# ---- tw_gen_modexp ----
**tw_gen_modexp: clock routing**

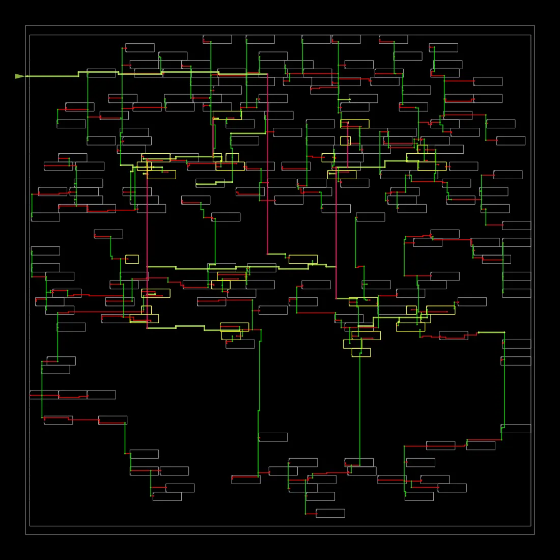
**tw_gen_modexp: cell area per tile**

Scale bar: 50 um. 16 x 16 tiles, from dark purple (low) to yellow (high), 0 to 100% covered.
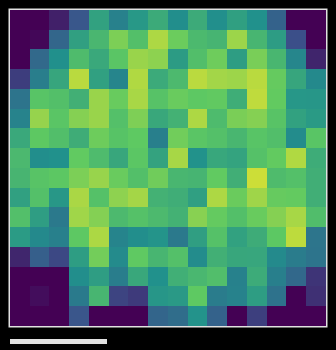
**tw_gen_modexp: cell classes on the final placement**

Scale bar: 50 um.
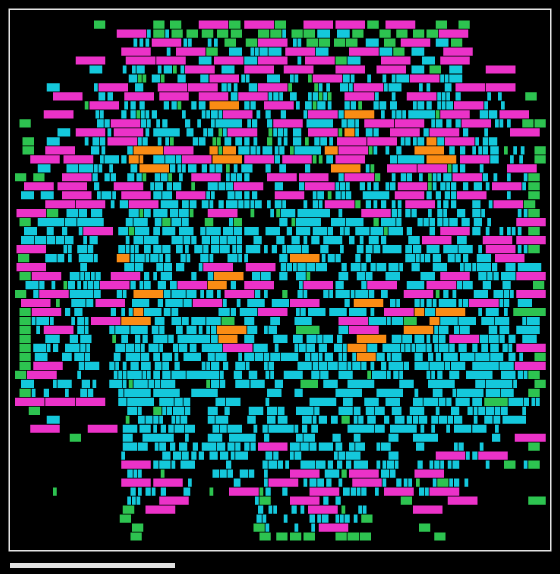
$ cat src/rtl/tw_gen_modexp.sv
// tw_gen_modexp: on-the-fly NTT twiddle generator, tw = root^((j << i) mod (N >> i)) mod q.
// Fixed-latency square-and-multiply over LOGN_MAX exponent bits using a bit-serial modular multiplier.
module tw_gen_modexp #(
    parameter int LOGN_MAX = 5,
    parameter int QW       = 25
) (
    input  logic                i_clk,
    input  logic                i_rst_n,
    input  logic                i_start,
    input  logic [LOGN_MAX-1:0] i_j,
    input  logic [LOGN_MAX-1:0] i_i,
    input  logic [LOGN_MAX-1:0] i_log_n,
    input  logic [QW-1:0]       i_cfg_q,
    input  logic [QW-1:0]       i_cfg_root,
    output logic                o_busy,
    output logic                o_done,
    output logic                o_err,
    output logic [QW-1:0]       o_tw_out
);
    localparam int BW = $clog2(QW);
    localparam int KW = $clog2(LOGN_MAX + 1);
    localparam int EW = 2 * LOGN_MAX;

    typedef enum logic [2:0] {S_IDLE, S_LOAD, S_MUL, S_SQR, S_DONE} state_t;

    state_t              r_state, w_next;
    logic [LOGN_MAX-1:0] r_j, r_i, r_log_n, r_e, w_e;
    logic [QW-1:0]       r_q, r_root, r_res, r_base, r_acc, r_tw;
    logic [BW-1:0]       r_bit;
    logic [KW-1:0]       r_k;
    logic                r_qbad, r_err;
    logic [EW-1:0]       w_w1, w_mask;
    logic [QW:0]         w_q1, w_dbl, w_sum;
    logic [QW-1:0]       w_d1, w_s1, w_a;
    logic                w_last;

    assign w_last = r_bit == '0;

    always_ff @(posedge i_clk or negedge i_rst_n) begin
        if (!i_rst_n)
            r_state <= S_IDLE;
        else
            r_state <= w_next;
    end

    always_comb begin
        w_next = r_state;
        case (r_state)
            S_IDLE:  w_next = i_start ? S_LOAD : S_IDLE;
            S_LOAD:  w_next = S_MUL;
            S_MUL:   w_next = w_last ? S_SQR : S_MUL;
            S_SQR:   w_next = !w_last ? S_SQR : (r_k == KW'(LOGN_MAX - 1)) ? S_DONE : S_MUL;
            S_DONE:  w_next = S_IDLE;
            default: w_next = S_IDLE;
        endcase
    end

    always_comb begin
        o_busy = r_state inside {S_LOAD, S_MUL, S_SQR};
        o_done = r_state == S_DONE;
    end

    // Modulo a power of two is a mask; out-of-range stages collapse to e = 0.
    always_comb begin
        w_w1   = EW'(r_j) << r_i;
        w_mask = (EW'(1) << (r_log_n - r_i)) - EW'(1);
        w_e    = (r_i >= r_log_n || r_log_n > LOGN_MAX'(LOGN_MAX)) ? '0 : LOGN_MAX'(w_w1 & w_mask);
    end

    // One MSB-first step of acc*2 + b_bit*a, reduced twice so acc stays below q.
    always_comb begin
        w_q1  = {1'b0, r_q};
        w_a   = (r_state == S_MUL) ? r_res : r_base;
        w_dbl = {r_acc, 1'b0};
        w_d1  = QW'((w_dbl >= w_q1) ? w_dbl - w_q1 : w_dbl);
        w_sum = {1'b0, w_d1} + (r_base[r_bit] ? {1'b0, w_a} : '0);
        w_s1  = QW'((w_sum >= w_q1) ? w_sum - w_q1 : w_sum);
    end

    always_ff @(posedge i_clk or negedge i_rst_n) begin
        if (!i_rst_n) begin
            r_j     <= '0;
            r_i     <= '0;
            r_log_n <= '0;
            r_q     <= '0;
            r_root  <= '0;
            r_e     <= '0;
            r_res   <= '0;
            r_base  <= '0;
            r_acc   <= '0;
            r_bit   <= '0;
            r_k     <= '0;
            r_qbad  <= 1'b0;
            r_err   <= 1'b0;
            r_tw    <= '0;
        end else begin
            if (r_state == S_IDLE && i_start) begin
                r_j     <= i_j;
                r_i     <= i_i;
                r_log_n <= i_log_n;
                r_q     <= i_cfg_q;
                r_root  <= i_cfg_root;
                r_err   <= 1'b0;
            end
            if (r_state == S_LOAD) begin
                r_e    <= w_e;
                r_res  <= QW'(1);
                r_base <= r_root;
                r_acc  <= '0;
                r_bit  <= BW'(QW - 1);
                r_k    <= '0;
                r_qbad <= (r_q < QW'(3)) || !r_q[0];
            end
            if (r_state == S_MUL || r_state == S_SQR) begin
                r_acc <= w_last ? '0 : w_s1;
                r_bit <= w_last ? BW'(QW - 1) : r_bit - 1'b1;
                if (w_last && r_state == S_MUL && r_e[r_k])
                    r_res <= w_s1;
                if (w_last && r_state == S_SQR) begin
                    r_base <= w_s1;
                    r_k    <= r_k + 1'b1;
                end
            end
            if (r_state == S_SQR && w_next == S_DONE) begin
                r_tw  <= r_qbad ? '0 : r_res;
                r_err <= r_qbad;
            end
        end
    end

    assign o_err    = r_err;
    assign o_tw_out = r_tw;
endmodule

$ cat config.mk
export PLATFORM = sky130hd
export DESIGN_NAME = tw_gen_modexp
export DESIGN_NICKNAME = d
export VERILOG_FILES = /design/src/rtl/tw_gen_modexp.sv
export SDC_FILE = /design/constraint.sdc
export NUM_CORES = 1
export LEC_CHECK = 0
export CAP_MARGIN = 0
export CORE_UTILIZATION = 50
export CTS_CLUSTER_DIAMETER = 80
export CTS_CLUSTER_SIZE = 12
export DETAILED_ROUTE_END_ITERATION = 6
export GPL_TIMING_DRIVEN = 0
export PLACE_DENSITY = 0.77
export SYNTH_ARGS = -nofsm -noshare
export SYNTH_HDL_FRONTEND = slang
export SYNTH_SLANG_ARGS = --single-unit
export TNS_END_PERCENT = 5
$ cat constraint.sdc
create_clock -name i_clk -period 8.3 [get_ports i_clk]
set_clock_uncertainty 0.2 [all_clocks]
set_input_delay 1.245 -clock i_clk [delete_from_list [all_inputs] [get_ports i_clk]]
set_output_delay 1.245 -clock i_clk [all_outputs]
set_load 0.02 [all_outputs]
==> ci_impl_report.md <==
### Flow metrics

| Metric | Value |
|---|---|
| Status | finished clean |
| Compound Share, Synth | 0.201 |
| Register bit count reported by yosys | ~180 |
| Layout Cells excl Fill | approximately 1900 |
| Startpoint Class | flip-flop |
| Most used logic cell in the final layout | nand2_1 |
| Synth warn | 0 |
| Top_reg_cell synth | dfrtp_1 |
| Via count | approximately 12000 |
| Busiest layer in global routing | met2 |
| Fmax | around 120 MHz |
| Syn_area_per_cell | about 8.8 um2 |
| Met3 Track Usage GR | 0.0495 |
| Hold Path Depth | 2 |
| GPL Wtd Cong | about 0.96 |
| CP endpoint kind | flip-flop |
| Net Count, Synth | 1635 |
| Vias in the first global route | 11600 |
| Register area | between 0.004 and 0.005 mm2 |
| Worst hold endpoint | o_tw_out[5] |
| Comb area | around 0.0083 mm2 |
| Period utilization | 0.968 |
| Metal3 WL | around 2.9 mm |
| Placed insts | approximately 1900 |
| Tool Warnings | 31 |
Notes on 'clock routing' of tw_gen_modexp above:
CTS Buf Count: 17
clock buffers: 18
sequential cells: 183
number of clock sinks: 183

Notes on 'cell area per tile' of tw_gen_modexp above:
tiles over 75% full: 24%
nearly empty tiles: 9.4%
mean over tiles: 56%
initial core utilization: 0.514
core box area: 0.0254 mm2
fin util: 0.607

Notes on 'cell classes on the final placement' of tw_gen_modexp above:
| color | class | cells | share of their area |
|---|---|---|---|
| orange | clock drivers and dummy loads | 32 | 3.9% |
| green | other buffers and delay cells | 171 | 9.0% |
| cyan | all other logic | 1226 | 57% |
| magenta | flip-flops | 183 | 31% |
sequential share of cell area: 0.297
row count: 58

worst max-delay path, delay by kind of cell, from the launching register on:
family	cells	cell delay [ps]
and+or+nand+nor	4	1030
adders and majority gates	3	1130
xor gates and xnor gates	1	240
muxes	1	300
buffers and inverters	3	410
DFF	1	450
AOI/OAI and AO/OA	17	4180
registers in the layout, indices dropped and copies added, names as in the netlist, 3 cells and up:
| name | flops |
|---|---|
| r_acc | 25 |
| r_log_n | 5 |
| r_res | 25 |
| r_e | 5 |
| r_state | 3 |
| o_tw_out | 25 |
| r_bit | 5 |
| r_root | 25 |
| r_i | 5 |
| r_k | 3 |
| r_base | 25 |
| r_q | 25 |
| r_j | 5 |

# ---- mdu_multicycle ----
File: src/rtl/mdu_pkg.sv
// Shared types and opcode helpers for the iterative RV32M multiply/divide unit.
package mdu_pkg;

    typedef enum logic [2:0] {
        OP_MUL    = 3'b000,
        OP_MULH   = 3'b001,
        OP_MULHSU = 3'b010,
        OP_MULHU  = 3'b011,
        OP_DIV    = 3'b100,
        OP_DIVU   = 3'b101,
        OP_REM    = 3'b110,
        OP_REMU   = 3'b111
    } mdu_op_e;

    typedef enum logic [1:0] {
        IDLE = 2'b00,
        CALC = 2'b01,
        FIN  = 2'b10
    } mdu_state_e;

    function automatic logic is_div(input mdu_op_e op);
        return op inside {OP_DIV, OP_DIVU, OP_REM, OP_REMU};
    endfunction

    function automatic logic a_signed(input mdu_op_e op);
        return op inside {OP_MULH, OP_MULHSU, OP_DIV, OP_REM};
    endfunction

    function automatic logic b_signed(input mdu_op_e op);
        return op inside {OP_MULH, OP_DIV, OP_REM};
    endfunction

endpackage

File: src/rtl/mdu_abs.sv
// Conditional two's-complement negate, used for operand magnitudes and result sign fix.
module mdu_abs #(
    parameter int WIDTH = 32
) (
    input  logic [WIDTH-1:0] value,
    input  logic             negate,
    output logic [WIDTH-1:0] result
);

    assign result = negate ? (~value + WIDTH'(1)) : value;

endmodule

File: src/rtl/mdu_multicycle.sv
// Iterative RV32M multiply/divide unit, one result bit per cycle, fixed WIDTH+1 latency.
// Optional: define MDU_EARLY_OUT_EN to send divide-by-zero / signed overflow straight to FIN.
module mdu_multicycle
    import mdu_pkg::*;
#(
    parameter int WIDTH = 32
) (
    input  logic             CLK,
    input  logic             Reset,
    input  logic             Start,
    input  logic [2:0]       Funct3,
    input  logic [WIDTH-1:0] SrcA,
    input  logic [WIDTH-1:0] SrcB,
    output logic             Busy,
    output logic             Done,
    output logic [WIDTH-1:0] Result
);

    localparam int CW = $clog2(WIDTH);
    localparam logic [WIDTH-1:0] MOST_NEG = {1'b1, {(WIDTH-1){1'b0}}};

    mdu_state_e state, next_state;

    mdu_op_e            op;
    logic [CW-1:0]      count;
    logic [WIDTH-1:0]   mag_a;
    logic [WIDTH-1:0]   mag_b;
    logic [2*WIDTH-1:0] prod;
    logic [WIDTH-1:0]   quo;
    logic [WIDTH:0]     rem;
    logic               neg_a;
    logic               neg_b;
    logic               div_zero;
    logic               overflow;

    mdu_op_e          in_op;
    logic             in_neg_a;
    logic             in_neg_b;
    logic             in_div_zero;
    logic             in_overflow;
    logic [WIDTH-1:0] in_mag_a;
    logic [WIDTH-1:0] in_mag_b;

    logic [WIDTH:0]   mul_sum;
    logic             div_ge;
    logic [WIDTH-1:0] div_rest;

    logic               is_rem_op;
    logic [WIDTH-1:0]   div_val;
    logic               div_neg;
    logic [WIDTH-1:0]   div_fixed;
    logic [2*WIDTH-1:0] prod_fixed;
    logic [WIDTH-1:0]   fin_result;

    always_comb begin
        in_op       = mdu_op_e'(Funct3);
        in_neg_a    = a_signed(in_op) & SrcA[WIDTH-1];
        in_neg_b    = b_signed(in_op) & SrcB[WIDTH-1];
        in_div_zero = is_div(in_op) && (SrcB == '0);
        in_overflow = ((in_op == OP_DIV) || (in_op == OP_REM)) &&
                      (SrcA == MOST_NEG) && (SrcB == '1);
    end

    mdu_abs #(.WIDTH(WIDTH)) u_abs_a (
        .value  (SrcA),
        .negate (in_neg_a),
        .result (in_mag_a)
    );

    mdu_abs #(.WIDTH(WIDTH)) u_abs_b (
        .value  (SrcB),
        .negate (in_neg_b),
        .result (in_mag_b)
    );

    // rem holds the already-shifted partial remainder, so its top bit feeds the compare
    always_comb begin
        mul_sum  = {1'b0, prod[2*WIDTH-1:WIDTH]} + (prod[0] ? {1'b0, mag_a} : '0);
        div_ge   = (rem >= {1'b0, mag_b});
        div_rest = div_ge ? WIDTH'(rem - {1'b0, mag_b}) : rem[WIDTH-1:0];
    end

    always_comb begin
        is_rem_op = (op == OP_REM) || (op == OP_REMU);
        div_val   = is_rem_op ? (div_zero ? mag_a : rem[WIDTH:1]) : quo;
        div_neg   = is_rem_op ? neg_a : (neg_a ^ neg_b);
    end

    mdu_abs #(.WIDTH(2*WIDTH)) u_fix_prod (
        .value  (prod),
        .negate (neg_a ^ neg_b),
        .result (prod_fixed)
    );

    mdu_abs #(.WIDTH(WIDTH)) u_fix_div (
        .value  (div_val),
        .negate (div_neg),
        .result (div_fixed)
    );

    // Special-case flags captured at Start override the iterative result
    always_comb begin
        fin_result = '0;
        case (op)
            OP_MUL:                       fin_result = prod_fixed[WIDTH-1:0];
            OP_MULH, OP_MULHSU, OP_MULHU: fin_result = prod_fixed[2*WIDTH-1:WIDTH];
            OP_DIV, OP_DIVU: begin
                if (div_zero)      fin_result = '1;
                else if (overflow) fin_result = MOST_NEG;
                else               fin_result = div_fixed;
            end
            OP_REM, OP_REMU:              fin_result = overflow ? '0 : div_fixed;
            default:                      fin_result = '0;
        endcase
    end

    always_ff @(posedge CLK or posedge Reset) begin
        if (Reset) state <= IDLE;
        else       state <= next_state;
    end

    always_comb begin
        next_state = state;
        case (state)
            IDLE: begin
                if (Start) begin
`ifdef MDU_EARLY_OUT_EN
                    next_state = (in_div_zero || in_overflow) ? FIN : CALC;
`else
                    next_state = CALC;
`endif
                end
            end
            CALC:    if (count == '0) next_state = FIN;
            FIN:     next_state = IDLE;
            default: next_state = IDLE;
        endcase
    end

    always_comb begin
        Busy = (state != IDLE);
    end

    always_ff @(posedge CLK or posedge Reset) begin
        if (Reset) begin
            op       <= OP_MUL;
            count    <= '0;
            mag_a    <= '0;
            mag_b    <= '0;
            prod     <= '0;
            quo      <= '0;
            rem      <= '0;
            neg_a    <= 1'b0;
            neg_b    <= 1'b0;
            div_zero <= 1'b0;
            overflow <= 1'b0;
            Result   <= '0;
            Done     <= 1'b0;
        end else begin
            Done <= (state == FIN);
            case (state)
                IDLE: begin
                    if (Start) begin
                        op       <= in_op;
                        count    <= CW'(WIDTH-1);
                        mag_a    <= in_mag_a;
                        mag_b    <= in_mag_b;
                        neg_a    <= in_neg_a;
                        neg_b    <= in_neg_b;
                        div_zero <= in_div_zero;
                        overflow <= in_overflow;
                        prod     <= {{WIDTH{1'b0}}, in_mag_b};
                        rem      <= {{WIDTH{1'b0}}, in_mag_a[WIDTH-1]};
                        quo      <= {in_mag_a[WIDTH-2:0], 1'b0};
                    end
                end
                CALC: begin
                    count <= count - CW'(1);
                    if (is_div(op)) begin
                        rem <= {div_rest, quo[WIDTH-1]};
                        quo <= {quo[WIDTH-2:0], div_ge};
                    end else begin
                        prod <= {mul_sum, prod[WIDTH-1:1]};
                    end
                end
                FIN:     Result <= fin_result;
                default: ;
            endcase
        end
    end

endmodule

File: config.mk
export PLATFORM = sky130hd
export DESIGN_NAME = mdu_multicycle
export DESIGN_NICKNAME = d
export VERILOG_FILES = /design/src/rtl/mdu_pkg.sv /design/src/rtl/mdu_abs.sv /design/src/rtl/mdu_multicycle.sv
export SDC_FILE = /design/constraint.sdc
export NUM_CORES = 1
export LEC_CHECK = 0
export CAP_MARGIN = 15
export CORE_ASPECT_RATIO = 0.8
export CORE_MARGIN = 2
export CORE_UTILIZATION = 25
export DETAILED_ROUTE_END_ITERATION = 16
export HOLD_SLACK_MARGIN = 0.15
export PLACE_DENSITY = 0.53
export SYNTH_ARGS = -nofsm -noshare
export SYNTH_HDL_FRONTEND = slang
export SYNTH_SLANG_ARGS = --single-unit
export TNS_END_PERCENT = 1
File: constraint.sdc
create_clock -name CLK -period 8.4 [get_ports CLK]
set_input_delay 1.68 -clock CLK [delete_from_list [all_inputs] [get_ports CLK]]
set_output_delay 1.68 -clock CLK [all_outputs]
set_load 0.005 [all_outputs]
**mdu_multicycle: cell area per tile**

Scale bar: 100 um. 30 x 24 tiles, from dark purple (low) to yellow (high), 0 to 100% covered.
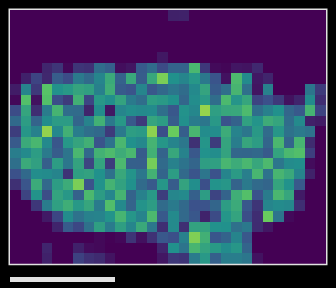
tiles over 75% full: 1.3%
emptiest ninth of the die: north-east
densest ninth of the die: center
nearly empty tiles: 34%
fullest tile: 84%
mean over tiles: 27%
fin util: 0.293
initial core utilization: 0.251
core box area: 0.0701 mm2

==> ci_impl_report.md <==
### Flow metrics

| Metric | Value |
|---|---|
| Area leader, netlist | dfrtp_1 |
| Die height | between 200 and 250 um |
| Syn_area_per_cell | about 8 um2 |
| GPL Wtd Cong | slightly above 0.9 |
| Top logic cells by instance count in the layout | nand2_1, o21ai_0, dfrtp_1, a21oi_1, nor2_1 |
| Yosys synthesis chip area | roughly 0.018 mm2 |
| Layout Cells excl Fill | around 3200 |
| Switching power of the nets | ~4900 uW |
| Final Skew | approximately 26 ps |
| Status | finished clean |
| Count of different cell masters after synthesis | between 80 and 90 |
| Number of clock sinks | 240 |
| Worst EP required | a little under 9000 ps |
| ClkCell Share | 0.0455 |
| Most used logic cell in the final layout | nand2_1 |
| CP Buf/Inv Count | 1 |
| CP endpoint kind | flip-flop |
| Top cells by count | nand2_1, o21ai_0, dfrtp_1, nor2_1, a21oi_1 |
| Vias in the first global route | 15700 |
| Via count | 16600 |
| H-Tree Depth | 1 |
| ANT nets after route | 0 |
| Layout cells sized above 1 | 0.0583 |
| Placed Instance Area | ~0.02 mm2 |
| GR met2 Demand/Resource | 0.267 |
| Met1 Track Usage GR | 0.272 |
| CP cell instances | and2_1 -> buf_4 -> mux2i_1 -> ha_1 -> o21ai_0 -> or2_1 -> nor4_4 -> nand2_1 -> o21ai_0 -> xor2_1 -> a21oi_1 -> nor2_1 |
| Final HPWL DP | ~53 mm |
| Inverters | 75 |
| Ant. Diodes | 0 |
| Crit-path max FO | 14 |
| FILL cells | around 7500 |
| Met3 Track Usage GR | 0.0341 |
| Fmax | around 210 MHz |
| Top_reg_cell synth | dfrtp_1 |
==> layer usage <==
layer / vias up / routed length, um
li1: 7836 / -
met1: 8102 / 32300
met2: 620 / 28900
met3: 82 / 5250
met4: 2 / 1730
met5: - / 174
==> registers in the layout, summed over array words and instances, names as in the netlist <==
name	count
neg_b	1
prod	64
count	5
Result	32
quo	32
mag_b	32
rem	33
op	3
div_zero	1
mag_a	32
neg_a	1
overflow	1
state	2
Done	1
==> power groups by stage <==
stage / logic, uW / registers, uW / clock network (uW)
global route: 6280 / 2510 / 1350
finish: 5690 / 2470 / 1270
CTS: 5630 / 2430 / 1300
detailed placement: 5610 / 2450 / 0
floorplan: 4130 / 2030 / 0
global placement: 5530 / 2440 / 0
==> worst paths after layout <==
kind	startpoint	to	slack, ps	depth (start not counted)
worst max-delay path	op[1]	Result[26]	3590	12
worst min register to register	mag_b[13]	mag_b[13]	480	2
worst max register to register	op[1]	Result[26]	3590	12
worst min-delay path	mag_b[13]	mag_b[13]	480	2
min in group asynchronous	Reset	prod[11]	1570	2
max in group asynchronous	Reset	mag_a[4]	5390	3
==> worst min-delay path: cells and delay by family, from the launching register on <==
kind            cells  cell delay, ps
compound gates      1              60
simple gates        1              50
flops               1             340

# ---- seq_event_counter_flat ----
**seq_event_counter_flat: where the registers sit**

Scale bar: 20 um. Other sequential cells in the stronger gray, the rest of the logic in the fainter gray.
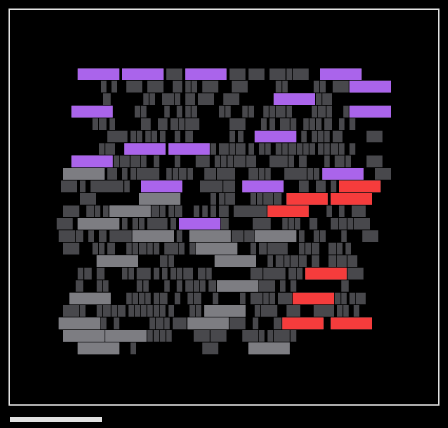
**seq_event_counter_flat: wiring heat map**

19 x 17 tiles, from dark purple (low) to yellow (high), scaled to the fullest tile. Values are wire area over tile area, all layers added.
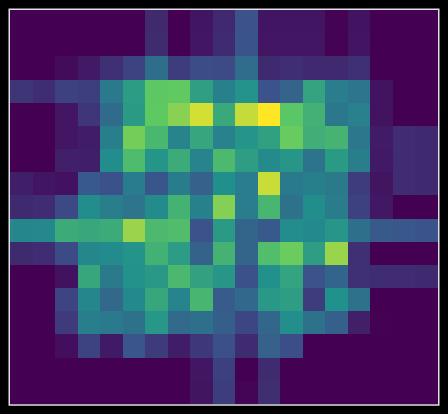
File: src/rtl/seq_det_pkg.sv
// Shared definitions for the 1011 detector and the windowed event counter stages.
package seq_det_pkg;

    localparam int unsigned TOTAL_W = 16;

    typedef enum logic {
        StIdle,
        StRun
    } cnt_state_e;

    // Encodings of the upstream 1011 sequence-detector stage.
    typedef enum logic [1:0] {
        DetS0,
        DetS1,
        DetS10,
        DetS101
    } det_state_e;

endpackage

File: src/rtl/seq_event_counter_if.sv
// Window-result handshake: producer drives count/valid, consumer drives ready.
interface seq_event_counter_if #(
    parameter int unsigned CNT_W = 8
);
    logic [CNT_W-1:0] win_cnt;
    logic             win_valid;
    logic             win_ready;

    modport master (output win_cnt, output win_valid, input win_ready);
    modport slave  (input win_cnt, input win_valid, output win_ready);
endinterface

File: src/rtl/sat_counter.sv
// Up-counter that sticks at all-ones instead of wrapping; sync clear has priority.
module sat_counter #(
    parameter int unsigned W = 8
) (
    input  logic         clk,
    input  logic         rst,
    input  logic         clr,
    input  logic         inc,
    output logic [W-1:0] cnt
);
    always_ff @(posedge clk or posedge rst) begin
        if (rst) begin
            cnt <= '0;
        end else if (clr) begin
            cnt <= '0;
        end else if (inc && (cnt != {W{1'b1}})) begin
            cnt <= cnt + W'(1);
        end
    end
endmodule

File: src/rtl/seq_event_counter.sv
// Counts detector pulses over fixed windows of WIN_CYCLES and hands each window's
// total to a consumer through a valid/ready register, plus a saturating grand total.
module seq_event_counter
    import seq_det_pkg::*;
#(
    parameter int unsigned WIN_CYCLES = 256,
    parameter int unsigned CNT_W      = 8
) (
    input  logic                clk,
    input  logic                rst,
    input  logic                det_in,
    input  logic                en,
    input  logic                clr,
    seq_event_counter_if.master res,
    output logic [TOTAL_W-1:0]  total_cnt,
    output logic                overrun,
    output logic                busy
);
    localparam int unsigned TW = (WIN_CYCLES > 1) ? $clog2(WIN_CYCLES) : 1;
    localparam logic [TW-1:0] LAST = TW'(WIN_CYCLES - 1);

    cnt_state_e       state_q;
    logic [TW-1:0]    timer_q;
    logic [CNT_W-1:0] win_cnt_q;
    logic             win_valid_q;
    logic             overrun_q;

    logic             run;
    logic             complete;
    logic             acc_clr;
    logic [CNT_W-1:0] acc_cnt;
    logic [CNT_W-1:0] win_final;

    assign run      = (state_q == StRun);
    assign complete = run && (timer_q == LAST);
    // Accumulator only carries across cycles that stay inside an enabled window.
    assign acc_clr  = clr || !run || !en || complete;

    // The last cycle's pulse must land in the result on the same edge the window closes.
    assign win_final = (det_in && (acc_cnt != {CNT_W{1'b1}})) ? acc_cnt + CNT_W'(1) : acc_cnt;

    sat_counter #(.W(CNT_W)) u_acc (
        .clk (clk),
        .rst (rst),
        .clr (acc_clr),
        .inc (run && det_in),
        .cnt (acc_cnt)
    );

    sat_counter #(.W(TOTAL_W)) u_total (
        .clk (clk),
        .rst (rst),
        .clr (clr),
        .inc (run && det_in),
        .cnt (total_cnt)
    );

    always_ff @(posedge clk or posedge rst) begin
        if (rst) begin
            state_q     <= StIdle;
            timer_q     <= '0;
            win_cnt_q   <= '0;
            win_valid_q <= 1'b0;
            overrun_q   <= 1'b0;
        end else if (clr) begin
            state_q     <= StIdle;
            timer_q     <= '0;
            win_cnt_q   <= '0;
            win_valid_q <= 1'b0;
            overrun_q   <= 1'b0;
        end else begin
            unique case (state_q)
                StIdle: begin
                    if (en) begin
                        state_q <= StRun;
                        timer_q <= '0;
                    end
                end
                StRun: begin
                    if (!en) begin
                        state_q <= StIdle;
                        timer_q <= '0;
                    end else begin
                        timer_q <= complete ? '0 : timer_q + TW'(1);
                    end
                end
                default: state_q <= StIdle;
            endcase

            if (complete) begin
                if (!win_valid_q || res.win_ready) begin
                    win_cnt_q   <= win_final;
                    win_valid_q <= 1'b1;
                end else begin
                    overrun_q <= 1'b1;
                end
            end else if (win_valid_q && res.win_ready) begin
                win_valid_q <= 1'b0;
            end
        end
    end

    assign res.win_cnt   = win_cnt_q;
    assign res.win_valid = win_valid_q;
    assign overrun       = overrun_q;
    assign busy          = run;
endmodule

File: src/flat_wrapper.sv
// flat-port wrapper written by rule: the top's interface ports become plain ports
module seq_event_counter_flat import seq_det_pkg::*;
#(
    parameter int unsigned WIN_CYCLES = 256,
    parameter int unsigned CNT_W      = 8
)
  (clk, rst, det_in, en, clr, total_cnt, overrun, busy, res_win_cnt, res_win_valid, res_win_ready);
  seq_event_counter_if #(.CNT_W(CNT_W)) res_i ();
  input  logic clk;
  input  logic rst;
  input  logic det_in;
  input  logic en;
  input  logic clr;
  output logic [TOTAL_W-1:0] total_cnt;
  output logic overrun;
  output logic busy;
  output wire logic [$bits(res_i.win_cnt)-1:0] res_win_cnt;
  output wire logic [$bits(res_i.win_valid)-1:0] res_win_valid;
  input wire logic [$bits(res_i.win_ready)-1:0] res_win_ready;
  assign res_win_cnt = res_i.win_cnt;
  assign res_win_valid = res_i.win_valid;
  assign res_i.win_ready = res_win_ready;
  seq_event_counter #(.WIN_CYCLES(WIN_CYCLES), .CNT_W(CNT_W)) u_core (.clk(clk), .rst(rst), .det_in(det_in), .en(en), .clr(clr), .res(res_i), .total_cnt(total_cnt), .overrun(overrun), .busy(busy));
endmodule
File: config.mk
export PLATFORM = sky130hd
export DESIGN_NAME = seq_event_counter_flat
export DESIGN_NICKNAME = d
export VERILOG_FILES = /design/src/rtl/seq_det_pkg.sv /design/src/rtl/seq_event_counter_if.sv /design/src/rtl/sat_counter.sv /design/src/rtl/seq_event_counter.sv /design/src/flat_wrapper.sv
export SDC_FILE = /design/constraint.sdc
export NUM_CORES = 1
export LEC_CHECK = 0
export ABC_AREA = 1
export CAP_MARGIN = 10
export CORE_ASPECT_RATIO = 0.9
export CORE_MARGIN = 10
export CORE_UTILIZATION = 50
export DETAILED_ROUTE_END_ITERATION = 16
export GPL_ROUTABILITY_DRIVEN = 0
export PLACE_DENSITY = 0.74
export SLEW_MARGIN = 5
export SYNTH_ARGS = -nofsm -noshare
export SYNTH_HDL_FRONTEND = slang
export SYNTH_SLANG_ARGS = --single-unit
File: constraint.sdc
create_clock -name clk -period 2.15 [get_ports clk]
set_input_delay 0.3225 -clock clk [delete_from_list [all_inputs] [get_ports clk]]
set_output_delay 0.3225 -clock clk [all_outputs]
set_load 0.05 [all_outputs]
==> ci_impl_report.md <==
### Flow metrics

| Metric | Value |
|---|---|
| Post-CTS sizing | 0 |
| Die area | 0.00805 mm2 |
| Most used logic cell in the final layout | nand2_1 |
| CP Buf/Inv Count | 1 |
| TritonCTS clock tree | yes |
| Static Leak | approximately 0.0014 uW |
| Register bit count reported by yosys | between 40 and 50 |
| Worst EP required | 1830 ps |
| Worst Tran Pin Value | 620 ps |
| Final Skew | approximately 4.6 ps |
| Count of different cell masters after synthesis | 29 |
| CTS max path bufs | 2 |
| Setup slack, reg-to-reg | ~380 ps |
| Xor/xnor cell area share of the yosys netlist | 0.0216 |
| Max layer used | met4 |
| Design Area, Final | 0.00293 mm2 |
| Congestion Overflow GR | 0 |
| CP endpoint kind | output port |
| Vias in the first global route | 2162 |
| Synth Instances | around 330 |
| Crit path from | u_core.u_total.cnt[7] |
| Post-synthesis cell area | ~0.0024 mm2 |
| Min cycle time layout | around 2000 ps |
| Comb area | about 0.0012 mm2 |
| Top logic cells by instance count in the layout | nand2_1, dfrtp_1, nor2_1, clkdlybuf4s50_1, inv_1 |
| Clock latency (worst-skew pair) | between 200 and 300 ps |
| Worst EP arrival | about 1600 ps |
| Die height | ~86 um |
| Max rail drop VDD | approximately 0.00038 V |
| Status | finished clean |
| Relative slew slack | 0.584 |
| Hold Vio Cnt, Final | 0 |
| Critical path type | flip-flop to output port |
| Top_reg_cell synth | dfrtp_1 |
| Area grow syn2layout | 20.8% |
| Clock buffers | 6 |
| IO buf count | 32 |
| Largest class | logic gates |
| Metal3 WL | 300 um |
| Reg2Reg Capture Point | u_core.u_total.cnt[7] |
| Adder-Cell Fraction of Synth Area | 0.0155 |
| Critical Path Sink | total_cnt[7] |
| Routed WL | 5.71 mm |
| H-Tree Depth | 2 |
| EDFF count, synth | 0 |
| Layout cells sized above 1 | 0.0780 |
| Inverters | 33 |
| Critical-path top delay cell | clkdlybuf4s50_1 |
| Placed Instance Area | between 0.002 and 0.003 mm2 |
| Busiest layer in global routing | met2 |
| Row count | 23 |
| Clock root cell | clkbuf_8 |
| Tapcell count | 62 |
| M1 WL | around 2.7 mm |
| CP cell instances | clkdlybuf4s50_1 |
| Met1 Track Usage GR | 0.188 |
| Gr usage total | 0.151 |
| TritonRoute pass-1 iters | 4 |
| First-pass GRT wire length | around 10 mm |
| Multi-input comb cells | around 250 |
| Pwr/cell area | around 480 mW/mm2 |
| Drc violations | 0 |
| FFs w/ async S/R, synth | 1.00 |
| Die W | roughly 93 um |
| ANT nets after route | 0 |
| Hold_ws | 334 ps |
| Multi-input combinational area share | 0.411 |
Notes on 'where the registers sit' of seq_event_counter_flat above:
| color | signal | flops |
|---|---|---|
| red | `u_core.timer_q` | 8 |
| purple | `u_core.u_total.cnt` | 16 |
sequential share of cell area: 0.367
fin util: 0.641
P_seq: 818 uW
register area: 0.00108 mm2

Notes on 'wiring heat map' of seq_event_counter_flat above:
mean over tiles: 0.11
fullest tile: 0.44
emptiest ninth of the die: south-east
densest ninth of the die: center
tiles over half the peak: 19%
via count: 2216
routed wire length per instance: 13.2 um

## cells by family (layout without fill, tap and decap cells)
| kind of cell | after synthesis | in the layout |
|---|---|---|
| compound gates | 17 | 17 |
| buf+inv | 37 | 77 |
| flops | 43 | 43 |
| xor+xnor | 6 | 6 |
| simple gates | 226 | 226 |
| fa+ha+maj | 3 | 3 |
## Yosys cell counts, types with 2 or more instances
cell type,number,share of area
dfrtp_1,43,0.44
nand3_1,29,0.060
o21bai_1,2,0.0062
nor2_4,3,0.014
ha_1,3,0.015
o21ai_0,4,0.0082
nor2_1,33,0.051
nor2_2,4,0.010
xor2_1,5,0.018
clkbuf_1,2,0.0031
nand2_1,127,0.20
or2_2,4,0.010
nand4_1,17,0.044
inv_1,32,0.049
a21oi_1,8,0.016
nor3_1,3,0.0062
## flip-flops by register name, indices dropped and copies added (netlist names)
signal and count:
u_core.res.win_cnt 8, u_core.u_total.cnt 16, u_core.busy 1, u_core.overrun 1, u_core.u_acc.cnt 8, u_core.res.win_valid 1, u_core.timer_q 8
## report_power, final
part	internal, uW	leakage (uW)	switching (uW)
clock	217	0.0000371	252
combinational	32.7	0.000734	75.0
sequential	812	0.000599	5.82
total	1060	0.00137	333

# ---- score_sequencer ----
**score_sequencer: clock routing**

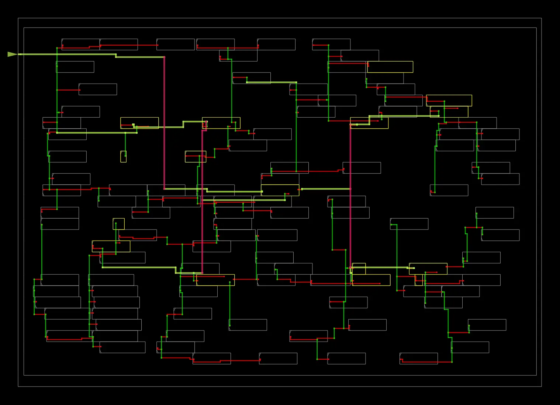
## config.mk

```make
export PLATFORM = sky130hd
export DESIGN_NAME = score_sequencer
export DESIGN_NICKNAME = d
export VERILOG_FILES = /design/src/rtl/score_pkg.sv /design/src/rtl/score_event_fifo.sv /design/src/rtl/score_sequencer.sv
export SDC_FILE = /design/constraint.sdc
export NUM_CORES = 1
export LEC_CHECK = 0
export ABC_AREA = 1
export CAP_MARGIN = 10
export CORE_ASPECT_RATIO = 0.7
export CORE_UTILIZATION = 56
export DETAILED_ROUTE_END_ITERATION = 16
export PLACE_DENSITY = 0.9
export SYNTH_ARGS = -nofsm -noshare
export SYNTH_HDL_FRONTEND = slang
export SYNTH_SLANG_ARGS = --single-unit
export TNS_END_PERCENT = 10
```

## constraint.sdc

```tcl
create_clock -name CLK -period 3.7 [get_ports CLK]
set_input_delay 0.555 -clock CLK [delete_from_list [all_inputs] [get_ports CLK]]
set_output_delay 0.555 -clock CLK [all_outputs]
set_load 0.1 [all_outputs]
```

## src/rtl/score_pkg.sv

```systemverilog
// score_pkg: shared types, constants and helpers for the BCD score sequencer.
//   bcd_digit_t / bcd_score_t : one BCD digit / six packed BCD digits ([0] = ones)
//   seq_state_t               : sequencer FSM states
//   BASE_PTS[1:4]             : base points per line count, in BCD
//   bcd_add_digit()           : single-digit BCD add with carry in/out
`timescale 1ns/1ps
package score_pkg;

  typedef logic [3:0] bcd_digit_t;
  typedef bcd_digit_t [5:0] bcd_score_t;

  typedef enum logic [1:0] {
    IDLE  = 2'd0,
    ADD   = 2'd1,
    LINES = 2'd2
  } seq_state_t;

  localparam bcd_score_t BCD_MAX = 24'h999999;

  localparam bcd_score_t BASE_PTS [1:4] = '{24'h000040, 24'h000100, 24'h000300, 24'h001200};

  // Returns {carry_out, digit}.
  function automatic logic [4:0] bcd_add_digit(input bcd_digit_t a, input bcd_digit_t b,
                                               input logic cin);
    logic [4:0] s;
    logic [4:0] adj;
    s   = {1'b0, a} + {1'b0, b} + {4'd0, cin};
    adj = s - 5'd10;
    if (s > 5'd9) return {1'b1, adj[3:0]};
    else          return {1'b0, s[3:0]};
  endfunction

  // Base points for a line count; zero for counts outside 1..4.
  function automatic bcd_score_t base_points(input logic [2:0] n);
    case (n)
      3'd1:    return BASE_PTS[1];
      3'd2:    return BASE_PTS[2];
      3'd3:    return BASE_PTS[3];
      3'd4:    return BASE_PTS[4];
      default: return '0;
    endcase
  endfunction

  function automatic logic lines_valid(input logic [2:0] n);
    return (n >= 3'd1) && (n <= 3'd4);
  endfunction

endpackage

```

## src/rtl/score_event_fifo.sv

```systemverilog
// score_event_fifo: generic synchronous FIFO with show-ahead read data.
//   CLK, RESET_N      : clock, async active-low reset
//   flush             : synchronous empty; wins over push and pop
//   push, push_data   : write strobe/data (ignored when full)
//   pop               : read strobe (ignored when empty)
//   head              : oldest entry, valid while !empty
//   empty, full       : occupancy flags
// DEPTH must be a power of two >= 2 so the pointers wrap naturally.
`timescale 1ns/1ps
module score_event_fifo #(
  parameter int WIDTH = 3,
  parameter int DEPTH = 4
) (
  input  logic             CLK,
  input  logic             RESET_N,
  input  logic             flush,
  input  logic             push,
  input  logic [WIDTH-1:0] push_data,
  input  logic             pop,
  output logic [WIDTH-1:0] head,
  output logic             empty,
  output logic             full
);

  localparam int AW = $clog2(DEPTH);
  localparam logic [AW:0] CNT_FULL = (AW+1)'(DEPTH);

  logic [WIDTH-1:0] mem [DEPTH];
  logic [AW-1:0]    wr_ptr;
  logic [AW-1:0]    rd_ptr;
  logic [AW:0]      count;
  logic             do_push;
  logic             do_pop;

  assign empty   = (count == '0);
  assign full    = (count == CNT_FULL);
  assign head    = mem[rd_ptr];
  assign do_push = push && !full && !flush;
  assign do_pop  = pop && !empty && !flush;

  always_ff @(posedge CLK) begin
    if (do_push) mem[wr_ptr] <= push_data;
  end

  always_ff @(posedge CLK or negedge RESET_N) begin
    if (!RESET_N) begin
      wr_ptr <= '0;
      rd_ptr <= '0;
      count  <= '0;
    end else if (flush) begin
      wr_ptr <= '0;
      rd_ptr <= '0;
      count  <= '0;
    end else begin
      if (do_push) wr_ptr <= wr_ptr + AW'(1);
      if (do_pop)  rd_ptr <= rd_ptr + AW'(1);
      case ({do_push, do_pop})
        2'b10:   count <= count + (AW+1)'(1);
        2'b01:   count <= count - (AW+1)'(1);
        default: count <= count;
      endcase
    end
  end

endmodule

```

## src/rtl/score_sequencer.sv

```systemverilog
// score_sequencer: queues line-clear events and applies level-scaled scoring
// to a 6-digit BCD score, one digit per clock, then updates lines and level.
//   CLK, RESET_N              : clock, async active-low reset
//   game_start                : sync clear of score/lines/level/queue (highest priority)
//   clear_valid/ready/lines   : event input; transfer when valid && ready
//   score_bcd                 : 6 BCD digits, [3:0] = ones
//   level, lines_total        : binary level and saturating line total
//   busy                      : FSM active or events queued
//   score_update              : 1-cycle pulse when an event's result lands
//   score_max                 : sticky, score pinned at 999999
//   hiscore_bcd               : best score when SCORE_HISCORE_EN is defined, else 0
// Handshake: an event transfers on any rising CLK edge where clear_valid and
// clear_ready are both high; clear_ready drops when the queue is full or
// game_start is high, and clear_valid may be held or changed freely.
// Scoring adds base(n) once per pass, level+1 passes, 6 clocks per pass.
`timescale 1ns/1ps
module score_sequencer
  import score_pkg::*;
#(
  parameter int FIFO_DEPTH  = 4,
  parameter int START_LEVEL = 0,
  parameter int MAX_LEVEL   = 29,
  parameter int LEVEL_LINES = 10
) (
  input  logic        CLK,
  input  logic        RESET_N,
  input  logic        game_start,
  input  logic        clear_valid,
  output logic        clear_ready,
  input  logic [2:0]  clear_lines,
  output logic [23:0] score_bcd,
  output logic [7:0]  level,
  output logic [15:0] lines_total,
  output logic        busy,
  output logic        score_update,
  output logic        score_max,
  output logic [23:0] hiscore_bcd
);

  localparam logic [7:0]        START_LVL     = 8'(START_LEVEL);
  localparam logic [7:0]        MAX_LVL       = 8'(MAX_LEVEL);
  localparam logic signed [7:0] LEVEL_LINES_S = 8'(LEVEL_LINES);

  seq_state_t        state;
  bcd_score_t        score;
  bcd_score_t        ev_base;
  logic [2:0]        ev_lines;
  logic [2:0]        digit_idx;
  logic              carry;
  logic [7:0]        pass_cnt;
  logic signed [7:0] to_next;

  logic              fifo_empty;
  logic              fifo_full;
  logic              fifo_push;
  logic              fifo_pop;
  logic [2:0]        fifo_head;

  logic [4:0]        dsum;
  logic [16:0]       lines_sum;
  logic [15:0]       lines_next;
  logic signed [7:0] to_next_dec;

  assign clear_ready = !fifo_full && !game_start;
  assign fifo_push   = clear_valid && clear_ready;
  assign fifo_pop    = (state == IDLE) && !fifo_empty && !game_start;
  assign busy        = (state != IDLE) || !fifo_empty;
  assign score_bcd   = score;

  score_event_fifo #(
    .WIDTH (3),
    .DEPTH (FIFO_DEPTH)
  ) u_fifo (
    .CLK       (CLK),
    .RESET_N   (RESET_N),
    .flush     (game_start),
    .push      (fifo_push),
    .push_data (clear_lines),
    .pop       (fifo_pop),
    .head      (fifo_head),
    .empty     (fifo_empty),
    .full      (fifo_full)
  );

  assign dsum        = bcd_add_digit(score[digit_idx], ev_base[digit_idx], carry);
  assign lines_sum   = {1'b0, lines_total} + {14'd0, ev_lines};
  assign lines_next  = lines_sum[16] ? 16'hFFFF : lines_sum[15:0];
  assign to_next_dec = to_next - $signed({5'd0, ev_lines});

  always_ff @(posedge CLK or negedge RESET_N) begin
    if (!RESET_N) begin
      state        <= IDLE;
      score        <= '0;
      ev_base      <= '0;
      ev_lines     <= '0;
      digit_idx    <= '0;
      carry        <= 1'b0;
      pass_cnt     <= '0;
      level        <= START_LVL;
      lines_total  <= '0;
      to_next      <= LEVEL_LINES_S;
      score_max    <= 1'b0;
      score_update <= 1'b0;
    end else begin
      score_update <= 1'b0;
      if (game_start) begin
        state       <= IDLE;
        score       <= '0;
        digit_idx   <= '0;
        carry       <= 1'b0;
        pass_cnt    <= '0;
        level       <= START_LVL;
        lines_total <= '0;
        to_next     <= LEVEL_LINES_S;
        score_max   <= 1'b0;
      end else begin
        case (state)
          IDLE: begin
            if (!fifo_empty) begin
              ev_lines  <= fifo_head;
              ev_base   <= base_points(fifo_head);
              pass_cnt  <= level;
              digit_idx <= '0;
              carry     <= 1'b0;
              // Out-of-range counts are consumed silently.
              if (lines_valid(fifo_head)) state <= score_max ? LINES : ADD;
            end
          end
          ADD: begin
            score[digit_idx] <= dsum[3:0];
            if (digit_idx == 3'd5) begin
              digit_idx <= '0;
              carry     <= 1'b0;
              if (dsum[4]) begin
                // Overflow past 999999: pin the score and skip remaining passes.
                score     <= BCD_MAX;
                score_max <= 1'b1;
                state     <= LINES;
              end else if (pass_cnt == 8'd0) begin
                state <= LINES;
              end else begin
                pass_cnt <= pass_cnt - 8'd1;
              end
            end else begin
              digit_idx <= digit_idx + 3'd1;
              carry     <= dsum[4];
            end
          end
          LINES: begin
            lines_total <= lines_next;
            // The countdown is frozen at the top level so it cannot wrap.
            if (level < MAX_LVL) begin
              if (to_next_dec[7] || (to_next_dec == 8'sd0)) begin
                level   <= level + 8'd1;
                to_next <= to_next_dec + LEVEL_LINES_S;
              end else begin
                to_next <= to_next_dec;
              end
            end
            score_update <= 1'b1;
            state        <= IDLE;
          end
          default: state <= IDLE;
        endcase
      end
    end
  end

`ifdef SCORE_HISCORE_EN
  bcd_score_t hiscore_q;

  // Packed BCD orders the same as binary, so a plain compare works.
  always_ff @(posedge CLK or negedge RESET_N) begin
    if (!RESET_N) begin
      hiscore_q <= '0;
    end else if ((state == LINES) && !game_start && (score > hiscore_q)) begin
      hiscore_q <= score;
    end
  end

  assign hiscore_bcd = hiscore_q;
`else
  assign hiscore_bcd = 24'd0;
`endif

endmodule

```

==> ci_impl_report.md <==
### Flow metrics

| Metric | Value |
|---|---|
| Ys cells | approximately 810 |
| Row count | 31 |
| Critical Path Sink | score_bcd[4] |
| HP Class | primary input to async pin |
| Instance count on the critical path | 16 |
| Pin count of the biggest net entering global routing | a little under 70 |
| Fmax | ~280 MHz |
| Pwr/cell area | 623 mW/mm2 |
| M1 WL | 7.02 mm |
| RSZ-0062 raised after global routing | false |
| Setup slack, reg-to-reg | 150 ps |
| Crit-path max FO | 10 |
| First-pass GRT wire length | around 25 mm |
| Synth top area share | 0.344 |
| TritonCTS clock tree | yes |
| Worst EP arrival | 3770 ps |
| Slowest stage delay, CP | about 450 ps |
| Final HPWL DP | between 10 and 15 mm |
| Critical-path top delay cell | dfrtp_1 |
| Status | finished clean |
| FFs w/ async S/R, synth | 0.878 |
| Layout cells sized above 1 | 0.0719 |
| Max layer used | met4 |
| Adder-Cell Fraction of Synth Area | 0.0533 |
| Post-CTS Repair Setup Buffers | 0 |
| Worst EP required | between 3000 and 4000 ps |
| Worst path top cell family by delay | simple AND/OR/NAND/NOR gates |
| Max cap viols | 0 |
| Die area | about 0.011 mm2 |
| Multi-input comb cells | 580 |
| TritonRoute pass-1 iters | 5 |
| H-Tree Depth | 3 |
| Gr usage total | 0.279 |
| Xor/xnor cell area share of the yosys netlist | 0.0201 |
| Area leader, netlist | dfrtp_1 |
| Hold Vio Cnt, Final | 0 |
| Drc violations | 0 |
| CP most frequent cell | inv_1 |
| Tapcell count | 132 |
| IO buf count | about 58 |
| Die height | about 89 um |
| Top cells by count | nand2_1, inv_1, dfrtp_1, nand3_1, nor2_1 |
| Reg2Reg Capture Point | score_bcd[4] |
| Final #Nets | 901 |
| Busiest layer in global routing | met2 |
| Congestion Overflow GR | 0 |
| Yosys synthesis chip area | 0.00611 mm2 |
| FILL cells | about 860 |
| CP Buf/Inv Count | 5 |
| Count of different cell masters after synthesis | approximately 48 |
| Placed Instance Area | approximately 0.0068 mm2 |
| Via count | between 5000 and 6000 |
| Min cycle time layout | 3550 ps |
| First DRT Iteration DRCs | approximately 520 |
| Initial core utilization | 0.583 |
| Vias in the first global route | 4989 |
| Syn_area_per_cell | 7.56 um2 |
| Routed wire length per instance | between 10 and 15 um |
| Ports | 83 |
| Comb area | approximately 0.003 mm2 |
| Top non-seq family | simple AND/OR/NAND/NOR gates |
| Crit path from | digit_idx[1] |
| Largest class | logic gates |
Notes on 'clock routing' of score_sequencer above:
Final Skew: 9.32 ps
number of clock sinks: 98
CTS Buf Count: 9
sequential cells: 98
clock latency (worst-skew pair): 350 ps

## repair_timing
action	CTS	global route
hold buffers	0	0
resized	0	3
setup endpoints to repair	0	31
## registers in the layout, indices dropped and copies added, names as in the netlist
| signal | count |
|---|---|
| score_bcd | 24 |
| lines_total | 16 |
| u_fifo.mem | 12 |
| level | 8 |
| pass_cnt | 8 |
| to_next | 8 |
| ev_base | 4 |
| digit_idx | 3 |
| ev_lines | 3 |
| u_fifo.count | 3 |
| state | 2 |
| u_fifo.rd_ptr | 2 |
| u_fifo.wr_ptr | 2 |
| carry | 1 |
| score_max | 1 |
| score_update | 1 |
## where the power goes
part / switching [uW] / internal, uW
clock: 413 / 621
combinational: 1460 / 544
sequential: 148 / 1230
## through the flow
stage / total power [uW] / hold slack [ps] / util / setup WS, ps / cells
finish: 4420 / 313 / 0.677 / 148 / 1008
floorplan: 2930 / 259 / - / 441 / 831
global placement: 3280 / 487 / 0.645 / 391 / 992
detailed placement: 3340 / 491 / 0.645 / 184 / 992
global route: 4690 / 391 / 0.677 / 1.32 / 1008
CTS: 4380 / 350 / 0.676 / 152 / 1008

# ---- bounded_down_counter ----
**config.mk**
```make
export PLATFORM = sky130hd
export DESIGN_NAME = bounded_down_counter
export DESIGN_NICKNAME = d
export VERILOG_FILES = /design/src/rtl/bounded_down_counter.sv
export SDC_FILE = /design/constraint.sdc
export NUM_CORES = 1
export LEC_CHECK = 0
export CORE_MARGIN = 4
export CORE_UTILIZATION = 45
export DETAILED_ROUTE_END_ITERATION = 12
export GPL_TIMING_DRIVEN = 0
export HOLD_SLACK_MARGIN = 0.05
export PLACE_DENSITY = 0.78
export SLEW_MARGIN = 10
export SYNTH_ARGS = -nofsm -noshare
export SYNTH_HDL_FRONTEND = slang
export SYNTH_SLANG_ARGS = --single-unit
```
**constraint.sdc**
```tcl
create_clock -name clk -period 2.15 [get_ports clk]
set_input_delay 0.3225 -clock clk [delete_from_list [all_inputs] [get_ports clk]]
set_output_delay 0.3225 -clock clk [all_outputs]
set_load 0.02 [all_outputs]
```
**src/rtl/bounded_down_counter.sv**
```systemverilog
`default_nettype none
// ============================================================================
// Module   : bounded_down_counter
// Brief    : Programmable-bound down counter (UPPER -> LOWER). It has an
//            IDLE/RUN/DONE control FSM, a clamped synchronous load,
//            one-shot or wrapping mode, and a terminal-count flag.
// Options  : DOWNCNT_WRAP_COUNT_EN adds the 'wraps' output, which counts
//            terminal-count events.
// Revision : 1.0 - initial release
// ============================================================================
module bounded_down_counter #(
  parameter int WIDTH = 8,
  parameter int LOWER = 3,
  parameter int UPPER = 45
) (
  input  logic             clk,
  input  logic             rst,
  input  logic             start,
  input  logic             en,
  input  logic             one_shot,
  input  logic             load,
  input  logic [WIDTH-1:0] load_val,
  output logic [WIDTH-1:0] count,
  output logic             tc,
  output logic             busy,
  output logic             done
`ifdef DOWNCNT_WRAP_COUNT_EN
  ,
  output logic [WIDTH-1:0] wraps
`endif
);

  // Bounds as WIDTH-bit values, so compares and assignments match in width.
  localparam logic [WIDTH-1:0] LOWER_V = WIDTH'(LOWER);
  localparam logic [WIDTH-1:0] UPPER_V = WIDTH'(UPPER);

  localparam logic [1:0] S_IDLE = 2'd0;
  localparam logic [1:0] S_RUN  = 2'd1;
  localparam logic [1:0] S_DONE = 2'd2;

  // Refuse to elaborate when the bounds are inconsistent or UPPER does not fit in WIDTH.
  if ((WIDTH < 1) || (WIDTH > 32) || (LOWER < 0) || (LOWER >= UPPER) ||
      (longint'(UPPER) > ((64'd1 << WIDTH) - 64'd1))) begin : g_bad_params
    $error("bounded_down_counter: illegal parameters (need 0 <= LOWER < UPPER <= 2^WIDTH-1)");
  end

  logic [1:0]       state_q, state_d;
  logic [WIDTH-1:0] count_q, count_d;
  logic             start_accepted;
  logic             at_lower;

  // Force an arbitrary load value into the legal count range.
  function automatic logic [WIDTH-1:0] clamp(input logic [WIDTH-1:0] v);
    if (v < LOWER_V) return LOWER_V;
    if (v > UPPER_V) return UPPER_V;
    return v;
  endfunction

  assign at_lower = (count_q == LOWER_V);

  // Next state and next count. Priority is load, then start, then the enabled decrement.
  always_comb begin
    state_d        = state_q;
    count_d        = count_q;
    start_accepted = 1'b0;
    if (load) begin
      count_d = clamp(load_val);
      if (state_q == S_DONE) state_d = S_IDLE;
    end else begin
      case (state_q)
        S_IDLE: begin
          if (start) begin
            count_d        = UPPER_V;
            state_d        = S_RUN;
            start_accepted = 1'b1;
          end
        end
        S_RUN: begin
          if (start) begin
            count_d        = UPPER_V;
            start_accepted = 1'b1;
          end else if (en) begin
            if (at_lower) begin
              // one_shot only matters here, at the terminal step.
              if (one_shot) state_d = S_DONE;
              else          count_d = UPPER_V;
            end else begin
              count_d = count_q - 1'b1;
            end
          end
        end
        S_DONE: begin
          if (start) begin
            count_d        = UPPER_V;
            state_d        = S_RUN;
            start_accepted = 1'b1;
          end
        end
        default: begin
          // An unreachable encoding falls back to a safe idle at the top of the range.
          state_d = S_IDLE;
          count_d = UPPER_V;
        end
      endcase
    end
  end

  // State and count registers. The asynchronous reset leaves the counter idle at UPPER.
  always_ff @(posedge clk or posedge rst) begin
    if (rst) begin
      state_q <= S_IDLE;
      count_q <= UPPER_V;
    end else begin
      state_q <= state_d;
      count_q <= count_d;
    end
  end

  assign count = count_q;
  assign tc    = (state_q == S_RUN) && en && at_lower;
  assign busy  = (state_q == S_RUN);
  assign done  = (state_q == S_DONE);

`ifdef DOWNCNT_WRAP_COUNT_EN
  logic [WIDTH-1:0] wraps_q, wraps_d;

  // Count terminal-count events. An accepted start clears the count and wins over a coincident tc.
  always_comb begin
    wraps_d = wraps_q;
    if (start_accepted) wraps_d = '0;
    else if (tc)        wraps_d = wraps_q + 1'b1;
  end

  // Terminal-count event register.
  always_ff @(posedge clk or posedge rst) begin
    if (rst) wraps_q <= '0;
    else     wraps_q <= wraps_d;
  end

  assign wraps = wraps_q;
`else
  // start_accepted only drives the wraps counter. Fold it here so it is not left unused.
  logic unused_start_accepted;
  assign unused_start_accepted = start_accepted;
`endif

endmodule
`default_nettype wire

```
**bounded_down_counter: where the registers sit**

Scale bar: 10 um. Other cells in gray.
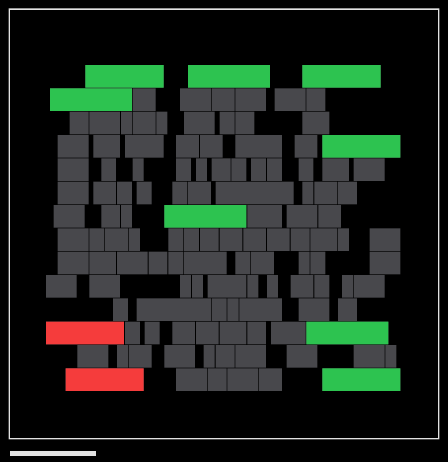
| color | signal | flops |
|---|---|---|
| green | `count` | 8 |
| red | `state_q` | 2 |
register area: 255 um2
P_seq: 216 uW
sequential share of cell area: 0.224
fin util: 0.724

**bounded_down_counter: cell area per tile**

Scale bar: 10 um. 10 x 10 tiles, from dark purple (low) to yellow (high), 0 to 100% covered.
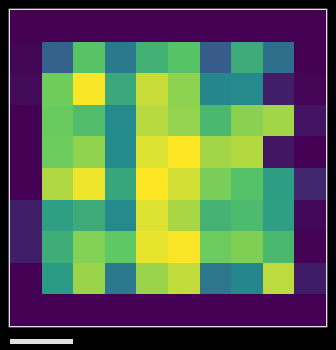
nearly empty tiles: 29%
densest ninth of the die: center
emptiest ninth of the die: north-east
fullest tile: 100%
tiles over 75% full: 31%
mean over tiles: 45%
core box area: 0.00158 mm2
initial core utilization: 0.501

==> ci_impl_report.md <==
### Flow metrics

| Metric | Value |
|---|---|
| Status | complete, but fails checks |
| Failing checks | negative setup slack |
| Final worst slack | -84.3 ps |
| Reg2reg start | count[0] |
| Synth warn | 0 |
| RSZ-0062 raised after global routing | true |
| Setup slack, reg-to-reg | 0 ps |
| Met3 Track Usage GR | 0.0301 |
| Period utilization | 1.04 |
| Relative slew slack | 0.712 |
| First-pass GRT wire length | 3.43 mm |
| Drc violations | 0 |
| CP Buf/Inv Count | 1 |
| Final setup viols | 1 |
| Critical Path Sink | tc |
| Critical-path top delay cell | dfstp_2 |
| Metal3 WL | 113 um |
| Vias per cell | between 6 and 7 |
| Hold Vio Cnt, Final | 0 |
| Xor/xnor cell area share of the yosys netlist | 0 |
| CTS Buf Count | 3 |
| Min cycle time layout | 2230 ps |
| HP Class | primary input to async pin |
| Post-synthesis cell area | between 700 and 800 um2 |
| Die W | around 50 um |
**bounded_down_counter: signal wires by layer**

Two of the layers only.
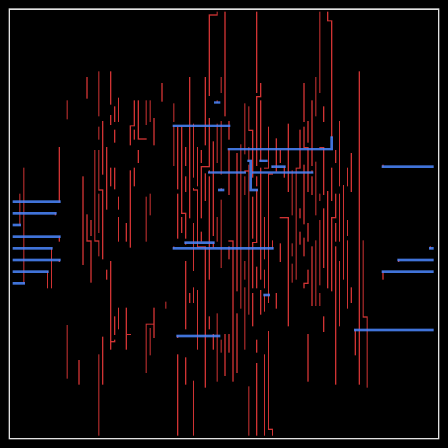
| color | layer | wire length |
|---|---|---|
| blue | met3 | 113 um |
| red | met2 | 1050 um |
via count: 886
gr usage total: 0.180
Routed WL: 2.16 mm
routed wire length per instance: 15.5 um

==> flip-flops by register name, indices dropped and copies added, names as in the netlist <==
| register | count |
|---|---|
| count | 8 |
| state_q | 2 |
==> cells in the final DEF, fill, tap and decap left out, types with 2 or more instances in the layout <==
cell type and count:
clkdlybuf4s50_1 23, nand2_1 7, nand3_1 7, o211ai_1 7
inv_1 6, dfrtp_1 6, nor2_1 4, o21ai_0 4
nor3_1 4, a21oi_1 4, dfstp_2 4, buf_4 4
or3_1 3, o31ai_1 3, clkbuf_4 3, nand2b_1 2
o22ai_1 2, o2bb2ai_1 2, nor2b_1 2
==> power breakdown <==
part | internal [uW] | switching, uW
combinational | 63.8 | 58.8
sequential | 200 | 15.5
clock | 103 | 77.9
total | 367 | 152
==> cells in the mapped netlist (all sizes together) (3+ instances only) <==
master,number,area share
nand3,7,0.044
or3,3,0.024
or4b,3,0.038
dfrtp,6,0.19
a21oi,4,0.025
nor3,4,0.025
nor2,5,0.024
o31ai,3,0.029
o211ai,7,0.067
o21ai,5,0.032
dfstp,4,0.13
nand2,7,0.033
inv,6,0.029
==> what timing repair did <==
action	in CTS	in global routing
buffers inserted	1	3
resized	8	3
setup endpoints to repair	1	7

# ---- vram_port_arb ----
## config.mk

```make
export PLATFORM = sky130hd
export DESIGN_NAME = vram_port_arb
export DESIGN_NICKNAME = d
export VERILOG_FILES = /design/src/rtl/vram_pkg.sv /design/src/rtl/vram_rd_tag_pipe.sv /design/src/rtl/vram_port_arb.sv
export SDC_FILE = /design/constraint.sdc
export NUM_CORES = 1
export LEC_CHECK = 0
export ABC_AREA = 1
export CAP_MARGIN = 0
export CORE_MARGIN = 2
export CORE_UTILIZATION = 31
export CTS_BUF_LIST = sky130_fd_sc_hd__clkbuf_4 sky130_fd_sc_hd__clkbuf_8 sky130_fd_sc_hd__clkbuf_16
export CTS_CLUSTER_SIZE = 12
export DETAILED_ROUTE_END_ITERATION = 12
export PLACE_DENSITY = 0.77
export SLEW_MARGIN = 10
export SYNTH_ARGS = -nofsm -noshare
export SYNTH_HDL_FRONTEND = slang
export SYNTH_SLANG_ARGS = --single-unit
```

## constraint.sdc

```tcl
create_clock -name clk -period 2.1 [get_ports clk]
set_input_delay 0.315 -clock clk [delete_from_list [all_inputs] [get_ports clk]]
set_output_delay 0.315 -clock clk [all_outputs]
set_load 0.01 [all_outputs]
```

## src/rtl/vram_pkg.sv

```systemverilog
// Shared types for the VRAM port arbiter: read-tag owner and pipeline entry.
package vram_pkg;

  localparam int unsigned STARVE_CNT_W = 8;

  typedef enum logic {
    OWN_PPU = 1'b0,
    OWN_CPU = 1'b1
  } owner_e;

  typedef struct packed {
    logic   valid;
    owner_e owner;
  } rd_tag_t;

endpackage

```

## src/rtl/vram_rd_tag_pipe.sv

```systemverilog
// Tracks outstanding reads: an RD_LAT-deep shift register of {valid, owner}.
// The last stage lines up with the cycle the RAM presents the read data.
module vram_rd_tag_pipe
  import vram_pkg::*;
#(
  parameter int unsigned RD_LAT = 2
) (
  input  logic   clk,
  input  logic   rst_n,
  input  logic   in_valid,
  input  owner_e in_owner,
  output logic   out_valid,
  output owner_e out_owner
);

  rd_tag_t stage [RD_LAT];

  // Shift every cycle; reset drops every read in flight.
  always_ff @(posedge clk or negedge rst_n) begin
    if (!rst_n) begin
      for (int i = 0; i < int'(RD_LAT); i++) begin
        stage[i] <= '0;
      end
    end else begin
      stage[0] <= '{valid: in_valid, owner: in_owner};
      for (int i = 1; i < int'(RD_LAT); i++) begin
        stage[i] <= stage[i-1];
      end
    end
  end

  assign out_valid = stage[RD_LAT-1].valid;
  assign out_owner = stage[RD_LAT-1].owner;

endmodule

```

## src/rtl/vram_port_arb.sv

```systemverilog
// Single RAM port arbiter between a PPU read stream and a CPU read/write port.
// PPU has priority; the CPU is forced through after STARVE_MAX stalled cycles.
// One instance fronts each RAM port (tile, pattern, palette, sprite port A).
module vram_port_arb
  import vram_pkg::*;
#(
  parameter int unsigned ADDR_W     = 10,
  parameter int unsigned DATA_W     = 32,
  parameter int unsigned RD_LAT     = 2,
  parameter int unsigned STARVE_MAX = 8
) (
  input  logic                clk,
  input  logic                rst_n,
  input  logic                ppu_req,
  input  logic [ADDR_W-1:0]   ppu_addr,
  output logic                ppu_gnt,
  output logic                ppu_rvalid,
  output logic [DATA_W-1:0]   ppu_rdata,
  input  logic                cpu_req,
  input  logic                cpu_wr,
  input  logic [ADDR_W-1:0]   cpu_addr,
  input  logic [DATA_W-1:0]   cpu_wdata,
  input  logic [DATA_W/8-1:0] cpu_be,
  output logic                cpu_gnt,
  output logic                cpu_rvalid,
  output logic [DATA_W-1:0]   cpu_rdata,
  output logic [ADDR_W-1:0]   ram_addr,
  output logic [DATA_W-1:0]   ram_wrdata,
  output logic [DATA_W/8-1:0] ram_byteena,
  output logic                ram_wren,
  input  logic [DATA_W-1:0]   ram_rddata
);

  logic [STARVE_CNT_W-1:0] starve_cnt;
  logic                    starve_hit;
  logic                    tag_in_valid;
  owner_e                  tag_in_owner;
  logic                    tag_out_valid;
  owner_e                  tag_out_owner;
  logic [DATA_W-1:0]       ppu_hold;
  logic [DATA_W-1:0]       cpu_hold;

  assign starve_hit = (starve_cnt == STARVE_CNT_W'(STARVE_MAX));

  // Same-cycle grants: PPU first unless the CPU has waited STARVE_MAX cycles.
  always_comb begin
    ppu_gnt = 1'b0;
    cpu_gnt = 1'b0;
    if (rst_n) begin
      ppu_gnt = ppu_req & ~starve_hit;
      cpu_gnt = cpu_req & (~ppu_req | starve_hit);
    end
  end

  // Count consecutive stalled CPU cycles, saturating at STARVE_MAX.
  always_ff @(posedge clk or negedge rst_n) begin
    if (!rst_n) begin
      starve_cnt <= '0;
    end else if (cpu_req && !cpu_gnt) begin
      if (!starve_hit) begin
        starve_cnt <= starve_cnt + STARVE_CNT_W'(1);
      end
    end else begin
      starve_cnt <= '0;
    end
  end

  // RAM port driven straight from the granted requester; idle drives zeros.
  always_comb begin
    ram_addr    = '0;
    ram_wrdata  = '0;
    ram_byteena = '0;
    ram_wren    = 1'b0;
    if (cpu_gnt) begin
      ram_addr    = cpu_addr;
      ram_wren    = cpu_wr;
      ram_wrdata  = cpu_wr ? cpu_wdata : '0;
      ram_byteena = cpu_wr ? cpu_be : '1;
    end else if (ppu_gnt) begin
      ram_addr    = ppu_addr;
      ram_byteena = '1;
    end
  end

  // Only granted reads occupy a tag slot; writes enter as empty slots.
  always_comb begin
    tag_in_valid = ppu_gnt | (cpu_gnt & ~cpu_wr);
    tag_in_owner = cpu_gnt ? OWN_CPU : OWN_PPU;
  end

  vram_rd_tag_pipe #(
    .RD_LAT (RD_LAT)
  ) u_tag_pipe (
    .clk       (clk),
    .rst_n     (rst_n),
    .in_valid  (tag_in_valid),
    .in_owner  (tag_in_owner),
    .out_valid (tag_out_valid),
    .out_owner (tag_out_owner)
  );

  assign ppu_rvalid = tag_out_valid & (tag_out_owner == OWN_PPU);
  assign cpu_rvalid = tag_out_valid & (tag_out_owner == OWN_CPU);

  // Remember the last returned word per requester so rdata holds between pulses.
  always_ff @(posedge clk or negedge rst_n) begin
    if (!rst_n) begin
      ppu_hold <= '0;
      cpu_hold <= '0;
    end else begin
      if (ppu_rvalid) ppu_hold <= ram_rddata;
      if (cpu_rvalid) cpu_hold <= ram_rddata;
    end
  end

  assign ppu_rdata = ppu_rvalid ? ram_rddata : ppu_hold;
  assign cpu_rdata = cpu_rvalid ? ram_rddata : cpu_hold;

endmodule

```

**vram_port_arb: cell area per tile**

Scale bar: 20 um. 11 x 11 tiles, from dark purple (low) to yellow (high), 0 to 100% covered.
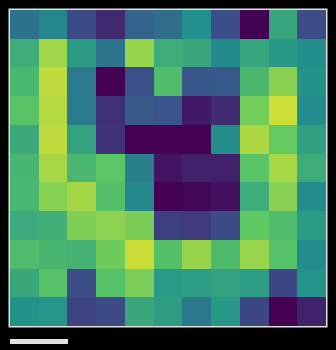
fullest tile: 92%
emptiest ninth of the die: center
densest ninth of the die: west
nearly empty tiles: 5.8%
tiles over 75% full: 19%
mean over tiles: 50%
fin util: 0.572
initial core utilization: 0.318
core box area: 0.0109 mm2

==> ci_impl_report.md <==
### Flow metrics

| Metric | Value |
|---|---|
| Status | complete, but fails checks |
| Failing checks | negative setup slack |
| Clock network power share | 0.259 |
| Top_reg_cell synth | dfrtp_1 |
| Vias in the first global route | 3794 |
| Post-CTS Repair Setup Buffers | 12 |
| Final setup viols | approximately 48 |
| Net Count, Synth | about 530 |
| Hold Path Depth | 0 |
| Xor/xnor cell area share of the yosys netlist | 0.0126 |
| Area leader, netlist | dfrtp_1 |
| Max cap viols | 0 |
| Routed wire length per instance | 15.3 um |
| Synth top cell by count | nand2_1 |
| First DRT Iteration DRCs | about 170 |
| Synth warn | 0 |
| Critical Path Sink | ram_addr[7] |
| Worst Tran Pin Value | between 600 and 700 ps |
| Routed WL | approximately 13 mm |
| Placed insts | roughly 790 |
| Post-synthesis cell area | around 0.0035 mm2 |
| Drc violations | 0 |
| Register area share after synthesis | 0.549 |
| EDFF count, synth | 0 |
| Die area | between 0.01 and 0.015 mm2 |
| Part of the power in registers | 0.419 |
| Area fraction in mux cells | 0 |
| Via count | between 3000 and 4000 |
| Reg2Reg Capture Point | starve_cnt[6] |
| Final worst slack | -159 ps |
| Top logic cells by instance count in the layout | nand2_1, clkdlybuf4s50_1, dfrtp_1, o21ai_1, inv_1 |
## worst max-delay path, stage by stage (launching register included)
cell	delay, ps
dfrtp_1	390
inv_2	80
ha_4	150
nand3_4	90
o21ai_4	240
buf_6	140
nor2_4	40
buf_6	130
buf_6	120
nand2_4	50
nand2_2	60
buf_6	120
## stage by stage
stage | hold slack, ps | instance area (um2) | setup TNS, ps | setup slack, ps
after CTS | 346 | 6080 | -1710 | -191
after global placement | 334 | 5880 | -5360 | -146
after floorplan | 19.4 | 3460 | 0 | 385
final | 344 | 6230 | -4720 | -159
after global routing | 366 | 6230 | -9240 | -251
after detailed placement | 335 | 5880 | -6580 | -194
## flip-flops by register name, summed over array words and instances (netlist names)
signal,count
cpu_hold,32
ppu_hold,32
starve_cnt,8
u_tag_pipe.stage,2
u_tag_pipe.out_owner,1
u_tag_pipe.out_valid,1
## final cells by class
class | instances | area [um2]
fillers | 932 | 4660
repair buffers | 255 | 2240
flip-flops and latches | 76 | 1900
multi-input cells | 287 | 1520
inverters | 48 | 183
well taps | 140 | 175
clock buffers | 10 | 138
clock inverters | 6 | 63.8

# ---- fsub_pipe ----
**fsub_pipe: cell area per tile**

Scale bar: 50 um. 23 x 23 tiles, from dark purple (low) to yellow (high), 0 to 100% covered.
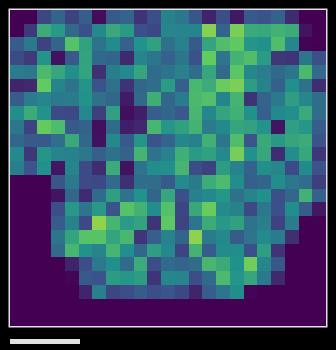
**fsub_pipe: clock routing**

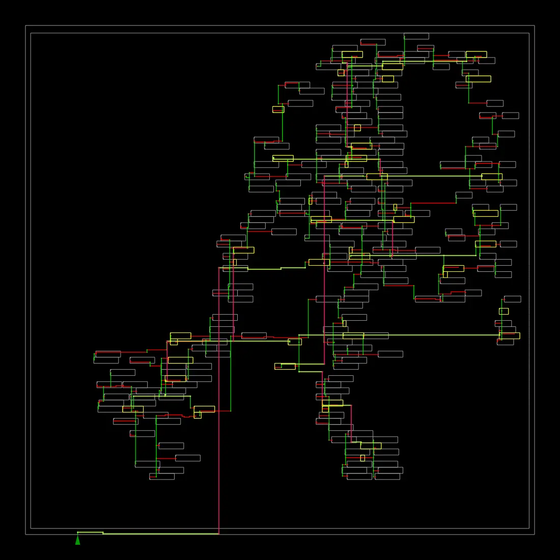
**fsub_pipe: signal wires by layer**

Two of the layers only.
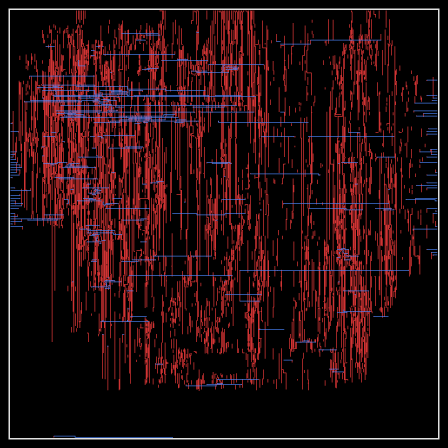
--- src/rtl/fpu_pkg.sv ---
// fpu_pkg: shared float types, constants and stage-register layouts for the FPU pipes
package fpu_pkg;
    typedef struct packed {
        logic        s;
        logic [7:0]  e;
        logic [22:0] m;
    } float_t;

    localparam logic [7:0]  EXP_MAX = 8'hFF;
    localparam logic [31:0] QNAN    = 32'h7FC00000;
    localparam int          BIAS    = 127;

    typedef struct packed {
        logic        sp;
        logic [31:0] spv;
        logic        s;
        logic [7:0]  e;
        logic        sub;
        logic [26:0] a;
        logic [26:0] b;
    } s1_t;

    typedef struct packed {
        logic        sp;
        logic [31:0] spv;
        logic        s;
        logic [7:0]  e;
        logic [27:0] sum;
        logic [4:0]  lz;
    } s2_t;
endpackage

--- src/rtl/fpu_lzc28.sv ---
// fpu_lzc28: combinational leading-zero count of a 28-bit vector (28 when all zero)
module fpu_lzc28 (
    input  logic [27:0] v,
    output logic [4:0]  lz
);
    always_comb begin
        lz = 5'd28;
        for (int i = 0; i < 28; i++) lz = v[i] ? 5'(27 - i) : lz;
    end
endmodule

--- src/rtl/fsub_pipe.sv ---
// fsub_pipe: 3-stage IEEE-754 single-precision subtractor y = x1 - x2, RNE, flush-to-zero
module fsub_pipe
    import fpu_pkg::*;
(
    input  logic        clk,
    input  logic        rst,
    input  logic        in_valid,
    output logic        in_ready,
    input  logic [31:0] x1,
    input  logic [31:0] x2,
    output logic        out_valid,
    input  logic        out_ready,
    output logic [31:0] y,
    output logic        ovf
);
    float_t fa, fb, xa, xb;
    s1_t c1, r1;
    s2_t c2, r2;
    logic v1, v2, adv, swap, a_inf, a_nan, b_inf, b_nan, up, novf;
    logic [31:0] nb, ny;
    logic [7:0] diff;
    logic [4:0] sh, lz;
    logic [26:0] bb;
    logic [27:0] sum, t;
    logic [23:0] fr;
    logic signed [9:0] en;

    assign adv = !out_valid || out_ready;
    assign in_ready = adv;

    assign nb = {~x2[31], x2[30:0]};
    assign fa = x1;
    assign fb = nb;
    assign a_inf = fa.e == EXP_MAX && fa.m == 23'd0;
    assign a_nan = fa.e == EXP_MAX && fa.m != 23'd0;
    assign b_inf = fb.e == EXP_MAX && fb.m == 23'd0;
    assign b_nan = fb.e == EXP_MAX && fb.m != 23'd0;
    assign swap = {fb.e, fb.m} > {fa.e, fa.m};
    assign xa = swap ? fb : fa;
    assign xb = swap ? fa : fb;
    assign diff = xa.e - xb.e;
    assign sh = diff[4:0];
    assign bb = xb.e != 8'd0 ? {1'b1, xb.m, 3'b000} : 27'd0;

    // bits shifted past the alignment window fold into the LSB as sticky
    always_comb begin
        c1.sp = fa.e == EXP_MAX || fb.e == EXP_MAX;
        c1.spv = (a_nan || b_nan || (a_inf && b_inf && fa.s != fb.s)) ? QNAN : a_inf ? x1 : nb;
        c1.s = xa.s;
        c1.e = xa.e;
        c1.sub = xa.s ^ xb.s;
        c1.a = xa.e != 8'd0 ? {1'b1, xa.m, 3'b000} : 27'd0;
        c1.b = diff >= 8'd26 ? {26'd0, |bb} : (bb >> sh) | {26'd0, |(bb << (5'd27 - sh))};
    end

    always_ff @(posedge clk) begin
        if (rst) v1 <= 1'b0;
        else if (adv) begin
            v1 <= in_valid;
            r1 <= c1;
        end
    end

    assign sum = r1.sub ? {1'b0, r1.a} - {1'b0, r1.b} : {1'b0, r1.a} + {1'b0, r1.b};

    fpu_lzc28 u_lzc (.v(sum), .lz(lz));

    always_comb c2 = '{sp: r1.sp, spv: r1.spv, s: r1.s, e: r1.e, sum: sum, lz: lz};

    always_ff @(posedge clk) begin
        if (rst) v2 <= 1'b0;
        else if (adv) begin
            v2 <= v1;
            r2 <= c2;
        end
    end

    // after the shift t[27] is the hidden bit, so it doubles as the non-zero flag
    assign t = r2.sum << r2.lz;
    assign up = t[3] & (t[2] | t[1] | t[0] | t[4]);
    assign fr = {1'b0, t[26:4]} + {23'd0, up};
    assign en = $signed({2'b00, r2.e}) + 10'sd1 - $signed({5'd0, r2.lz}) + $signed({9'd0, fr[23]});
    assign novf = !r2.sp && t[27] && en >= 10'sd255;
    assign ny = r2.sp ? r2.spv : !t[27] ? 32'h0 : en >= 10'sd255 ? {r2.s, EXP_MAX, 23'd0}
              : en <= 10'sd0 ? {r2.s, 31'd0} : {r2.s, en[7:0], fr[22:0]};

    always_ff @(posedge clk) begin
        if (rst) begin
            out_valid <= 1'b0;
            y <= 32'h0;
            ovf <= 1'b0;
        end else if (adv) begin
            out_valid <= v2;
            if (v2) begin
                y <= ny;
                ovf <= novf;
            end
        end
    end
endmodule
--- config.mk ---
export PLATFORM = sky130hd
export DESIGN_NAME = fsub_pipe
export DESIGN_NICKNAME = d
export VERILOG_FILES = /design/src/rtl/fpu_pkg.sv /design/src/rtl/fpu_lzc28.sv /design/src/rtl/fsub_pipe.sv
export SDC_FILE = /design/constraint.sdc
export NUM_CORES = 1
export LEC_CHECK = 0
export CORE_MARGIN = 2
export CORE_UTILIZATION = 31
export DETAILED_ROUTE_END_ITERATION = 10
export PLACE_DENSITY = 0.47
export RECOVER_POWER = 100
export SLEW_MARGIN = 15
export SYNTH_ARGS = -nofsm -noshare
export SYNTH_HDL_FRONTEND = slang
export SYNTH_SLANG_ARGS = --single-unit
--- constraint.sdc ---
create_clock -name clk -period 16.9 [get_ports clk]
set_input_delay 4.225 -clock clk [delete_from_list [all_inputs] [get_ports clk]]
set_output_delay 4.225 -clock clk [all_outputs]
set_load 0.05 [all_outputs]
==> ci_impl_report.md <==
### Flow metrics

| Metric | Value |
|---|---|
| Final setup viols | 0 |
| Compound Share, Synth | 0.173 |
| Vias per cell | about 5.5 |
| Failing checks | max-capacitance violations, max-slew violations |
| Worst EP arrival | approximately 13000 ps |
| Met3 Track Usage GR | 0.0288 |
| Register clock-pin slew on the reported worst setup and hold paths | roughly 60 ps |
| Synth Instances | 1633 |
| Relative slew slack | -4.85 |
| Switching power of the nets | 744 uW |
| IO buf count | 102 |
| Drc violations | 0 |
| Yosys synthesis chip area | about 0.015 mm2 |
| Max cap viols | 5 |
| Area fraction in mux cells | 0.109 |
| Static Leak | 0.00660 uW |
| Place WS | ~5800 ps |
| Pwr Total | roughly 2000 uW |
| Status | complete, but fails checks |
| Post-synthesis cell area | ~0.015 mm2 |
| Slew Limit Fails | roughly 340 |
| Setup slack, reg-to-reg | 9290 ps |
| Initial antenna violation count | 2 |
| Worst EP required | between 15000 and 20000 ps |
## Picture notes: 'cell area per tile' of fsub_pipe
nearly empty tiles: 20%
emptiest ninth of the die: south-west
fullest tile: 83%
tiles over 75% full: 2.3%
initial core utilization: 0.314
fin util: 0.362
core box area: 0.0488 mm2

## Picture notes: 'clock routing' of fsub_pipe
CTS Buf Count: 24
Final Skew: 17.7 ps
clock buffers: 32
Clock net power: 530 uW

## Picture notes: 'signal wires by layer' of fsub_pipe
| color | layer | wire length |
|---|---|---|
| red | met2 | 23.3 mm |
| blue | met3 | 2830 um |
Routed WL: 50.1 mm
via count: 13100
gr usage total: 0.194
routed wire length per instance: 21.1 um

cells in the mapped netlist, types with 22 or more instances:
library cell,number
clkbuf_1,57
nor2_1,159
inv_1,83
a21oi_1,122
o21ai_0,55
nand3_1,31
ha_1,76
a211oi_1,31
a221oi_1,26
a31oi_1,22
nor3_1,71
and3_1,28
nor4_1,29
xnor2_1,56
edfxtp_1,169
dfxtp_1,36
nand2_1,167
mux4_2,43
mux2i_1,51
critical path: stages:
cell and delay (ps):
clkdlybuf4s50_1 760, ha_1 510, nand3_1 170, or2_2 360, o2111a_1 270, o21a_1 240
nor3_2 190, clkbuf_1 2340, a221oi_1 360, nor4_1 550, or2_0 940, inv_1 590
ha_1 370, a21oi_1 160, o41ai_1 110, a32oi_1 150, o21ai_0 550, a21oi_1 330
a32oi_1 140
per-layer routing:
metal	wire [um]	part of all wire	up-vias
met3	2830	0.057	76
met4	1290	0.026	0
li1	-	-	6284
met5	0	0	-
met1	22700	0.45	6306
met2	23300	0.46	456
final cells by class:
type	instances	share of cell area
repair buffers	117	0.0625
flip-flops and latches	205	0.327
well taps	664	0.0469
clock buffers	32	0.0372
diodes	1	0.000141
multi-input cells	1253	0.498
inverters	87	0.0184
clock inverters	12	0.00905

# ---- lifo_stack_ctrl ----
**lifo_stack_ctrl: wiring heat map**

20 x 20 tiles, from dark purple (low) to yellow (high), scaled to the fullest tile. Values are wire area over tile area, all layers added.
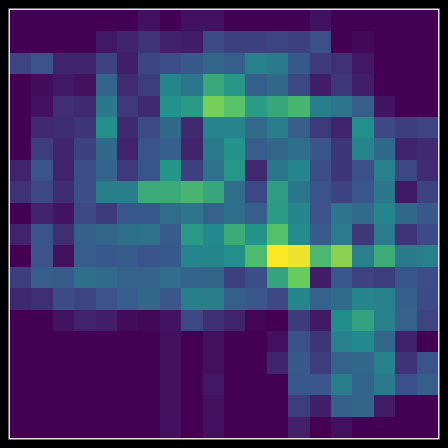
**lifo_stack_ctrl: where the registers sit**

Scale bar: 20 um. Other sequential cells in the stronger gray, the rest of the logic in the fainter gray.
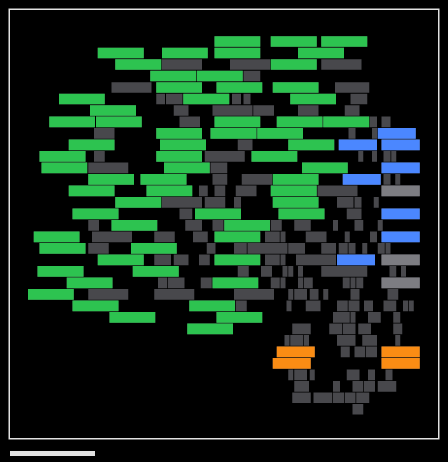
## src/rtl/stack_pkg.sv

```systemverilog
// -----------------------------------------------------------------------------
// stack_pkg
// Shared definitions for the LIFO stack controller.
//   - OP_* : operation codes, decoded from {push, pop}
//   - depth(): number of entries for a given log2 depth
// -----------------------------------------------------------------------------
package stack_pkg;

    // Operation encoding, bit 1 = push strobe, bit 0 = pop strobe.
    localparam logic [1:0] OP_NOP  = 2'b00;
    localparam logic [1:0] OP_POP  = 2'b01;
    localparam logic [1:0] OP_PUSH = 2'b10;
    localparam logic [1:0] OP_RPL  = 2'b11;

    // Number of stack entries for a log2 depth of h.
    function automatic int depth(input int h);
        return 1 << h;
    endfunction

endpackage : stack_pkg

```

## src/rtl/stack_regfile.sv

```systemverilog
// -----------------------------------------------------------------------------
// stack_regfile
// W x 2**H register array backing the LIFO stack. One synchronous write port
// and one asynchronous (combinational) read port. The array has no reset; the
// controller never exposes an entry that has not been written since the
// stack last emptied.
//
// Ports:
//   clk        in   clock, writes on the rising edge
//   wr_en      in   write strobe
//   wr_addr    in   H   write address
//   wr_data    in   W   write data
//   rd_addr    in   H   read address
//   rd_data    out  W   array contents at rd_addr (combinational)
// -----------------------------------------------------------------------------
module stack_regfile
    import stack_pkg::*;
#(
    parameter int W = 8,
    parameter int H = 3
) (
    input  logic         clk,
    input  logic         wr_en,
    input  logic [H-1:0] wr_addr,
    input  logic [W-1:0] wr_data,
    input  logic [H-1:0] rd_addr,
    output logic [W-1:0] rd_data
);

    localparam int DEPTH = depth(H);

    logic [W-1:0] mem_q [DEPTH];

    always_ff @(posedge clk) begin
        if (wr_en) begin
            mem_q[wr_addr] <= wr_data;
        end
    end

    assign rd_data = mem_q[rd_addr];

endmodule : stack_regfile

```

## src/rtl/lifo_stack_ctrl.sv

```systemverilog
// -----------------------------------------------------------------------------
// lifo_stack_ctrl
// Parametrised upward-growing LIFO stack used to save and restore context
// words. Supports push, pop, simultaneous push+pop (replace when non-empty,
// bypass when empty), synchronous flush, occupancy reporting and sticky
// overflow/underflow flags.
//
// Ports:
//   clk          in   clock, all state changes on the rising edge
//   clear_n      in   asynchronous active-low reset
//   clear        in   synchronous flush, overrides push/pop
//   push         in   push data_in this cycle
//   pop          in   pop top of stack this cycle
//   data_in      in   W     word to push
//   err_clr      in   clear sticky error flags (a same-cycle error wins)
//   data_out     out  W     registered popped word, held until next pop
//   dout_valid   out  one-cycle pulse the cycle after a successful pop
//   top          out  W     combinational top of stack, 0 when empty
//   count        out  H+1   number of stored entries, 0..2**H
//   empty        out  count == 0
//   full         out  count == 2**H
//   almost_full  out  count >= AF_LEVEL
//   overflow     out  sticky, push-only attempted while full
//   underflow    out  sticky, pop-only attempted while empty
// -----------------------------------------------------------------------------
module lifo_stack_ctrl
    import stack_pkg::*;
#(
    parameter int W        = 8,
    parameter int H        = 3,
    parameter int AF_LEVEL = depth(H) - 1
) (
    input  logic         clk,
    input  logic         clear_n,
    input  logic         clear,
    input  logic         push,
    input  logic         pop,
    input  logic [W-1:0] data_in,
    input  logic         err_clr,
    output logic [W-1:0] data_out,
    output logic         dout_valid,
    output logic [W-1:0] top,
    output logic [H:0]   count,
    output logic         empty,
    output logic         full,
    output logic         almost_full,
    output logic         overflow,
    output logic         underflow
);

    localparam int         DEPTH  = depth(H);
    localparam logic [H:0] D_CNT  = (H+1)'(DEPTH);
    localparam logic [H:0] AF_CNT = (H+1)'(AF_LEVEL);

    // -------------------------------------------------------------------------
    // State
    // -------------------------------------------------------------------------
    logic [H:0]   count_q, count_d;
    logic [W-1:0] dout_q, dout_d;
    logic         dv_q, dv_d;
    logic         ovf_q, ovf_d;
    logic         unf_q, unf_d;

    // Register file interface
    logic         wr_en;
    logic [H-1:0] wr_addr;
    logic [H-1:0] top_addr;
    logic [W-1:0] rd_data;

    logic         is_empty;
    logic         is_full;

    assign is_empty = (count_q == '0);
    assign is_full  = (count_q == D_CNT);

    // Index of the current top entry. Modulo-2**H arithmetic gives the right
    // slot when full (count = D wraps to 0, minus one gives D-1); the empty
    // case is masked on the top output and never used for a pop.
    assign top_addr = count_q[H-1:0] - 1'b1;

    stack_regfile #(
        .W (W),
        .H (H)
    ) u_regfile (
        .clk     (clk),
        .wr_en   (wr_en),
        .wr_addr (wr_addr),
        .wr_data (data_in),
        .rd_addr (top_addr),
        .rd_data (rd_data)
    );

    // -------------------------------------------------------------------------
    // Operation decode
    // -------------------------------------------------------------------------
    always_comb begin
        count_d = count_q;
        dout_d  = dout_q;
        dv_d    = 1'b0;
        // Clear first; an error event below re-sets the flag so set wins.
        ovf_d   = err_clr ? 1'b0 : ovf_q;
        unf_d   = err_clr ? 1'b0 : unf_q;
        wr_en   = 1'b0;
        wr_addr = count_q[H-1:0];

        if (clear) begin
            // Flush: entries are abandoned, not erased.
            count_d = '0;
        end else begin
            case ({push, pop})
                OP_NOP: begin
                end
                OP_PUSH: begin
                    if (!is_full) begin
                        wr_en   = 1'b1;
                        count_d = count_q + 1'b1;
                    end else begin
                        ovf_d = 1'b1;
                    end
                end
                OP_POP: begin
                    if (!is_empty) begin
                        dout_d  = rd_data;
                        dv_d    = 1'b1;
                        count_d = count_q - 1'b1;
                    end else begin
                        unf_d = 1'b1;
                    end
                end
                OP_RPL: begin
                    if (!is_empty) begin
                        // Replace: old top is returned and overwritten in
                        // the same edge; occupancy is unchanged.
                        dout_d  = rd_data;
                        dv_d    = 1'b1;
                        wr_en   = 1'b1;
                        wr_addr = top_addr;
                    end else begin
                        // Bypass: the pushed word goes straight out.
                        dout_d = data_in;
                        dv_d   = 1'b1;
                    end
                end
                default: begin
                end
            endcase
        end
    end

    // -------------------------------------------------------------------------
    // Registers
    // -------------------------------------------------------------------------
    always_ff @(posedge clk or negedge clear_n) begin
        if (!clear_n) begin
            count_q <= '0;
            dout_q  <= '0;
            dv_q    <= 1'b0;
            ovf_q   <= 1'b0;
            unf_q   <= 1'b0;
        end else begin
            count_q <= count_d;
            dout_q  <= dout_d;
            dv_q    <= dv_d;
            ovf_q   <= ovf_d;
            unf_q   <= unf_d;
        end
    end

    // -------------------------------------------------------------------------
    // Outputs
    // -------------------------------------------------------------------------
    assign data_out    = dout_q;
    assign dout_valid  = dv_q;
    assign count       = count_q;
    assign empty       = is_empty;
    assign full        = is_full;
    assign almost_full = (count_q >= AF_CNT);
    assign overflow    = ovf_q;
    assign underflow   = unf_q;
    // Mask the array read when empty so stale or never-written entries
    // are not visible.
    assign top         = is_empty ? '0 : rd_data;

endmodule : lifo_stack_ctrl

```

## config.mk

```make
export PLATFORM = sky130hd
export DESIGN_NAME = lifo_stack_ctrl
export DESIGN_NICKNAME = d
export VERILOG_FILES = /design/src/rtl/stack_pkg.sv /design/src/rtl/stack_regfile.sv /design/src/rtl/lifo_stack_ctrl.sv
export SDC_FILE = /design/constraint.sdc
export NUM_CORES = 1
export LEC_CHECK = 0
export CAP_MARGIN = 40
export CORE_MARGIN = 4
export CORE_UTILIZATION = 40
export DETAILED_ROUTE_END_ITERATION = 10
export DONT_BUFFER_PORTS = 1
export GPL_TIMING_DRIVEN = 0
export PLACE_DENSITY = 0.59
export SLEW_MARGIN = 20
export SYNTH_ARGS = -nofsm -noshare
export SYNTH_HDL_FRONTEND = slang
export SYNTH_HIERARCHICAL = 1
export SYNTH_SLANG_ARGS = --single-unit
```

## constraint.sdc

```tcl
create_clock -name clk -period 7.9 [get_ports clk]
set_input_delay 1.58 -clock clk [delete_from_list [all_inputs] [get_ports clk]]
set_output_delay 1.58 -clock clk [all_outputs]
set_load 0.005 [all_outputs]
```

==> ci_impl_report.md <==
### Flow metrics

| Metric | Value |
|---|---|
| Status | finished clean |
| Pin count of the biggest net entering global routing | 16 |
| Count of different cell masters after synthesis | 36 |
| Die area | 0.0103 mm2 |
| Sum Neg Setup Slack | 0 ps |
| Area grow syn2layout | 11.6% |
| Setup slack, reg-to-reg | around 4800 ps |
| Syn_area_per_cell | 16.9 um2 |
| Post-synthesis cell area | 0.00348 mm2 |
| Drc violations | 0 |
| TritonRoute pass-1 iters | 4 |
| Area leader, netlist | edfxtp_1 |
| Tool Warnings | 27 |
| Initial core utilization | 0.417 |
| Worst EP required | about 6300 ps |
| Inverters | 7 |
| Switching power of the nets | approximately 340 uW |
| FFs w/ async S/R, synth | 0.190 |
| Row count | 33 |
| Synth Instances | about 210 |
| Startpoint Class | flip-flop |
| Final setup viols | 0 |
| Sequential cells | between 70 and 80 |
| Crit-path max FO | 10 |
| IO buf count | 0 |
| Logic power comb | about 310 uW |
| Design Area, Final | between 0.003 and 0.004 mm2 |
| Max cap viols | 0 |
| Synth warn | 6 |
| Simple share | 0.0693 |
| Place WS | approximately 3600 ps |
| Initial antenna violation count | 0 |
| Tapcell count | ~110 |
| Hold Path Depth | 2 |
| Post-CTS sizing | 0 |
| FILL cells | 755 |
| Xor/xnor cell area share of the yosys netlist | 0.0151 |
Notes on 'wiring heat map' of lifo_stack_ctrl above:
emptiest ninth of the die: south-west
mean over tiles: 0.11
nearly empty tiles: 26%
tiles over half the peak: 7.7%
routed wire length per instance: 21.1 um
via count: 1860
gr usage total: 0.143
Routed WL: 7.06 mm

Notes on 'where the registers sit' of lifo_stack_ctrl above:
| color | signal | flops |
|---|---|---|
| green | `u_regfile/mem_q` | 64 |
| blue | `data_out` | 8 |
| orange | `count` | 4 |
not colored: 3
P_seq: 512 uW
register area: 0.00230 mm2
fin util: 0.466
sequential share of cell area: 0.591

## routing by layer
layer | vias up | wire length (um)
met5 | - | 0
met4 | 0 | 58
met3 | 5 | 652
met2 | 68 | 3240
met1 | 945 | 3110
li1 | 842 | -
## worst min-delay path by stage
stage | to | slack [ps]
5_1_grt | overflow | 590
3_3_place_gp | overflow | 530
3_5_place_dp | overflow | 550
2_1_floorplan | overflow | 510
6_report | overflow | 560
4_1_cts | overflow | 560
## synthesized netlist by cell type (2+ instances only)
cell      instances
buf_2             3
mux2i_1          10
nor2b_1          10
inv_1             7
nand3b_1          2
nor3_1            2
nand2b_1          5
o21a_1            2
mux4_1           15
dfrtp_1          15
nand2_1           3
mux2_2            9
xor2_1            2
ha_1              4
nor2_1           16
xnor2_1           4
a21oi_1          11
o31ai_1           2
clkbuf_1          4
edfxtp_1         64
## sequential cells by signal, indices dropped and copies added, names as in the netlist
name / count
underflow: 1
dout_valid: 1
count: 4
overflow: 1
u_regfile/mem_q: 64
data_out: 8
## worst register-to-register path, cell delays in order (launching register included)
cell	delay (ps)
dfrtp_1	460
inv_1	160
ha_1	280
nor3b_2	210
nor3b_1	390
mux2i_1	490
nand2b_1	130
nor2_1	450
buf_4	270

# ---- gen3_block_lock_ctrl ----
**gen3_block_lock_ctrl: clock routing**

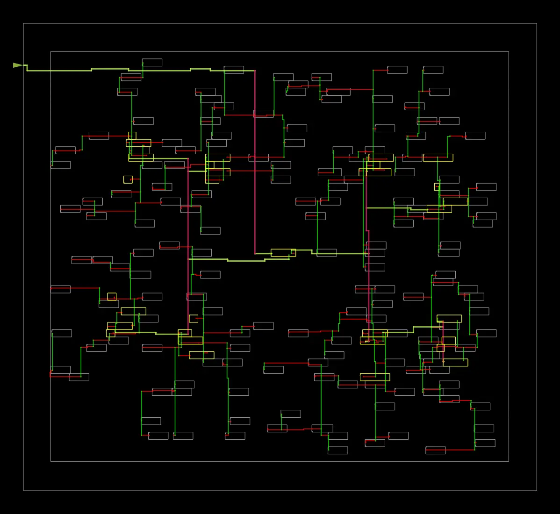
**gen3_block_lock_ctrl: signal wires by layer**

Two of the layers only.
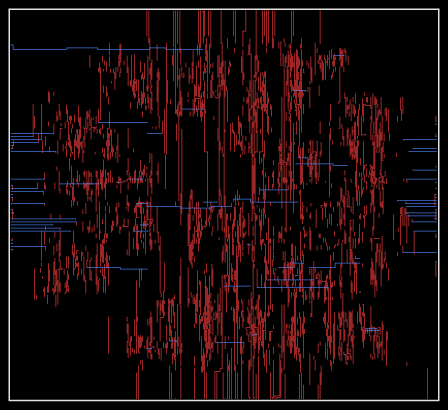
--- config.mk ---
export PLATFORM = sky130hd
export DESIGN_NAME = gen3_block_lock_ctrl
export DESIGN_NICKNAME = d
export VERILOG_FILES = /design/src/rtl/gen3_block_lock_ctrl_pkg.sv /design/src/rtl/gen3_block_lock_ctrl_lane.sv /design/src/rtl/gen3_block_lock_ctrl.sv
export SDC_FILE = /design/constraint.sdc
export NUM_CORES = 1
export LEC_CHECK = 0
export ABC_AREA = 0
export CAP_MARGIN = 20
export CORE_ASPECT_RATIO = 0.9
export CORE_MARGIN = 10
export CORE_UTILIZATION = 34
export DETAILED_ROUTE_END_ITERATION = 12
export PLACE_DENSITY = 0.57
export SLEW_MARGIN = 40
export SYNTH_ARGS = -nofsm -noshare
export SYNTH_HDL_FRONTEND = slang
export SYNTH_SLANG_ARGS = --single-unit
--- constraint.sdc ---
create_clock -name clk -period 2.2 [get_ports clk]
set_clock_uncertainty 0.15 [all_clocks]
set_input_delay 0.55 -clock clk [delete_from_list [all_inputs] [get_ports clk]]
set_output_delay 0.55 -clock clk [all_outputs]
set_load 0.01 [all_outputs]
--- src/rtl/gen3_block_lock_ctrl_pkg.sv ---
// Shared constants for the Gen3 receive path: generation code, sync-header
// encodings, lane alignment FSM states and LTSSM substate codes.
package gen3_block_lock_ctrl_pkg;

   localparam logic [2:0] GEN3    = 3'd3;
   localparam logic [1:0] SH_DATA = 2'b10;
   localparam logic [1:0] SH_OS   = 2'b01;

   typedef enum logic {
      HUNT   = 1'b0,
      LOCKED = 1'b1
   } lane_state_t;

   // LTSSM substates that sequence descrambler enable around block lock
   localparam logic [3:0] LTSSM_RCV_LOCK   = 4'd0;
   localparam logic [3:0] LTSSM_RCV_CFG    = 4'd1;
   localparam logic [3:0] LTSSM_RCV_IDLE   = 4'd2;
   localparam logic [3:0] LTSSM_RCV_EQ     = 4'd3;
   localparam logic [3:0] LTSSM_RCV_SPEED  = 4'd4;

   function automatic logic sh_is_valid(input logic [1:0] sh);
      return (sh == SH_DATA) || (sh == SH_OS);
   endfunction

endpackage

--- src/rtl/gen3_block_lock_ctrl_lane.sv ---
// Single-lane block alignment FSM: hunts for LOCK_COUNT consecutive valid sync
// headers, then holds lock until UNLOCK_COUNT consecutive invalid ones arrive.
module gen3_block_lock_ctrl_lane
   import gen3_block_lock_ctrl_pkg::*;
#(
   parameter int LOCK_COUNT   = 4,
   parameter int UNLOCK_COUNT = 8
) (
   input  logic       clk,
   input  logic       reset,
   input  logic       enable,
   input  logic       header_event,
   input  logic [1:0] sync_header,
   output logic       lane_lock,
   output logic       lock_lost
);

   lane_state_t state_reg, state_next;
   logic [2:0]  good_cnt_reg, good_cnt_next;
   logic [3:0]  bad_cnt_reg, bad_cnt_next;
   logic        lost_reg, lost_next;
   logic        hdr_ok;

   assign hdr_ok = sh_is_valid(sync_header);

   always_ff @(posedge clk) begin
      if (reset) begin
         state_reg    <= HUNT;
         good_cnt_reg <= 3'd0;
         bad_cnt_reg  <= 4'd0;
         lost_reg     <= 1'b0;
      end else begin
         state_reg    <= state_next;
         good_cnt_reg <= good_cnt_next;
         bad_cnt_reg  <= bad_cnt_next;
         lost_reg     <= lost_next;
      end
   end

   always_comb begin
      state_next    = state_reg;
      good_cnt_next = good_cnt_reg;
      bad_cnt_next  = bad_cnt_reg;
      lost_next     = 1'b0;
      // Forced exits (gating/restart) never report a lock loss
      if (!enable) begin
         state_next    = HUNT;
         good_cnt_next = 3'd0;
         bad_cnt_next  = 4'd0;
      end else if (header_event) begin
         case (state_reg)
            HUNT: begin
               if (!hdr_ok) begin
                  good_cnt_next = 3'd0;
               end else if ((int'(good_cnt_reg) + 1) == LOCK_COUNT) begin
                  state_next    = LOCKED;
                  good_cnt_next = 3'd0;
                  bad_cnt_next  = 4'd0;
               end else begin
                  good_cnt_next = good_cnt_reg + 3'd1;
               end
            end
            LOCKED: begin
               if (hdr_ok) begin
                  bad_cnt_next = 4'd0;
               end else if ((int'(bad_cnt_reg) + 1) == UNLOCK_COUNT) begin
                  state_next    = HUNT;
                  good_cnt_next = 3'd0;
                  bad_cnt_next  = 4'd0;
                  lost_next     = 1'b1;
               end else begin
                  bad_cnt_next = bad_cnt_reg + 4'd1;
               end
            end
            default: state_next = HUNT;
         endcase
      end
   end

   assign lane_lock = (state_reg == LOCKED);
   assign lock_lost = lost_reg;

endmodule

--- src/rtl/gen3_block_lock_ctrl.sv ---
// Gen3 block-lock controller: per-lane alignment FSMs, link-wide lock across
// the active lanes and a watchdog that pulses when link lock takes too long.
module gen3_block_lock_ctrl
   import gen3_block_lock_ctrl_pkg::*;
#(
   parameter int LANES          = 16,
   parameter int LOCK_COUNT     = 4,
   parameter int UNLOCK_COUNT   = 8,
   parameter int TIMEOUT_CYCLES = 1024
) (
   input  logic               clk,
   input  logic               reset,
   input  logic [2:0]         GEN,
   input  logic               restart,
   input  logic [4:0]         numberOfDetectedLanes,
   input  logic [LANES-1:0]   PIPEDataValid,
   input  logic [LANES-1:0]   RxStartBlock,
   input  logic [2*LANES-1:0] PIPESyncHeader,
   output logic [LANES-1:0]   laneLock,
   output logic               linkLock,
   output logic [LANES-1:0]   lockLost,
   output logic               lockTimeout
);

   localparam int TMO_W = $clog2(TIMEOUT_CYCLES) + 1;

   logic             gen3;
   logic             any_active;
   logic [LANES-1:0] active_mask;
   logic [LANES-1:0] lock_ok;
   logic             link_lock_reg, link_lock_next;
   logic [TMO_W-1:0] tmo_cnt_reg;
   logic             tmo_pulse_reg;
   logic             tmo_run;

   assign gen3       = (GEN == GEN3);
   assign any_active = (numberOfDetectedLanes != 5'd0);

   // Lane counts above LANES clamp naturally: every lane index is below them
   generate
      for (genvar gi = 0; gi < LANES; gi++) begin : g_lane
         assign active_mask[gi] = (int'(numberOfDetectedLanes) > gi);
         assign lock_ok[gi]     = laneLock[gi] | ~active_mask[gi];

         gen3_block_lock_ctrl_lane #(
            .LOCK_COUNT   (LOCK_COUNT),
            .UNLOCK_COUNT (UNLOCK_COUNT)
         ) u_block_lock_lane (
            .clk          (clk),
            .reset        (reset),
            .enable       (gen3 & active_mask[gi] & ~restart),
            .header_event (PIPEDataValid[gi] & RxStartBlock[gi]),
            .sync_header  (PIPESyncHeader[2*gi +: 2]),
            .lane_lock    (laneLock[gi]),
            .lock_lost    (lockLost[gi])
         );
      end
   endgenerate

   assign link_lock_next = gen3 & any_active & (&lock_ok);
   assign tmo_run        = gen3 & any_active & ~link_lock_reg & ~restart;

   always_ff @(posedge clk) begin
      if (reset) begin
         link_lock_reg <= 1'b0;
         tmo_cnt_reg   <= '0;
         tmo_pulse_reg <= 1'b0;
      end else begin
         link_lock_reg <= link_lock_next;
         tmo_pulse_reg <= 1'b0;
         if (!tmo_run) begin
            tmo_cnt_reg <= '0;
         end else if (tmo_cnt_reg == TMO_W'(TIMEOUT_CYCLES - 1)) begin
            tmo_cnt_reg   <= '0;
            tmo_pulse_reg <= 1'b1;
         end else begin
            tmo_cnt_reg <= tmo_cnt_reg + 1'b1;
         end
      end
   end

   assign linkLock    = link_lock_reg;
   assign lockTimeout = tmo_pulse_reg;

endmodule

==> ci_impl_report.md <==
### Flow metrics

| Metric | Value |
|---|---|
| Fin util | 0.453 |
| Sequential share of cell area | 0.269 |
| Core box area | around 0.026 mm2 |
| FILL cells | 2624 |
| Inverters | 15 |
| Die area | 0.0331 mm2 |
| Syn_area_per_cell | slightly above 8 um2 |
| Placed Instance Area | roughly 0.011 mm2 |
| CP cell instances | clkdlybuf4s50_1 |
| Synth area leaders | dfxtp_1, ha_1, a21oi_1 |
| GR met2 Demand/Resource | 0.223 |
| Most used logic cell in the final layout | dfxtp_1 |
| Pin count of the biggest net entering global routing | 17 |
| Metal3 WL | 905 um |
| Vias in the first global route | around 8000 |
| Static Leak | ~0.0044 uW |
| Hold Vio Cnt, Final | 0 |
| Register area | ~0.0032 mm2 |
| Max layer used | met4 |
| Status | finished clean |
| Ant. Diodes | 0 |
| Reg2reg start | g_lane[15].u_block_lock_lane.lane_lock |
About 'clock routing' of gen3_block_lock_ctrl:
clock buffers: 21
sequential cells: 157

About 'signal wires by layer' of gen3_block_lock_ctrl:
| color | layer | wire length |
|---|---|---|
| red | met2 | 10400 um |
| blue | met3 | 906 um |
via count: 8421
gr usage total: 0.137
Routed WL: 22.9 mm
routed wire length per instance: 13.8 um

[repair_timing]
action | 4_1_cts | 5_1_grt
pin swaps | 7 | 3
endpoints found under the hold margin | 0 | 0
hold buffers | 0 | 0
setup endpoints to repair | 10 | 10
resized | 26 | 7
gates cloned | 0 | 0
setup buffers | 4 | 0
[synthesized netlist by cell type (all sizes together), types with 15 or more instances]
cell type,instances
a21oi,96
a22oi,18
a31oi,29
and2,20
buf,43
clkbuf,17
dfxtp,157
ha,49
inv,15
nand2,98
nand2b,18
nand3,54
nand3b,17
nor2,109
nor2b,19
nor3,31
nor4,20
o21ai,74
xnor2,20
xor2,17
[report_power, final]
group | internal (uW) | switching [uW]
logic | 333 | 290
registers | 2840 | 2.09
clock network | 1800 | 1250
total | 4980 | 1550
[tightest hold or removal path: cells and delay by family (launching register included)]
| family | cells | cell delay (ps) |
|---|---|---|
| flops | 1 | 310 |
| compound gates | 2 | 120 |
[per-stage QoR]
stage	worst slack (ps)	TNS, ps	total power (uW)	hold slack (ps)
after global placement	-487	-31700	3520	296
after CTS	0.0207	0	6640	318
final	68.5	0	6520	313
after detailed placement	-530	-36790	3520	309
after floorplan	56.5	0	3140	280
after global routing	-16.7	-16.7	6790	346

# ---- line_buf_ctrl_flat ----
**line_buf_ctrl_flat: where the registers sit**

Scale bar: 20 um. Other sequential cells in the stronger gray, the rest of the logic in the fainter gray.
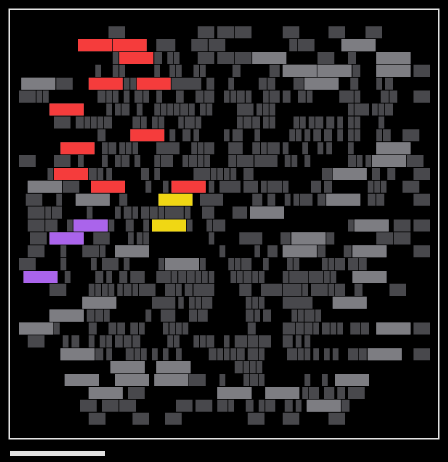
**line_buf_ctrl_flat: wiring heat map**

18 x 18 tiles, from dark purple (low) to yellow (high), scaled to the fullest tile. Values are wire area over tile area, all layers added.
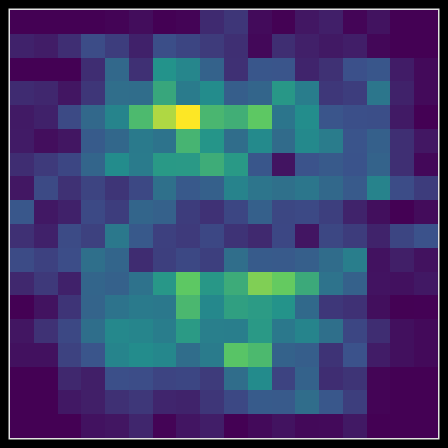
## config.mk

```make
export PLATFORM = sky130hd
export DESIGN_NAME = line_buf_ctrl_flat
export DESIGN_NICKNAME = d
export VERILOG_FILES = /design/src/rtl/line_buf_ctrl_if.sv /design/src/rtl/line_buf_ctrl.sv /design/src/flat_wrapper.sv
export SDC_FILE = /design/constraint.sdc
export NUM_CORES = 1
export LEC_CHECK = 0
export ABC_AREA = 1
export CAP_MARGIN = 20
export CORE_MARGIN = 1.5
export CORE_UTILIZATION = 40
export CTS_CLUSTER_DIAMETER = 100
export DETAILED_ROUTE_END_ITERATION = 10
export HOLD_SLACK_MARGIN = 0.1
export SETUP_SLACK_MARGIN = 0.1
export SYNTH_ARGS = -nofsm -noshare
export SYNTH_HDL_FRONTEND = slang
export SYNTH_SLANG_ARGS = --single-unit
```

## constraint.sdc

```tcl
create_clock -name clk -period 4.2 [get_ports clk]
set_clock_uncertainty 0.05 [all_clocks]
set_input_delay 0.84 -clock clk [delete_from_list [all_inputs] [get_ports clk]]
set_output_delay 0.84 -clock clk [all_outputs]
set_load 0.02 [all_outputs]
```

## src/rtl/line_buf_ctrl_if.sv

```systemverilog
// Pixel-timing bus between the delayed line-buffer taps and the window sequencer.
// The master drives the delayed dv/hs/vs; the slave returns position and status.
interface line_buf_ctrl_if #(
  parameter int unsigned COL_W = 11,
  parameter int unsigned ROW_W = 11
);
  logic             dv_i;
  logic             hs_i;
  logic             vs_i;
  logic             dv_o;
  logic             hs_o;
  logic             vs_o;
  logic [COL_W-1:0] col_o;
  logic [ROW_W-1:0] row_o;
  logic [2:0]       row_valid_o;
  logic             win_valid_o;
  logic [COL_W-1:0] line_len_o;
  logic [ROW_W-1:0] frame_lines_o;
  logic             len_err_o;
  logic             ovf_err_o;
  logic             sof_o;

  modport master (
    output dv_i, hs_i, vs_i,
    input  dv_o, hs_o, vs_o, col_o, row_o, row_valid_o, win_valid_o,
    input  line_len_o, frame_lines_o, len_err_o, ovf_err_o, sof_o
  );

  modport slave (
    input  dv_i, hs_i, vs_i,
    output dv_o, hs_o, vs_o, col_o, row_o, row_valid_o, win_valid_o,
    output line_len_o, frame_lines_o, len_err_o, ovf_err_o, sof_o
  );
endinterface

```

## src/rtl/line_buf_ctrl.sv

```systemverilog
// Frame/line sequencer for the 3-row window: tracks pixel position, masks stale
// previous-frame rows, measures frame geometry and flags line-length errors.
module line_buf_ctrl #(
  parameter int unsigned COL_W       = 11,
  parameter int unsigned ROW_W       = 11,
  parameter int unsigned SCREENWIDTH = 1600,
  parameter bit          VS_POL      = 1'b1
) (
  input logic            clk,
  input logic            rst,
  line_buf_ctrl_if.slave bus
);

  localparam logic [COL_W-1:0] ColMax  = '1;
  localparam logic [ROW_W-1:0] RowMax  = '1;
  localparam logic [COL_W-1:0] ScreenW = COL_W'(SCREENWIDTH);

  typedef enum logic [1:0] {StSync, StFirst, StLine, StGap} state_e;

  state_e           state_q, state_d, cur_st;
  logic             vs_q, hs_q, dv_q, dv_d;
  logic [COL_W-1:0] col_q, col_d, line_len_q, line_len_d, col_inc, len_cur;
  logic [ROW_W-1:0] row_q, row_d, frame_lines_q, frame_lines_d, row_inc;
  logic [2:0]       row_valid_q, row_valid_d;
  logic             win_valid_q, win_valid_d;
  logic             len_err_q, len_err_d, ovf_err_q, ovf_err_d, sof_q, sof_d;
  logic             vs_edge;

  assign vs_edge = (bus.vs_i == VS_POL) && (vs_q != VS_POL);
  assign col_inc = (col_q == ColMax) ? ColMax : col_q + COL_W'(1);
  assign row_inc = (row_q == RowMax) ? RowMax : row_q + ROW_W'(1);
  // Length of the line just ended is last column + 1, saturating like the column.
  assign len_cur = col_inc;

  always_comb begin
    state_d       = state_q;
    cur_st        = state_q;
    dv_d          = 1'b0;
    col_d         = col_q;
    row_d         = row_q;
    line_len_d    = line_len_q;
    frame_lines_d = frame_lines_q;
    len_err_d     = 1'b0;
    ovf_err_d     = 1'b0;
    sof_d         = 1'b0;

    // Frame start is resolved first so a coincident pixel lands on row 0, col 0.
    if (vs_edge) begin
      sof_d = 1'b1;
      if (state_q == StLine) begin
        frame_lines_d = row_inc;
      end else if (state_q == StGap) begin
        frame_lines_d = row_q;
      end else if (state_q == StFirst) begin
        frame_lines_d = '0;
      end
      cur_st = StFirst;
      col_d  = '0;
      row_d  = '0;
    end
    state_d = cur_st;

    unique case (cur_st)
      StSync: ;
      StFirst, StGap: begin
        if (bus.dv_i) begin
          state_d = StLine;
          dv_d    = 1'b1;
          col_d   = '0;
        end
      end
      StLine: begin
        if (bus.dv_i) begin
          dv_d  = 1'b1;
          col_d = col_inc;
          if (col_q != ColMax && col_inc == ScreenW) begin
            ovf_err_d = 1'b1;
          end
        end else begin
          state_d = StGap;
          col_d   = '0;
          row_d   = row_inc;
          if (row_q == '0) begin
            line_len_d = len_cur;
          end else if (len_cur != line_len_q) begin
            len_err_d = 1'b1;
          end
        end
      end
    endcase

    row_valid_d = {dv_d & (row_d > ROW_W'(1)), dv_d & (row_d != '0), dv_d};
    win_valid_d = dv_d & (row_d > ROW_W'(1)) & (col_d > COL_W'(1));
  end

  always_ff @(posedge clk) begin
    if (rst) begin
      state_q       <= StSync;
      vs_q          <= 1'b0;
      hs_q          <= 1'b0;
      dv_q          <= 1'b0;
      col_q         <= '0;
      row_q         <= '0;
      row_valid_q   <= '0;
      win_valid_q   <= 1'b0;
      line_len_q    <= '0;
      frame_lines_q <= '0;
      len_err_q     <= 1'b0;
      ovf_err_q     <= 1'b0;
      sof_q         <= 1'b0;
    end else begin
      state_q       <= state_d;
      vs_q          <= bus.vs_i;
      hs_q          <= bus.hs_i;
      dv_q          <= dv_d;
      col_q         <= col_d;
      row_q         <= row_d;
      row_valid_q   <= row_valid_d;
      win_valid_q   <= win_valid_d;
      line_len_q    <= line_len_d;
      frame_lines_q <= frame_lines_d;
      len_err_q     <= len_err_d;
      ovf_err_q     <= ovf_err_d;
      sof_q         <= sof_d;
    end
  end

  assign bus.dv_o          = dv_q;
  assign bus.hs_o          = hs_q;
  assign bus.vs_o          = vs_q;
  assign bus.col_o         = col_q;
  assign bus.row_o         = row_q;
  assign bus.row_valid_o   = row_valid_q;
  assign bus.win_valid_o   = win_valid_q;
  assign bus.line_len_o    = line_len_q;
  assign bus.frame_lines_o = frame_lines_q;
  assign bus.len_err_o     = len_err_q;
  assign bus.ovf_err_o     = ovf_err_q;
  assign bus.sof_o         = sof_q;

endmodule

```

## src/flat_wrapper.sv

```systemverilog
// flat-port wrapper written by rule: the top's interface ports become plain ports
module line_buf_ctrl_flat 
#(
  parameter int unsigned COL_W       = 11,
  parameter int unsigned ROW_W       = 11,
  parameter int unsigned SCREENWIDTH = 1600,
  parameter bit          VS_POL      = 1'b1
)
  (clk, rst, bus_dv_i, bus_hs_i, bus_vs_i, bus_dv_o, bus_hs_o, bus_vs_o, bus_col_o, bus_row_o, bus_row_valid_o, bus_win_valid_o, bus_line_len_o, bus_frame_lines_o, bus_len_err_o, bus_ovf_err_o, bus_sof_o);
  line_buf_ctrl_if #(.COL_W(COL_W), .ROW_W(ROW_W)) bus_i ();
  input logic clk;
  input logic rst;
  input wire logic [$bits(bus_i.dv_i)-1:0] bus_dv_i;
  input wire logic [$bits(bus_i.hs_i)-1:0] bus_hs_i;
  input wire logic [$bits(bus_i.vs_i)-1:0] bus_vs_i;
  output wire logic [$bits(bus_i.dv_o)-1:0] bus_dv_o;
  output wire logic [$bits(bus_i.hs_o)-1:0] bus_hs_o;
  output wire logic [$bits(bus_i.vs_o)-1:0] bus_vs_o;
  output wire logic [$bits(bus_i.col_o)-1:0] bus_col_o;
  output wire logic [$bits(bus_i.row_o)-1:0] bus_row_o;
  output wire logic [$bits(bus_i.row_valid_o)-1:0] bus_row_valid_o;
  output wire logic [$bits(bus_i.win_valid_o)-1:0] bus_win_valid_o;
  output wire logic [$bits(bus_i.line_len_o)-1:0] bus_line_len_o;
  output wire logic [$bits(bus_i.frame_lines_o)-1:0] bus_frame_lines_o;
  output wire logic [$bits(bus_i.len_err_o)-1:0] bus_len_err_o;
  output wire logic [$bits(bus_i.ovf_err_o)-1:0] bus_ovf_err_o;
  output wire logic [$bits(bus_i.sof_o)-1:0] bus_sof_o;
  assign bus_i.dv_i = bus_dv_i;
  assign bus_i.hs_i = bus_hs_i;
  assign bus_i.vs_i = bus_vs_i;
  assign bus_dv_o = bus_i.dv_o;
  assign bus_hs_o = bus_i.hs_o;
  assign bus_vs_o = bus_i.vs_o;
  assign bus_col_o = bus_i.col_o;
  assign bus_row_o = bus_i.row_o;
  assign bus_row_valid_o = bus_i.row_valid_o;
  assign bus_win_valid_o = bus_i.win_valid_o;
  assign bus_line_len_o = bus_i.line_len_o;
  assign bus_frame_lines_o = bus_i.frame_lines_o;
  assign bus_len_err_o = bus_i.len_err_o;
  assign bus_ovf_err_o = bus_i.ovf_err_o;
  assign bus_sof_o = bus_i.sof_o;
  line_buf_ctrl #(.COL_W(COL_W), .ROW_W(ROW_W), .SCREENWIDTH(SCREENWIDTH), .VS_POL(VS_POL)) u_core (.clk(clk), .rst(rst), .bus(bus_i));
endmodule
```

==> ci_impl_report.md <==
### Flow metrics

| Metric | Value |
|---|---|
| Area leader, netlist | dfxtp_1 |
| Hold Vio Cnt, Final | 0 |
| First-pass GRT wire length | roughly 14 mm |
| Int Power | ~700 uW |
| Crit path from | u_core.bus.row_o[3] |
| Most used logic cell in the final layout | nand2_1 |
| ANT nets after route | 0 |
| Non-clock buffer share | 0.160 |
| Top cells by count | nand2_1, dfxtp_1, inv_1, nor2_1, nand3_1 |
| CTS max path bufs | 2 |
| Clock latency (worst-skew pair) | a little over 300 ps |
| Worst EP arrival | between 1500 and 2000 ps |
| Status | finished clean |
| Hold buffer count at CTS | 0 |
| Worst path top cell family by delay | buffers and inverters |
| Worst hold endpoint | u_core.bus.frame_lines_o[10] |
| Critical-path top delay cell | clkdlybuf4s50_1 |
| Count of different cell masters after synthesis | 32 |
| Pwr/cell area | 251 mW/mm2 |
| Synth top area share | 0.361 |
| Placed Instance Area | around 0.0037 mm2 |
| FILL cells | ~730 |
| Synth top cell by count | nand2_1 |
| TritonRoute pass-1 iters | 5 |
| Die area | 0.00817 mm2 |
| Die W | 90.4 um |
| Ant. Diodes | 0 |
| Synth Instances | 460 |
| Number of clock sinks | 55 |
| Ports | a little under 60 |
| Sum Neg Setup Slack | 0 ps |
| Synth area leaders | dfxtp_1, nand2_1, nand3_1 |
| Synth warn | 0 |
| Critical Path Sink | bus_row_o[3] |
| Reg2reg start | u_core.bus.col_o[0] |
| Clock network power share | 0.308 |
| Max rail drop VDD | around 0.00013 V |
| Worst EP required | around 3300 ps |
| Pin count of the biggest net entering global routing | 30 |
| FFs w/ async S/R, synth | 0 |
| Period utilization | 0.592 |
| TritonCTS clock tree | yes |
## Picture notes: 'where the registers sit' of line_buf_ctrl_flat
| color | signal | flops |
|---|---|---|
| purple | `u_core.bus.row_valid_o` | 3 |
| yellow | `u_core.state_q` | 2 |
| red | `u_core.bus.col_o` | 11 |
not colored: 39
fin util: 0.514
register area: 0.00110 mm2

## Picture notes: 'wiring heat map' of line_buf_ctrl_flat
nearly empty tiles: 12%
mean over tiles: 0.16
fullest tile: 0.70
Routed WL: 8.27 mm
routed wire length per instance: 13.5 um
via count: 3108
gr usage total: 0.208

stage by stage:
step	util	hold slack (ps)	std cells
floorplan	-	435	460
finish	0.514	492	611
global route	0.514	537	611
detailed placement	0.502	476	603
CTS	0.514	492	611
global placement	0.502	469	603
cells by family (layout without fill, tap and decap cells):
| family | count (synthesis) | after routing | share of synthesized area |
|---|---|---|---|
| buf+inv | 79 | 131 | 0.108 |
| simple gates | 244 | 244 | 0.368 |
| flops | 55 | 55 | 0.361 |
| compound gates | 72 | 72 | 0.131 |
| xor+xnor | 7 | 7 | 0.0201 |
| fa+ha+maj | 3 | 3 | 0.0123 |
tightest hold or removal path, cell delays in order (launching register included):
cell and delay (ps):
dfxtp_1 340, nand2_1 80, a31oi_1 70
power groups by stage:
stage / registers (uW) / logic (uW) / clock network, uW
final: 546 / 108 / 291
after global routing: 548 / 118 / 320
after CTS: 546 / 108 / 303
after detailed placement: 558 / 108 / 0
after global placement: 557 / 107 / 0
after floorplan: 572 / 50.7 / 0
metal layers:
layer | routed length, um | vias to the layer above | part of all wire
li1 | - | 1586 | -
met1 | 4360 | 1406 | 0.53
met2 | 3350 | 112 | 0.40
met3 | 524 | 4 | 0.063
met4 | 38 | 0 | 0.0046
met5 | 0 | - | 0

# ---- mux16_sync ----
$ cat config.mk
export PLATFORM = sky130hd
export DESIGN_NAME = mux16_sync
export DESIGN_NICKNAME = d
export VERILOG_FILES = /design/src/rtl/mux16_sync.sv
export SDC_FILE = /design/constraint.sdc
export NUM_CORES = 1
export LEC_CHECK = 0
export CORE_MARGIN = 3
export CORE_UTILIZATION = 27
export CTS_CLUSTER_DIAMETER = 120
export CTS_CLUSTER_SIZE = 20
export DETAILED_ROUTE_END_ITERATION = 16
export GPL_TIMING_DRIVEN = 0
export PLACE_DENSITY = 0.71
export SLEW_MARGIN = 20
export SYNTH_ARGS = -nofsm -noshare
export SYNTH_HDL_FRONTEND = slang
export SYNTH_SLANG_ARGS = --single-unit
$ cat constraint.sdc
create_clock -name clk -period 1.5 [get_ports clk]
set_input_delay 0.375 -clock clk [delete_from_list [all_inputs] [get_ports clk]]
set_output_delay 0.375 -clock clk [all_outputs]
set_load 0.02 [all_outputs]
$ cat src/rtl/mux16_sync.sv
// 16-to-1 lane selector with a zero-latency combinational output and a
// one-cycle registered output that also returns the captured select code.
module mux16_sync #(
  parameter int DATA_W = 1
) (
  input  logic                clk,
  input  logic                rst_n,
  input  logic [16*DATA_W-1:0] in,
  input  logic [3:0]          sel,
  input  logic                en,
  output logic [DATA_W-1:0]   q_comb,
  output logic [DATA_W-1:0]   q,
  output logic                q_valid,
  output logic [3:0]          sel_q
);

  logic [DATA_W-1:0] lane [16];

  logic [DATA_W-1:0] q_reg;
  logic [DATA_W-1:0] q_next;
  logic [3:0]        sel_q_reg;
  logic [3:0]        sel_q_next;
  logic              q_valid_reg;
  logic              q_valid_next;

  // Lane 0 occupies the least significant DATA_W bits of the packed bus.
  genvar gi;
  generate
    for (gi = 0; gi < 16; gi++) begin : g_lane
      assign lane[gi] = in[gi*DATA_W +: DATA_W];
    end
  endgenerate

  // Every 4-bit code addresses a real lane, so no default path exists.
  assign q_comb = lane[sel];

  always_comb begin
    q_next       = q_reg;
    sel_q_next   = sel_q_reg;
    q_valid_next = 1'b0;
    if (en) begin
      q_next       = q_comb;
      sel_q_next   = sel;
      q_valid_next = 1'b1;
    end
  end

  always_ff @(posedge clk or negedge rst_n) begin
    if (!rst_n) begin
      q_reg       <= '0;
      sel_q_reg   <= '0;
      q_valid_reg <= 1'b0;
    end else begin
      q_reg       <= q_next;
      sel_q_reg   <= sel_q_next;
      q_valid_reg <= q_valid_next;
    end
  end

  assign q       = q_reg;
  assign sel_q   = sel_q_reg;
  assign q_valid = q_valid_reg;

endmodule

**mux16_sync: cell area per tile**

Scale bar: 10 um. 9 x 9 tiles, from dark purple (low) to yellow (high), 0 to 100% covered.
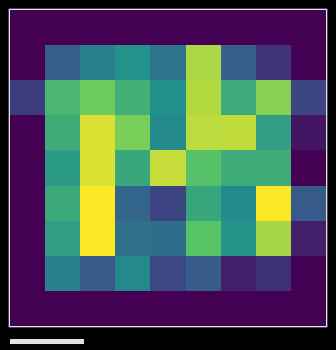
fullest tile: 100%
densest ninth of the die: center
nearly empty tiles: 33%
mean over tiles: 36%
initial core utilization: 0.311
core box area: 0.00119 mm2
fin util: 0.579

==> ci_impl_report.md <==
### Flow metrics

| Metric | Value |
|---|---|
| Final worst slack | -270 ps |
| Slew Limit Fails | 0 |
| Worst EP required | roughly 1100 ps |
| Final setup viols | 1 |
| H-Tree Depth | 1 |
| Status | complete, but fails checks |
| Sw Ratio | 0.289 |
| Die height | 43.0 um |
| ANT nets after route | 0 |
| Crit-path max FO | 4 |
| Max reg flops | 4 |
| Top cells by count | dfrtp_1, mux2_2, mux4_1 |
| Post-synthesis cell area | 369 um2 |
| Row count | 12 |
| Max cap viols | 0 |
| Min cycle time layout | 1770 ps |
| Failing checks | negative setup slack |
| Area leader, netlist | dfrtp_1 |
| Fmax | ~570 MHz |
| Drc violations | 0 |
| Metal3 WL | approximately 130 um |
| Pwr Total | about 540 uW |
| Initial antenna violation count | 0 |
| Tool Warnings | 29 |
| RSZ-0062 raised after global routing | true |
| Worst path top cell family by delay | multiplexers |
| Max layer used | met4 |
| Vias in the first global route | 418 |
| Max rail drop VDD | around 0.00040 V |
| Synth area leaders | dfrtp_1, mux4_1, mux2_2 |
| Logic power comb | slightly above 200 uW |
| Layout cells sized above 1 | 0.689 |
| Final #Nets | about 86 |
| Most used logic cell in the final layout | buf_2 |
| Die area | about 0.0018 mm2 |
**mux16_sync: clock routing**

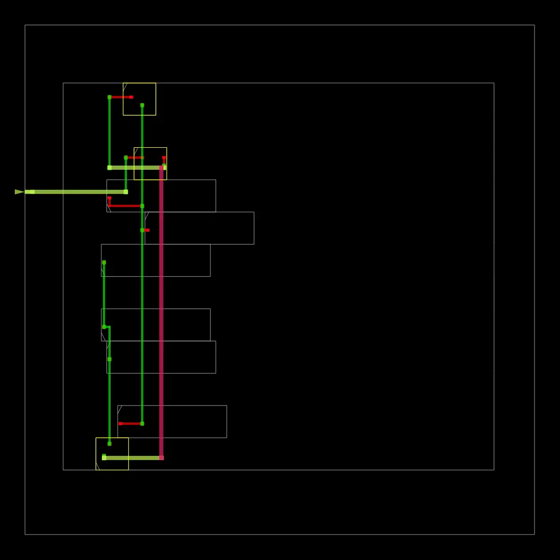
CTS Buf Count: 3
number of clock sinks: 6
clock latency (worst-skew pair): 250 ps
Final Skew: 0 ps

==> area by class of cell <==
cell class / count / area, um2 / area share
clock buffer: 3 / 22.5 / 0.0328
sequential: 6 / 150 / 0.219
multi-input combinational: 16 / 234 / 0.341
buffer: 1 / 3.75 / 0.00546
tap: 14 / 17.5 / 0.0255
timing repair buffer: 35 / 259 / 0.377
==> per-stage QoR <==
step           std cells  hold slack, ps  cell area, um2  setup TNS, ps
2_1_floorplan         23            79.4             382          -45.1
3_3_place_gp          66             489             689          -2280
3_5_place_dp          66             497             689          -2470
4_1_cts               71             352             667           -284
5_1_grt               75             365             687           -295
6_report              75             356             687           -270
==> kinds of logic after synthesis <==
| logic type | share of synthesized area |
|---|---|
| mux | 0.434 |
| flops | 0.407 |
| buf+inv | 0.0102 |
| compound gates | 0.0881 |
| simple gates | 0.0610 |
==> path summary, 6_finish.rpt <==
kind | from | end | slack [ps] | cells after the start
max in group asynchronous | rst_n | sel_q[2] | 930 | 1
max reg2reg | sel_q[0] | sel_q[0] | 720 | 1
max | sel[2] | q_comb | -270 | 5
min | rst_n | q_valid | 360 | 1
min reg2reg | sel_q[1] | sel_q[1] | 510 | 1
min in group clk | sel[1] | sel_q[1] | 410 | 2

# ---- mem_access ----
**mem_access: cell area per tile**

Scale bar: 50 um. 17 x 12 tiles, from dark purple (low) to yellow (high), 0 to 100% covered.
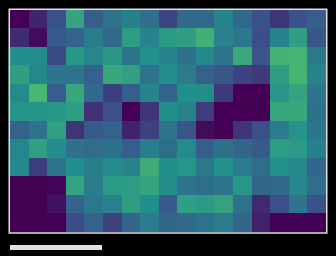
**mem_access: wiring heat map**

34 x 24 tiles, from dark purple (low) to yellow (high), scaled to the fullest tile. Values are wire area over tile area, all layers added.
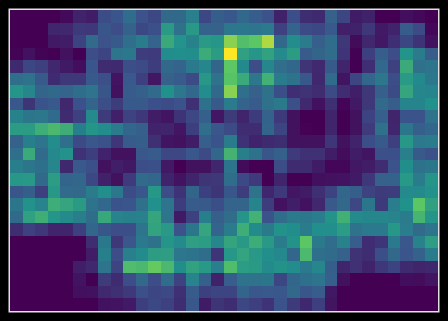
$ cat config.mk
export PLATFORM = sky130hd
export DESIGN_NAME = mem_access
export DESIGN_NICKNAME = d
export VERILOG_FILES = /design/src/rtl/mem_access.sv
export SDC_FILE = /design/constraint.sdc
export NUM_CORES = 1
export LEC_CHECK = 0
export CAP_MARGIN = 20
export CELL_PAD_IN_SITES_DETAIL_PLACEMENT = 2
export CELL_PAD_IN_SITES_GLOBAL_PLACEMENT = 2
export CORE_ASPECT_RATIO = 0.7
export CORE_UTILIZATION = 24
export DETAILED_ROUTE_END_ITERATION = 16
export MAX_ROUTING_LAYER = met4
export PLACE_DENSITY = 0.92
export SLEW_MARGIN = 20
export SYNTH_ARGS = -nofsm -noshare
export SYNTH_HDL_FRONTEND = slang
export SYNTH_SLANG_ARGS = --single-unit
$ cat constraint.sdc
create_clock -name clk -period 1.8 [get_ports clk]
set_input_delay 0.36 -clock clk [delete_from_list [all_inputs] [get_ports clk]]
set_output_delay 0.36 -clock clk [all_outputs]
set_load 0.005 [all_outputs]
$ cat src/rtl/mem_access.sv
// mem_access: MEM-stage load/store unit with a req/ack data bus handshake and pipeline stall.
// Build option: define MEM_MISALIGN_EXC_EN to trap misaligned accesses on adelM/adesM.
module mem_access (
  input  logic        clk,
  input  logic        rst,
  input  logic [31:0] instrM,
  input  logic [31:0] ALUOutM,
  input  logic [31:0] WriteDataM,
  output logic        stallM,
  output logic [31:0] ReadDataM,
  output logic        mem_req,
  output logic        mem_we,
  output logic [31:0] mem_addr,
  output logic [3:0]  mem_be,
  output logic [31:0] mem_wdata,
  input  logic [31:0] mem_rdata,
  input  logic        mem_ack
`ifdef MEM_MISALIGN_EXC_EN
  ,
  output logic        adelM,
  output logic        adesM
`endif
);

  // state | meaning
  // IDLE  | evaluate instrM; a memory op loads the bus registers and stalls
  // WAIT  | request on the bus, waiting for mem_ack
  // DONE  | access complete, ReadDataM valid, pipeline advances
  typedef enum logic [1:0] {
    ST_IDLE = 2'd0,
    ST_WAIT = 2'd1,
    ST_DONE = 2'd2
  } state_t;

  localparam logic [5:0] OP_LB  = 6'h20;
  localparam logic [5:0] OP_LH  = 6'h21;
  localparam logic [5:0] OP_LW  = 6'h23;
  localparam logic [5:0] OP_LBU = 6'h24;
  localparam logic [5:0] OP_LHU = 6'h25;
  localparam logic [5:0] OP_SB  = 6'h28;
  localparam logic [5:0] OP_SH  = 6'h29;
  localparam logic [5:0] OP_SW  = 6'h2B;

  state_t      state_q, state_d;
  logic        mem_req_q, mem_req_d;
  logic        mem_we_q, mem_we_d;
  logic [31:0] mem_addr_q, mem_addr_d;
  logic [3:0]  mem_be_q, mem_be_d;
  logic [31:0] mem_wdata_q, mem_wdata_d;
  logic [2:0]  ld_op_q, ld_op_d;
  logic [1:0]  ld_off_q, ld_off_d;
  logic [31:0] read_data_q, read_data_d;

  logic [5:0]  opcode;
  logic [1:0]  a;
  logic        is_load, is_store, sz_byte, sz_half;
  logic        misalign, trap, go;
  logic [1:0]  off_eff;
  logic [3:0]  be_new;
  logic [31:0] wdata_new;
  logic [7:0]  lane_b;
  logic [15:0] lane_h;
  logic [31:0] load_ext;
  logic        unused_bits;

  assign opcode = instrM[31:26];
  assign a      = ALUOutM[1:0];

  always_comb begin : decode
    is_load  = 1'b0;
    is_store = 1'b0;
    sz_byte  = 1'b0;
    sz_half  = 1'b0;
    case (opcode)
      OP_LB, OP_LBU: begin is_load = 1'b1;  sz_byte = 1'b1; end
      OP_LH, OP_LHU: begin is_load = 1'b1;  sz_half = 1'b1; end
      OP_LW:         begin is_load = 1'b1;                  end
      OP_SB:         begin is_store = 1'b1; sz_byte = 1'b1; end
      OP_SH:         begin is_store = 1'b1; sz_half = 1'b1; end
      OP_SW:         begin is_store = 1'b1;                 end
      default:       ;
    endcase
  end

  // Offset is forced to natural alignment; misalign flags what was dropped.
  always_comb begin : store_fmt
    misalign  = 1'b0;
    off_eff   = 2'b00;
    be_new    = 4'b1111;
    wdata_new = WriteDataM;
    if (sz_byte) begin
      off_eff = a;
    end else if (sz_half) begin
      off_eff  = {a[1], 1'b0};
      misalign = a[0];
    end else begin
      misalign = (a != 2'b00);
    end
    if (is_store && sz_byte) begin
      be_new    = 4'b0001 << a;
      wdata_new = {4{WriteDataM[7:0]}};
    end else if (is_store && sz_half) begin
      be_new    = a[1] ? 4'b1100 : 4'b0011;
      wdata_new = {2{WriteDataM[15:0]}};
    end
  end

`ifdef MEM_MISALIGN_EXC_EN
  logic adel_q, adel_d;
  logic ades_q, ades_d;
  assign trap        = misalign;
  assign unused_bits = ^instrM[25:0];
  assign adelM       = adel_q;
  assign adesM       = ades_q;
`else
  assign trap        = 1'b0;
  assign unused_bits = ^{instrM[25:0], misalign};
`endif

  assign go = (state_q == ST_IDLE) && (is_load || is_store) && !trap;

  always_comb begin : load_fmt
    lane_b = mem_rdata[{ld_off_q, 3'b000} +: 8];
    lane_h = ld_off_q[1] ? mem_rdata[31:16] : mem_rdata[15:0];
    case (ld_op_q)
      3'b000:  load_ext = {{24{lane_b[7]}}, lane_b};
      3'b100:  load_ext = {24'd0, lane_b};
      3'b001:  load_ext = {{16{lane_h[15]}}, lane_h};
      3'b101:  load_ext = {16'd0, lane_h};
      default: load_ext = mem_rdata;
    endcase
  end

  always_comb begin : next_state
    state_d     = state_q;
    mem_req_d   = mem_req_q;
    mem_we_d    = mem_we_q;
    mem_addr_d  = mem_addr_q;
    mem_be_d    = mem_be_q;
    mem_wdata_d = mem_wdata_q;
    ld_op_d     = ld_op_q;
    ld_off_d    = ld_off_q;
    read_data_d = read_data_q;
`ifdef MEM_MISALIGN_EXC_EN
    adel_d      = 1'b0;
    ades_d      = 1'b0;
`endif
    case (state_q)
      ST_IDLE: begin
        if (go) begin
          state_d     = ST_WAIT;
          mem_req_d   = 1'b1;
          mem_we_d    = is_store;
          mem_addr_d  = {ALUOutM[31:2], 2'b00};
          mem_be_d    = be_new;
          mem_wdata_d = wdata_new;
          ld_op_d     = opcode[2:0];
          ld_off_d    = off_eff;
        end
`ifdef MEM_MISALIGN_EXC_EN
        adel_d = is_load && misalign;
        ades_d = is_store && misalign;
`endif
      end
      ST_WAIT: begin
        if (mem_ack) begin
          state_d   = ST_DONE;
          mem_req_d = 1'b0;
          if (!mem_we_q) read_data_d = load_ext;
        end
      end
      ST_DONE: state_d = ST_IDLE;
      default: state_d = ST_IDLE;
    endcase
  end

  always_ff @(posedge clk or negedge rst) begin
    if (!rst) begin
      state_q     <= ST_IDLE;
      mem_req_q   <= 1'b0;
      mem_we_q    <= 1'b0;
      mem_addr_q  <= 32'd0;
      mem_be_q    <= 4'd0;
      mem_wdata_q <= 32'd0;
      ld_op_q     <= 3'd0;
      ld_off_q    <= 2'd0;
      read_data_q <= 32'd0;
`ifdef MEM_MISALIGN_EXC_EN
      adel_q      <= 1'b0;
      ades_q      <= 1'b0;
`endif
    end else begin
      state_q     <= state_d;
      mem_req_q   <= mem_req_d;
      mem_we_q    <= mem_we_d;
      mem_addr_q  <= mem_addr_d;
      mem_be_q    <= mem_be_d;
      mem_wdata_q <= mem_wdata_d;
      ld_op_q     <= ld_op_d;
      ld_off_q    <= ld_off_d;
      read_data_q <= read_data_d;
`ifdef MEM_MISALIGN_EXC_EN
      adel_q      <= adel_d;
      ades_q      <= ades_d;
`endif
    end
  end

  // Stall is combinational so the pipeline freezes in the detection cycle.
  assign stallM    = rst & (go | (state_q == ST_WAIT));
  assign ReadDataM = read_data_q;
  assign mem_req   = mem_req_q;
  assign mem_we    = mem_we_q;
  assign mem_addr  = mem_addr_q;
  assign mem_be    = mem_be_q;
  assign mem_wdata = mem_wdata_q;

endmodule

==> ci_impl_report.md <==
### Flow metrics

| Metric | Value |
|---|---|
| Die W | ~170 um |
| Pwr Total | between 8000 and 9000 uW |
| IO buf count | ~200 |
| Sequential cells | around 110 |
| Non-clock buffer share | 0.311 |
| Hold Vio Cnt, Final | 0 |
| Slowest stage delay, CP | roughly 260 ps |
| CTS Buf Count | 9 |
| FF-to-FF path depth | 5 |
| Status | finished clean |
| Fin util | 0.393 |
| Initial antenna violation count | 1 |
| Layout cells sized above 1 | 0.176 |
| CP Buf/Inv Count | 2 |
| Most used logic cell in the final layout | clkdlybuf4s50_1 |
| Worst EP required | 1440 ps |
| Synth top area share | 0.548 |
| Post-synthesis cell area | ~0.0049 mm2 |
| Top logic cells by instance count in the layout | clkdlybuf4s50_1, dfrtp_1, nand2_1, mux2_2, buf_4 |
| Crit-path max FO | 2 |
| Static Leak | between 0.003 and 0.004 uW |
| TritonCTS clock tree | yes |
| Int Power | 6240 uW |
| Adder-Cell Fraction of Synth Area | 0 |
| Post-CTS sizing | 15 |
| Reg2reg start | ld_op_q[0] |
| Row count | around 43 |
| Yosys synthesis chip area | slightly below 0.005 mm2 |
| Register area | 0.00268 mm2 |
| Fmax | between 500 and 600 MHz |
| Syn_area_per_cell | between 10 and 15 um2 |
| Die area | between 0.02 and 0.025 mm2 |
| Die height | between 100 and 150 um |
| Area fraction in mux cells | 0.132 |
| Clock net power | 1960 uW |
About 'cell area per tile' of mem_access:
nearly empty tiles: 9.3%
mean over tiles: 36%
fullest tile: 66%
emptiest ninth of the die: south-west
initial core utilization: 0.246
core box area: 0.0199 mm2

About 'wiring heat map' of mem_access:
fullest tile: 0.53
nearly empty tiles: 11%
tiles over half the peak: 12%
mean over tiles: 0.14
via count: 4399
gr usage total: 0.193
routed wire length per instance: 19.8 um
Routed WL: 18.9 mm

[cell usage after synthesis (all sizes together) (2+ instances only)]
cell and instances:
nor3b 9, nand2b 4, mux2 47, a221oi 8
nand2 68, o21bai 2, inv 5, nand3b 2
nor2b 4, mux2i 11, dfrtp 107, a211oi 8
and3 9, o21ai 34, clkbuf 10, a21oi 16
o22ai 7, buf 20, nor2 22, o21a 3
nand3 35, o31ai 7
[worst max-delay path by stage]
stage / startpoint / endpoint / cells after the start
2_1_floorplan: ld_off_q[1] / ReadDataM[10] / 5
3_3_place_gp: instrM[28] / stallM / 6
3_5_place_dp: instrM[28] / stallM / 6
4_1_cts: instrM[28] / stallM / 6
5_1_grt: instrM[29] / stallM / 6
6_report: instrM[29] / stallM / 6
[state kept, by name, summed over array words and instances, names as in the netlist]
register	flops
mem_be	4
state_q	2
mem_we	1
ld_off_q	2
ReadDataM	32
mem_wdata	32
mem_req	1
mem_addr	30
ld_op_q	3
[routing by layer]
layer / GRT usage / vias up / part of all wire
met5: - / - / 0
met4: 0.0442 / 0 / 0.010
met3: 0.0532 / 15 / 0.064
met2: 0.311 / 126 / 0.48
met1: 0.239 / 2211 / 0.44
li1: - / 2047 / -

# ---- aha_reload_down_counter ----
**aha_reload_down_counter: signal wires by layer**

Two of the layers only.
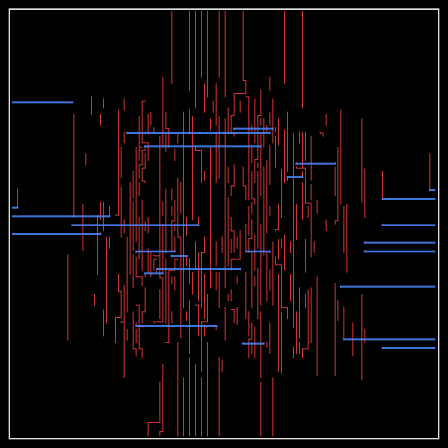
**aha_reload_down_counter: wiring heat map**

13 x 13 tiles, from dark purple (low) to yellow (high), scaled to the fullest tile. Values are wire area over tile area, all layers added.
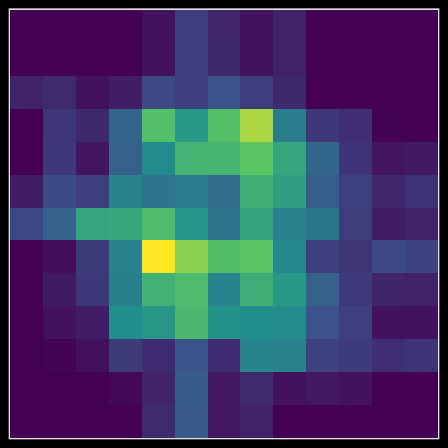
**aha_reload_down_counter: where the registers sit**

Scale bar: 20 um. Other sequential cells in the stronger gray, the rest of the logic in the fainter gray.
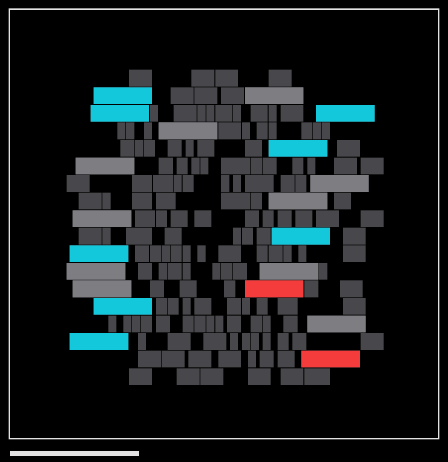
File: src/rtl/aha_reload_down_counter_pkg.sv
// aha_reload_down_counter_pkg: state and mode encodings shared by the timer block
package aha_reload_down_counter_pkg;
  typedef enum logic [1:0] {
    ST_IDLE = 2'd0,
    ST_RUN  = 2'd1,
    ST_DONE = 2'd2
  } state_e;
  typedef enum logic {
    MODE_ONESHOT  = 1'b0,
    MODE_PERIODIC = 1'b1
  } mode_e;
endpackage

File: src/rtl/aha_reload_down_counter.sv
// aha_reload_down_counter: loadable down-counter with one-shot/auto-reload and a terminal-count pulse
module aha_reload_down_counter
  import aha_reload_down_counter_pkg::*;
#(
  parameter int WIDTH = 8
) (
  input  logic             clk_i,
  input  logic             rst_ni,
  input  logic             en_i,
  input  logic             load_i,
  input  logic [WIDTH-1:0] load_val_i,
  input  logic             periodic_i,
  input  logic             clr_i,
  output logic [WIDTH-1:0] q_o,
  output logic [WIDTH-1:0] reload_o,
  output logic             running_o,
  output logic             zero_o,
  output logic             expired_o
);
  localparam logic [WIDTH-1:0] ONE = WIDTH'(1);
  state_e           state_q, state_d;
  mode_e            mode_q, mode_d;
  logic [WIDTH-1:0] q_q, q_d, reload_q, reload_d;
  logic             expired_q, expired_d;
  always_ff @(posedge clk_i or negedge rst_ni) begin
    if (!rst_ni) begin
      state_q   <= ST_IDLE;
      mode_q    <= MODE_ONESHOT;
      q_q       <= '0;
      reload_q  <= '0;
      expired_q <= 1'b0;
    end else begin
      state_q   <= state_d;
      mode_q    <= mode_d;
      q_q       <= q_d;
      reload_q  <= reload_d;
      expired_q <= expired_d;
    end
  end
  // CLR beats LOAD beats counting; a zero load parks the timer in IDLE
  always_comb begin
    state_d   = state_q;
    mode_d    = mode_q;
    q_d       = q_q;
    reload_d  = reload_q;
    expired_d = 1'b0;
    if (clr_i) begin
      state_d = ST_IDLE;
      q_d     = '0;
    end else if (load_i) begin
      q_d      = load_val_i;
      reload_d = load_val_i;
      if (load_val_i != '0) begin
        mode_d  = mode_e'(periodic_i);
        state_d = ST_RUN;
      end else begin
        state_d = ST_IDLE;
      end
    end else begin
      case (state_q)
        ST_RUN: begin
          if (en_i) begin
            if (q_q == ONE) begin
              expired_d = 1'b1;
              q_d       = (mode_q == MODE_PERIODIC) ? reload_q : '0;
              state_d   = (mode_q == MODE_PERIODIC) ? ST_RUN : ST_DONE;
            end else begin
              q_d = q_q - ONE;
            end
          end
        end
        ST_IDLE, ST_DONE: ;
        default: begin
          state_d = ST_IDLE;
          q_d     = '0;
        end
      endcase
    end
  end
  assign q_o       = q_q;
  assign reload_o  = reload_q;
  assign running_o = (state_q == ST_RUN);
  assign zero_o    = (q_q == '0);
  assign expired_o = expired_q;
endmodule

File: config.mk
export PLATFORM = sky130hd
export DESIGN_NAME = aha_reload_down_counter
export DESIGN_NICKNAME = d
export VERILOG_FILES = /design/src/rtl/aha_reload_down_counter_pkg.sv /design/src/rtl/aha_reload_down_counter.sv
export SDC_FILE = /design/constraint.sdc
export NUM_CORES = 1
export LEC_CHECK = 0
export CAP_MARGIN = 20
export CORE_MARGIN = 8
export CORE_UTILIZATION = 45
export DETAILED_ROUTE_END_ITERATION = 16
export GPL_TIMING_DRIVEN = 0
export PLACE_DENSITY = 0.76
export SYNTH_ARGS = -nofsm -noshare
export SYNTH_HDL_FRONTEND = slang
export SYNTH_SLANG_ARGS = --single-unit
export TNS_END_PERCENT = 20
File: constraint.sdc
create_clock -name clk_i -period 5.9 [get_ports clk_i]
set_input_delay 0.885 -clock clk_i [delete_from_list [all_inputs] [get_ports clk_i]]
set_output_delay 0.885 -clock clk_i [all_outputs]
set_load 0.005 [all_outputs]
==> ci_impl_report.md <==
### Flow metrics

| Metric | Value |
|---|---|
| Status | finished clean |
| Top logic cells by instance count in the layout | clkdlybuf4s50_1, nand2_1, dfrtp_1, nor2_1, o21ai_1 |
| Worst EP arrival | 2450 ps |
| Clock buffers | 3 |
| H-Tree Depth | 1 |
| Met3 Track Usage GR | 0.0424 |
| Register clock-pin slew on the reported worst setup and hold paths | about 110 ps |
| Most used logic cell in the final layout | clkdlybuf4s50_1 |
| Ys cells | roughly 140 |
| Final setup viols | 0 |
| Slew Limit Fails | 0 |
| Syn_area_per_cell | 8.44 um2 |
| Tapcell count | 30 |
| GR met2 Demand/Resource | 0.247 |
| RSZ-0062 raised after global routing | false |
| Bufs w/o clock | 38 |
| Synth area leaders | dfrtp_1, nand2_1, a31oi_1 |
| Static Leak | around 0.00066 uW |
| Min cycle time layout | approximately 3300 ps |
| Vias in the first global route | 1145 |
| Hold buffer count at CTS | 0 |
| Congestion Overflow GR | 0 |
| Post-synthesis cell area | about 0.0011 mm2 |
| Design Area, Final | between 0.0015 and 0.002 mm2 |
| Layout Cells excl Fill | about 200 |
| CTS max path bufs | 2 |
| Top_reg_cell synth | dfrtp_1 |
| Hold_ws | a little over 500 ps |
| Comb area | roughly 600 um2 |
| Number of clock sinks | 20 |
| Hold Vio Cnt, Final | 0 |
| Inverters | 3 |
| ClkCell Share | 0.0148 |
| Busiest layer in global routing | met2 |
| Synth top cell by count | nand2_1 |
| Final HPWL DP | about 2.4 mm |
Notes on 'signal wires by layer' of aha_reload_down_counter above:
| color | layer | wire length |
|---|---|---|
| red | met2 | 1590 um |
| blue | met3 | 231 um |
via count: 1133
Routed WL: 3.19 mm
routed wire length per instance: 15.9 um

Notes on 'wiring heat map' of aha_reload_down_counter above:
densest ninth of the die: center
emptiest ninth of the die: north-east
nearly empty tiles: 25%
gr usage total: 0.155

Notes on 'where the registers sit' of aha_reload_down_counter above:
| color | signal | flops |
|---|---|---|
| cyan | `reload_o` | 8 |
| red | `state_q` | 2 |
not colored: 10
register area: 500 um2
P_seq: 170 uW
sequential share of cell area: 0.329
fin util: 0.625

[where the power goes]
part           internal (uW)  leakage (uW)  switching [uW]  total, uW
Combinational           63.4      0.000389            55.5        119
Sequential               152      0.000256            17.5        170
Clock                   23.7     0.0000138            39.5       63.2
Total                    239      0.000658             112        352
[cells by family after synthesis]
kind of cell / synth area share
compound gates: 0.161
xor+xnor: 0.0231
fa+ha+maj: 0.0329
buf+inv: 0.0307
flops: 0.439
mux: 0.0187
simple gates: 0.294
[worst paths after layout]
kind	start	end	slack [ps]	depth (start not counted)
worst max-delay path	q_o[2]	zero_o	2570	4
worst min-delay path	reload_o[6]	reload_o[6]	510	2
worst max register to register	q_o[2]	q_o[2]	3800	5
worst min register to register	reload_o[6]	reload_o[6]	510	2
max in group asynchronous	rst_ni	reload_o[4]	4240	1
min in group asynchronous	rst_ni	q_o[6]	1100	1
[routing by layer]
layer  vias up  part of all wire  wire (um)
li1        550                 -          -
met1       542              0.42       1340
met2        39              0.50       1590
met3         2             0.072        230
met4         0            0.0060         19
met5         -                 0          0
[critical path, stage by stage, from the launching register on]
cell	delay [ps]
dfrtp_1	480
or4_4	580
or2_1	270
nor3b_1	260
clkdlybuf4s50_1	550

# ---- async_4ph_tx ----
**async_4ph_tx: where the registers sit**

Scale bar: 20 um. Other sequential cells in the stronger gray, the rest of the logic in the fainter gray.
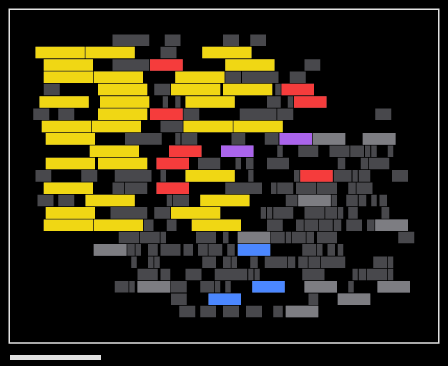
## src/rtl/async_demo_pkg.sv

```systemverilog
// rtl/async_demo_pkg.sv - shared types and default sizes for the sync/async bridge blocks
package async_demo_pkg;

    typedef enum logic [1:0] {
        IDLE,
        SETUP,
        REQ_HI,
        REQ_LO
    } tx_state_t;

    localparam int DEF_WIDTH       = 8;
    localparam int DEF_DEPTH       = 4;
    localparam int DEF_SETUP_CYC   = 2;
    localparam int DEF_SYNC_STAGES = 2;

endpackage

```

## src/rtl/sync_ff.sv

```systemverilog
// rtl/sync_ff.sv - multi-stage single-bit synchroniser, cleared by synchronous reset
module sync_ff #(
    parameter int STAGES = 2
) (
    input  logic clk,
    input  logic reset,
    input  logic d,
    output logic q
);

    logic [STAGES-1:0] chain;

    always_ff @(posedge clk) begin
        if (reset) begin
            chain <= '0;
        end else begin
            chain <= {chain[STAGES-2:0], d};
        end
    end

    assign q = chain[STAGES-1];

endmodule

```

## src/rtl/async_4ph_tx.sv

```systemverilog
// rtl/async_4ph_tx.sv - clocked FIFO feeding a 4-phase bundled-data Req/Ack channel
module async_4ph_tx
    import async_demo_pkg::*;
#(
    parameter int WIDTH       = DEF_WIDTH,
    parameter int DEPTH       = DEF_DEPTH,
    parameter int SETUP_CYC   = DEF_SETUP_CYC,
    parameter int SYNC_STAGES = DEF_SYNC_STAGES
) (
    input  logic                       Clk,
    input  logic                       Reset,
    input  logic                       InValid,
    output logic                       InReady,
    input  logic [WIDTH-1:0]           InData,
    output logic                       Req,
    input  logic                       Ack,
    output logic [WIDTH-1:0]           Data,
    output logic                       Busy,
    output logic [$clog2(DEPTH+1)-1:0] Count
);

    localparam int AW = $clog2(DEPTH);
    localparam int CW = $clog2(DEPTH + 1);
    localparam int SW = $clog2(SETUP_CYC + 1);
    localparam int WW = $clog2(SYNC_STAGES + 1);

    logic [WIDTH-1:0] mem [DEPTH];
    logic [AW-1:0]    wr_ptr;
    logic [AW-1:0]    rd_ptr;
    logic             push;
    logic             pop;
    logic             ack_s;
    logic             warm;
    logic [WW-1:0]    warm_cnt;
    logic [SW-1:0]    cnt;
    logic [SW-1:0]    cnt_next;
    logic             req_next;
    tx_state_t        state;
    tx_state_t        state_next;

    sync_ff #(.STAGES(SYNC_STAGES)) u_ack_sync (
        .clk   (Clk),
        .reset (Reset),
        .d     (Ack),
        .q     (ack_s)
    );

    assign InReady = (Count != CW'(DEPTH));
    assign push    = InValid && InReady;
    assign Busy    = (state != IDLE);
    assign warm    = (warm_cnt == WW'(SYNC_STAGES));

    always_ff @(posedge Clk) begin
        if (push) begin
            mem[wr_ptr] <= InData;
        end
    end

    always_ff @(posedge Clk) begin
        if (Reset) begin
            wr_ptr <= '0;
            rd_ptr <= '0;
            Count  <= '0;
        end else begin
            if (push) begin
                wr_ptr <= wr_ptr + AW'(1);
            end
            if (pop) begin
                rd_ptr <= rd_ptr + AW'(1);
            end
            case ({push, pop})
                2'b10:   Count <= Count + CW'(1);
                2'b01:   Count <= Count - CW'(1);
                default: Count <= Count;
            endcase
        end
    end

    // The synchroniser restarts at 0 after reset, so ack_s is not trusted until
    // the chain has refilled; otherwise a stale high Ack would read as low.
    always_ff @(posedge Clk) begin
        if (Reset) begin
            warm_cnt <= '0;
        end else if (!warm) begin
            warm_cnt <= warm_cnt + WW'(1);
        end
    end

    always_ff @(posedge Clk) begin
        if (Reset) begin
            state <= IDLE;
            cnt   <= '0;
            Req   <= 1'b0;
            Data  <= '0;
        end else begin
            state <= state_next;
            cnt   <= cnt_next;
            Req   <= req_next;
            if (pop) begin
                Data <= mem[rd_ptr];
            end
        end
    end

    always_comb begin
        state_next = state;
        cnt_next   = cnt;
        req_next   = Req;
        pop        = 1'b0;
        unique case (state)
            IDLE: begin
                req_next = 1'b0;
                if (warm && (Count != '0) && !ack_s) begin
                    pop        = 1'b1;
                    cnt_next   = SW'(SETUP_CYC - 1);
                    state_next = SETUP;
                end
            end
            SETUP: begin
                // Ack is deliberately not looked at here; early pulses are ignored.
                if (cnt == '0) begin
                    req_next   = 1'b1;
                    state_next = REQ_HI;
                end else begin
                    req_next = 1'b0;
                    cnt_next = cnt - SW'(1);
                end
            end
            REQ_HI: begin
                if (ack_s) begin
                    req_next   = 1'b0;
                    state_next = REQ_LO;
                end
            end
            REQ_LO: begin
                if (!ack_s) begin
                    if (Count != '0) begin
                        pop        = 1'b1;
                        cnt_next   = SW'(SETUP_CYC - 1);
                        state_next = SETUP;
                    end else begin
                        state_next = IDLE;
                    end
                end
            end
            default: begin
                state_next = IDLE;
                req_next   = 1'b0;
            end
        endcase
    end

endmodule

```

## config.mk

```make
export PLATFORM = sky130hd
export DESIGN_NAME = async_4ph_tx
export DESIGN_NICKNAME = d
export VERILOG_FILES = /design/src/rtl/async_demo_pkg.sv /design/src/rtl/sync_ff.sv /design/src/rtl/async_4ph_tx.sv
export SDC_FILE = /design/constraint.sdc
export NUM_CORES = 1
export LEC_CHECK = 0
export CORE_ASPECT_RATIO = 0.75
export CORE_MARGIN = 5
export CORE_UTILIZATION = 45
export CTS_CLUSTER_SIZE = 8
export DETAILED_ROUTE_END_ITERATION = 6
export PLACE_DENSITY = 0.71
export SYNTH_ARGS = -nofsm -noshare
export SYNTH_HDL_FRONTEND = slang
export SYNTH_SLANG_ARGS = --single-unit
```

## constraint.sdc

```tcl
create_clock -name Clk -period 3.8 [get_ports Clk]
set_clock_uncertainty 0.1 [all_clocks]
set_input_delay 0.38 -clock Clk [delete_from_list [all_inputs] [get_ports Clk]]
set_output_delay 0.38 -clock Clk [all_outputs]
set_load 0.02 [all_outputs]
```

==> ci_impl_report.md <==
### Flow metrics

| Metric | Value |
|---|---|
| Area fraction in mux cells | 0.112 |
| Status | finished clean |
| Clock root cell | clkbuf_8 |
| Sum Neg Setup Slack | 0 ps |
| RSZ-0062 raised after global routing | false |
| Logic power comb | 400 uW |
| Hold_ws | 353 ps |
| Placed Instance Area | 0.00274 mm2 |
| Final setup viols | 0 |
| Via count | 1425 |
| Clock network power share | 0.223 |
| Slowest stage delay, CP | ~430 ps |
| Xor/xnor cell area share of the yosys netlist | 0.0182 |
| Switching power of the nets | ~460 uW |
| Register area share after synthesis | 0.599 |
| Hold_sp | u_ack_sync.chain[0] |
| Tool Warnings | 33 |
Notes on 'where the registers sit' of async_4ph_tx above:
| color | signal | flops |
|---|---|---|
| purple | `rd_ptr` | 2 |
| red | `Data` | 8 |
| blue | `Count` | 3 |
| yellow | `mem` | 32 |
not colored: 11
register area: 0.00144 mm2
sequential share of cell area: 0.509

## layer usage
metal	GRT usage	up-vias	wire, um
met4	0.0337	0	44
met2	0.199	23	1840
met3	0.0409	6	201
met5	0	-	0
met1	0.171	693	1930
li1	-	703	-
## sequential cells by signal, summed over array words and instances, names as in the netlist
register,count
u_ack_sync.chain,2
cnt,2
state,2
warm_cnt,2
rd_ptr,2
Count,3
Req,1
wr_ptr,2
Data,8
mem,32
## worst max-delay path: cells and delay by family, from the launching register on
| kind | cells | cell delay (ps) |
|---|---|---|
| adder cells (fa/ha/maj) | 3 | 910 |
| AND-OR/OR-AND | 1 | 140 |
| XOR/XNOR | 1 | 160 |
| flip-flops | 1 | 430 |
| buffers and inverters | 3 | 440 |
| AND/OR/NAND/NOR | 2 | 580 |
## cell type report
cell class / count / area (um2) / share of cell area
multi-input combinational: 103 / 880 / 0.311
sequential: 56 / 1440 / 0.509
clock buffer: 5 / 68.8 / 0.0243
inverter: 15 / 56.3 / 0.0199
tap: 75 / 93.8 / 0.0332
clock inverter: 3 / 25.0 / 0.00884
timing repair buffer: 27 / 265 / 0.0937

# ---- disp_frame_sched ----
**disp_frame_sched: wiring heat map**

35 x 35 tiles, from dark purple (low) to yellow (high), scaled to the fullest tile. Values are wire area over tile area, all layers added.
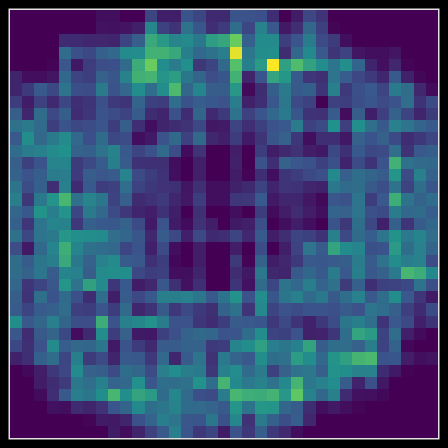
**src/rtl/disp_pkg.sv**
```systemverilog
// disp_pkg: shared constants for the display frame scheduler.
// Frame width, seven-segment glyphs and scheduler state encoding.
package disp_pkg;

  localparam int FRAME_W = 56;

  localparam logic [6:0] SEG_0 = 7'h3F;
  localparam logic [6:0] SEG_1 = 7'h06;
  localparam logic [6:0] SEG_2 = 7'h5B;
  localparam logic [6:0] SEG_3 = 7'h4F;
  localparam logic [6:0] SEG_4 = 7'h66;
  localparam logic [6:0] SEG_5 = 7'h6D;
  localparam logic [6:0] SEG_6 = 7'h7D;
  localparam logic [6:0] SEG_7 = 7'h07;
  localparam logic [6:0] SEG_8 = 7'h7F;
  localparam logic [6:0] SEG_9 = 7'h6F;
  localparam logic [6:0] SEG_A = 7'h77;
  localparam logic [6:0] SEG_B = 7'h7C;
  localparam logic [6:0] SEG_C = 7'h39;
  localparam logic [6:0] SEG_D = 7'h5E;
  localparam logic [6:0] SEG_E = 7'h79;
  localparam logic [6:0] SEG_F = 7'h71;

  localparam logic [6:0] SEG_H     = 7'h76;
  localparam logic [6:0] SEG_L     = 7'h38;
  localparam logic [6:0] SEG_P     = 7'h73;
  localparam logic [6:0] SEG_U     = 7'h3E;
  localparam logic [6:0] SEG_R     = 7'h50;
  localparam logic [6:0] SEG_N     = 7'h54;
  localparam logic [6:0] SEG_O     = 7'h5C;
  localparam logic [6:0] SEG_DASH  = 7'h40;
  localparam logic [6:0] SEG_BLANK = 7'h00;

  typedef enum logic {
    ST_IDLE = 1'b0,
    ST_SHOW = 1'b1
  } sched_state_t;

endpackage

```
**src/rtl/frame_fifo.sv**
```systemverilog
// frame_fifo: DEPTH-entry first-word-fall-through queue of frame+hold.
// Head entry is always visible on o_rdata; flush empties it in one edge.
module frame_fifo #(
  parameter int DEPTH = 4,
  parameter int W     = 60
) (
  input  logic                         i_clk,
  input  logic                         i_rst_n,
  input  logic                         i_flush,
  input  logic                         i_push,
  input  logic [W-1:0]                 i_wdata,
  input  logic                         i_pop,
  output logic [W-1:0]                 o_rdata,
  output logic                         o_full,
  output logic                         o_empty,
  output logic [$clog2(DEPTH+1)-1:0]   o_count
);

  localparam int AW = $clog2(DEPTH);
  localparam int CW = $clog2(DEPTH+1);

  logic [W-1:0]  r_mem [DEPTH];
  logic [AW-1:0] r_wptr;
  logic [AW-1:0] r_rptr;
  logic [CW-1:0] r_count;
  logic          w_push;
  logic          w_pop;

  assign w_push  = i_push && !o_full;
  assign w_pop   = i_pop && !o_empty;
  assign o_full  = (r_count == CW'(DEPTH));
  assign o_empty = (r_count == '0);
  assign o_count = r_count;
  assign o_rdata = r_mem[r_rptr];

  // pointer and occupancy bookkeeping
  always_ff @(posedge i_clk or negedge i_rst_n) begin
    if (!i_rst_n) begin
      r_wptr  <= '0;
      r_rptr  <= '0;
      r_count <= '0;
    end else if (i_flush) begin
      r_wptr  <= '0;
      r_rptr  <= '0;
      r_count <= '0;
    end else begin
      if (w_push) r_wptr <= r_wptr + AW'(1);
      if (w_pop)  r_rptr <= r_rptr + AW'(1);
      r_count <= r_count + CW'(w_push) - CW'(w_pop);
    end
  end

  // storage array, no reset needed
  always_ff @(posedge i_clk) begin
    if (w_push && !i_flush) r_mem[r_wptr] <= i_wdata;
  end

endmodule

```
**src/rtl/disp_frame_sched.sv**
```systemverilog
// disp_frame_sched: round-robin queued frame scheduler for the 7-seg path.
// Build option DISP_SCHED_SKIP_EN lets SKIP end a hold early.
module disp_frame_sched #(
  parameter int DEPTH   = 4,
  parameter int HOLD_W  = 4,
  parameter int FRAME_W = disp_pkg::FRAME_W
) (
  input  logic                         CLK,
  input  logic                         RST_N,
  input  logic                         TICK,
  input  logic [FRAME_W-1:0]           LIVE_FRAME,
  input  logic                         A_VALID,
  input  logic [FRAME_W-1:0]           A_FRAME,
  input  logic [HOLD_W-1:0]            A_HOLD,
  output logic                         A_READY,
  input  logic                         B_VALID,
  input  logic [FRAME_W-1:0]           B_FRAME,
  input  logic [HOLD_W-1:0]            B_HOLD,
  output logic                         B_READY,
  input  logic                         FLUSH,
  input  logic                         SKIP,
  output logic [FRAME_W-1:0]           DISP_In,
  output logic                         BUSY,
  output logic [$clog2(DEPTH+1)-1:0]   COUNT
);

  import disp_pkg::*;

  localparam int EW = FRAME_W + HOLD_W;

  sched_state_t        r_state;
  sched_state_t        w_state_nxt;
  logic                r_ptr;
  logic [FRAME_W-1:0]  r_disp;
  logic [FRAME_W-1:0]  w_disp_nxt;
  logic [HOLD_W-1:0]   r_hold;
  logic [HOLD_W-1:0]   w_hold_nxt;
  logic [HOLD_W-1:0]   r_tcnt;
  logic [HOLD_W-1:0]   w_tcnt_nxt;

  logic                w_full;
  logic                w_empty;
  logic [EW-1:0]       w_head;
  logic [EW-1:0]       w_wdata;
  logic [HOLD_W-1:0]   w_head_hold;
  logic                w_grant_a;
  logic                w_grant_b;
  logic                w_push_a;
  logic                w_push_b;
  logic                w_push;
  logic                w_pop;
  logic                w_skip;
  logic                w_expire;

`ifdef DISP_SCHED_SKIP_EN
  assign w_skip = SKIP;
`else
  logic w_unused_skip;
  assign w_unused_skip = SKIP;
  assign w_skip = 1'b0;
`endif

  assign w_grant_a = A_VALID && (!B_VALID || !r_ptr);
  assign w_grant_b = B_VALID && (!A_VALID || r_ptr);
  assign A_READY   = RST_N && !w_full && !FLUSH && w_grant_a;
  assign B_READY   = RST_N && !w_full && !FLUSH && w_grant_b;
  assign w_push_a  = A_VALID && A_READY;
  assign w_push_b  = B_VALID && B_READY;
  assign w_push    = w_push_a || w_push_b;
  assign w_wdata   = w_push_a ? {A_HOLD, A_FRAME} : {B_HOLD, B_FRAME};
  assign w_head_hold = w_head[EW-1:FRAME_W];

  assign DISP_In = r_disp;
  assign BUSY    = (r_state == ST_SHOW) || !w_empty;

  frame_fifo #(
    .DEPTH (DEPTH),
    .W     (EW)
  ) u_fifo (
    .i_clk   (CLK),
    .i_rst_n (RST_N),
    .i_flush (FLUSH),
    .i_push  (w_push),
    .i_wdata (w_wdata),
    .i_pop   (w_pop),
    .o_rdata (w_head),
    .o_full  (w_full),
    .o_empty (w_empty),
    .o_count (COUNT)
  );

  // round-robin pointer flips away from whoever just pushed
  always_ff @(posedge CLK or negedge RST_N) begin
    if (!RST_N)        r_ptr <= 1'b0;
    else if (w_push_a) r_ptr <= 1'b1;
    else if (w_push_b) r_ptr <= 1'b0;
  end

  // state, display and hold registers
  always_ff @(posedge CLK or negedge RST_N) begin
    if (!RST_N) begin
      r_state <= ST_IDLE;
      r_disp  <= '0;
      r_hold  <= '0;
      r_tcnt  <= '0;
    end else begin
      r_state <= w_state_nxt;
      r_disp  <= w_disp_nxt;
      r_hold  <= w_hold_nxt;
      r_tcnt  <= w_tcnt_nxt;
    end
  end

  // next state: flush first, then pop/expire handling
  always_comb begin
    w_state_nxt = r_state;
    w_disp_nxt  = r_disp;
    w_hold_nxt  = r_hold;
    w_tcnt_nxt  = r_tcnt;
    w_pop       = 1'b0;
    w_expire    = (TICK && (r_tcnt == r_hold - HOLD_W'(1))) || w_skip;
    if (FLUSH) begin
      w_state_nxt = ST_IDLE;
      w_disp_nxt  = LIVE_FRAME;
    end else begin
      unique case (r_state)
        ST_IDLE: begin
          if (!w_empty) begin
            w_pop = 1'b1;
          end else begin
            w_disp_nxt = LIVE_FRAME;
          end
        end
        ST_SHOW: begin
          if (w_expire) begin
            if (!w_empty) begin
              w_pop = 1'b1;
            end else begin
              w_state_nxt = ST_IDLE;
              w_disp_nxt  = LIVE_FRAME;
            end
          end else if (TICK) begin
            w_tcnt_nxt = r_tcnt + HOLD_W'(1);
          end
        end
        default: begin
          w_state_nxt = ST_IDLE;
        end
      endcase
      if (w_pop) begin
        w_state_nxt = ST_SHOW;
        w_disp_nxt  = w_head[FRAME_W-1:0];
        w_hold_nxt  = (w_head_hold == '0) ? HOLD_W'(1) : w_head_hold;
        w_tcnt_nxt  = '0;
      end
    end
  end

endmodule

```
**config.mk**
```make
export PLATFORM = sky130hd
export DESIGN_NAME = disp_frame_sched
export DESIGN_NICKNAME = d
export VERILOG_FILES = /design/src/rtl/disp_pkg.sv /design/src/rtl/frame_fifo.sv /design/src/rtl/disp_frame_sched.sv
export SDC_FILE = /design/constraint.sdc
export NUM_CORES = 1
export LEC_CHECK = 0
export CORE_MARGIN = 4
export CORE_UTILIZATION = 48
export DETAILED_ROUTE_END_ITERATION = 8
export PLACE_DENSITY = 0.89
export SLEW_MARGIN = 30
export SYNTH_ARGS = -nofsm -noshare
export SYNTH_HDL_FRONTEND = slang
export SYNTH_HIERARCHICAL = 1
export SYNTH_SLANG_ARGS = --single-unit
```
**constraint.sdc**
```tcl
create_clock -name CLK -period 3.73 [get_ports CLK]
set_input_delay 0.746 -clock CLK [delete_from_list [all_inputs] [get_ports CLK]]
set_output_delay 0.746 -clock CLK [all_outputs]
set_load 0.005 [all_outputs]
```
==> ci_impl_report.md <==
### Flow metrics

| Metric | Value |
|---|---|
| Simple share | 0.0203 |
| Xor/xnor cell area share of the yosys netlist | 0.00755 |
| CP endpoint kind | output port |
| Clock root cell | clkbuf_16 |
| Adder-Cell Fraction of Synth Area | 0.00895 |
| P_seq | between 4000 and 5000 uW |
| Worst path top cell family by delay | buffers and inverters |
| Sw Ratio | 0.274 |
| Static Leak | around 0.0068 uW |
| Via count | 7886 |
| Fin util | 0.644 |
| Inverters | ~180 |
| TritonRoute pass-1 iters | 7 |
| Largest Register | u_fifo/r_mem |
| Slowest stage delay, CP | ~530 ps |
| Post-CTS sizing | 0 |
| Synth area leaders | edfxtp_1, dfrtp_1, mux4_1 |
| FF-to-FF path depth | 14 |
| Relative slew slack | 0.476 |
| Crit-path max FO | 8 |
| Pwr/cell area | between 600 and 700 mW/mm2 |
| Register bit count reported by yosys | between 300 and 400 |
| Tool Warnings | 30 |
| Switching power of the nets | approximately 2900 uW |
| Number of clock sinks | approximately 310 |
| Multi-input comb cells | around 260 |
| Pwr Total | approximately 11000 uW |
| Clock buffers | ~40 |
| Sequential share of cell area | 0.515 |
| Bufs w/o clock | around 270 |
| Design Area, Final | ~0.018 mm2 |
| GPL Wtd Cong | 0.766 |
| Core box area | 0.0273 mm2 |
| CTS Buf Count | 34 |
| Worst Tran Pin Value | 785 ps |
| Final HPWL DP | 19.7 mm |
| H-Tree Depth | 2 |
| Synth top area share | 0.537 |
| Startpoint Class | primary input |
| Metal3 WL | just under 2 mm |
| ANT nets after route | 0 |
| Heaviest power group | sequential cells |
| ClkCell Share | 0.0649 |
| Initial antenna violation count | 1 |
| Largest class | registers |
| Status | finished clean |
| Part of the power in registers | 0.426 |
| Logic power comb | 2710 uW |
| Most used logic cell in the final layout | clkdlybuf4s50_1 |
| Max cap viols | 0 |
## Picture notes: 'wiring heat map' of disp_frame_sched
mean over tiles: 0.15
emptiest ninth of the die: center
fullest tile: 0.63
tiles over half the peak: 6.0%
nearly empty tiles: 13%
routed wire length per instance: 20.2 um
Routed WL: 29.5 mm
gr usage total: 0.189

[per-layer routing]
layer / GRT usage / vias to the layer above
met5: 0 / -
met3: 0.0413 / 42
met2: 0.338 / 308
met1: 0.235 / 3961
met4: 0.0471 / 0
li1: - / 3575
[synth_stat cells, drive strengths merged]
library cell / n
nor3b: 2
and2: 4
a21oi: 3
xor3: 1
nor3: 5
buf: 24
a222oi: 56
mux2i: 2
nand3: 5
nand2b: 4
a211o: 2
o21ai: 3
xor2: 5
edfxtp: 240
mux4: 60
mux2: 63
nor2b: 1
nor2: 6
or3: 3
o211a: 1
inv: 182
ha: 8
o311ai: 1
and3b: 1
clkbuf: 15
dfrtp: 73
xnor2: 3
nand4b: 2
a31oi: 2
nand4: 2
and4b: 1
or2: 1
o31ai: 4
nand2: 8
fa: 1
o211ai: 1
[path summary, 6_finish.rpt]
check	start	end	slack [ps]
worst max-delay path	FLUSH	B_READY	450
worst min-delay path	RST_N	r_hold[0]	310
worst max register to register	r_hold[0]	u_fifo/o_count[2]	670
worst min register to register	r_ptr	r_ptr	510
max in group asynchronous	RST_N	u_fifo/r_rptr[1]	2370
min in group CLK	r_ptr	r_ptr	510

# ---- aquatux_spi_slave ----
**aquatux_spi_slave: signal wires by layer**

Two of the layers only.
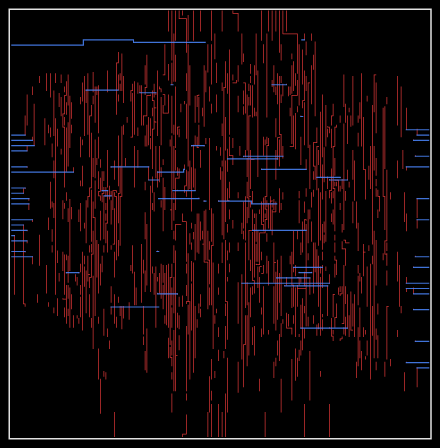
==> config.mk <==
export PLATFORM = sky130hd
export DESIGN_NAME = aquatux_spi_slave
export DESIGN_NICKNAME = d
export VERILOG_FILES = /design/src/rtl/aquatux_spi_pkg.sv /design/src/rtl/aquatux_spi_slave_sync2.sv /design/src/rtl/aquatux_spi_slave.sv
export SDC_FILE = /design/constraint.sdc
export NUM_CORES = 1
export LEC_CHECK = 0
export ABC_CLOCK_PERIOD_IN_PS = 5700
export CORE_AREA = 3 3 105 107
export DETAILED_ROUTE_END_ITERATION = 12
export DIE_AREA = 0 0 108 110
export PLACE_DENSITY = 0.65
export SYNTH_ARGS = -nofsm -noshare
export SYNTH_HDL_FRONTEND = slang
export SYNTH_SLANG_ARGS = --single-unit
==> constraint.sdc <==
create_clock -name Clk -period 5.7 [get_ports Clk]
set_input_delay 0.57 -clock Clk [delete_from_list [all_inputs] [get_ports Clk]]
set_output_delay 0.57 -clock Clk [all_outputs]
set_load 0.03 [all_outputs]
==> src/rtl/aquatux_spi_pkg.sv <==
// Shared types and helpers for the AquaTux SPI responder.
// Contents: default frame width, FSM state enum, and the helper that maps
// CPOL/CPHA plus the raw SCLK edges onto sample/shift strobes.
package aquatux_spi_pkg;

  localparam int unsigned SPI_WIDTH = 16;

  typedef enum logic [1:0] {
    IDLE,
    ACTIVE,
    DONE
  } spi_state_e;

  typedef struct packed {
    logic sample;
    logic shift;
  } spi_edge_t;

  // Leading edge is rise for CPOL=0 and fall for CPOL=1. CPHA picks which
  // of leading/trailing samples MOSI; the other one shifts MISO.
  function automatic spi_edge_t spi_edge_sel(input logic cpol, input logic cpha,
                                             input logic rise, input logic fall);
    logic      leading;
    logic      trailing;
    spi_edge_t e;
    leading  = cpol ? fall : rise;
    trailing = cpol ? rise : fall;
    e.sample = cpha ? trailing : leading;
    e.shift  = cpha ? leading : trailing;
    return e;
  endfunction

endpackage

==> src/rtl/aquatux_spi_slave_sync2.sv <==
// Two-flop synchronizer for one asynchronous bus input.
// Ports: clk/reset (sync, active-high), d = async input, q = synced output.
// RESET_VAL sets the value both flops take during reset.
module spi_sync2
  import aquatux_spi_pkg::*;
#(
  parameter logic RESET_VAL = 1'b0
) (
  input  logic clk,
  input  logic reset,
  input  logic d,
  output logic q
);

  logic meta_q, meta_d;
  logic sync_q, sync_d;

  always_comb begin
    meta_d = d;
    sync_d = meta_q;
  end

  always_ff @(posedge clk) begin
    if (reset) begin
      meta_q <= RESET_VAL;
      sync_q <= RESET_VAL;
    end else begin
      meta_q <= meta_d;
      sync_q <= sync_d;
    end
  end

  assign q = sync_q;

endmodule

==> src/rtl/aquatux_spi_slave.sv <==
// SPI responder (AD7264 emulation / FPGA-as-slave).
// Oversamples SCLK/SS/MOSI on Clk, receives one WIDTH-bit command on MOSI and
// returns txA_data/txB_data MSB-first on MISOA/MISOB. CPOL/CPHA and both tx
// words are captured when SS falls.
// Ports: Clk, reset (sync, active-high); CPOL, CPHA mode select; SCLK, SS,
// MOSI async bus inputs; MISOA, MISOB, MISO_OE bus outputs; txA_data,
// txB_data reply words; rx_data last command, rx_valid / frame_error
// one-cycle pulses; busy = frame in progress or awaiting SS release.
module aquatux_spi_slave
  import aquatux_spi_pkg::*;
#(
  parameter int unsigned WIDTH = SPI_WIDTH
) (
  input  logic             Clk,
  input  logic             reset,
  input  logic             CPOL,
  input  logic             CPHA,
  input  logic             SCLK,
  input  logic             SS,
  input  logic             MOSI,
  output logic             MISOA,
  output logic             MISOB,
  output logic             MISO_OE,
  input  logic [WIDTH-1:0] txA_data,
  input  logic [WIDTH-1:0] txB_data,
  output logic [WIDTH-1:0] rx_data,
  output logic             rx_valid,
  output logic             frame_error,
  output logic             busy
);

  localparam int unsigned      CNT_W    = $clog2(WIDTH + 1);
  localparam logic [CNT_W-1:0] LAST_CNT = CNT_W'(WIDTH - 1);

  logic sclk_s, ss_s, mosi_s;

  spi_sync2 #(.RESET_VAL(1'b0)) u_sync_sclk (.clk(Clk), .reset(reset), .d(SCLK), .q(sclk_s));
  spi_sync2 #(.RESET_VAL(1'b1)) u_sync_ss   (.clk(Clk), .reset(reset), .d(SS),   .q(ss_s));
  spi_sync2 #(.RESET_VAL(1'b0)) u_sync_mosi (.clk(Clk), .reset(reset), .d(MOSI), .q(mosi_s));

  spi_state_e       state_q, state_d;
  logic             sclk_dly_q, sclk_dly_d;
  logic             ss_dly_q, ss_dly_d;
  logic [1:0]       warm_q, warm_d;
  logic             armed_q, armed_d;
  logic             cpol_q, cpol_d;
  logic             cpha_q, cpha_d;
  logic [CNT_W-1:0] cnt_q, cnt_d;
  logic [WIDTH-1:0] rx_sr_q, rx_sr_d;
  logic [WIDTH-1:0] txa_sr_q, txa_sr_d;
  logic [WIDTH-1:0] txb_sr_q, txb_sr_d;
  logic             misoa_q, misoa_d;
  logic             misob_q, misob_d;
  logic [WIDTH-1:0] rx_data_q, rx_data_d;
  logic             rx_valid_q, rx_valid_d;
  logic             frame_error_q, frame_error_d;

  logic      sclk_rise, sclk_fall, ss_fall, ss_rise;
  spi_edge_t edges;

  assign sclk_rise = sclk_s & ~sclk_dly_q;
  assign sclk_fall = ~sclk_s & sclk_dly_q;
  assign ss_fall   = ~ss_s & ss_dly_q;
  assign ss_rise   = ss_s & ~ss_dly_q;
  assign edges     = spi_edge_sel(cpol_q, cpha_q, sclk_rise, sclk_fall);

  always_comb begin
    state_d       = state_q;
    sclk_dly_d    = sclk_s;
    ss_dly_d      = ss_s;
    warm_d        = {warm_q[0], 1'b1};
    // A frame start is only accepted once SS has been seen high after the
    // synchronizer flushed its reset value; otherwise a reset with SS held
    // low would fabricate a falling edge.
    armed_d       = armed_q | (warm_q[1] & ss_s);
    cpol_d        = cpol_q;
    cpha_d        = cpha_q;
    cnt_d         = cnt_q;
    rx_sr_d       = rx_sr_q;
    txa_sr_d      = txa_sr_q;
    txb_sr_d      = txb_sr_q;
    misoa_d       = misoa_q;
    misob_d       = misob_q;
    rx_data_d     = rx_data_q;
    rx_valid_d    = 1'b0;
    frame_error_d = 1'b0;

    unique case (state_q)
      IDLE: begin
        misoa_d = 1'b0;
        misob_d = 1'b0;
        if (ss_fall && armed_q) begin
          state_d = ACTIVE;
          cpol_d  = CPOL;
          cpha_d  = CPHA;
          cnt_d   = '0;
          rx_sr_d = '0;
          if (!CPHA) begin
            // MSB goes out immediately; the register holds the remaining bits.
            misoa_d  = txA_data[WIDTH-1];
            misob_d  = txB_data[WIDTH-1];
            txa_sr_d = {txA_data[WIDTH-2:0], 1'b0};
            txb_sr_d = {txB_data[WIDTH-2:0], 1'b0};
          end else begin
            txa_sr_d = txA_data;
            txb_sr_d = txB_data;
          end
        end
      end

      ACTIVE: begin
        if (edges.shift) begin
          misoa_d  = txa_sr_q[WIDTH-1];
          misob_d  = txb_sr_q[WIDTH-1];
          txa_sr_d = {txa_sr_q[WIDTH-2:0], 1'b0};
          txb_sr_d = {txb_sr_q[WIDTH-2:0], 1'b0};
        end
        if (edges.sample) begin
          rx_sr_d = {rx_sr_q[WIDTH-2:0], mosi_s};
          cnt_d   = cnt_q + CNT_W'(1);
        end
        if (edges.sample && (cnt_q == LAST_CNT)) begin
          // Final bit wins over a coincident SS release.
          rx_data_d  = {rx_sr_q[WIDTH-2:0], mosi_s};
          rx_valid_d = 1'b1;
          misoa_d    = 1'b0;
          misob_d    = 1'b0;
          state_d    = ss_rise ? IDLE : DONE;
        end else if (ss_rise) begin
          frame_error_d = 1'b1;
          misoa_d       = 1'b0;
          misob_d       = 1'b0;
          state_d       = IDLE;
        end
      end

      DONE: begin
        misoa_d = 1'b0;
        misob_d = 1'b0;
        if (ss_rise) begin
          state_d = IDLE;
        end
      end

      default: begin
        state_d = IDLE;
      end
    endcase
  end

  always_ff @(posedge Clk) begin
    if (reset) begin
      state_q       <= IDLE;
      sclk_dly_q    <= 1'b0;
      ss_dly_q      <= 1'b1;
      warm_q        <= '0;
      armed_q       <= 1'b0;
      cpol_q        <= 1'b0;
      cpha_q        <= 1'b0;
      cnt_q         <= '0;
      rx_sr_q       <= '0;
      txa_sr_q      <= '0;
      txb_sr_q      <= '0;
      misoa_q       <= 1'b0;
      misob_q       <= 1'b0;
      rx_data_q     <= '0;
      rx_valid_q    <= 1'b0;
      frame_error_q <= 1'b0;
    end else begin
      state_q       <= state_d;
      sclk_dly_q    <= sclk_dly_d;
      ss_dly_q      <= ss_dly_d;
      warm_q        <= warm_d;
      armed_q       <= armed_d;
      cpol_q        <= cpol_d;
      cpha_q        <= cpha_d;
      cnt_q         <= cnt_d;
      rx_sr_q       <= rx_sr_d;
      txa_sr_q      <= txa_sr_d;
      txb_sr_q      <= txb_sr_d;
      misoa_q       <= misoa_d;
      misob_q       <= misob_d;
      rx_data_q     <= rx_data_d;
      rx_valid_q    <= rx_valid_d;
      frame_error_q <= frame_error_d;
    end
  end

  assign MISO_OE     = (state_q != IDLE);
  assign busy        = (state_q != IDLE);
  assign MISOA       = misoa_q & MISO_OE;
  assign MISOB       = misob_q & MISO_OE;
  assign rx_data     = rx_data_q;
  assign rx_valid    = rx_valid_q;
  assign frame_error = frame_error_q;

endmodule

==> ci_impl_report.md <==
### Flow metrics

| Metric | Value |
|---|---|
| Status | finished clean |
| Ys cells | between 400 and 500 |
| Post-synthesis cell area | about 0.0046 mm2 |
| Crit-path max FO | a little over 80 |
| Initial antenna violation count | 0 |
| Top_reg_cell synth | dfxtp_1 |
| Sequential share of cell area | 0.325 |
| CP endpoint kind | flip-flop |
| Synth top area share | 0.380 |
| Fmax | 357 MHz |
| Congestion Overflow GR | 0 |
| Min cycle time layout | 2800 ps |
| Part of the power in registers | 0.493 |
| Pin count of the biggest net entering global routing | 87 |
| Sum Neg Setup Slack | 0 ps |
| Post-CTS sizing | 0 |
| Fin util | 0.524 |
| WL met2 | 5.02 mm |
| Worst EP arrival | approximately 3000 ps |
| Synth Instances | 492 |
| Sequential cells | between 80 and 90 |
| Top cells by count | dfxtp_1, a21oi_1, nand2_1, mux2i_1, clkbuf_1 |
| Register area | about 0.0017 mm2 |
| ClkCell Share | 0.0364 |
| Place WS | about 2600 ps |
| First-pass GRT wire length | approximately 18 mm |
| Static Leak | a little over 0.002 uW |
| CP most frequent cell | buf_4 |
| Met3 Track Usage GR | 0.0373 |
| Final HPWL DP | between 6 and 7 mm |
| Placed Instance Area | 0.00517 mm2 |
| Placed insts | 639 |
| Ant. Diodes | 0 |
| TritonCTS clock tree | yes |
| HP Class | flip-flop to flip-flop |
| EDFF count, synth | 0 |
| Area grow syn2layout | 17.1% |
| FILL cells | slightly below 1000 |
| CTS Buf Count | 9 |
| IO buf count | 60 |
| CP Buf/Inv Count | 2 |
| Tapcell count | about 140 |
| Worst EP required | between 5000 and 6000 ps |
| Register bit count reported by yosys | ~87 |
| H-Tree Depth | 3 |
| Busiest layer in global routing | met2 |
| Inverters | 8 |
| First DRT Iteration DRCs | 209 |
| Simple share | 0.122 |
| Sw Ratio | 0.283 |
| Final Skew | 15.3 ps |
| Synth warn | 0 |
| Register area share after synthesis | 0.380 |
| FFs w/ async S/R, synth | 0 |
| Tool Warnings | 30 |
| Hold Vio Cnt, Final | 0 |
## Picture notes: 'signal wires by layer' of aquatux_spi_slave
| color | layer | wire length |
|---|---|---|
| red | met2 | 5020 um |
| blue | met3 | 416 um |
gr usage total: 0.179
Routed WL: 10.5 mm

[flip-flops by register name, summed over array words and instances, names as in the netlist, 2 cells and up]
signal and count:
txa_sr_q 16, cnt_q 5, rx_sr_q 15, rx_data 16, state_q 2, txb_sr_q 16, warm_q 2
[power groups by stage]
stage | logic [uW] | clock network [uW] | registers (uW)
3_5_place_dp | 207 | 0 | 640
4_1_cts | 209 | 446 | 625
2_1_floorplan | 149 | 0 | 638
5_1_grt | 227 | 467 | 627
3_3_place_gp | 206 | 0 | 639
6_report | 209 | 435 | 625
[layout by cell type (no fill, tap or decap), types with 16 or more instances in the layout]
cell,instances
a21oi_1,42
o2111ai_1,32
clkdlybuf4s50_1,59
mux2i_1,34
nand2_1,37
nand3_1,22
o21ai_0,21
mux2_2,32
nand4_1,16
o211ai_1,20
a2111o_1,30
dfxtp_1,87
[path summary, 6_finish.rpt]
path	cells past startpoint	start	slack, ps	to
setup / recovery	7	state_q[0]	2900	cnt_q[0]
hold / removal	1	u_sync_ss.meta_q	420	u_sync_ss.q
hold reg to reg	1	u_sync_ss.meta_q	420	u_sync_ss.q
setup reg to reg	7	state_q[0]	2900	cnt_q[0]

# ---- ws2812_tx_flat ----
**ws2812_tx_flat: signal wires by layer**

Two of the layers only.
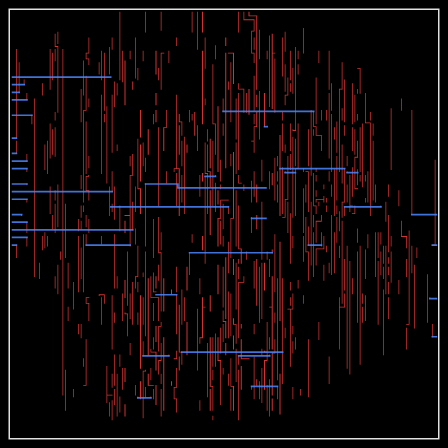
**ws2812_tx_flat: cell area per tile**

Scale bar: 20 um. 8 x 8 tiles, from dark purple (low) to yellow (high), 0 to 100% covered.
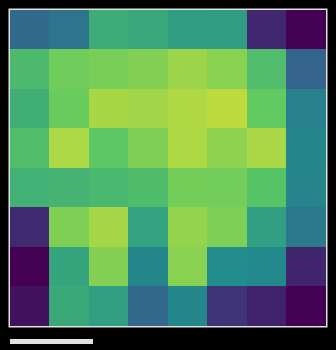
### src/rtl/ws2812_pkg.sv
// Shared constants and state encoding for the WS2812 serializer.
// Default timings assume a 48 MHz clock.
package ws2812_pkg;

  localparam int unsigned PIXEL_BITS         = 24;
  localparam int unsigned DEF_BIT_CYCLES     = 60;
  localparam int unsigned DEF_T0H_CYCLES     = 19;
  localparam int unsigned DEF_T1H_CYCLES     = 38;
  localparam int unsigned DEF_LATCH_CYCLES   = 14400;
  localparam int unsigned DEF_LOAD_DELAY     = 2;

  typedef enum logic [1:0] {
    IDLE,
    PREFETCH,
    SHIFT,
    LATCH
  } state_e;

endpackage

### src/rtl/ws2812_tx_if.sv
// Sequencer/RAM side of the WS2812 serializer plus its line outputs.
interface ws2812_tx_if import ws2812_pkg::*; ();

  logic                  active;
  logic [PIXEL_BITS-1:0] pixel;
  logic                  next;
  logic                  dout;
  logic                  busy;

  modport master (output active, output pixel, input next, input dout, input busy);
  modport slave  (input active, input pixel, output next, output dout, output busy);

endinterface

### src/rtl/ws2812_tx.sv
// WS2812 one-wire serializer: captures 24-bit pixels, shifts them out MSB
// first with NRZ pulse timing and holds the line low for the latch period.
module ws2812_tx import ws2812_pkg::*; #(
  parameter int unsigned BIT_CYCLES   = DEF_BIT_CYCLES,
  parameter int unsigned T0H_CYCLES   = DEF_T0H_CYCLES,
  parameter int unsigned T1H_CYCLES   = DEF_T1H_CYCLES,
  parameter int unsigned LATCH_CYCLES = DEF_LATCH_CYCLES,
  parameter int unsigned LOAD_DELAY   = DEF_LOAD_DELAY
) (
  input logic        clk,
  input logic        reset,
  ws2812_tx_if.slave tx
);

  localparam int unsigned CW = $clog2(BIT_CYCLES);
  localparam int unsigned WW = $clog2(LOAD_DELAY + 1);
  localparam int unsigned BW = $clog2(PIXEL_BITS);
  localparam int unsigned LW = (LATCH_CYCLES > 1) ? $clog2(LATCH_CYCLES) : 1;

  localparam logic [CW-1:0] CYC_LAST  = CW'(BIT_CYCLES - 1);
  localparam logic [CW-1:0] T0H_LAST  = CW'(T0H_CYCLES - 1);
  localparam logic [CW-1:0] T1H_LAST  = CW'(T1H_CYCLES - 1);
  localparam logic [WW-1:0] WAIT_LAST = WW'(LOAD_DELAY);
  localparam logic [BW-1:0] BIT_LAST  = BW'(PIXEL_BITS - 1);
  localparam logic [LW-1:0] LAT_LAST  = LW'(LATCH_CYCLES - 1);

  state_e                state_q, state_d;
  logic [WW-1:0]         wait_q, wait_d;
  logic [CW-1:0]         cyc_q, cyc_d;
  logic [BW-1:0]         bit_q, bit_d;
  logic [LW-1:0]         lat_q, lat_d;
  logic [PIXEL_BITS-1:0] shreg_q, shreg_d;
  logic                  dout_q, dout_d;
  logic                  load;

  always_comb begin
    state_d = state_q;
    wait_d  = wait_q;
    cyc_d   = cyc_q;
    bit_d   = bit_q;
    lat_d   = lat_q;
    shreg_d = shreg_q;
    dout_d  = dout_q;
    load    = 1'b0;

    unique case (state_q)
      IDLE: begin
        if (tx.active) begin
          state_d = PREFETCH;
          wait_d  = WW'(1);
        end
      end
      PREFETCH: begin
        if (!tx.active) begin
          state_d = IDLE;
          wait_d  = '0;
        end else if (wait_q == WAIT_LAST) begin
          load = 1'b1;
        end else begin
          wait_d = wait_q + 1'b1;
        end
      end
      SHIFT: begin
        if (cyc_q == CYC_LAST) begin
          if (bit_q != BIT_LAST) begin
            shreg_d = {shreg_q[PIXEL_BITS-2:0], 1'b0};
            bit_d   = bit_q + 1'b1;
            cyc_d   = '0;
            dout_d  = 1'b1;
          end else if (tx.active) begin
            load = 1'b1;
          end else begin
            state_d = LATCH;
            lat_d   = '0;
            cyc_d   = '0;
            bit_d   = '0;
            dout_d  = 1'b0;
          end
        end else begin
          cyc_d = cyc_q + 1'b1;
          // dout_d describes the cycle where cyc becomes cyc_q+1, hence *_LAST
          dout_d = dout_q && (cyc_q < (shreg_q[PIXEL_BITS-1] ? T1H_LAST : T0H_LAST));
        end
      end
      LATCH: begin
        if (lat_q == LAT_LAST) begin
          state_d = IDLE;
          lat_d   = '0;
        end else begin
          lat_d = lat_q + 1'b1;
        end
      end
      default: state_d = IDLE;
    endcase

    if (load) begin
      state_d = SHIFT;
      shreg_d = tx.pixel;
      bit_d   = '0;
      cyc_d   = '0;
      wait_d  = '0;
      dout_d  = 1'b1;
    end
  end

  always_ff @(posedge clk) begin
    if (reset) begin
      state_q <= IDLE;
      wait_q  <= '0;
      cyc_q   <= '0;
      bit_q   <= '0;
      lat_q   <= '0;
      shreg_q <= '0;
      dout_q  <= 1'b0;
    end else begin
      state_q <= state_d;
      wait_q  <= wait_d;
      cyc_q   <= cyc_d;
      bit_q   <= bit_d;
      lat_q   <= lat_d;
      shreg_q <= shreg_d;
      dout_q  <= dout_d;
    end
  end

  assign tx.next = load && !reset;
  assign tx.dout = dout_q;
  assign tx.busy = (state_q != IDLE);

endmodule
### src/flat_wrapper.sv
// flat-port wrapper written by rule: the top's interface ports become plain ports
module ws2812_tx_flat import ws2812_pkg::*;
#(
  parameter int unsigned BIT_CYCLES   = DEF_BIT_CYCLES,
  parameter int unsigned T0H_CYCLES   = DEF_T0H_CYCLES,
  parameter int unsigned T1H_CYCLES   = DEF_T1H_CYCLES,
  parameter int unsigned LATCH_CYCLES = DEF_LATCH_CYCLES,
  parameter int unsigned LOAD_DELAY   = DEF_LOAD_DELAY
)
  (clk, reset, tx_active, tx_pixel, tx_next, tx_dout, tx_busy);
  ws2812_tx_if tx_i ();
  input logic clk;
  input logic reset;
  input wire logic [$bits(tx_i.active)-1:0] tx_active;
  input wire logic [$bits(tx_i.pixel)-1:0] tx_pixel;
  output wire logic [$bits(tx_i.next)-1:0] tx_next;
  output wire logic [$bits(tx_i.dout)-1:0] tx_dout;
  output wire logic [$bits(tx_i.busy)-1:0] tx_busy;
  assign tx_i.active = tx_active;
  assign tx_i.pixel = tx_pixel;
  assign tx_next = tx_i.next;
  assign tx_dout = tx_i.dout;
  assign tx_busy = tx_i.busy;
  ws2812_tx #(.BIT_CYCLES(BIT_CYCLES), .T0H_CYCLES(T0H_CYCLES), .T1H_CYCLES(T1H_CYCLES), .LATCH_CYCLES(LATCH_CYCLES), .LOAD_DELAY(LOAD_DELAY)) u_core (.clk(clk), .reset(reset), .tx(tx_i));
endmodule
### config.mk
export PLATFORM = sky130hd
export DESIGN_NAME = ws2812_tx_flat
export DESIGN_NICKNAME = d
export VERILOG_FILES = /design/src/rtl/ws2812_pkg.sv /design/src/rtl/ws2812_tx_if.sv /design/src/rtl/ws2812_tx.sv /design/src/flat_wrapper.sv
export SDC_FILE = /design/constraint.sdc
export NUM_CORES = 1
export LEC_CHECK = 0
export CAP_MARGIN = 20
export CORE_UTILIZATION = 55
export DETAILED_ROUTE_END_ITERATION = 10
export PLACE_DENSITY_LB_ADDON = 0.3
export REMOVE_ABC_BUFFERS = 1
export SYNTH_ARGS = -nofsm -noshare
export SYNTH_HDL_FRONTEND = slang
export SYNTH_SLANG_ARGS = --single-unit
### constraint.sdc
create_clock -name clk -period 2.9 [get_ports clk]
set_input_delay 0.435 -clock clk [delete_from_list [all_inputs] [get_ports clk]]
set_output_delay 0.435 -clock clk [all_outputs]
set_load 0.01 [all_outputs]
==> ci_impl_report.md <==
### Flow metrics

| Metric | Value |
|---|---|
| Status | finished clean |
| Synth top area share | 0.357 |
| P_seq | between 700 and 800 uW |
| Bufs w/o clock | 38 |
| Most used logic cell in the final layout | dfxtp_1 |
| Number of clock sinks | between 50 and 60 |
| Critical path type | flip-flop to output port |
| Register area | about 0.0011 mm2 |
| GR met2 Demand/Resource | 0.363 |
| Tapcell count | 70 |
| Max reg flops | 24 |
| Top logic cells by instance count in the layout | dfxtp_1, nor2_1, clkdlybuf4s50_1, nand2_1, mux2i_1 |
| Worst EP arrival | 2190 ps |
| Reg2reg start | u_core.state_q[0] |
| Vias in the first global route | between 2000 and 2500 |
| Layout Cells excl Fill | roughly 440 |
| Simple share | 0.239 |
| Gr usage total | 0.222 |
| EDFF count, synth | 0 |
| Yosys synthesis chip area | 0.00303 mm2 |
| ClkCell Share | 0.0337 |
| Power share of the combinational group | 0.210 |
| Setup slack, reg-to-reg | 620 ps |
| Hold Vio Cnt, Final | 0 |
| Sequential share of cell area | 0.310 |
| CTS Buf Count | 5 |
| Largest class | logic gates |
| Reg2Reg Capture Point | u_core.shreg_q[20] |
| Syn_area_per_cell | slightly below 9 um2 |
| Critical Path Sink | tx_next |
| Area grow syn2layout | 15.3% |
| Register bit count reported by yosys | 54 |
| Multi-input combinational area share | 0.516 |
| Layout cells sized above 1 | 0.137 |
| Placed insts | 428 |
About 'signal wires by layer' of ws2812_tx_flat:
| color | layer | wire length |
|---|---|---|
| red | met2 | 2840 um |
| blue | met3 | 240 um |
routed wire length per instance: 14.0 um
Routed WL: 6.11 mm

About 'cell area per tile' of ws2812_tx_flat:
mean over tiles: 59%
tiles over 75% full: 38%
fullest tile: 90%
core box area: 0.00520 mm2
initial core utilization: 0.582
fin util: 0.671

[routing by layer]
layer | vias to the layer above | wire length [um]
met5 | - | 0
met4 | 0 | 39
met3 | 5 | 240
met2 | 56 | 2840
met1 | 1202 | 2990
li1 | 1266 | -
[what timing repair did]
action                     4_1_cts  5_1_grt
gates resized                    0        1
hold endpoints to repair         0        0
setup endpoints to repair        0        1
[cell usage after synthesis (2+ instances only)]
cell	count
a31oi_1	3
o32ai_1	4
and2_1	5
nand4_1	10
nand2_1	25
buf_6	2
nor3b_1	2
a21oi_1	21
a211o_1	2
buf_4	4
clkbuf_1	11
inv_1	12
nor2b_1	6
ha_1	13
or2_2	3
and4b_1	3
nand2b_1	2
mux2_1	2
or4_1	2
nand3_1	13
a22oi_1	2
o21ai_0	7
buf_2	4
mux2_2	21
or3_1	8
and3_1	5
dfxtp_1	54
nor2_1	40
mux2i_1	24
o21a_1	3
a211oi_1	2
nor3_1	5
[worst max-delay path, cell delays in order, from the launching register on]
cell             delay (ps)
dfxtp_1                 350
inv_1                   110
ha_2                    340
nand4_1                 190
a21oi_4                 210
nor2b_1                 150
clkdlybuf4s50_1         540

# ---- decode_hazard_controller_flat ----
**decode_hazard_controller_flat: clock routing**

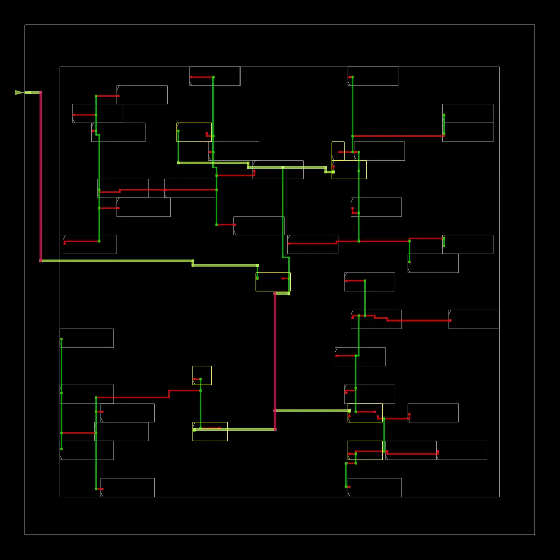
**decode_hazard_controller_flat: cell area per tile**

Scale bar: 20 um. 7 x 7 tiles, from dark purple (low) to yellow (high), 0 to 100% covered.
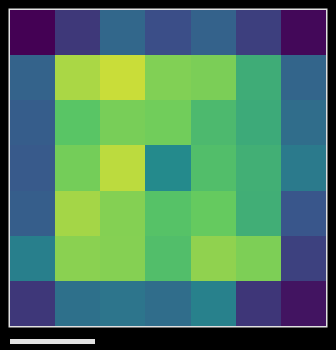
**decode_hazard_controller_flat: signal wires by layer**

Two of the layers only.
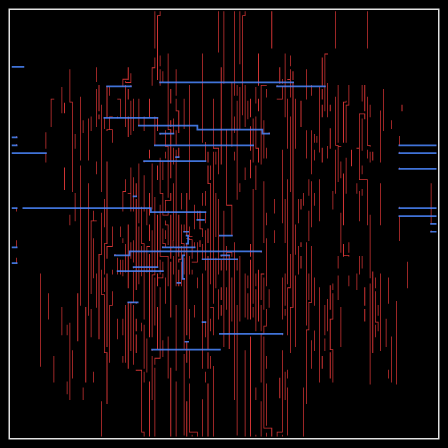
<file path="config.mk">
export PLATFORM = sky130hd
export DESIGN_NAME = decode_hazard_controller_flat
export DESIGN_NICKNAME = d
export VERILOG_FILES = /design/src/rtl/decode_hazard_controller_if.sv /design/src/rtl/decode_hazard_controller.sv /design/src/flat_wrapper.sv
export SDC_FILE = /design/constraint.sdc
export NUM_CORES = 1
export LEC_CHECK = 0
export CAP_MARGIN = 20
export CORE_MARGIN = 5
export CORE_UTILIZATION = 51
export CTS_CLUSTER_DIAMETER = 40
export DETAILED_ROUTE_END_ITERATION = 10
export GPL_ROUTABILITY_DRIVEN = 1
export PLACE_DENSITY_LB_ADDON = 0.15
export SLEW_MARGIN = 15
export SYNTH_ARGS = -nofsm -noshare
export SYNTH_HDL_FRONTEND = slang
export SYNTH_SLANG_ARGS = --single-unit
</file>
<file path="constraint.sdc">
create_clock -name CLK -period 2.9 [get_ports CLK]
set_input_delay 0.435 -clock CLK [delete_from_list [all_inputs] [get_ports CLK]]
set_output_delay 0.435 -clock CLK [all_outputs]
set_load 0.05 [all_outputs]
</file>
<file path="src/rtl/decode_hazard_controller_if.sv">
`default_nettype none
// ============================================================================
// Module      : decode_hazard_controller_if
// Description : Decode-stage request and hazard-control response bundle.
// Revision    : 1.0 - initial release
// ============================================================================
interface decode_hazard_controller_if #(
    parameter int ADDR_W = 3
);
    logic                     dec_valid;
    logic [ADDR_W-1:0]        dec_srcA;
    logic                     dec_useA;
    logic [ADDR_W-1:0]        dec_srcB;
    logic                     dec_useB;
    logic                     dec_wren;
    logic [ADDR_W-1:0]        dec_writeAd;
    logic                     exe_pc_load;
    logic                     stall;
    logic                     bubble;
    logic                     issue;
    logic [1:0]               state;
    logic [(1<<ADDR_W)-1:0]   busy_map;
    logic [15:0]              stall_count;

    modport master (
        output dec_valid, dec_srcA, dec_useA, dec_srcB, dec_useB,
               dec_wren, dec_writeAd, exe_pc_load,
        input  stall, bubble, issue, state, busy_map, stall_count
    );

    modport slave (
        input  dec_valid, dec_srcA, dec_useA, dec_srcB, dec_useB,
               dec_wren, dec_writeAd, exe_pc_load,
        output stall, bubble, issue, state, busy_map, stall_count
    );
endinterface
`default_nettype wire

</file>
<file path="src/rtl/decode_hazard_controller.sv">
`default_nettype none
// ============================================================================
// Module      : decode_hazard_controller
// Description : RAW-hazard scoreboard, stall/bubble and branch-flush control
//               for the decode-to-execute pipeline register.
// Revision    : 1.0 - initial release
// ============================================================================
module decode_hazard_controller #(
    parameter int PIPE_DEPTH   = 3,
    parameter int FLUSH_CYCLES = 2,
    parameter int ADDR_W       = 3
) (
    input  wire logic                 CLK,
    input  wire logic                 RST_N,
    decode_hazard_controller_if.slave bus
);
    localparam int         c_NREG       = 1 << ADDR_W;
    localparam logic [3:0] c_FLUSH_LOAD = 4'(FLUSH_CYCLES - 1);

    typedef enum logic [1:0] {
        ST_RUN   = 2'd0,
        ST_STALL = 2'd1,
        ST_FLUSH = 2'd2
    } state_t;

    state_t                r_state;
    state_t                w_state_nxt;
    logic [3:0]            r_flush_cnt;
    logic [3:0]            w_flush_cnt_nxt;
    logic [PIPE_DEPTH-1:0] r_sb_v;
    logic [ADDR_W-1:0]     r_sb_addr [PIPE_DEPTH];
    logic [15:0]           r_stall_count;
    logic [c_NREG-1:0]     w_busy;
    logic                  w_hz;
    logic                  w_flushing;
    logic                  w_squash;
    logic                  w_issue;
    logic                  w_stall;

    // The retiring entry still counts: there is no write-through bypass.
    always_comb begin
        w_busy = '0;
        for (int k = 0; k < PIPE_DEPTH; k++) begin
            if (r_sb_v[k]) begin
                w_busy[r_sb_addr[k]] = 1'b1;
            end
        end
    end

    assign w_hz       = bus.dec_valid &
                        ((bus.dec_useA & w_busy[bus.dec_srcA]) |
                         (bus.dec_useB & w_busy[bus.dec_srcB]));
    assign w_flushing = (r_state == ST_FLUSH);
    assign w_squash   = bus.exe_pc_load & ~w_flushing;
    assign w_issue    = RST_N & bus.dec_valid & ~w_hz & ~w_flushing & ~bus.exe_pc_load;
    assign w_stall    = RST_N & (w_hz | w_flushing | bus.exe_pc_load);

    assign bus.issue       = w_issue;
    assign bus.stall       = w_stall;
    assign bus.bubble      = ~w_issue;
    assign bus.state       = r_state;
    assign bus.busy_map    = RST_N ? w_busy : '0;
    assign bus.stall_count = r_stall_count;

    always_comb begin
        w_state_nxt     = r_state;
        w_flush_cnt_nxt = r_flush_cnt;
        case (r_state)
            ST_RUN, ST_STALL: begin
                if (bus.exe_pc_load) begin
                    w_state_nxt     = ST_FLUSH;
                    w_flush_cnt_nxt = c_FLUSH_LOAD;
                end else if (w_hz) begin
                    w_state_nxt = ST_STALL;
                end else begin
                    w_state_nxt = ST_RUN;
                end
            end
            ST_FLUSH: begin
                if (r_flush_cnt == 4'd0) begin
                    w_state_nxt = ST_RUN;
                end else begin
                    w_flush_cnt_nxt = r_flush_cnt - 4'd1;
                end
            end
            default: begin
                w_state_nxt     = ST_RUN;
                w_flush_cnt_nxt = 4'd0;
            end
        endcase
    end

    always_ff @(posedge CLK) begin
        if (!RST_N) begin
            r_state       <= ST_RUN;
            r_flush_cnt   <= 4'd0;
            r_stall_count <= 16'd0;
        end else begin
            r_state     <= w_state_nxt;
            r_flush_cnt <= w_flush_cnt_nxt;
            if (w_stall && (r_stall_count != 16'hFFFF)) begin
                r_stall_count <= r_stall_count + 16'd1;
            end
        end
    end

    // A taken PC load kills the younger instruction as it leaves entry 0.
    always_ff @(posedge CLK) begin
        if (!RST_N) begin
            r_sb_v <= '0;
            for (int k = 0; k < PIPE_DEPTH; k++) begin
                r_sb_addr[k] <= '0;
            end
        end else begin
            r_sb_v[0]    <= w_issue & bus.dec_wren;
            r_sb_addr[0] <= bus.dec_writeAd;
            for (int k = 1; k < PIPE_DEPTH; k++) begin
                if (k == 1) begin
                    r_sb_v[k] <= r_sb_v[0] & ~w_squash;
                end else begin
                    r_sb_v[k] <= r_sb_v[k-1];
                end
                r_sb_addr[k] <= r_sb_addr[k-1];
            end
        end
    end
endmodule
`default_nettype wire

</file>
<file path="src/flat_wrapper.sv">
// flat-port wrapper written by rule: the top's interface ports become plain ports
module decode_hazard_controller_flat 
#(
    parameter int PIPE_DEPTH   = 3,
    parameter int FLUSH_CYCLES = 2,
    parameter int ADDR_W       = 3
)
  (CLK, RST_N, bus_dec_valid, bus_dec_srcA, bus_dec_useA, bus_dec_srcB, bus_dec_useB, bus_dec_wren, bus_dec_writeAd, bus_exe_pc_load, bus_stall, bus_bubble, bus_issue, bus_state, bus_busy_map, bus_stall_count);
  decode_hazard_controller_if #(.ADDR_W(ADDR_W)) bus_i ();
  input  wire logic CLK;
  input  wire logic RST_N;
  input wire logic [$bits(bus_i.dec_valid)-1:0] bus_dec_valid;
  input wire logic [$bits(bus_i.dec_srcA)-1:0] bus_dec_srcA;
  input wire logic [$bits(bus_i.dec_useA)-1:0] bus_dec_useA;
  input wire logic [$bits(bus_i.dec_srcB)-1:0] bus_dec_srcB;
  input wire logic [$bits(bus_i.dec_useB)-1:0] bus_dec_useB;
  input wire logic [$bits(bus_i.dec_wren)-1:0] bus_dec_wren;
  input wire logic [$bits(bus_i.dec_writeAd)-1:0] bus_dec_writeAd;
  input wire logic [$bits(bus_i.exe_pc_load)-1:0] bus_exe_pc_load;
  output wire logic [$bits(bus_i.stall)-1:0] bus_stall;
  output wire logic [$bits(bus_i.bubble)-1:0] bus_bubble;
  output wire logic [$bits(bus_i.issue)-1:0] bus_issue;
  output wire logic [$bits(bus_i.state)-1:0] bus_state;
  output wire logic [$bits(bus_i.busy_map)-1:0] bus_busy_map;
  output wire logic [$bits(bus_i.stall_count)-1:0] bus_stall_count;
  assign bus_i.dec_valid = bus_dec_valid;
  assign bus_i.dec_srcA = bus_dec_srcA;
  assign bus_i.dec_useA = bus_dec_useA;
  assign bus_i.dec_srcB = bus_dec_srcB;
  assign bus_i.dec_useB = bus_dec_useB;
  assign bus_i.dec_wren = bus_dec_wren;
  assign bus_i.dec_writeAd = bus_dec_writeAd;
  assign bus_i.exe_pc_load = bus_exe_pc_load;
  assign bus_stall = bus_i.stall;
  assign bus_bubble = bus_i.bubble;
  assign bus_issue = bus_i.issue;
  assign bus_state = bus_i.state;
  assign bus_busy_map = bus_i.busy_map;
  assign bus_stall_count = bus_i.stall_count;
  decode_hazard_controller #(.PIPE_DEPTH(PIPE_DEPTH), .FLUSH_CYCLES(FLUSH_CYCLES), .ADDR_W(ADDR_W)) u_core (.CLK(CLK), .RST_N(RST_N), .bus(bus_i));
endmodule
</file>
==> ci_impl_report.md <==
### Flow metrics

| Metric | Value |
|---|---|
| GPL Wtd Cong | about 0.96 |
| Layout cells sized above 1 | 0.217 |
| Final HPWL DP | between 3 and 4 mm |
| Crit-path max FO | 9 |
| Layout Cells excl Fill | around 340 |
| Final Skew | 5.39 ps |
| Hold_sp | u_core.bus.stall_count[10] |
| Hold Vio Cnt, Final | 0 |
| Post-CTS Repair Setup Buffers | 0 |
| Synth warn | 0 |
| Multi-input comb cells | around 190 |
| Post-synthesis cell area | roughly 0.0021 mm2 |
| Congestion Overflow GR | 0 |
| Met1 Track Usage GR | 0.263 |
| Clock network power share | 0.339 |
| Multi-input combinational area share | 0.480 |
| Logic power comb | around 210 uW |
| Reg2reg start | u_core.r_sb_v[1] |
| Top_reg_cell synth | dfxtp_1 |
| Sw Ratio | 0.289 |
| CP endpoint kind | output port |
| Critical-path top delay cell | dfxtp_1 |
| Top logic cells by instance count in the layout | clkdlybuf4s50_1, dfxtp_1, nand2_1, nor2_1, and2_1 |
| Clock root cell | clkbuf_8 |
| Net Count, Synth | ~260 |
| Status | finished clean |
| Area grow syn2layout | 37.8% |
| Register area | 693 um2 |
| FF-to-FF path depth | 9 |
| CP Buf/Inv Count | 2 |
| IO buf count | ~44 |
| Relative slew slack | 0.658 |
| First DRT Iteration DRCs | approximately 150 |
| Initial antenna violation count | 0 |
| Tapcell count | 50 |
| GR met2 Demand/Resource | 0.349 |
| Design Area, Final | 0.00289 mm2 |
| M1 WL | between 2 and 2.5 mm |
| Startpoint Class | flip-flop |
| HP Class | flip-flop to flip-flop |
## Picture notes: 'clock routing' of decode_hazard_controller_flat
clock latency (worst-skew pair): 290 ps
CTS Buf Count: 5
Clock net power: 368 uW
number of clock sinks: 34

## Picture notes: 'cell area per tile' of decode_hazard_controller_flat
nearly empty tiles: 2.0%
densest ninth of the die: center
tiles over 75% full: 31%
core box area: 0.00400 mm2
fin util: 0.722
initial core utilization: 0.524

## Picture notes: 'signal wires by layer' of decode_hazard_controller_flat
| color | layer | wire length |
|---|---|---|
| red | met2 | 2730 um |
| blue | met3 | 261 um |
gr usage total: 0.211
Routed WL: 5.38 mm
via count: 2069

-- final timing paths --
kind / to / slack, ps
setup / recovery: bus_stall / 100
hold / removal: u_core.bus.stall_count[10] / 490
setup reg to reg: u_core.bus.stall_count[6] / 290
hold reg to reg: u_core.bus.stall_count[10] / 490
-- synthesized netlist by cell type (all sizes together) (2+ instances only) --
library cell,instances,share of area
a211oi,4,0.014
a21oi,10,0.024
a221oi,2,0.011
a31oi,4,0.012
and2,14,0.042
and3,4,0.014
and4b,3,0.014
and4bb,7,0.042
buf,2,0.0078
clkbuf,5,0.0090
dfxtp,34,0.32
ha,3,0.018
inv,9,0.016
mux2i,7,0.033
nand2,19,0.034
nand2b,11,0.033
nand3,6,0.014
nand4,5,0.015
nand4b,7,0.029
nor2,17,0.030
nor2b,2,0.0060
nor3,7,0.019
nor4,6,0.027
nor4b,9,0.059
o21ai,7,0.017
o31ai,6,0.022
or3,2,0.0060
or4,5,0.018
xnor2,2,0.0084
-- sequential cells by signal, summed over array words and instances (netlist names) --
name	count
u_core.bus.stall_count	16
u_core.r_sb_addr	9
u_core.r_flush_cnt	4
u_core.r_sb_v	3
u_core.bus.state	2

# ---- muldiv_unit ----
**muldiv_unit: cell area per tile**

Scale bar: 50 um. 18 x 18 tiles, from dark purple (low) to yellow (high), 0 to 100% covered.
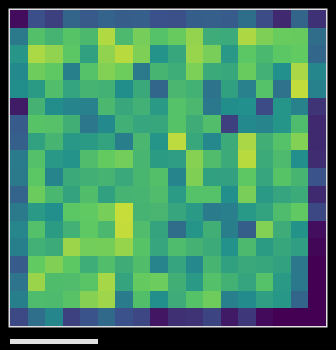
**muldiv_unit: wiring heat map**

36 x 36 tiles, from dark purple (low) to yellow (high), scaled to the fullest tile. Values are wire area over tile area, all layers added.
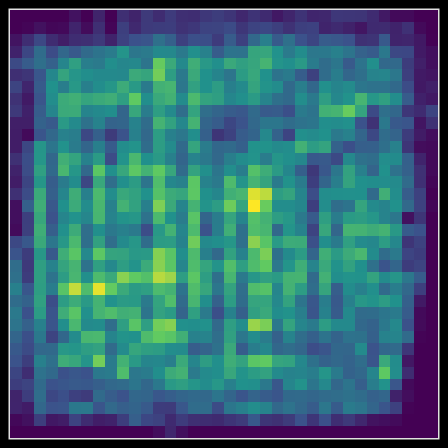
==> src/rtl/muldiv_pkg.sv <==
// muldiv_pkg: shared op and state encodings for the multiply/divide unit.
package muldiv_pkg;

    typedef enum logic [2:0] {
        MD_MULT  = 3'b000,
        MD_MULTU = 3'b001,
        MD_DIV   = 3'b010,
        MD_DIVU  = 3'b011,
        MD_MTHI  = 3'b100,
        MD_MTLO  = 3'b101
    } md_op_e;

    typedef enum logic [1:0] {
        IDLE = 2'd0,
        CALC = 2'd1,
        DONE = 2'd2
    } md_state_e;

endpackage

==> src/rtl/muldiv_step.sv <==
// muldiv_step: one shift-add multiply step or one restoring-divide step.
// Multiply acc = {partial product, remaining multiplier}; divide acc = {remainder, dividend/quotient}.
module muldiv_step #(
    parameter int WIDTH = 32
) (
    input  logic [2*WIDTH-1:0] acc_i,
    input  logic [WIDTH-1:0]   opnd_i,
    input  logic               div_i,
    output logic [2*WIDTH-1:0] acc_o
);

    logic [WIDTH:0] sum, tmp, diff;

    always_comb begin
        sum   = {1'b0, acc_i[2*WIDTH-1:WIDTH]} + {1'b0, opnd_i};
        tmp   = acc_i[2*WIDTH-1:WIDTH-1];
        diff  = tmp - {1'b0, opnd_i};
        // diff[WIDTH] is the borrow: remainder smaller than divisor, restore
        acc_o = div_i ? (diff[WIDTH] ? {tmp[WIDTH-1:0], acc_i[WIDTH-2:0], 1'b0}
                                     : {diff[WIDTH-1:0], acc_i[WIDTH-2:0], 1'b1})
                      : (acc_i[0] ? {sum, acc_i[WIDTH-1:1]} : {1'b0, acc_i[2*WIDTH-1:1]});
    end

endmodule

==> src/rtl/muldiv_unit.sv <==
// muldiv_unit: iterative MULT/MULTU/DIV/DIVU with HI/LO registers and MTHI/MTLO.
// Operates on magnitudes; signs are reapplied on the final CALC edge.
module muldiv_unit
    import muldiv_pkg::*;
#(
    parameter int WIDTH = 32
) (
    input  logic             clk,
    input  logic             rst,
    input  logic             start,
    input  logic [2:0]       op,
    input  logic [WIDTH-1:0] A,
    input  logic [WIDTH-1:0] B,
    output logic             busy,
    output logic             done,
    output logic             div_by_zero,
    output logic [WIDTH-1:0] hi,
    output logic [WIDTH-1:0] lo
);

    localparam int CW = $clog2(WIDTH + 1);

    md_state_e          state_q, state_d;
    logic [CW-1:0]      cnt_q, cnt_d;
    logic [WIDTH-1:0]   opnd_q, opnd_d, hi_q, hi_d, lo_q, lo_d;
    logic [2*WIDTH-1:0] acc_q, acc_d, acc_nx, prod;
    logic               neg_q, neg_d, rneg_q, rneg_d, dz_q, dz_d, div_q, div_d;
    logic               sgn;
    logic [WIDTH-1:0]   a_abs, b_abs, quo, rem;

    muldiv_step #(.WIDTH(WIDTH)) u_step (
        .acc_i  (acc_q),
        .opnd_i (opnd_q),
        .div_i  (div_q),
        .acc_o  (acc_nx)
    );

    always_comb begin
        sgn     = ~op[0];
        a_abs   = (sgn && A[WIDTH-1]) ? -A : A;
        b_abs   = (sgn && B[WIDTH-1]) ? -B : B;
        prod    = neg_q ? -acc_nx : acc_nx;
        quo     = dz_q ? '1 : (neg_q ? -acc_nx[WIDTH-1:0] : acc_nx[WIDTH-1:0]);
        // a zero divisor leaves |A| as remainder, so the sign fix restores A itself
        rem     = rneg_q ? -acc_nx[2*WIDTH-1:WIDTH] : acc_nx[2*WIDTH-1:WIDTH];
        state_d = state_q;
        cnt_d   = cnt_q;
        opnd_d  = opnd_q;
        acc_d   = acc_q;
        neg_d   = neg_q;
        rneg_d  = rneg_q;
        dz_d    = dz_q;
        div_d   = div_q;
        hi_d    = hi_q;
        lo_d    = lo_q;
        if (state_q == IDLE && start) begin
            if (!op[2]) begin
                state_d = CALC;
                cnt_d   = '0;
                div_d   = op[1];
                opnd_d  = op[1] ? b_abs : a_abs;
                acc_d   = {{WIDTH{1'b0}}, op[1] ? a_abs : b_abs};
                neg_d   = sgn & (A[WIDTH-1] ^ B[WIDTH-1]);
                rneg_d  = sgn & A[WIDTH-1];
                dz_d    = op[1] & (B == '0);
            end else if (op == MD_MTHI) begin
                hi_d = A;
            end else if (op == MD_MTLO) begin
                lo_d = A;
            end
        end else if (state_q == CALC) begin
            acc_d = acc_nx;
            cnt_d = cnt_q + 1'b1;
            if (cnt_q == CW'(WIDTH - 1)) begin
                state_d = DONE;
                hi_d    = div_q ? rem : prod[2*WIDTH-1:WIDTH];
                lo_d    = div_q ? quo : prod[WIDTH-1:0];
            end
        end else if (state_q == DONE) begin
            state_d = IDLE;
        end
    end

    always_ff @(posedge clk or posedge rst) begin
        if (rst) begin
            state_q <= IDLE;
            cnt_q   <= '0;
            opnd_q  <= '0;
            acc_q   <= '0;
            neg_q   <= 1'b0;
            rneg_q  <= 1'b0;
            dz_q    <= 1'b0;
            div_q   <= 1'b0;
            hi_q    <= '0;
            lo_q    <= '0;
        end else begin
            state_q <= state_d;
            cnt_q   <= cnt_d;
            opnd_q  <= opnd_d;
            acc_q   <= acc_d;
            neg_q   <= neg_d;
            rneg_q  <= rneg_d;
            dz_q    <= dz_d;
            div_q   <= div_d;
            hi_q    <= hi_d;
            lo_q    <= lo_d;
        end
    end

    assign busy        = (state_q == CALC);
    assign done        = (state_q == DONE);
    assign div_by_zero = done & dz_q;
    assign hi          = hi_q;
    assign lo          = lo_q;

endmodule

==> config.mk <==
export PLATFORM = sky130hd
export DESIGN_NAME = muldiv_unit
export DESIGN_NICKNAME = d
export VERILOG_FILES = /design/src/rtl/muldiv_pkg.sv /design/src/rtl/muldiv_step.sv /design/src/rtl/muldiv_unit.sv
export SDC_FILE = /design/constraint.sdc
export NUM_CORES = 1
export LEC_CHECK = 0
export CAP_MARGIN = 30
export CORE_MARGIN = 4
export CORE_UTILIZATION = 54
export DETAILED_ROUTE_END_ITERATION = 10
export GPL_TIMING_DRIVEN = 0
export PLACE_DENSITY = 0.82
export RECOVER_POWER = 50
export SYNTH_ARGS = -nofsm -noshare
export SYNTH_HDL_FRONTEND = slang
export SYNTH_SLANG_ARGS = --single-unit
==> constraint.sdc <==
create_clock -name clk -period 7.1 [get_ports clk]
set_clock_uncertainty 0.1 [all_clocks]
set_input_delay 2.13 -clock clk [delete_from_list [all_inputs] [get_ports clk]]
set_output_delay 2.13 -clock clk [all_outputs]
set_load 0.02 [all_outputs]
==> ci_impl_report.md <==
### Flow metrics

| Metric | Value |
|---|---|
| Bufs w/o clock | approximately 270 |
| Reg2reg start | opnd_q[25] |
| Pin count of the biggest net entering global routing | 105 |
| Area grow syn2layout | 15.2% |
| Slew Limit Fails | between 150 and 200 |
| Failing checks | max-capacitance violations, max-slew violations |
| Status | complete, but fails checks |
| RSZ-0062 raised after global routing | false |
| FFs w/ async S/R, synth | 1.00 |
| Top logic cells by instance count in the layout | nand2_1, o21ai_0, nor2_1, a21oi_1, dfrtp_1 |
| Yosys synthesis chip area | 0.0161 mm2 |
| Hold Path Depth | 2 |
| CTS Buf Count | 17 |
| Clock latency (worst-skew pair) | about 460 ps |
| Register clock-pin slew on the reported worst setup and hold paths | about 80 ps |
| Largest Register | acc_q |
| M1 WL | ~26 mm |
| Vias per cell | roughly 6.8 |
| Setup slack, reg-to-reg | ~1100 ps |
| GPL Wtd Cong | ~1.0 |
| Max cap viols | 2 |
About 'cell area per tile' of muldiv_unit:
mean over tiles: 55%
tiles over 75% full: 16%
fullest tile: 91%
emptiest ninth of the die: south-east
fin util: 0.638
initial core utilization: 0.553
core box area: 0.0290 mm2

About 'wiring heat map' of muldiv_unit:
tiles over half the peak: 28%
fullest tile: 1.0
densest ninth of the die: center
mean over tiles: 0.39
nearly empty tiles: 6.1%
gr usage total: 0.417
via count: 18300
routed wire length per instance: 26.2 um

[cell families after synthesis]
logic type,count (synthesis),synth area share
AOI/OAI and AO/OA,738,0.289
DFF,172,0.268
muxes,58,0.0367
buffers and inverters,204,0.0511
and+or+nand+nor,733,0.212
xor gates and xnor gates,155,0.0846
adders and majority gates,74,0.0586
[where the power goes]
group | total [uW] | switching, uW | internal [uW]
Clock | 1010 | 477 | 538
Combinational | 8020 | 5230 | 2790
Sequential | 1980 | 570 | 1410
Total | 11000 | 6280 | 4740
[worst max-delay path by stage]
| stage | end | slack [ps] | start | depth (start not counted) |
|---|---|---|---|---|
| 3_5_place_dp | opnd_q[30] | 1110 | B[0] | 11 |
| 6_report | hi[28] | 1070 | opnd_q[25] | 20 |
| 2_1_floorplan | acc_q[0] | 210 | rst | 1 |
| 3_3_place_gp | hi[26] | -2320 | rst | 2 |
| 4_1_cts | hi[28] | 1310 | opnd_q[25] | 20 |
| 5_1_grt | hi[28] | 550 | rst | 3 |
[critical path: cells and delay by family, from the launching register on]
kind | cells | cell delay [ps]
xor+xnor | 1 | 180
compound gates | 7 | 1660
simple gates | 9 | 2670
buf+inv | 1 | 90
flops | 1 | 540
fa+ha+maj | 2 | 690

# ---- pc_seq ----
$ cat src/rtl/pc_seq_pkg.sv
// pc_seq_pkg: shared defaults and next-pc select encoding for pc_seq
package pc_seq_pkg;
   localparam int PC_WIDTH_DEF = 16;
   localparam int INC_DEF = 1;
   localparam int RAS_DEPTH_DEF = 4;
   localparam logic [PC_WIDTH_DEF-1:0] RESET_VECTOR_DEF = '0;
   typedef enum logic [2:0] {
      SEL_SEQ,
      SEL_BRANCH,
      SEL_JUMP,
      SEL_CALL,
      SEL_RET,
      SEL_HOLD
   } pc_sel_e;
   function automatic pc_sel_e pick_sel(input logic stall, ret, call, jump, branch, empty);
      return stall ? SEL_HOLD :
             (ret && !empty) ? SEL_RET :
             call ? SEL_CALL :
             ret ? SEL_SEQ :
             jump ? SEL_JUMP :
             branch ? SEL_BRANCH : SEL_SEQ;
   endfunction
endpackage

$ cat src/rtl/pc_seq_ras_stack.sv
// ras_stack: circular return-address stack with saturating count and error pulses
module ras_stack #(
   parameter int W = 16,
   parameter int DEPTH = 4
) (
   input  logic                         clk,
   input  logic                         rst,
   input  logic                         push,
   input  logic                         pop,
   input  logic [W-1:0]                 push_data,
   output logic [W-1:0]                 top,
   output logic [$clog2(DEPTH+1)-1:0]   count,
   output logic                         full,
   output logic                         empty,
   output logic                         ovf,
   output logic                         unf
);
   localparam int PW = (DEPTH > 1) ? $clog2(DEPTH) : 1;
   localparam int CW = $clog2(DEPTH+1);
   logic [W-1:0] mem_q [DEPTH];
   logic [PW-1:0] sp_q, sp_d, top_idx, sp_inc, wr_idx;
   logic [CW-1:0] count_q, count_d;
   logic ovf_q, ovf_d, unf_q, unf_d;
   logic do_repl, do_push, do_pop, wr_en;
   always_comb begin
      empty   = count_q == '0;
      full    = count_q == CW'(DEPTH);
      top_idx = (sp_q == '0) ? PW'(DEPTH-1) : sp_q - PW'(1);
      sp_inc  = (sp_q == PW'(DEPTH-1)) ? '0 : sp_q + PW'(1);
      do_repl = push && pop && !empty;
      do_push = push && !do_repl;
      do_pop  = pop && !push && !empty;
      wr_en   = do_push || do_repl;
      wr_idx  = do_repl ? top_idx : sp_q;
      // sp_q is the next free slot; when full it also points at the oldest entry
      sp_d    = do_push ? sp_inc : do_pop ? top_idx : sp_q;
      count_d = (do_push && !full) ? count_q + CW'(1) : do_pop ? count_q - CW'(1) : count_q;
      ovf_d   = do_push && full;
      unf_d   = pop && empty;
      top     = mem_q[top_idx];
      count   = count_q;
      ovf     = ovf_q;
      unf     = unf_q;
   end
   always_ff @(posedge clk) begin
      if (rst) begin
         sp_q    <= '0;
         count_q <= '0;
         ovf_q   <= 1'b0;
         unf_q   <= 1'b0;
      end else begin
         sp_q    <= sp_d;
         count_q <= count_d;
         ovf_q   <= ovf_d;
         unf_q   <= unf_d;
         if (wr_en) mem_q[wr_idx] <= push_data;
      end
   end
endmodule

$ cat src/rtl/pc_seq.sv
// pc_seq: program counter sequencer with branch/jump/call/ret and return-address stack
module pc_seq import pc_seq_pkg::*; #(
   parameter int PC_WIDTH = PC_WIDTH_DEF,
   parameter int INC = INC_DEF,
   parameter logic [PC_WIDTH-1:0] RESET_VECTOR = PC_WIDTH'(RESET_VECTOR_DEF),
   parameter int RAS_DEPTH = RAS_DEPTH_DEF
) (
   input  logic                clk,
   input  logic                rst,
   input  logic                stall,
   input  logic                branch_taken,
   input  logic [PC_WIDTH-1:0] branch_target,
   input  logic                jump,
   input  logic [PC_WIDTH-1:0] jump_target,
   input  logic                call,
   input  logic                ret,
   output logic [PC_WIDTH-1:0] pc,
   output logic                ras_empty,
   output logic                ras_full,
   output logic                ras_ovf,
   output logic                ras_unf
);
   localparam logic [PC_WIDTH-1:0] INC_W = PC_WIDTH'(INC);
   logic [PC_WIDTH-1:0] pc_q, pc_d, pc_inc, ras_top;
   logic [$clog2(RAS_DEPTH+1)-1:0] ras_count;
   pc_sel_e sel;
   ras_stack #(.W(PC_WIDTH), .DEPTH(RAS_DEPTH)) u_ras (
      .clk       (clk),
      .rst       (rst),
      .push      (call && !stall),
      .pop       (ret && !stall),
      .push_data (pc_inc),
      .top       (ras_top),
      .count     (ras_count),
      .full      (ras_full),
      .empty     (ras_empty),
      .ovf       (ras_ovf),
      .unf       (ras_unf)
   );
   always_comb begin
      pc_inc = pc_q + INC_W;
      sel    = pick_sel(stall, ret, call, jump, branch_taken, ras_empty);
      pc_d   = (sel == SEL_HOLD) ? pc_q :
               (sel == SEL_RET) ? ras_top :
               (sel == SEL_CALL || sel == SEL_JUMP) ? jump_target :
               (sel == SEL_BRANCH) ? branch_target : pc_inc;
      pc     = pc_q;
   end
   always_ff @(posedge clk) begin
      if (rst) pc_q <= RESET_VECTOR;
      else pc_q <= pc_d;
   end
   logic unused_count;
   assign unused_count = ^ras_count;
endmodule

$ cat config.mk
export PLATFORM = sky130hd
export DESIGN_NAME = pc_seq
export DESIGN_NICKNAME = d
export VERILOG_FILES = /design/src/rtl/pc_seq_pkg.sv /design/src/rtl/pc_seq_ras_stack.sv /design/src/rtl/pc_seq.sv
export SDC_FILE = /design/constraint.sdc
export NUM_CORES = 1
export LEC_CHECK = 0
export CAP_MARGIN = 40
export CORE_AREA = 2 2 140 88
export CTS_CLUSTER_DIAMETER = 200
export DETAILED_ROUTE_END_ITERATION = 12
export DIE_AREA = 0 0 142 90
export GPL_ROUTABILITY_DRIVEN = 0
export GPL_TIMING_DRIVEN = 0
export PLACE_DENSITY = 0.64
export SYNTH_ARGS = -nofsm -noshare
export SYNTH_HDL_FRONTEND = slang
export SYNTH_SLANG_ARGS = --single-unit
$ cat constraint.sdc
create_clock -name clk -period 2.4 [get_ports clk]
set_input_delay 0.24 -clock clk [delete_from_list [all_inputs] [get_ports clk]]
set_output_delay 0.24 -clock clk [all_outputs]
set_load 0.03 [all_outputs]
==> ci_impl_report.md <==
### Flow metrics

| Metric | Value |
|---|---|
| Place WS | -713 ps |
| Drc violations | 0 |
| Initial antenna violation count | 0 |
| FILL cells | between 900 and 1000 |
| Bufs w/o clock | 79 |
| CTS max path bufs | 2 |
| H-Tree Depth | 3 |
| Hold Path Depth | 3 |
| Pwr/cell area | 785 mW/mm2 |
| EDFF count, synth | between 60 and 70 |
| Slew Limit Fails | 0 |
| Critical Path Sink | ras_full |
| Vias per cell | about 5.6 |
| Met3 Track Usage GR | 0.0527 |
| ClkCell Share | 0.0584 |
| Die W | 142 um |
| Final #Nets | approximately 450 |
| Worst EP arrival | 2020 ps |
| Startpoint Class | flip-flop |
| Area leader, netlist | edfxtp_1 |
| Inverters | 17 |
| Period utilization | 0.943 |
| Placed insts | around 540 |
| Ports | 59 |
| Non-clock buffer share | 0.145 |
| CP Buf/Inv Count | 2 |
| CP endpoint kind | output port |
| ANT nets after route | 0 |
| Synth top area share | 0.462 |
| Relative slew slack | 0.536 |
| CP cell instances | or3b_2 -> inv_1 -> clkdlybuf4s50_1 |
| WL met2 | ~5.3 mm |
| Status | finished clean |
| Static Leak | 0.00182 uW |
| Top cells by count | edfxtp_1, nand2_1, nor2_1, dfxtp_1, a21oi_1 |
| Sum Neg Setup Slack | 0 ps |
| Worst path top cell family by delay | buffers and inverters |
| Sequential cells | roughly 87 |
| FF-to-FF path depth | 9 |
| Tapcell count | around 150 |
| HP Class | primary input to flip-flop |
| Fmax | 442 MHz |
| Syn_area_per_cell | around 13 um2 |
| Hold buffer count at CTS | 0 |
| Register area share after synthesis | 0.573 |
| Max rail drop VDD | between 0.0003 and 0.0004 V |
| Crit-path max FO | 5 |
| Number of clock sinks | between 80 and 90 |
| CTS Buf Count | 9 |
| Post-synthesis cell area | about 0.0042 mm2 |
| Layout Cells excl Fill | about 560 |
| Hold_ws | ~220 ps |
| Synth warn | 0 |
| Crit path from | u_ras.count[2] |
| Max reg flops | 64 |
-- power breakdown --
part	internal (uW)	switching, uW	total, uW	leakage, uW
sequential	1730	108	1840	0.000777
combinational	385	503	887	0.000896
clock	915	582	1500	0.000150
total	3030	1190	4230	0.00182
-- logic make-up (layout without fill, tap and decap cells) --
logic type                 after synthesis  count (layout)  synth area share
DFF                                     87              87             0.573
AOI/OAI and AO/OA                       72              72             0.125
and+or+nand+nor                         97              97             0.118
buffers and inverters                   32             112            0.0370
xor gates and xnor gates                16              16            0.0337
muxes                                   21              21            0.0993
adders and majority gates                4               4            0.0138
-- tightest hold or removal path, cell delays in order --
cell and delay (ps):
buf_6 120, nand2_1 80, nor4_1 60
-- repair_timing --
item	CTS	global route
setup endpoints to repair	73	46
pin swaps	3	2
resized	5	10
setup buffers	3	1
-- layout by cell type, fill, tap and decap left out, types with 9 or more instances in the layout --
cell,instances
edfxtp_1,64
clkdlybuf4s50_1,56
nand2_1,27
dfxtp_1,23
nor2_1,21
a21oi_1,18
inv_1,17
mux4_2,16
nand3_1,10
xor2_1,9
o21ai_0,9
clkbuf_16,9
**pc_seq: wiring heat map**

28 x 18 tiles, from dark purple (low) to yellow (high), scaled to the fullest tile. Values are wire area over tile area, all layers added.
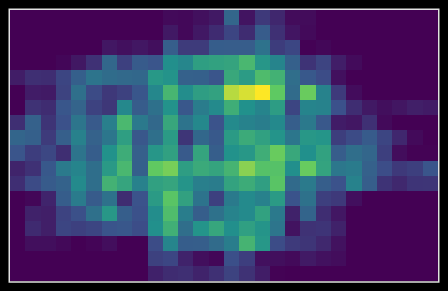
tiles over half the peak: 16%
mean over tiles: 0.15
densest ninth of the die: center
fullest tile: 0.65
emptiest ninth of the die: south-east
Routed WL: 11.8 mm
routed wire length per instance: 21.1 um

**pc_seq: signal wires by layer**

Two of the layers only.
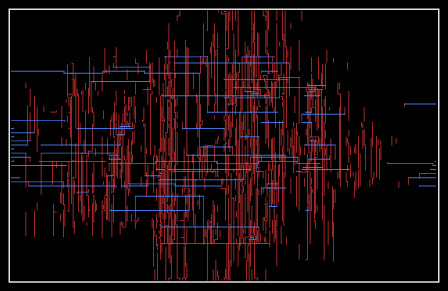
| color | layer | wire length |
|---|---|---|
| red | met2 | 5250 um |
| blue | met3 | 1070 um |
gr usage total: 0.187
via count: 3139


# ---- imem_fetch_unit_flat ----
<file path="src/rtl/imem_fetch_unit_if.sv">
// Fetch-side bus bundle: instruction-memory read port, decode handshake, redirect and jump strobe.
// The fetch unit takes the master view; the memory/decode environment takes the slave view.
interface imem_fetch_unit_if;
  logic [31:0] imem_pc;
  logic [31:0] imem_inst;
  logic        dec_valid;
  logic        dec_ready;
  logic [31:0] dec_inst;
  logic [31:0] dec_pc;
  logic        redirect_valid;
  logic [31:0] redirect_target;
  logic        jump_taken;

  modport master (
    output imem_pc,
    input  imem_inst,
    output dec_valid,
    input  dec_ready,
    output dec_inst,
    output dec_pc,
    input  redirect_valid,
    input  redirect_target,
    output jump_taken
  );

  modport slave (
    input  imem_pc,
    output imem_inst,
    input  dec_valid,
    output dec_ready,
    input  dec_inst,
    input  dec_pc,
    output redirect_valid,
    output redirect_target,
    input  jump_taken
  );
endinterface

</file>
<file path="src/rtl/imem_fetch_unit.sv">
// Instruction fetch requester: issues word PCs to a one-cycle-latency memory, buffers the
// returned words in a small FIFO for decode, and follows external redirects and J-type jumps.
module imem_fetch_unit #(
  parameter int unsigned RESET_PC   = 0,
  parameter int unsigned IMEM_DEPTH = 128,
  parameter int unsigned FIFO_DEPTH = 2
) (
  input  logic              clk,
  input  logic              rst,
  imem_fetch_unit_if.master bus
);

  localparam int unsigned AW   = (IMEM_DEPTH > 1) ? $clog2(IMEM_DEPTH) : 1;
  localparam int unsigned PW   = $clog2(FIFO_DEPTH);
  localparam int unsigned CW   = $clog2(FIFO_DEPTH + 1);
  localparam int unsigned OCCW = CW + 1;

  localparam logic [5:0]      OP_J       = 6'b000010;
  localparam logic [AW-1:0]   RESET_PC_W = AW'(RESET_PC);
  localparam logic [PW-1:0]   PTR_LAST   = PW'(FIFO_DEPTH - 1);
  localparam logic [OCCW-1:0] DEPTH_W    = OCCW'(FIFO_DEPTH);

  function automatic logic [PW-1:0] ptr_inc(input logic [PW-1:0] p);
    if (p == PTR_LAST) begin
      return '0;
    end else begin
      return p + PW'(1);
    end
  endfunction

  logic [AW-1:0] pc_q, pc_d;
  logic          inflight_q, inflight_d;
  logic [AW-1:0] inflight_pc_q, inflight_pc_d;
  logic [PW-1:0] rd_ptr_q, rd_ptr_d;
  logic [PW-1:0] wr_ptr_q, wr_ptr_d;
  logic [CW-1:0] count_q, count_d;
  logic          jump_q, jump_d;
  logic [31:0]   fifo_inst_q [FIFO_DEPTH];
  logic [AW-1:0] fifo_pc_q   [FIFO_DEPTH];

  logic            dec_valid_s;
  logic            dec_fire_s;
  logic            push_s;
  logic            resp_is_jump_s;
  logic            issue_ok_s;
  logic [OCCW-1:0] occ_s;
  logic [31:0]     jtarget_s;
  logic            unused_s;

  assign dec_valid_s = (count_q != '0);
  assign jtarget_s   = {6'b000000, bus.imem_inst[25:0]};
  assign unused_s    = ^{bus.redirect_target[31:AW], jtarget_s[31:AW]};

  // Priority: redirect flushes everything, then a jump response retargets, then sequential issue.
  always_comb begin
    dec_fire_s     = dec_valid_s & bus.dec_ready;
    resp_is_jump_s = inflight_q & (bus.imem_inst[31:26] == OP_J);
    occ_s          = OCCW'(count_q) + OCCW'(inflight_q) - OCCW'(dec_fire_s);
    issue_ok_s     = (occ_s < DEPTH_W);
    pc_d           = pc_q;
    inflight_d     = 1'b0;
    inflight_pc_d  = inflight_pc_q;
    rd_ptr_d       = rd_ptr_q;
    wr_ptr_d       = wr_ptr_q;
    count_d        = count_q;
    push_s         = 1'b0;
    jump_d         = 1'b0;
    if (bus.redirect_valid) begin
      pc_d     = bus.redirect_target[AW-1:0];
      rd_ptr_d = '0;
      wr_ptr_d = '0;
      count_d  = '0;
    end else begin
      push_s = inflight_q;
      if (resp_is_jump_s) begin
        pc_d   = jtarget_s[AW-1:0];
        jump_d = 1'b1;
      end else if (issue_ok_s) begin
        inflight_d    = 1'b1;
        inflight_pc_d = pc_q;
        pc_d          = pc_q + AW'(1);
      end else begin
        pc_d = pc_q;
      end
      if (push_s) begin
        wr_ptr_d = ptr_inc(wr_ptr_q);
      end else begin
        wr_ptr_d = wr_ptr_q;
      end
      if (dec_fire_s) begin
        rd_ptr_d = ptr_inc(rd_ptr_q);
      end else begin
        rd_ptr_d = rd_ptr_q;
      end
      count_d = count_q + CW'(push_s) - CW'(dec_fire_s);
    end
  end

  always_ff @(posedge clk) begin
    if (rst) begin
      pc_q          <= RESET_PC_W;
      inflight_q    <= 1'b0;
      inflight_pc_q <= '0;
      rd_ptr_q      <= '0;
      wr_ptr_q      <= '0;
      count_q       <= '0;
      jump_q        <= 1'b0;
    end else begin
      pc_q          <= pc_d;
      inflight_q    <= inflight_d;
      inflight_pc_q <= inflight_pc_d;
      rd_ptr_q      <= rd_ptr_d;
      wr_ptr_q      <= wr_ptr_d;
      count_q       <= count_d;
      jump_q        <= jump_d;
    end
  end

  // Payload storage needs no reset: the head is masked to zero whenever the FIFO is empty.
  always_ff @(posedge clk) begin
    if (!rst && push_s) begin
      fifo_inst_q[wr_ptr_q] <= bus.imem_inst;
      fifo_pc_q[wr_ptr_q]   <= inflight_pc_q;
    end
  end

  assign bus.imem_pc    = 32'(pc_q);
  assign bus.dec_valid  = dec_valid_s;
  assign bus.dec_inst   = dec_valid_s ? fifo_inst_q[rd_ptr_q] : 32'h0000_0000;
  assign bus.dec_pc     = dec_valid_s ? 32'(fifo_pc_q[rd_ptr_q]) : 32'h0000_0000;
  assign bus.jump_taken = jump_q;

endmodule

</file>
<file path="src/flat_wrapper.sv">
// flat-port wrapper written by rule: the top's interface ports become plain ports
module imem_fetch_unit_flat 
#(
  parameter int unsigned RESET_PC   = 0,
  parameter int unsigned IMEM_DEPTH = 128,
  parameter int unsigned FIFO_DEPTH = 2
)
  (clk, rst, bus_imem_pc, bus_imem_inst, bus_dec_valid, bus_dec_ready, bus_dec_inst, bus_dec_pc, bus_redirect_valid, bus_redirect_target, bus_jump_taken);
  imem_fetch_unit_if bus_i ();
  input  logic clk;
  input  logic rst;
  output wire logic [$bits(bus_i.imem_pc)-1:0] bus_imem_pc;
  input wire logic [$bits(bus_i.imem_inst)-1:0] bus_imem_inst;
  output wire logic [$bits(bus_i.dec_valid)-1:0] bus_dec_valid;
  input wire logic [$bits(bus_i.dec_ready)-1:0] bus_dec_ready;
  output wire logic [$bits(bus_i.dec_inst)-1:0] bus_dec_inst;
  output wire logic [$bits(bus_i.dec_pc)-1:0] bus_dec_pc;
  input wire logic [$bits(bus_i.redirect_valid)-1:0] bus_redirect_valid;
  input wire logic [$bits(bus_i.redirect_target)-1:0] bus_redirect_target;
  output wire logic [$bits(bus_i.jump_taken)-1:0] bus_jump_taken;
  assign bus_imem_pc = bus_i.imem_pc;
  assign bus_i.imem_inst = bus_imem_inst;
  assign bus_dec_valid = bus_i.dec_valid;
  assign bus_i.dec_ready = bus_dec_ready;
  assign bus_dec_inst = bus_i.dec_inst;
  assign bus_dec_pc = bus_i.dec_pc;
  assign bus_i.redirect_valid = bus_redirect_valid;
  assign bus_i.redirect_target = bus_redirect_target;
  assign bus_jump_taken = bus_i.jump_taken;
  imem_fetch_unit #(.RESET_PC(RESET_PC), .IMEM_DEPTH(IMEM_DEPTH), .FIFO_DEPTH(FIFO_DEPTH)) u_core (.clk(clk), .rst(rst), .bus(bus_i));
endmodule
</file>
<file path="config.mk">
export PLATFORM = sky130hd
export DESIGN_NAME = imem_fetch_unit_flat
export DESIGN_NICKNAME = d
export VERILOG_FILES = /design/src/rtl/imem_fetch_unit_if.sv /design/src/rtl/imem_fetch_unit.sv /design/src/flat_wrapper.sv
export SDC_FILE = /design/constraint.sdc
export NUM_CORES = 1
export LEC_CHECK = 0
export ABC_AREA = 1
export CAP_MARGIN = 20
export CORE_ASPECT_RATIO = 0.8
export CORE_MARGIN = 2
export CORE_UTILIZATION = 40
export DETAILED_ROUTE_END_ITERATION = 10
export PLACE_DENSITY = 0.76
export SLEW_MARGIN = 20
export SYNTH_ARGS = -nofsm -noshare
export SYNTH_HDL_FRONTEND = slang
export SYNTH_SLANG_ARGS = --single-unit
</file>
<file path="constraint.sdc">
create_clock -name clk -period 5.05 [get_ports clk]
set_input_delay 1.2625 -clock clk [delete_from_list [all_inputs] [get_ports clk]]
set_output_delay 1.2625 -clock clk [all_outputs]
set_load 0.005 [all_outputs]
</file>
**imem_fetch_unit_flat: where the registers sit**

Scale bar: 20 um. Other sequential cells in the stronger gray, the rest of the logic in the fainter gray.
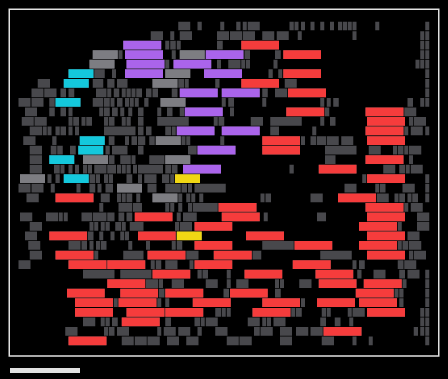
| color | signal | flops |
|---|---|---|
| red | `u_core.fifo_inst_q` | 64 |
| purple | `u_core.fifo_pc_q` | 14 |
| cyan | `u_core.pc_q` | 7 |
| yellow | `u_core.count_q` | 2 |
not colored: 12
fin util: 0.516
register area: 0.00276 mm2

==> ci_impl_report.md <==
### Flow metrics

| Metric | Value |
|---|---|
| Area grow syn2layout | 25.6% |
| Synth Instances | roughly 430 |
| Register area share after synthesis | 0.620 |
| Hold buffer count at CTS | 0 |
| HP Class | flip-flop to flip-flop |
| Congestion Overflow GR | 0 |
| Inverters | 26 |
| Sw Ratio | 0.231 |
| Tool Warnings | about 51 |
| Worst EP arrival | 3720 ps |
| Count of different cell masters after synthesis | 30 |
| Met3 Track Usage GR | 0.0508 |
| Row count | 34 |
| Routed WL | approximately 9.4 mm |
| TritonRoute pass-1 iters | 4 |
| Sum Neg Setup Slack | 0 ps |
| ClkCell Share | 0.0483 |
| Top cells by count | nand2_1, edfxtp_1, a21oi_1, buf_4, inv_1 |
| Metal3 WL | ~650 um |
| Multi-input combinational area share | 0.241 |
| Max cap viols | 0 |
| Hold Vio Cnt, Final | 0 |
| Synth warn | 0 |
| Die area | 0.0120 mm2 |
| FILL cells | 973 |
| Register clock-pin slew on the reported worst setup and hold paths | around 70 ps |
| Hold_ws | ~450 ps |
| Placed Instance Area | approximately 0.0053 mm2 |
| Number of clock sinks | roughly 100 |
| Die W | 122 um |
| Post-CTS sizing | 0 |
| Worst EP required | around 5300 ps |
| EDFF count, synth | about 80 |
| Final #Nets | a little under 600 |
| Area leader, netlist | edfxtp_1 |
| Top logic cells by instance count in the layout | nand2_1, clkdlybuf4s50_1, edfxtp_1, a21oi_1, conb_1 |
| Int Power | 1340 uW |
| Pwr/cell area | roughly 310 mW/mm2 |
| Top non-seq family | simple AND/OR/NAND/NOR gates |
| Routed wire length per instance | about 14 um |
| Final HPWL DP | ~6.3 mm |
| Area fraction in mux cells | 0 |
| Multi-input comb cells | approximately 290 |
| Slew Limit Fails | 0 |
| Clock latency (worst-skew pair) | approximately 340 ps |
| CP endpoint kind | flip-flop |
| Drc violations | 0 |
| Final setup viols | 0 |
| Via count | between 3000 and 4000 |
| ANT nets after route | 0 |
| Crit path from | bus_dec_ready |
| Ports | around 170 |
| Fmax | approximately 290 MHz |
| Vias in the first global route | 2998 |
| Worst Tran Pin Value | roughly 550 ps |
| Tapcell count | ~140 |
| Startpoint Class | primary input |
| M1 WL | slightly above 4 mm |
| Compound Share, Synth | 0.0882 |
| Hold_sp | u_core.inflight_pc_q[6] |
| Design Area, Final | 0.00560 mm2 |
| GR met2 Demand/Resource | 0.260 |
| Critical Path Sink | u_core.inflight_pc_q[2] |
| H-Tree Depth | 3 |
| Critical path type | primary input to flip-flop |
| TritonCTS clock tree | yes |
| Top_reg_cell synth | edfxtp_1 |
| Status | finished clean |
| Non-clock buffer share | 0.168 |
| Ys cells | 429 |
**imem_fetch_unit_flat: cell area per tile**

Scale bar: 20 um. 12 x 10 tiles, from dark purple (low) to yellow (high), 0 to 100% covered.
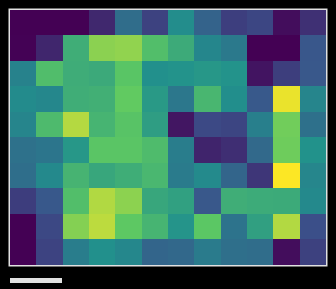
emptiest ninth of the die: north-east
nearly empty tiles: 6.7%
fullest tile: 100%
tiles over 75% full: 11%
mean over tiles: 45%
initial core utilization: 0.411
core box area: 0.0108 mm2

[state kept, by name, indices dropped and copies added (netlist names), named ones only]
| name | cells |
|---|---|
| u_core.fifo_pc_q | 14 |
| u_core.inflight_pc_q | 7 |
| u_core.rd_ptr_q | 1 |
| u_core.pc_q | 7 |
| u_core.wr_ptr_q | 1 |
| u_core.inflight_q | 1 |
| u_core.count_q | 2 |
| u_core.fifo_inst_q | 64 |
| u_core.bus.jump_taken | 1 |
[cell families (layout without fill, tap and decap cells)]
logic type / count (synthesis) / count (layout)
compound gates: 75 / 75
xor+xnor: 2 / 2
fa+ha+maj: 4 / 4
buf+inv: 91 / 137
flops: 99 / 99
other cells: 1 / 50
simple gates: 157 / 157
[worst max-delay path, cell delays in order]
cell	delay, ps
clkdlybuf4s50_1	410
nand2_1	140
inv_1	80
ha_1	300
inv_1	60
ha_1	140
inv_1	50
fa_1	500
nand3_1	160
nand3b_4	310
o21ai_0	240
a21oi_1	70
[power by group through the flow]
stage | combinational, uW | sequential [uW] | clock, uW
2_1_floorplan | 122 | 938 | 0
4_1_cts | 197 | 925 | 635
3_5_place_dp | 196 | 943 | 0
6_report | 196 | 925 | 616
5_1_grt | 219 | 929 | 665
3_3_place_gp | 190 | 941 | 0

# ---- mem_arbiter ----
[config.mk]
export PLATFORM = sky130hd
export DESIGN_NAME = mem_arbiter
export DESIGN_NICKNAME = d
export VERILOG_FILES = /design/src/rtl/mem_arb_pkg.sv /design/src/rtl/arb_starve_cnt.sv /design/src/rtl/mem_arbiter.sv
export SDC_FILE = /design/constraint.sdc
export NUM_CORES = 1
export LEC_CHECK = 0
export CELL_PAD_IN_SITES_DETAIL_PLACEMENT = 1
export CELL_PAD_IN_SITES_GLOBAL_PLACEMENT = 2
export CORE_MARGIN = 1.5
export CORE_UTILIZATION = 13
export CTS_CLUSTER_DIAMETER = 120
export CTS_CLUSTER_SIZE = 8
export DETAILED_ROUTE_END_ITERATION = 7
export PLACE_DENSITY_LB_ADDON = 0.1
export SYNTH_ARGS = -nofsm -noshare
export SYNTH_HDL_FRONTEND = slang
export SYNTH_HIERARCHICAL = 1
export SYNTH_SLANG_ARGS = --single-unit
[constraint.sdc]
create_clock -name clk -period 4.4 [get_ports clk]
set_input_delay 0.88 -clock clk [delete_from_list [all_inputs] [get_ports clk]]
set_output_delay 0.88 -clock clk [all_outputs]
set_load 0.01 [all_outputs]
[src/rtl/mem_arb_pkg.sv]
// Shared types and defaults for the fetch/data memory arbiter.
// Owner encoding identifies which requester the in-flight access belongs to.
package mem_arb_pkg;

   localparam int STARVE_MAX_DEFAULT = 4;

   typedef enum logic [1:0] {
      OWN_NONE = 2'd0,
      OWN_IF   = 2'd1,
      OWN_D    = 2'd2
   } owner_e;

   typedef enum logic {
      TAG_IDLE = 1'b0,
      TAG_RESP = 1'b1
   } tag_state_e;

endpackage

[src/rtl/arb_starve_cnt.sv]
// Counts consecutive cycles a requester is denied; raises starved once the
// count reaches STARVE_MAX, where it holds until the requester is served.
module arb_starve_cnt
   import mem_arb_pkg::*;
#(
   parameter int STARVE_MAX = STARVE_MAX_DEFAULT
) (
   input  logic clk,
   input  logic rst_n,
   input  logic req,
   input  logic gnt,
   output logic starved
);

   localparam logic [3:0] CNT_MAX = 4'(STARVE_MAX);

   logic [3:0] cnt_reg;

   always_ff @(posedge clk or negedge rst_n) begin
      if (!rst_n) begin
         cnt_reg <= '0;
      end else if (req && !gnt) begin
         if (cnt_reg != CNT_MAX) begin
            cnt_reg <= cnt_reg + 4'd1;
         end
      end else begin
         cnt_reg <= '0;
      end
   end

   assign starved = (cnt_reg == CNT_MAX);

endmodule

[src/rtl/mem_arbiter.sv]
// Two-port (fetch/data) arbiter in front of a single-port synchronous RAM.
// Data wins contention unless fetch has been starved; responses return 1 cycle later.
module mem_arbiter
   import mem_arb_pkg::*;
#(
   parameter int STARVE_MAX = STARVE_MAX_DEFAULT
) (
   input  logic        clk,
   input  logic        rst_n,
   input  logic        if_req,
   input  logic [31:0] if_addr,
   output logic        if_gnt,
   output logic        if_rvalid,
   output logic [31:0] if_rdata,
   input  logic        d_req,
   input  logic        d_we,
   input  logic [31:0] d_addr,
   input  logic [31:0] d_wd,
   output logic        d_gnt,
   output logic        d_rvalid,
   output logic [31:0] d_rdata,
   output logic        mem_en,
   output logic        mem_we,
   output logic [31:0] mem_addr,
   output logic [31:0] mem_wd,
   input  logic [31:0] mem_rd
);

   logic       starved;
   tag_state_e state_reg, state_next;
   owner_e     owner_reg, owner_next;
   logic       write_reg, write_next;

   arb_starve_cnt #(
      .STARVE_MAX (STARVE_MAX)
   ) u_starve (
      .clk     (clk),
      .rst_n   (rst_n),
      .req     (if_req),
      .gnt     (if_gnt),
      .starved (starved)
   );

   // Grant depends only on requests and registered starvation state, never on mem_rd.
   always_comb begin
      if_gnt = 1'b0;
      d_gnt  = 1'b0;
      if (rst_n) begin
         if (if_req && (!d_req || starved)) begin
            if_gnt = 1'b1;
         end else if (d_req) begin
            d_gnt = 1'b1;
         end
      end
   end

   always_comb begin
      mem_en   = if_gnt | d_gnt;
      mem_we   = d_gnt & d_we;
      mem_addr = '0;
      mem_wd   = '0;
      if (if_gnt) begin
         mem_addr = if_addr;
      end else if (d_gnt) begin
         mem_addr = d_addr;
         mem_wd   = d_wd;
      end
   end

   always_ff @(posedge clk or negedge rst_n) begin
      if (!rst_n) begin
         state_reg <= TAG_IDLE;
         owner_reg <= OWN_NONE;
         write_reg <= 1'b0;
      end else begin
         state_reg <= state_next;
         owner_reg <= owner_next;
         write_reg <= write_next;
      end
   end

   always_comb begin
      state_next = TAG_IDLE;
      owner_next = OWN_NONE;
      write_next = 1'b0;
      if (if_gnt) begin
         state_next = TAG_RESP;
         owner_next = OWN_IF;
      end else if (d_gnt) begin
         state_next = TAG_RESP;
         owner_next = OWN_D;
         write_next = d_we;
      end
   end

   always_comb begin
      if_rvalid = (state_reg == TAG_RESP) && (owner_reg == OWN_IF);
      d_rvalid  = (state_reg == TAG_RESP) && (owner_reg == OWN_D);
      if_rdata  = if_rvalid ? mem_rd : '0;
      d_rdata   = (d_rvalid && !write_reg) ? mem_rd : '0;
   end

endmodule

**mem_arbiter: wiring heat map**

26 x 26 tiles, from dark purple (low) to yellow (high), scaled to the fullest tile. Values are wire area over tile area, all layers added.
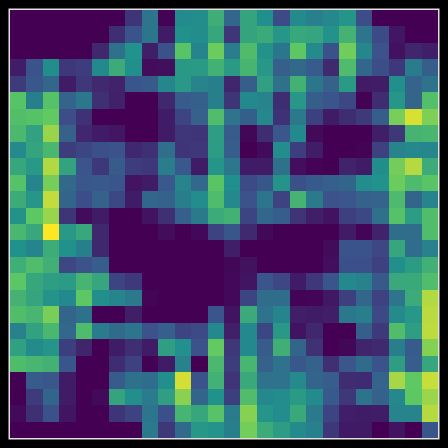
emptiest ninth of the die: center
fullest tile: 0.33
nearly empty tiles: 18%
tiles over half the peak: 24%
gr usage total: 0.120
Routed WL: 11.1 mm
via count: 2852
routed wire length per instance: 15.4 um

**mem_arbiter: signal wires by layer**

Two of the layers only.
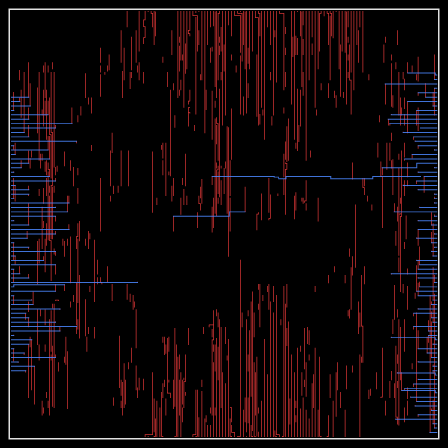
| color | layer | wire length |
|---|---|---|
| red | met2 | 5720 um |
| blue | met3 | 1070 um |

==> ci_impl_report.md <==
### Flow metrics

| Metric | Value |
|---|---|
| Min cycle time layout | approximately 3900 ps |
| Most used logic cell in the final layout | clkdlybuf4s50_1 |
| Fin util | 0.312 |
| FFs w/ async S/R, synth | 1.00 |
| WL met2 | ~5.7 mm |
| Final worst slack | around 470 ps |
| H-Tree Depth | 1 |
| Busiest layer in global routing | met2 |
| Initial core utilization | 0.135 |
| Static Leak | approximately 0.0018 uW |
| Area leader, netlist | o32ai_2 |
| Met3 Track Usage GR | 0.0423 |
| Drc violations | 0 |
| Initial antenna violation count | 0 |
| Placed insts | around 720 |
| HP Class | primary input to async pin |
| Hold_ws | between 400 and 500 ps |
| Top_reg_cell synth | dfrtp_1 |
| Top cells by count | nand2_1, and2_1, o32ai_2, nor3b_2, buf_2 |
| Clock latency (worst-skew pair) | 230 ps |
| Hold Vio Cnt, Final | 0 |
| Status | finished clean |
| First DRT Iteration DRCs | 38 |
| Ports | around 270 |
| Setup slack, reg-to-reg | about 2400 ps |
| Fmax | ~250 MHz |
| Relative slew slack | 0.317 |
| Die height | roughly 130 um |
| Vias in the first global route | about 3000 |
| First-pass GRT wire length | 16.8 mm |
| M1 WL | 4.29 mm |
| Period utilization | 0.892 |
| Tool Warnings | 27 |
| Met1 Track Usage GR | 0.130 |
| Count of different cell masters after synthesis | 29 |
| Crit-path max FO | 32 |
| Synth top cell by count | nand2_1 |
| Number of clock sinks | 8 |
| CP endpoint kind | output port |
| Area grow syn2layout | 132% |
| Layout cells sized above 1 | 0.147 |
| Max layer used | met4 |
| Post-CTS sizing | 0 |
| Final Skew | around 2.3 ps |
| Startpoint Class | primary input |
| CTS max path bufs | 2 |
| Max rail drop VDD | 0.000130 V |
| FF-to-FF path depth | 6 |
| Vias per cell | approximately 4.0 |
| Worst Tran Pin Value | 1020 ps |
| Top logic cells by instance count in the layout | clkdlybuf4s50_1, nand2_1, and2_1, o32ai_2, nor3b_2 |
[kinds of logic (layout without fill, tap and decap cells)]
kind of cell	Yosys count	after routing	share of synthesized area
buffers and inverters	34	277	0.107
xor gates and xnor gates	2	2	0.00811
adders and majority gates	2	2	0.0116
AOI/OAI and AO/OA	36	36	0.248
and+or+nand+nor	179	179	0.528
DFF	8	8	0.0926
muxes	1	1	0.00463
[critical path, stage by stage]
cell and delay, ps:
clkdlybuf4s50_1 580, a21bo_2 840, o32ai_2 150, clkdlybuf4s50_1 560
[area by class of cell]
| class | instances | area, um2 |
|---|---|---|
| clock buffer | 3 | 75.1 |
| fill | 1842 | 11100 |
| inverter | 3 | 11.3 |
| multi-input combinational | 220 | 1740 |
| sequential | 8 | 200 |
| tap | 216 | 270 |
| timing repair buffer | 271 | 2710 |
[power by group]
| part | internal [uW] | switching [uW] | leakage [uW] | total [uW] |
|---|---|---|---|---|
| Sequential | 78.5 | 3.37 | 0.000106 | 81.8 |
| Clock | 117 | 35.3 | 0.0000370 | 152 |
| Combinational | 224 | 141 | 0.00164 | 365 |
| Total | 420 | 179 | 0.00178 | 599 |

# ---- postif_ibuf ----
**postif_ibuf: signal wires by layer**

Two of the layers only.
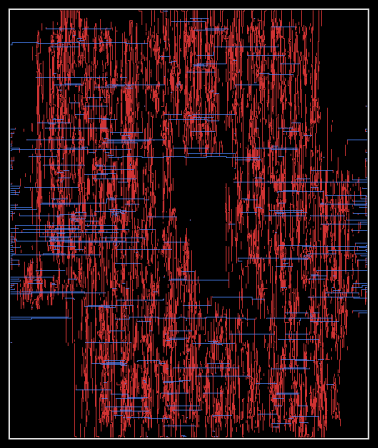
**postif_ibuf: where the registers sit**

Scale bar: 50 um. Other sequential cells in the stronger gray, the rest of the logic in the fainter gray.
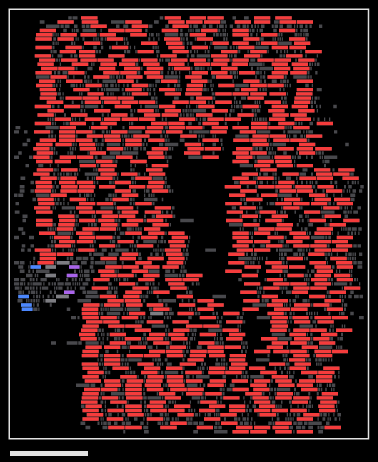
**postif_ibuf: cell area per tile**

Scale bar: 50 um. 23 x 28 tiles, from dark purple (low) to yellow (high), 0 to 100% covered.
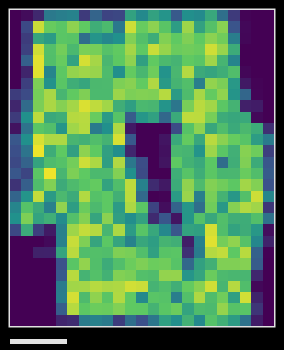
`src/rtl/cpu_pkg.sv`:
```
// Shared CPU package: fetch/decode instruction-buffer entry type and default sizing.
package cpu_pkg;

    // One buffered fetch result.
    typedef struct packed {
        logic [31:0] pc;
        logic [31:0] inst;
        logic [31:0] exception_type;
    } ibuf_entry_t;

    localparam int unsigned IBUF_DEPTH_DEFAULT = 8;
    localparam int unsigned IBUF_SKID_DEFAULT  = 2;

endpackage

```
`src/rtl/ibuf_ram.sv`:
```
// Instruction-buffer storage: DEPTH x 96-bit register array with one write port and one
// asynchronous read port. Contents are intentionally not reset.
module ibuf_ram
    import cpu_pkg::*;
#(
    parameter int unsigned DEPTH = IBUF_DEPTH_DEFAULT,
    parameter int unsigned AW    = $clog2(DEPTH)
) (
    input  logic        clk,
    input  logic        we,
    input  logic [AW-1:0] waddr,
    input  ibuf_entry_t wdata,
    input  logic [AW-1:0] raddr,
    output ibuf_entry_t rdata
);

    ibuf_entry_t mem [DEPTH];

    // Single write port.
    always_ff @(posedge clk) begin
        if (we) begin
            mem[waddr] <= wdata;
        end
    end

    assign rdata = mem[raddr];

endmodule

```
`src/rtl/postif_ibuf.sv`:
```
// Instruction buffer between fetch and decode. Circular FIFO of {pc, inst, exception_type}
// with an early fetch stall leaving SKID free slots for in-flight requests.
// Optional feature: define IBUF_BYPASS_EN to forward a delivery straight to the outputs when
// the buffer is empty (0-cycle latency); otherwise latency is always 1 cycle.
module postif_ibuf
    import cpu_pkg::*;
#(
    parameter int unsigned DEPTH = IBUF_DEPTH_DEFAULT,
    parameter int unsigned SKID  = IBUF_SKID_DEFAULT
) (
    input  logic                     clk,
    input  logic                     rst,
    input  logic                     flush_i,
    input  logic                     inst_valid_i,
    input  logic [31:0]              pc_i,
    input  logic [31:0]              inst_i,
    input  logic [31:0]              exception_type_i,
    input  logic                     id_stall_i,
    output logic                     inst_valid_o,
    output logic [31:0]              pc_o,
    output logic [31:0]              inst_o,
    output logic [31:0]              exception_type_o,
    output logic                     postif_stall_o,
    output logic [$clog2(DEPTH):0]   count_o
);

    localparam int unsigned AW = $clog2(DEPTH);
    localparam int unsigned CW = AW + 1;

    logic [AW-1:0] wr_ptr_q, rd_ptr_q;
    logic [CW-1:0] count_q;

    ibuf_entry_t in_entry, head_entry, out_entry;
    logic        empty, bypass, bypass_take, pop_mem, push;

    assign in_entry = '{pc: pc_i, inst: inst_i, exception_type: exception_type_i};
    assign empty    = (count_q == '0);

    ibuf_ram #(
        .DEPTH (DEPTH),
        .AW    (AW)
    ) u_ram (
        .clk   (clk),
        .we    (push),
        .waddr (wr_ptr_q),
        .wdata (in_entry),
        .raddr (rd_ptr_q),
        .rdata (head_entry)
    );

    // Head selection, bypass decision and push/pop qualification.
    always_comb begin
        bypass = 1'b0;
`ifdef IBUF_BYPASS_EN
        bypass = empty & inst_valid_i & ~flush_i;
`endif
        // A bypassed triple that decode accepts is consumed without touching storage.
        bypass_take = bypass & ~id_stall_i;
        pop_mem     = ~empty & ~id_stall_i & ~flush_i;
        push        = inst_valid_i & ~flush_i & ~bypass_take &
                      ((count_q < CW'(DEPTH)) | pop_mem);

        inst_valid_o = ~empty | bypass;
        out_entry    = bypass ? in_entry : head_entry;
        if (!inst_valid_o) begin
            out_entry = '0;
        end
    end

    assign pc_o             = out_entry.pc;
    assign inst_o           = out_entry.inst;
    assign exception_type_o = out_entry.exception_type;

    // Pointer and occupancy update; flush returns the buffer to its reset state.
    always_ff @(posedge clk) begin
        if (rst || flush_i) begin
            wr_ptr_q <= '0;
            rd_ptr_q <= '0;
            count_q  <= '0;
        end else begin
            if (push) begin
                wr_ptr_q <= wr_ptr_q + 1'b1;
            end
            if (pop_mem) begin
                rd_ptr_q <= rd_ptr_q + 1'b1;
            end
            unique case ({push, pop_mem})
                2'b10:   count_q <= count_q + 1'b1;
                2'b01:   count_q <= count_q - 1'b1;
                default: count_q <= count_q;
            endcase
        end
    end

    // Stall depends on registered occupancy only.
    assign postif_stall_o = (count_q >= CW'(DEPTH - SKID));
    assign count_o        = count_q;

endmodule

```
`config.mk`:
```
export PLATFORM = sky130hd
export DESIGN_NAME = postif_ibuf
export DESIGN_NICKNAME = d
export VERILOG_FILES = /design/src/rtl/cpu_pkg.sv /design/src/rtl/ibuf_ram.sv /design/src/rtl/postif_ibuf.sv
export SDC_FILE = /design/constraint.sdc
export NUM_CORES = 1
export LEC_CHECK = 0
export ABC_AREA = 1
export CAP_MARGIN = 20
export CORE_ASPECT_RATIO = 1.2
export CORE_MARGIN = 2
export CORE_UTILIZATION = 50
export DETAILED_ROUTE_END_ITERATION = 8
export MAX_ROUTING_LAYER = met4
export PLACE_DENSITY = 0.72
export SYNTH_ARGS = -nofsm -noshare
export SYNTH_HDL_FRONTEND = slang
export SYNTH_SLANG_ARGS = --single-unit
```
`constraint.sdc`:
```
create_clock -name clk -period 6.75 [get_ports clk]
set_clock_uncertainty 0.05 [all_clocks]
set_input_delay 2.025 -clock clk [delete_from_list [all_inputs] [get_ports clk]]
set_output_delay 2.025 -clock clk [all_outputs]
set_load 0.1 [all_outputs]
```
==> ci_impl_report.md <==
### Flow metrics

| Metric | Value |
|---|---|
| Status | finished clean |
| Critical-path top delay cell | dfxtp_4 |
| Tapcell count | roughly 810 |
| Setup slack, reg-to-reg | around 3500 ps |
| Synth warn | 0 |
| IO buf count | about 200 |
| Power share of the combinational group | 0.101 |
| CP most frequent cell | buf_4 |
| FFs w/ async S/R, synth | 0 |
| ClkCell Share | 0.0631 |
| Hold_ws | 436 ps |
| Clock latency (worst-skew pair) | ~600 ps |
| Die W | 230 um |
| Slew Limit Fails | 0 |
| Tool Warnings | 37 |
| Int Power | about 7800 uW |
| Final setup viols | 0 |
| Ant. Diodes | 11 |
| Min cycle time layout | just under 6000 ps |
| Worst EP arrival | around 3800 ps |
| Worst hold endpoint | wr_ptr_q[0] |
| Metal3 WL | 4.94 mm |
| Critical path type | flip-flop to output port |
| Net Count, Synth | around 2500 |
| Part of the power in registers | 0.523 |
| Design Area, Final | between 0.03 and 0.04 mm2 |
| Sum Neg Setup Slack | 0 ps |
| Congestion Overflow GR | 0 |
| CTS Buf Count | between 70 and 80 |
| Ports | 203 |
| Reg2reg start | count_o[3] |
| RSZ-0062 raised after global routing | false |
| Worst Tran Pin Value | between 1000 and 1500 ps |
| Max cap viols | 0 |
| M1 WL | between 20 and 30 mm |
| Area leader, netlist | edfxtp_1 |
| Drc violations | 0 |
| Inverters | 21 |
| ANT nets after route | 0 |
| Area fraction in mux cells | 0 |
About 'signal wires by layer' of postif_ibuf:
| color | layer | wire length |
|---|---|---|
| blue | met3 | 4940 um |
| red | met2 | 34.7 mm |
via count: 19500
gr usage total: 0.226
Routed WL: 70.8 mm

About 'where the registers sit' of postif_ibuf:
| color | signal | flops |
|---|---|---|
| purple | `wr_ptr_q` | 3 |
| red | `u_ram.mem` | 768 |
| blue | `count_o` | 4 |
not colored: 6
fin util: 0.582
register area: 0.0233 mm2

About 'cell area per tile' of postif_ibuf:
emptiest ninth of the die: south-west
mean over tiles: 54%
nearly empty tiles: 12%
tiles over 75% full: 29%
initial core utilization: 0.506
core box area: 0.0608 mm2

-- cell usage in the layout (no fill, tap or decap) --
cell,synthesis,routed
nand3_4,0,1
nand2_1,113,113
clkinvlp_4,0,1
clkbuf_16,0,77
o211ai_2,1,1
clkinv_4,0,2
o22ai_1,96,96
edfxtp_1,768,768
xor2_1,2,2
a21oi_1,10,10
inv_2,1,1
clkbuf_1,74,13
dfxtp_4,0,3
o211ai_1,95,95
buf_12,1,11
clkdlybuf4s50_1,0,106
o21ai_0,269,269
clkinv_2,0,13
diode_2,0,11
inv_1,19,19
clkinv_8,0,1
buf_4,19,115
dfxtp_1,13,10
bufinv_16,0,3
xnor2_1,2,2
inv_6,1,2
nor2_4,0,8
nand3_1,5,5
nor2_1,688,680
ha_1,5,5
clkinv_1,0,16
o21ai_1,123,123
-- power groups by stage --
stage / clock [uW] / sequential [uW] / combinational, uW
global route: 4130 / 5390 / 1090
floorplan: 0 / 5500 / 710
global placement: 0 / 5480 / 1020
detailed placement: 0 / 5490 / 1040
finish: 3880 / 5380 / 1040
CTS: 3940 / 5380 / 1040


==> notes/layouts.md <==
Pictures saved along the way, in no particular order.

Signal wires by layer.
Two of the layers only.
panel A
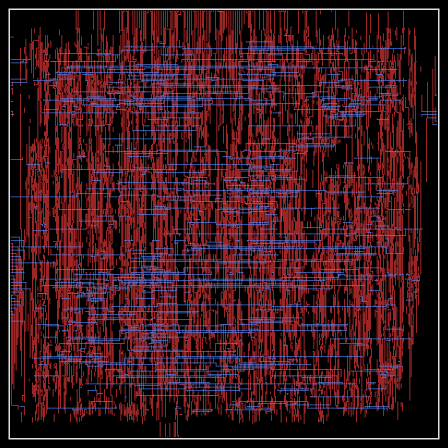
panel B
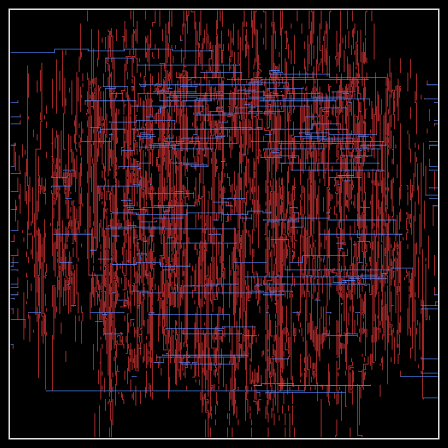
panel C
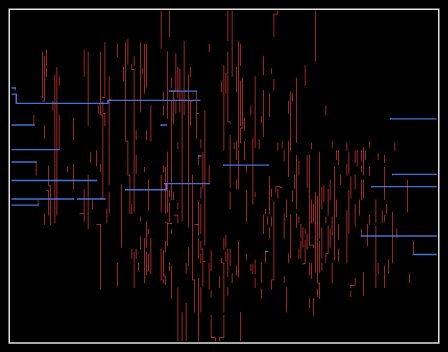
panel D
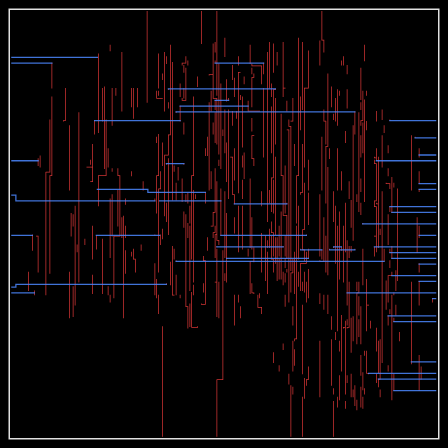
panel E
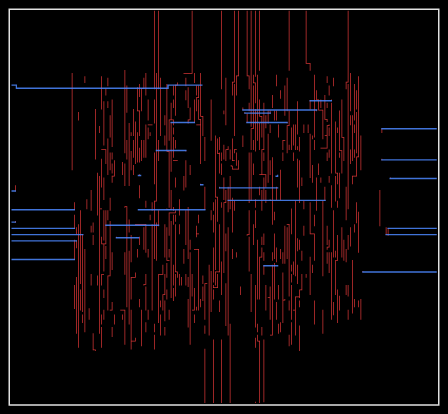
panel F
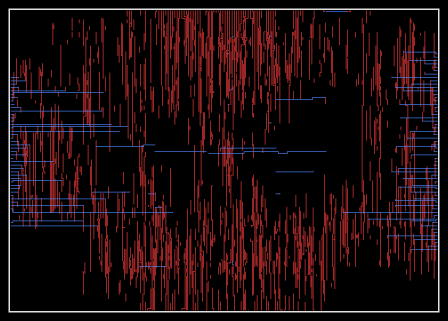
panel C: async_4ph_tx
panel D: lifo_stack_ctrl
panel B: tw_gen_modexp
panel E: seq_event_counter_flat
panel A: muldiv_unit
panel F: mem_access
- most wire: panel A
- least wire: panel C

Key to panel C:
| color | layer | wire length |
|---|---|---|
| red | met2 | 1840 um |
| blue | met3 | 202 um |


==> notes/layouts.md <==
Pictures saved along the way, in no particular order.

Signal wires by layer.
Two of the layers only.
Plate I
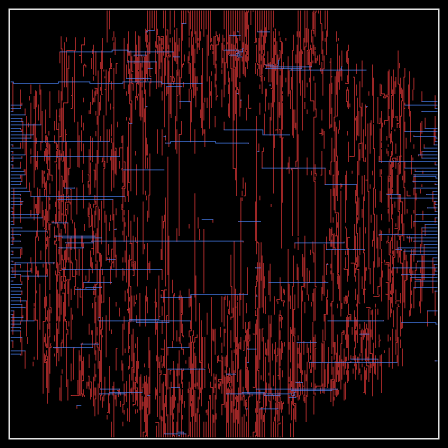
Plate II
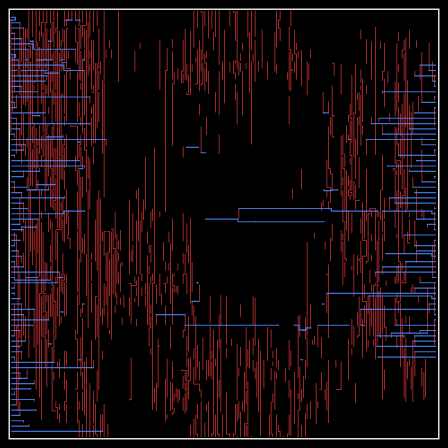
Plate III
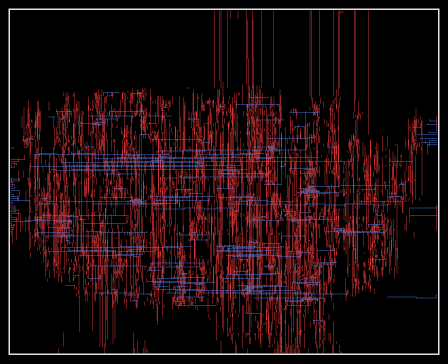
Plate IV
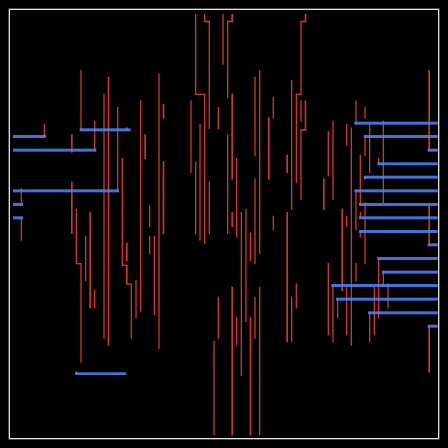
Plate V
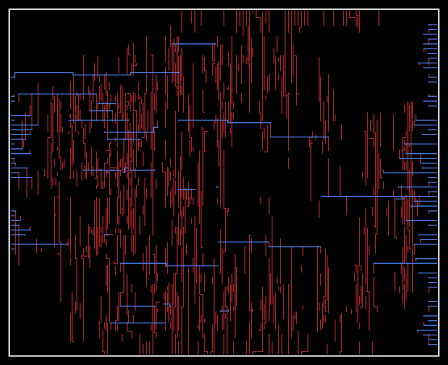
Plate VI
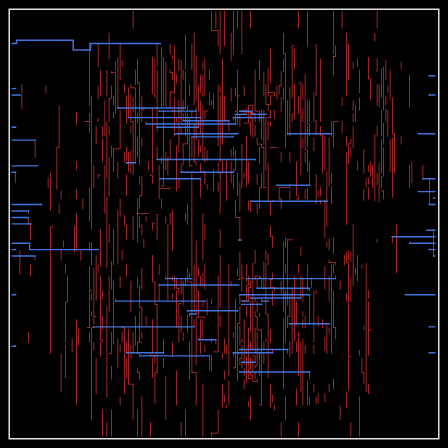
- vram_port_arb = Plate II
- mux16_sync = Plate IV
- line_buf_ctrl_flat = Plate VI
- imem_fetch_unit_flat = Plate V
- mdu_multicycle = Plate III
- disp_frame_sched = Plate I
Of these, least wire: Plate IV
Of these, most wire: Plate III

Key to Plate II:
| color | layer | wire length |
|---|---|---|
| blue | met3 | 1050 um |
| red | met2 | 6250 um |

Power is estimated from default activity; no workload was simulated.
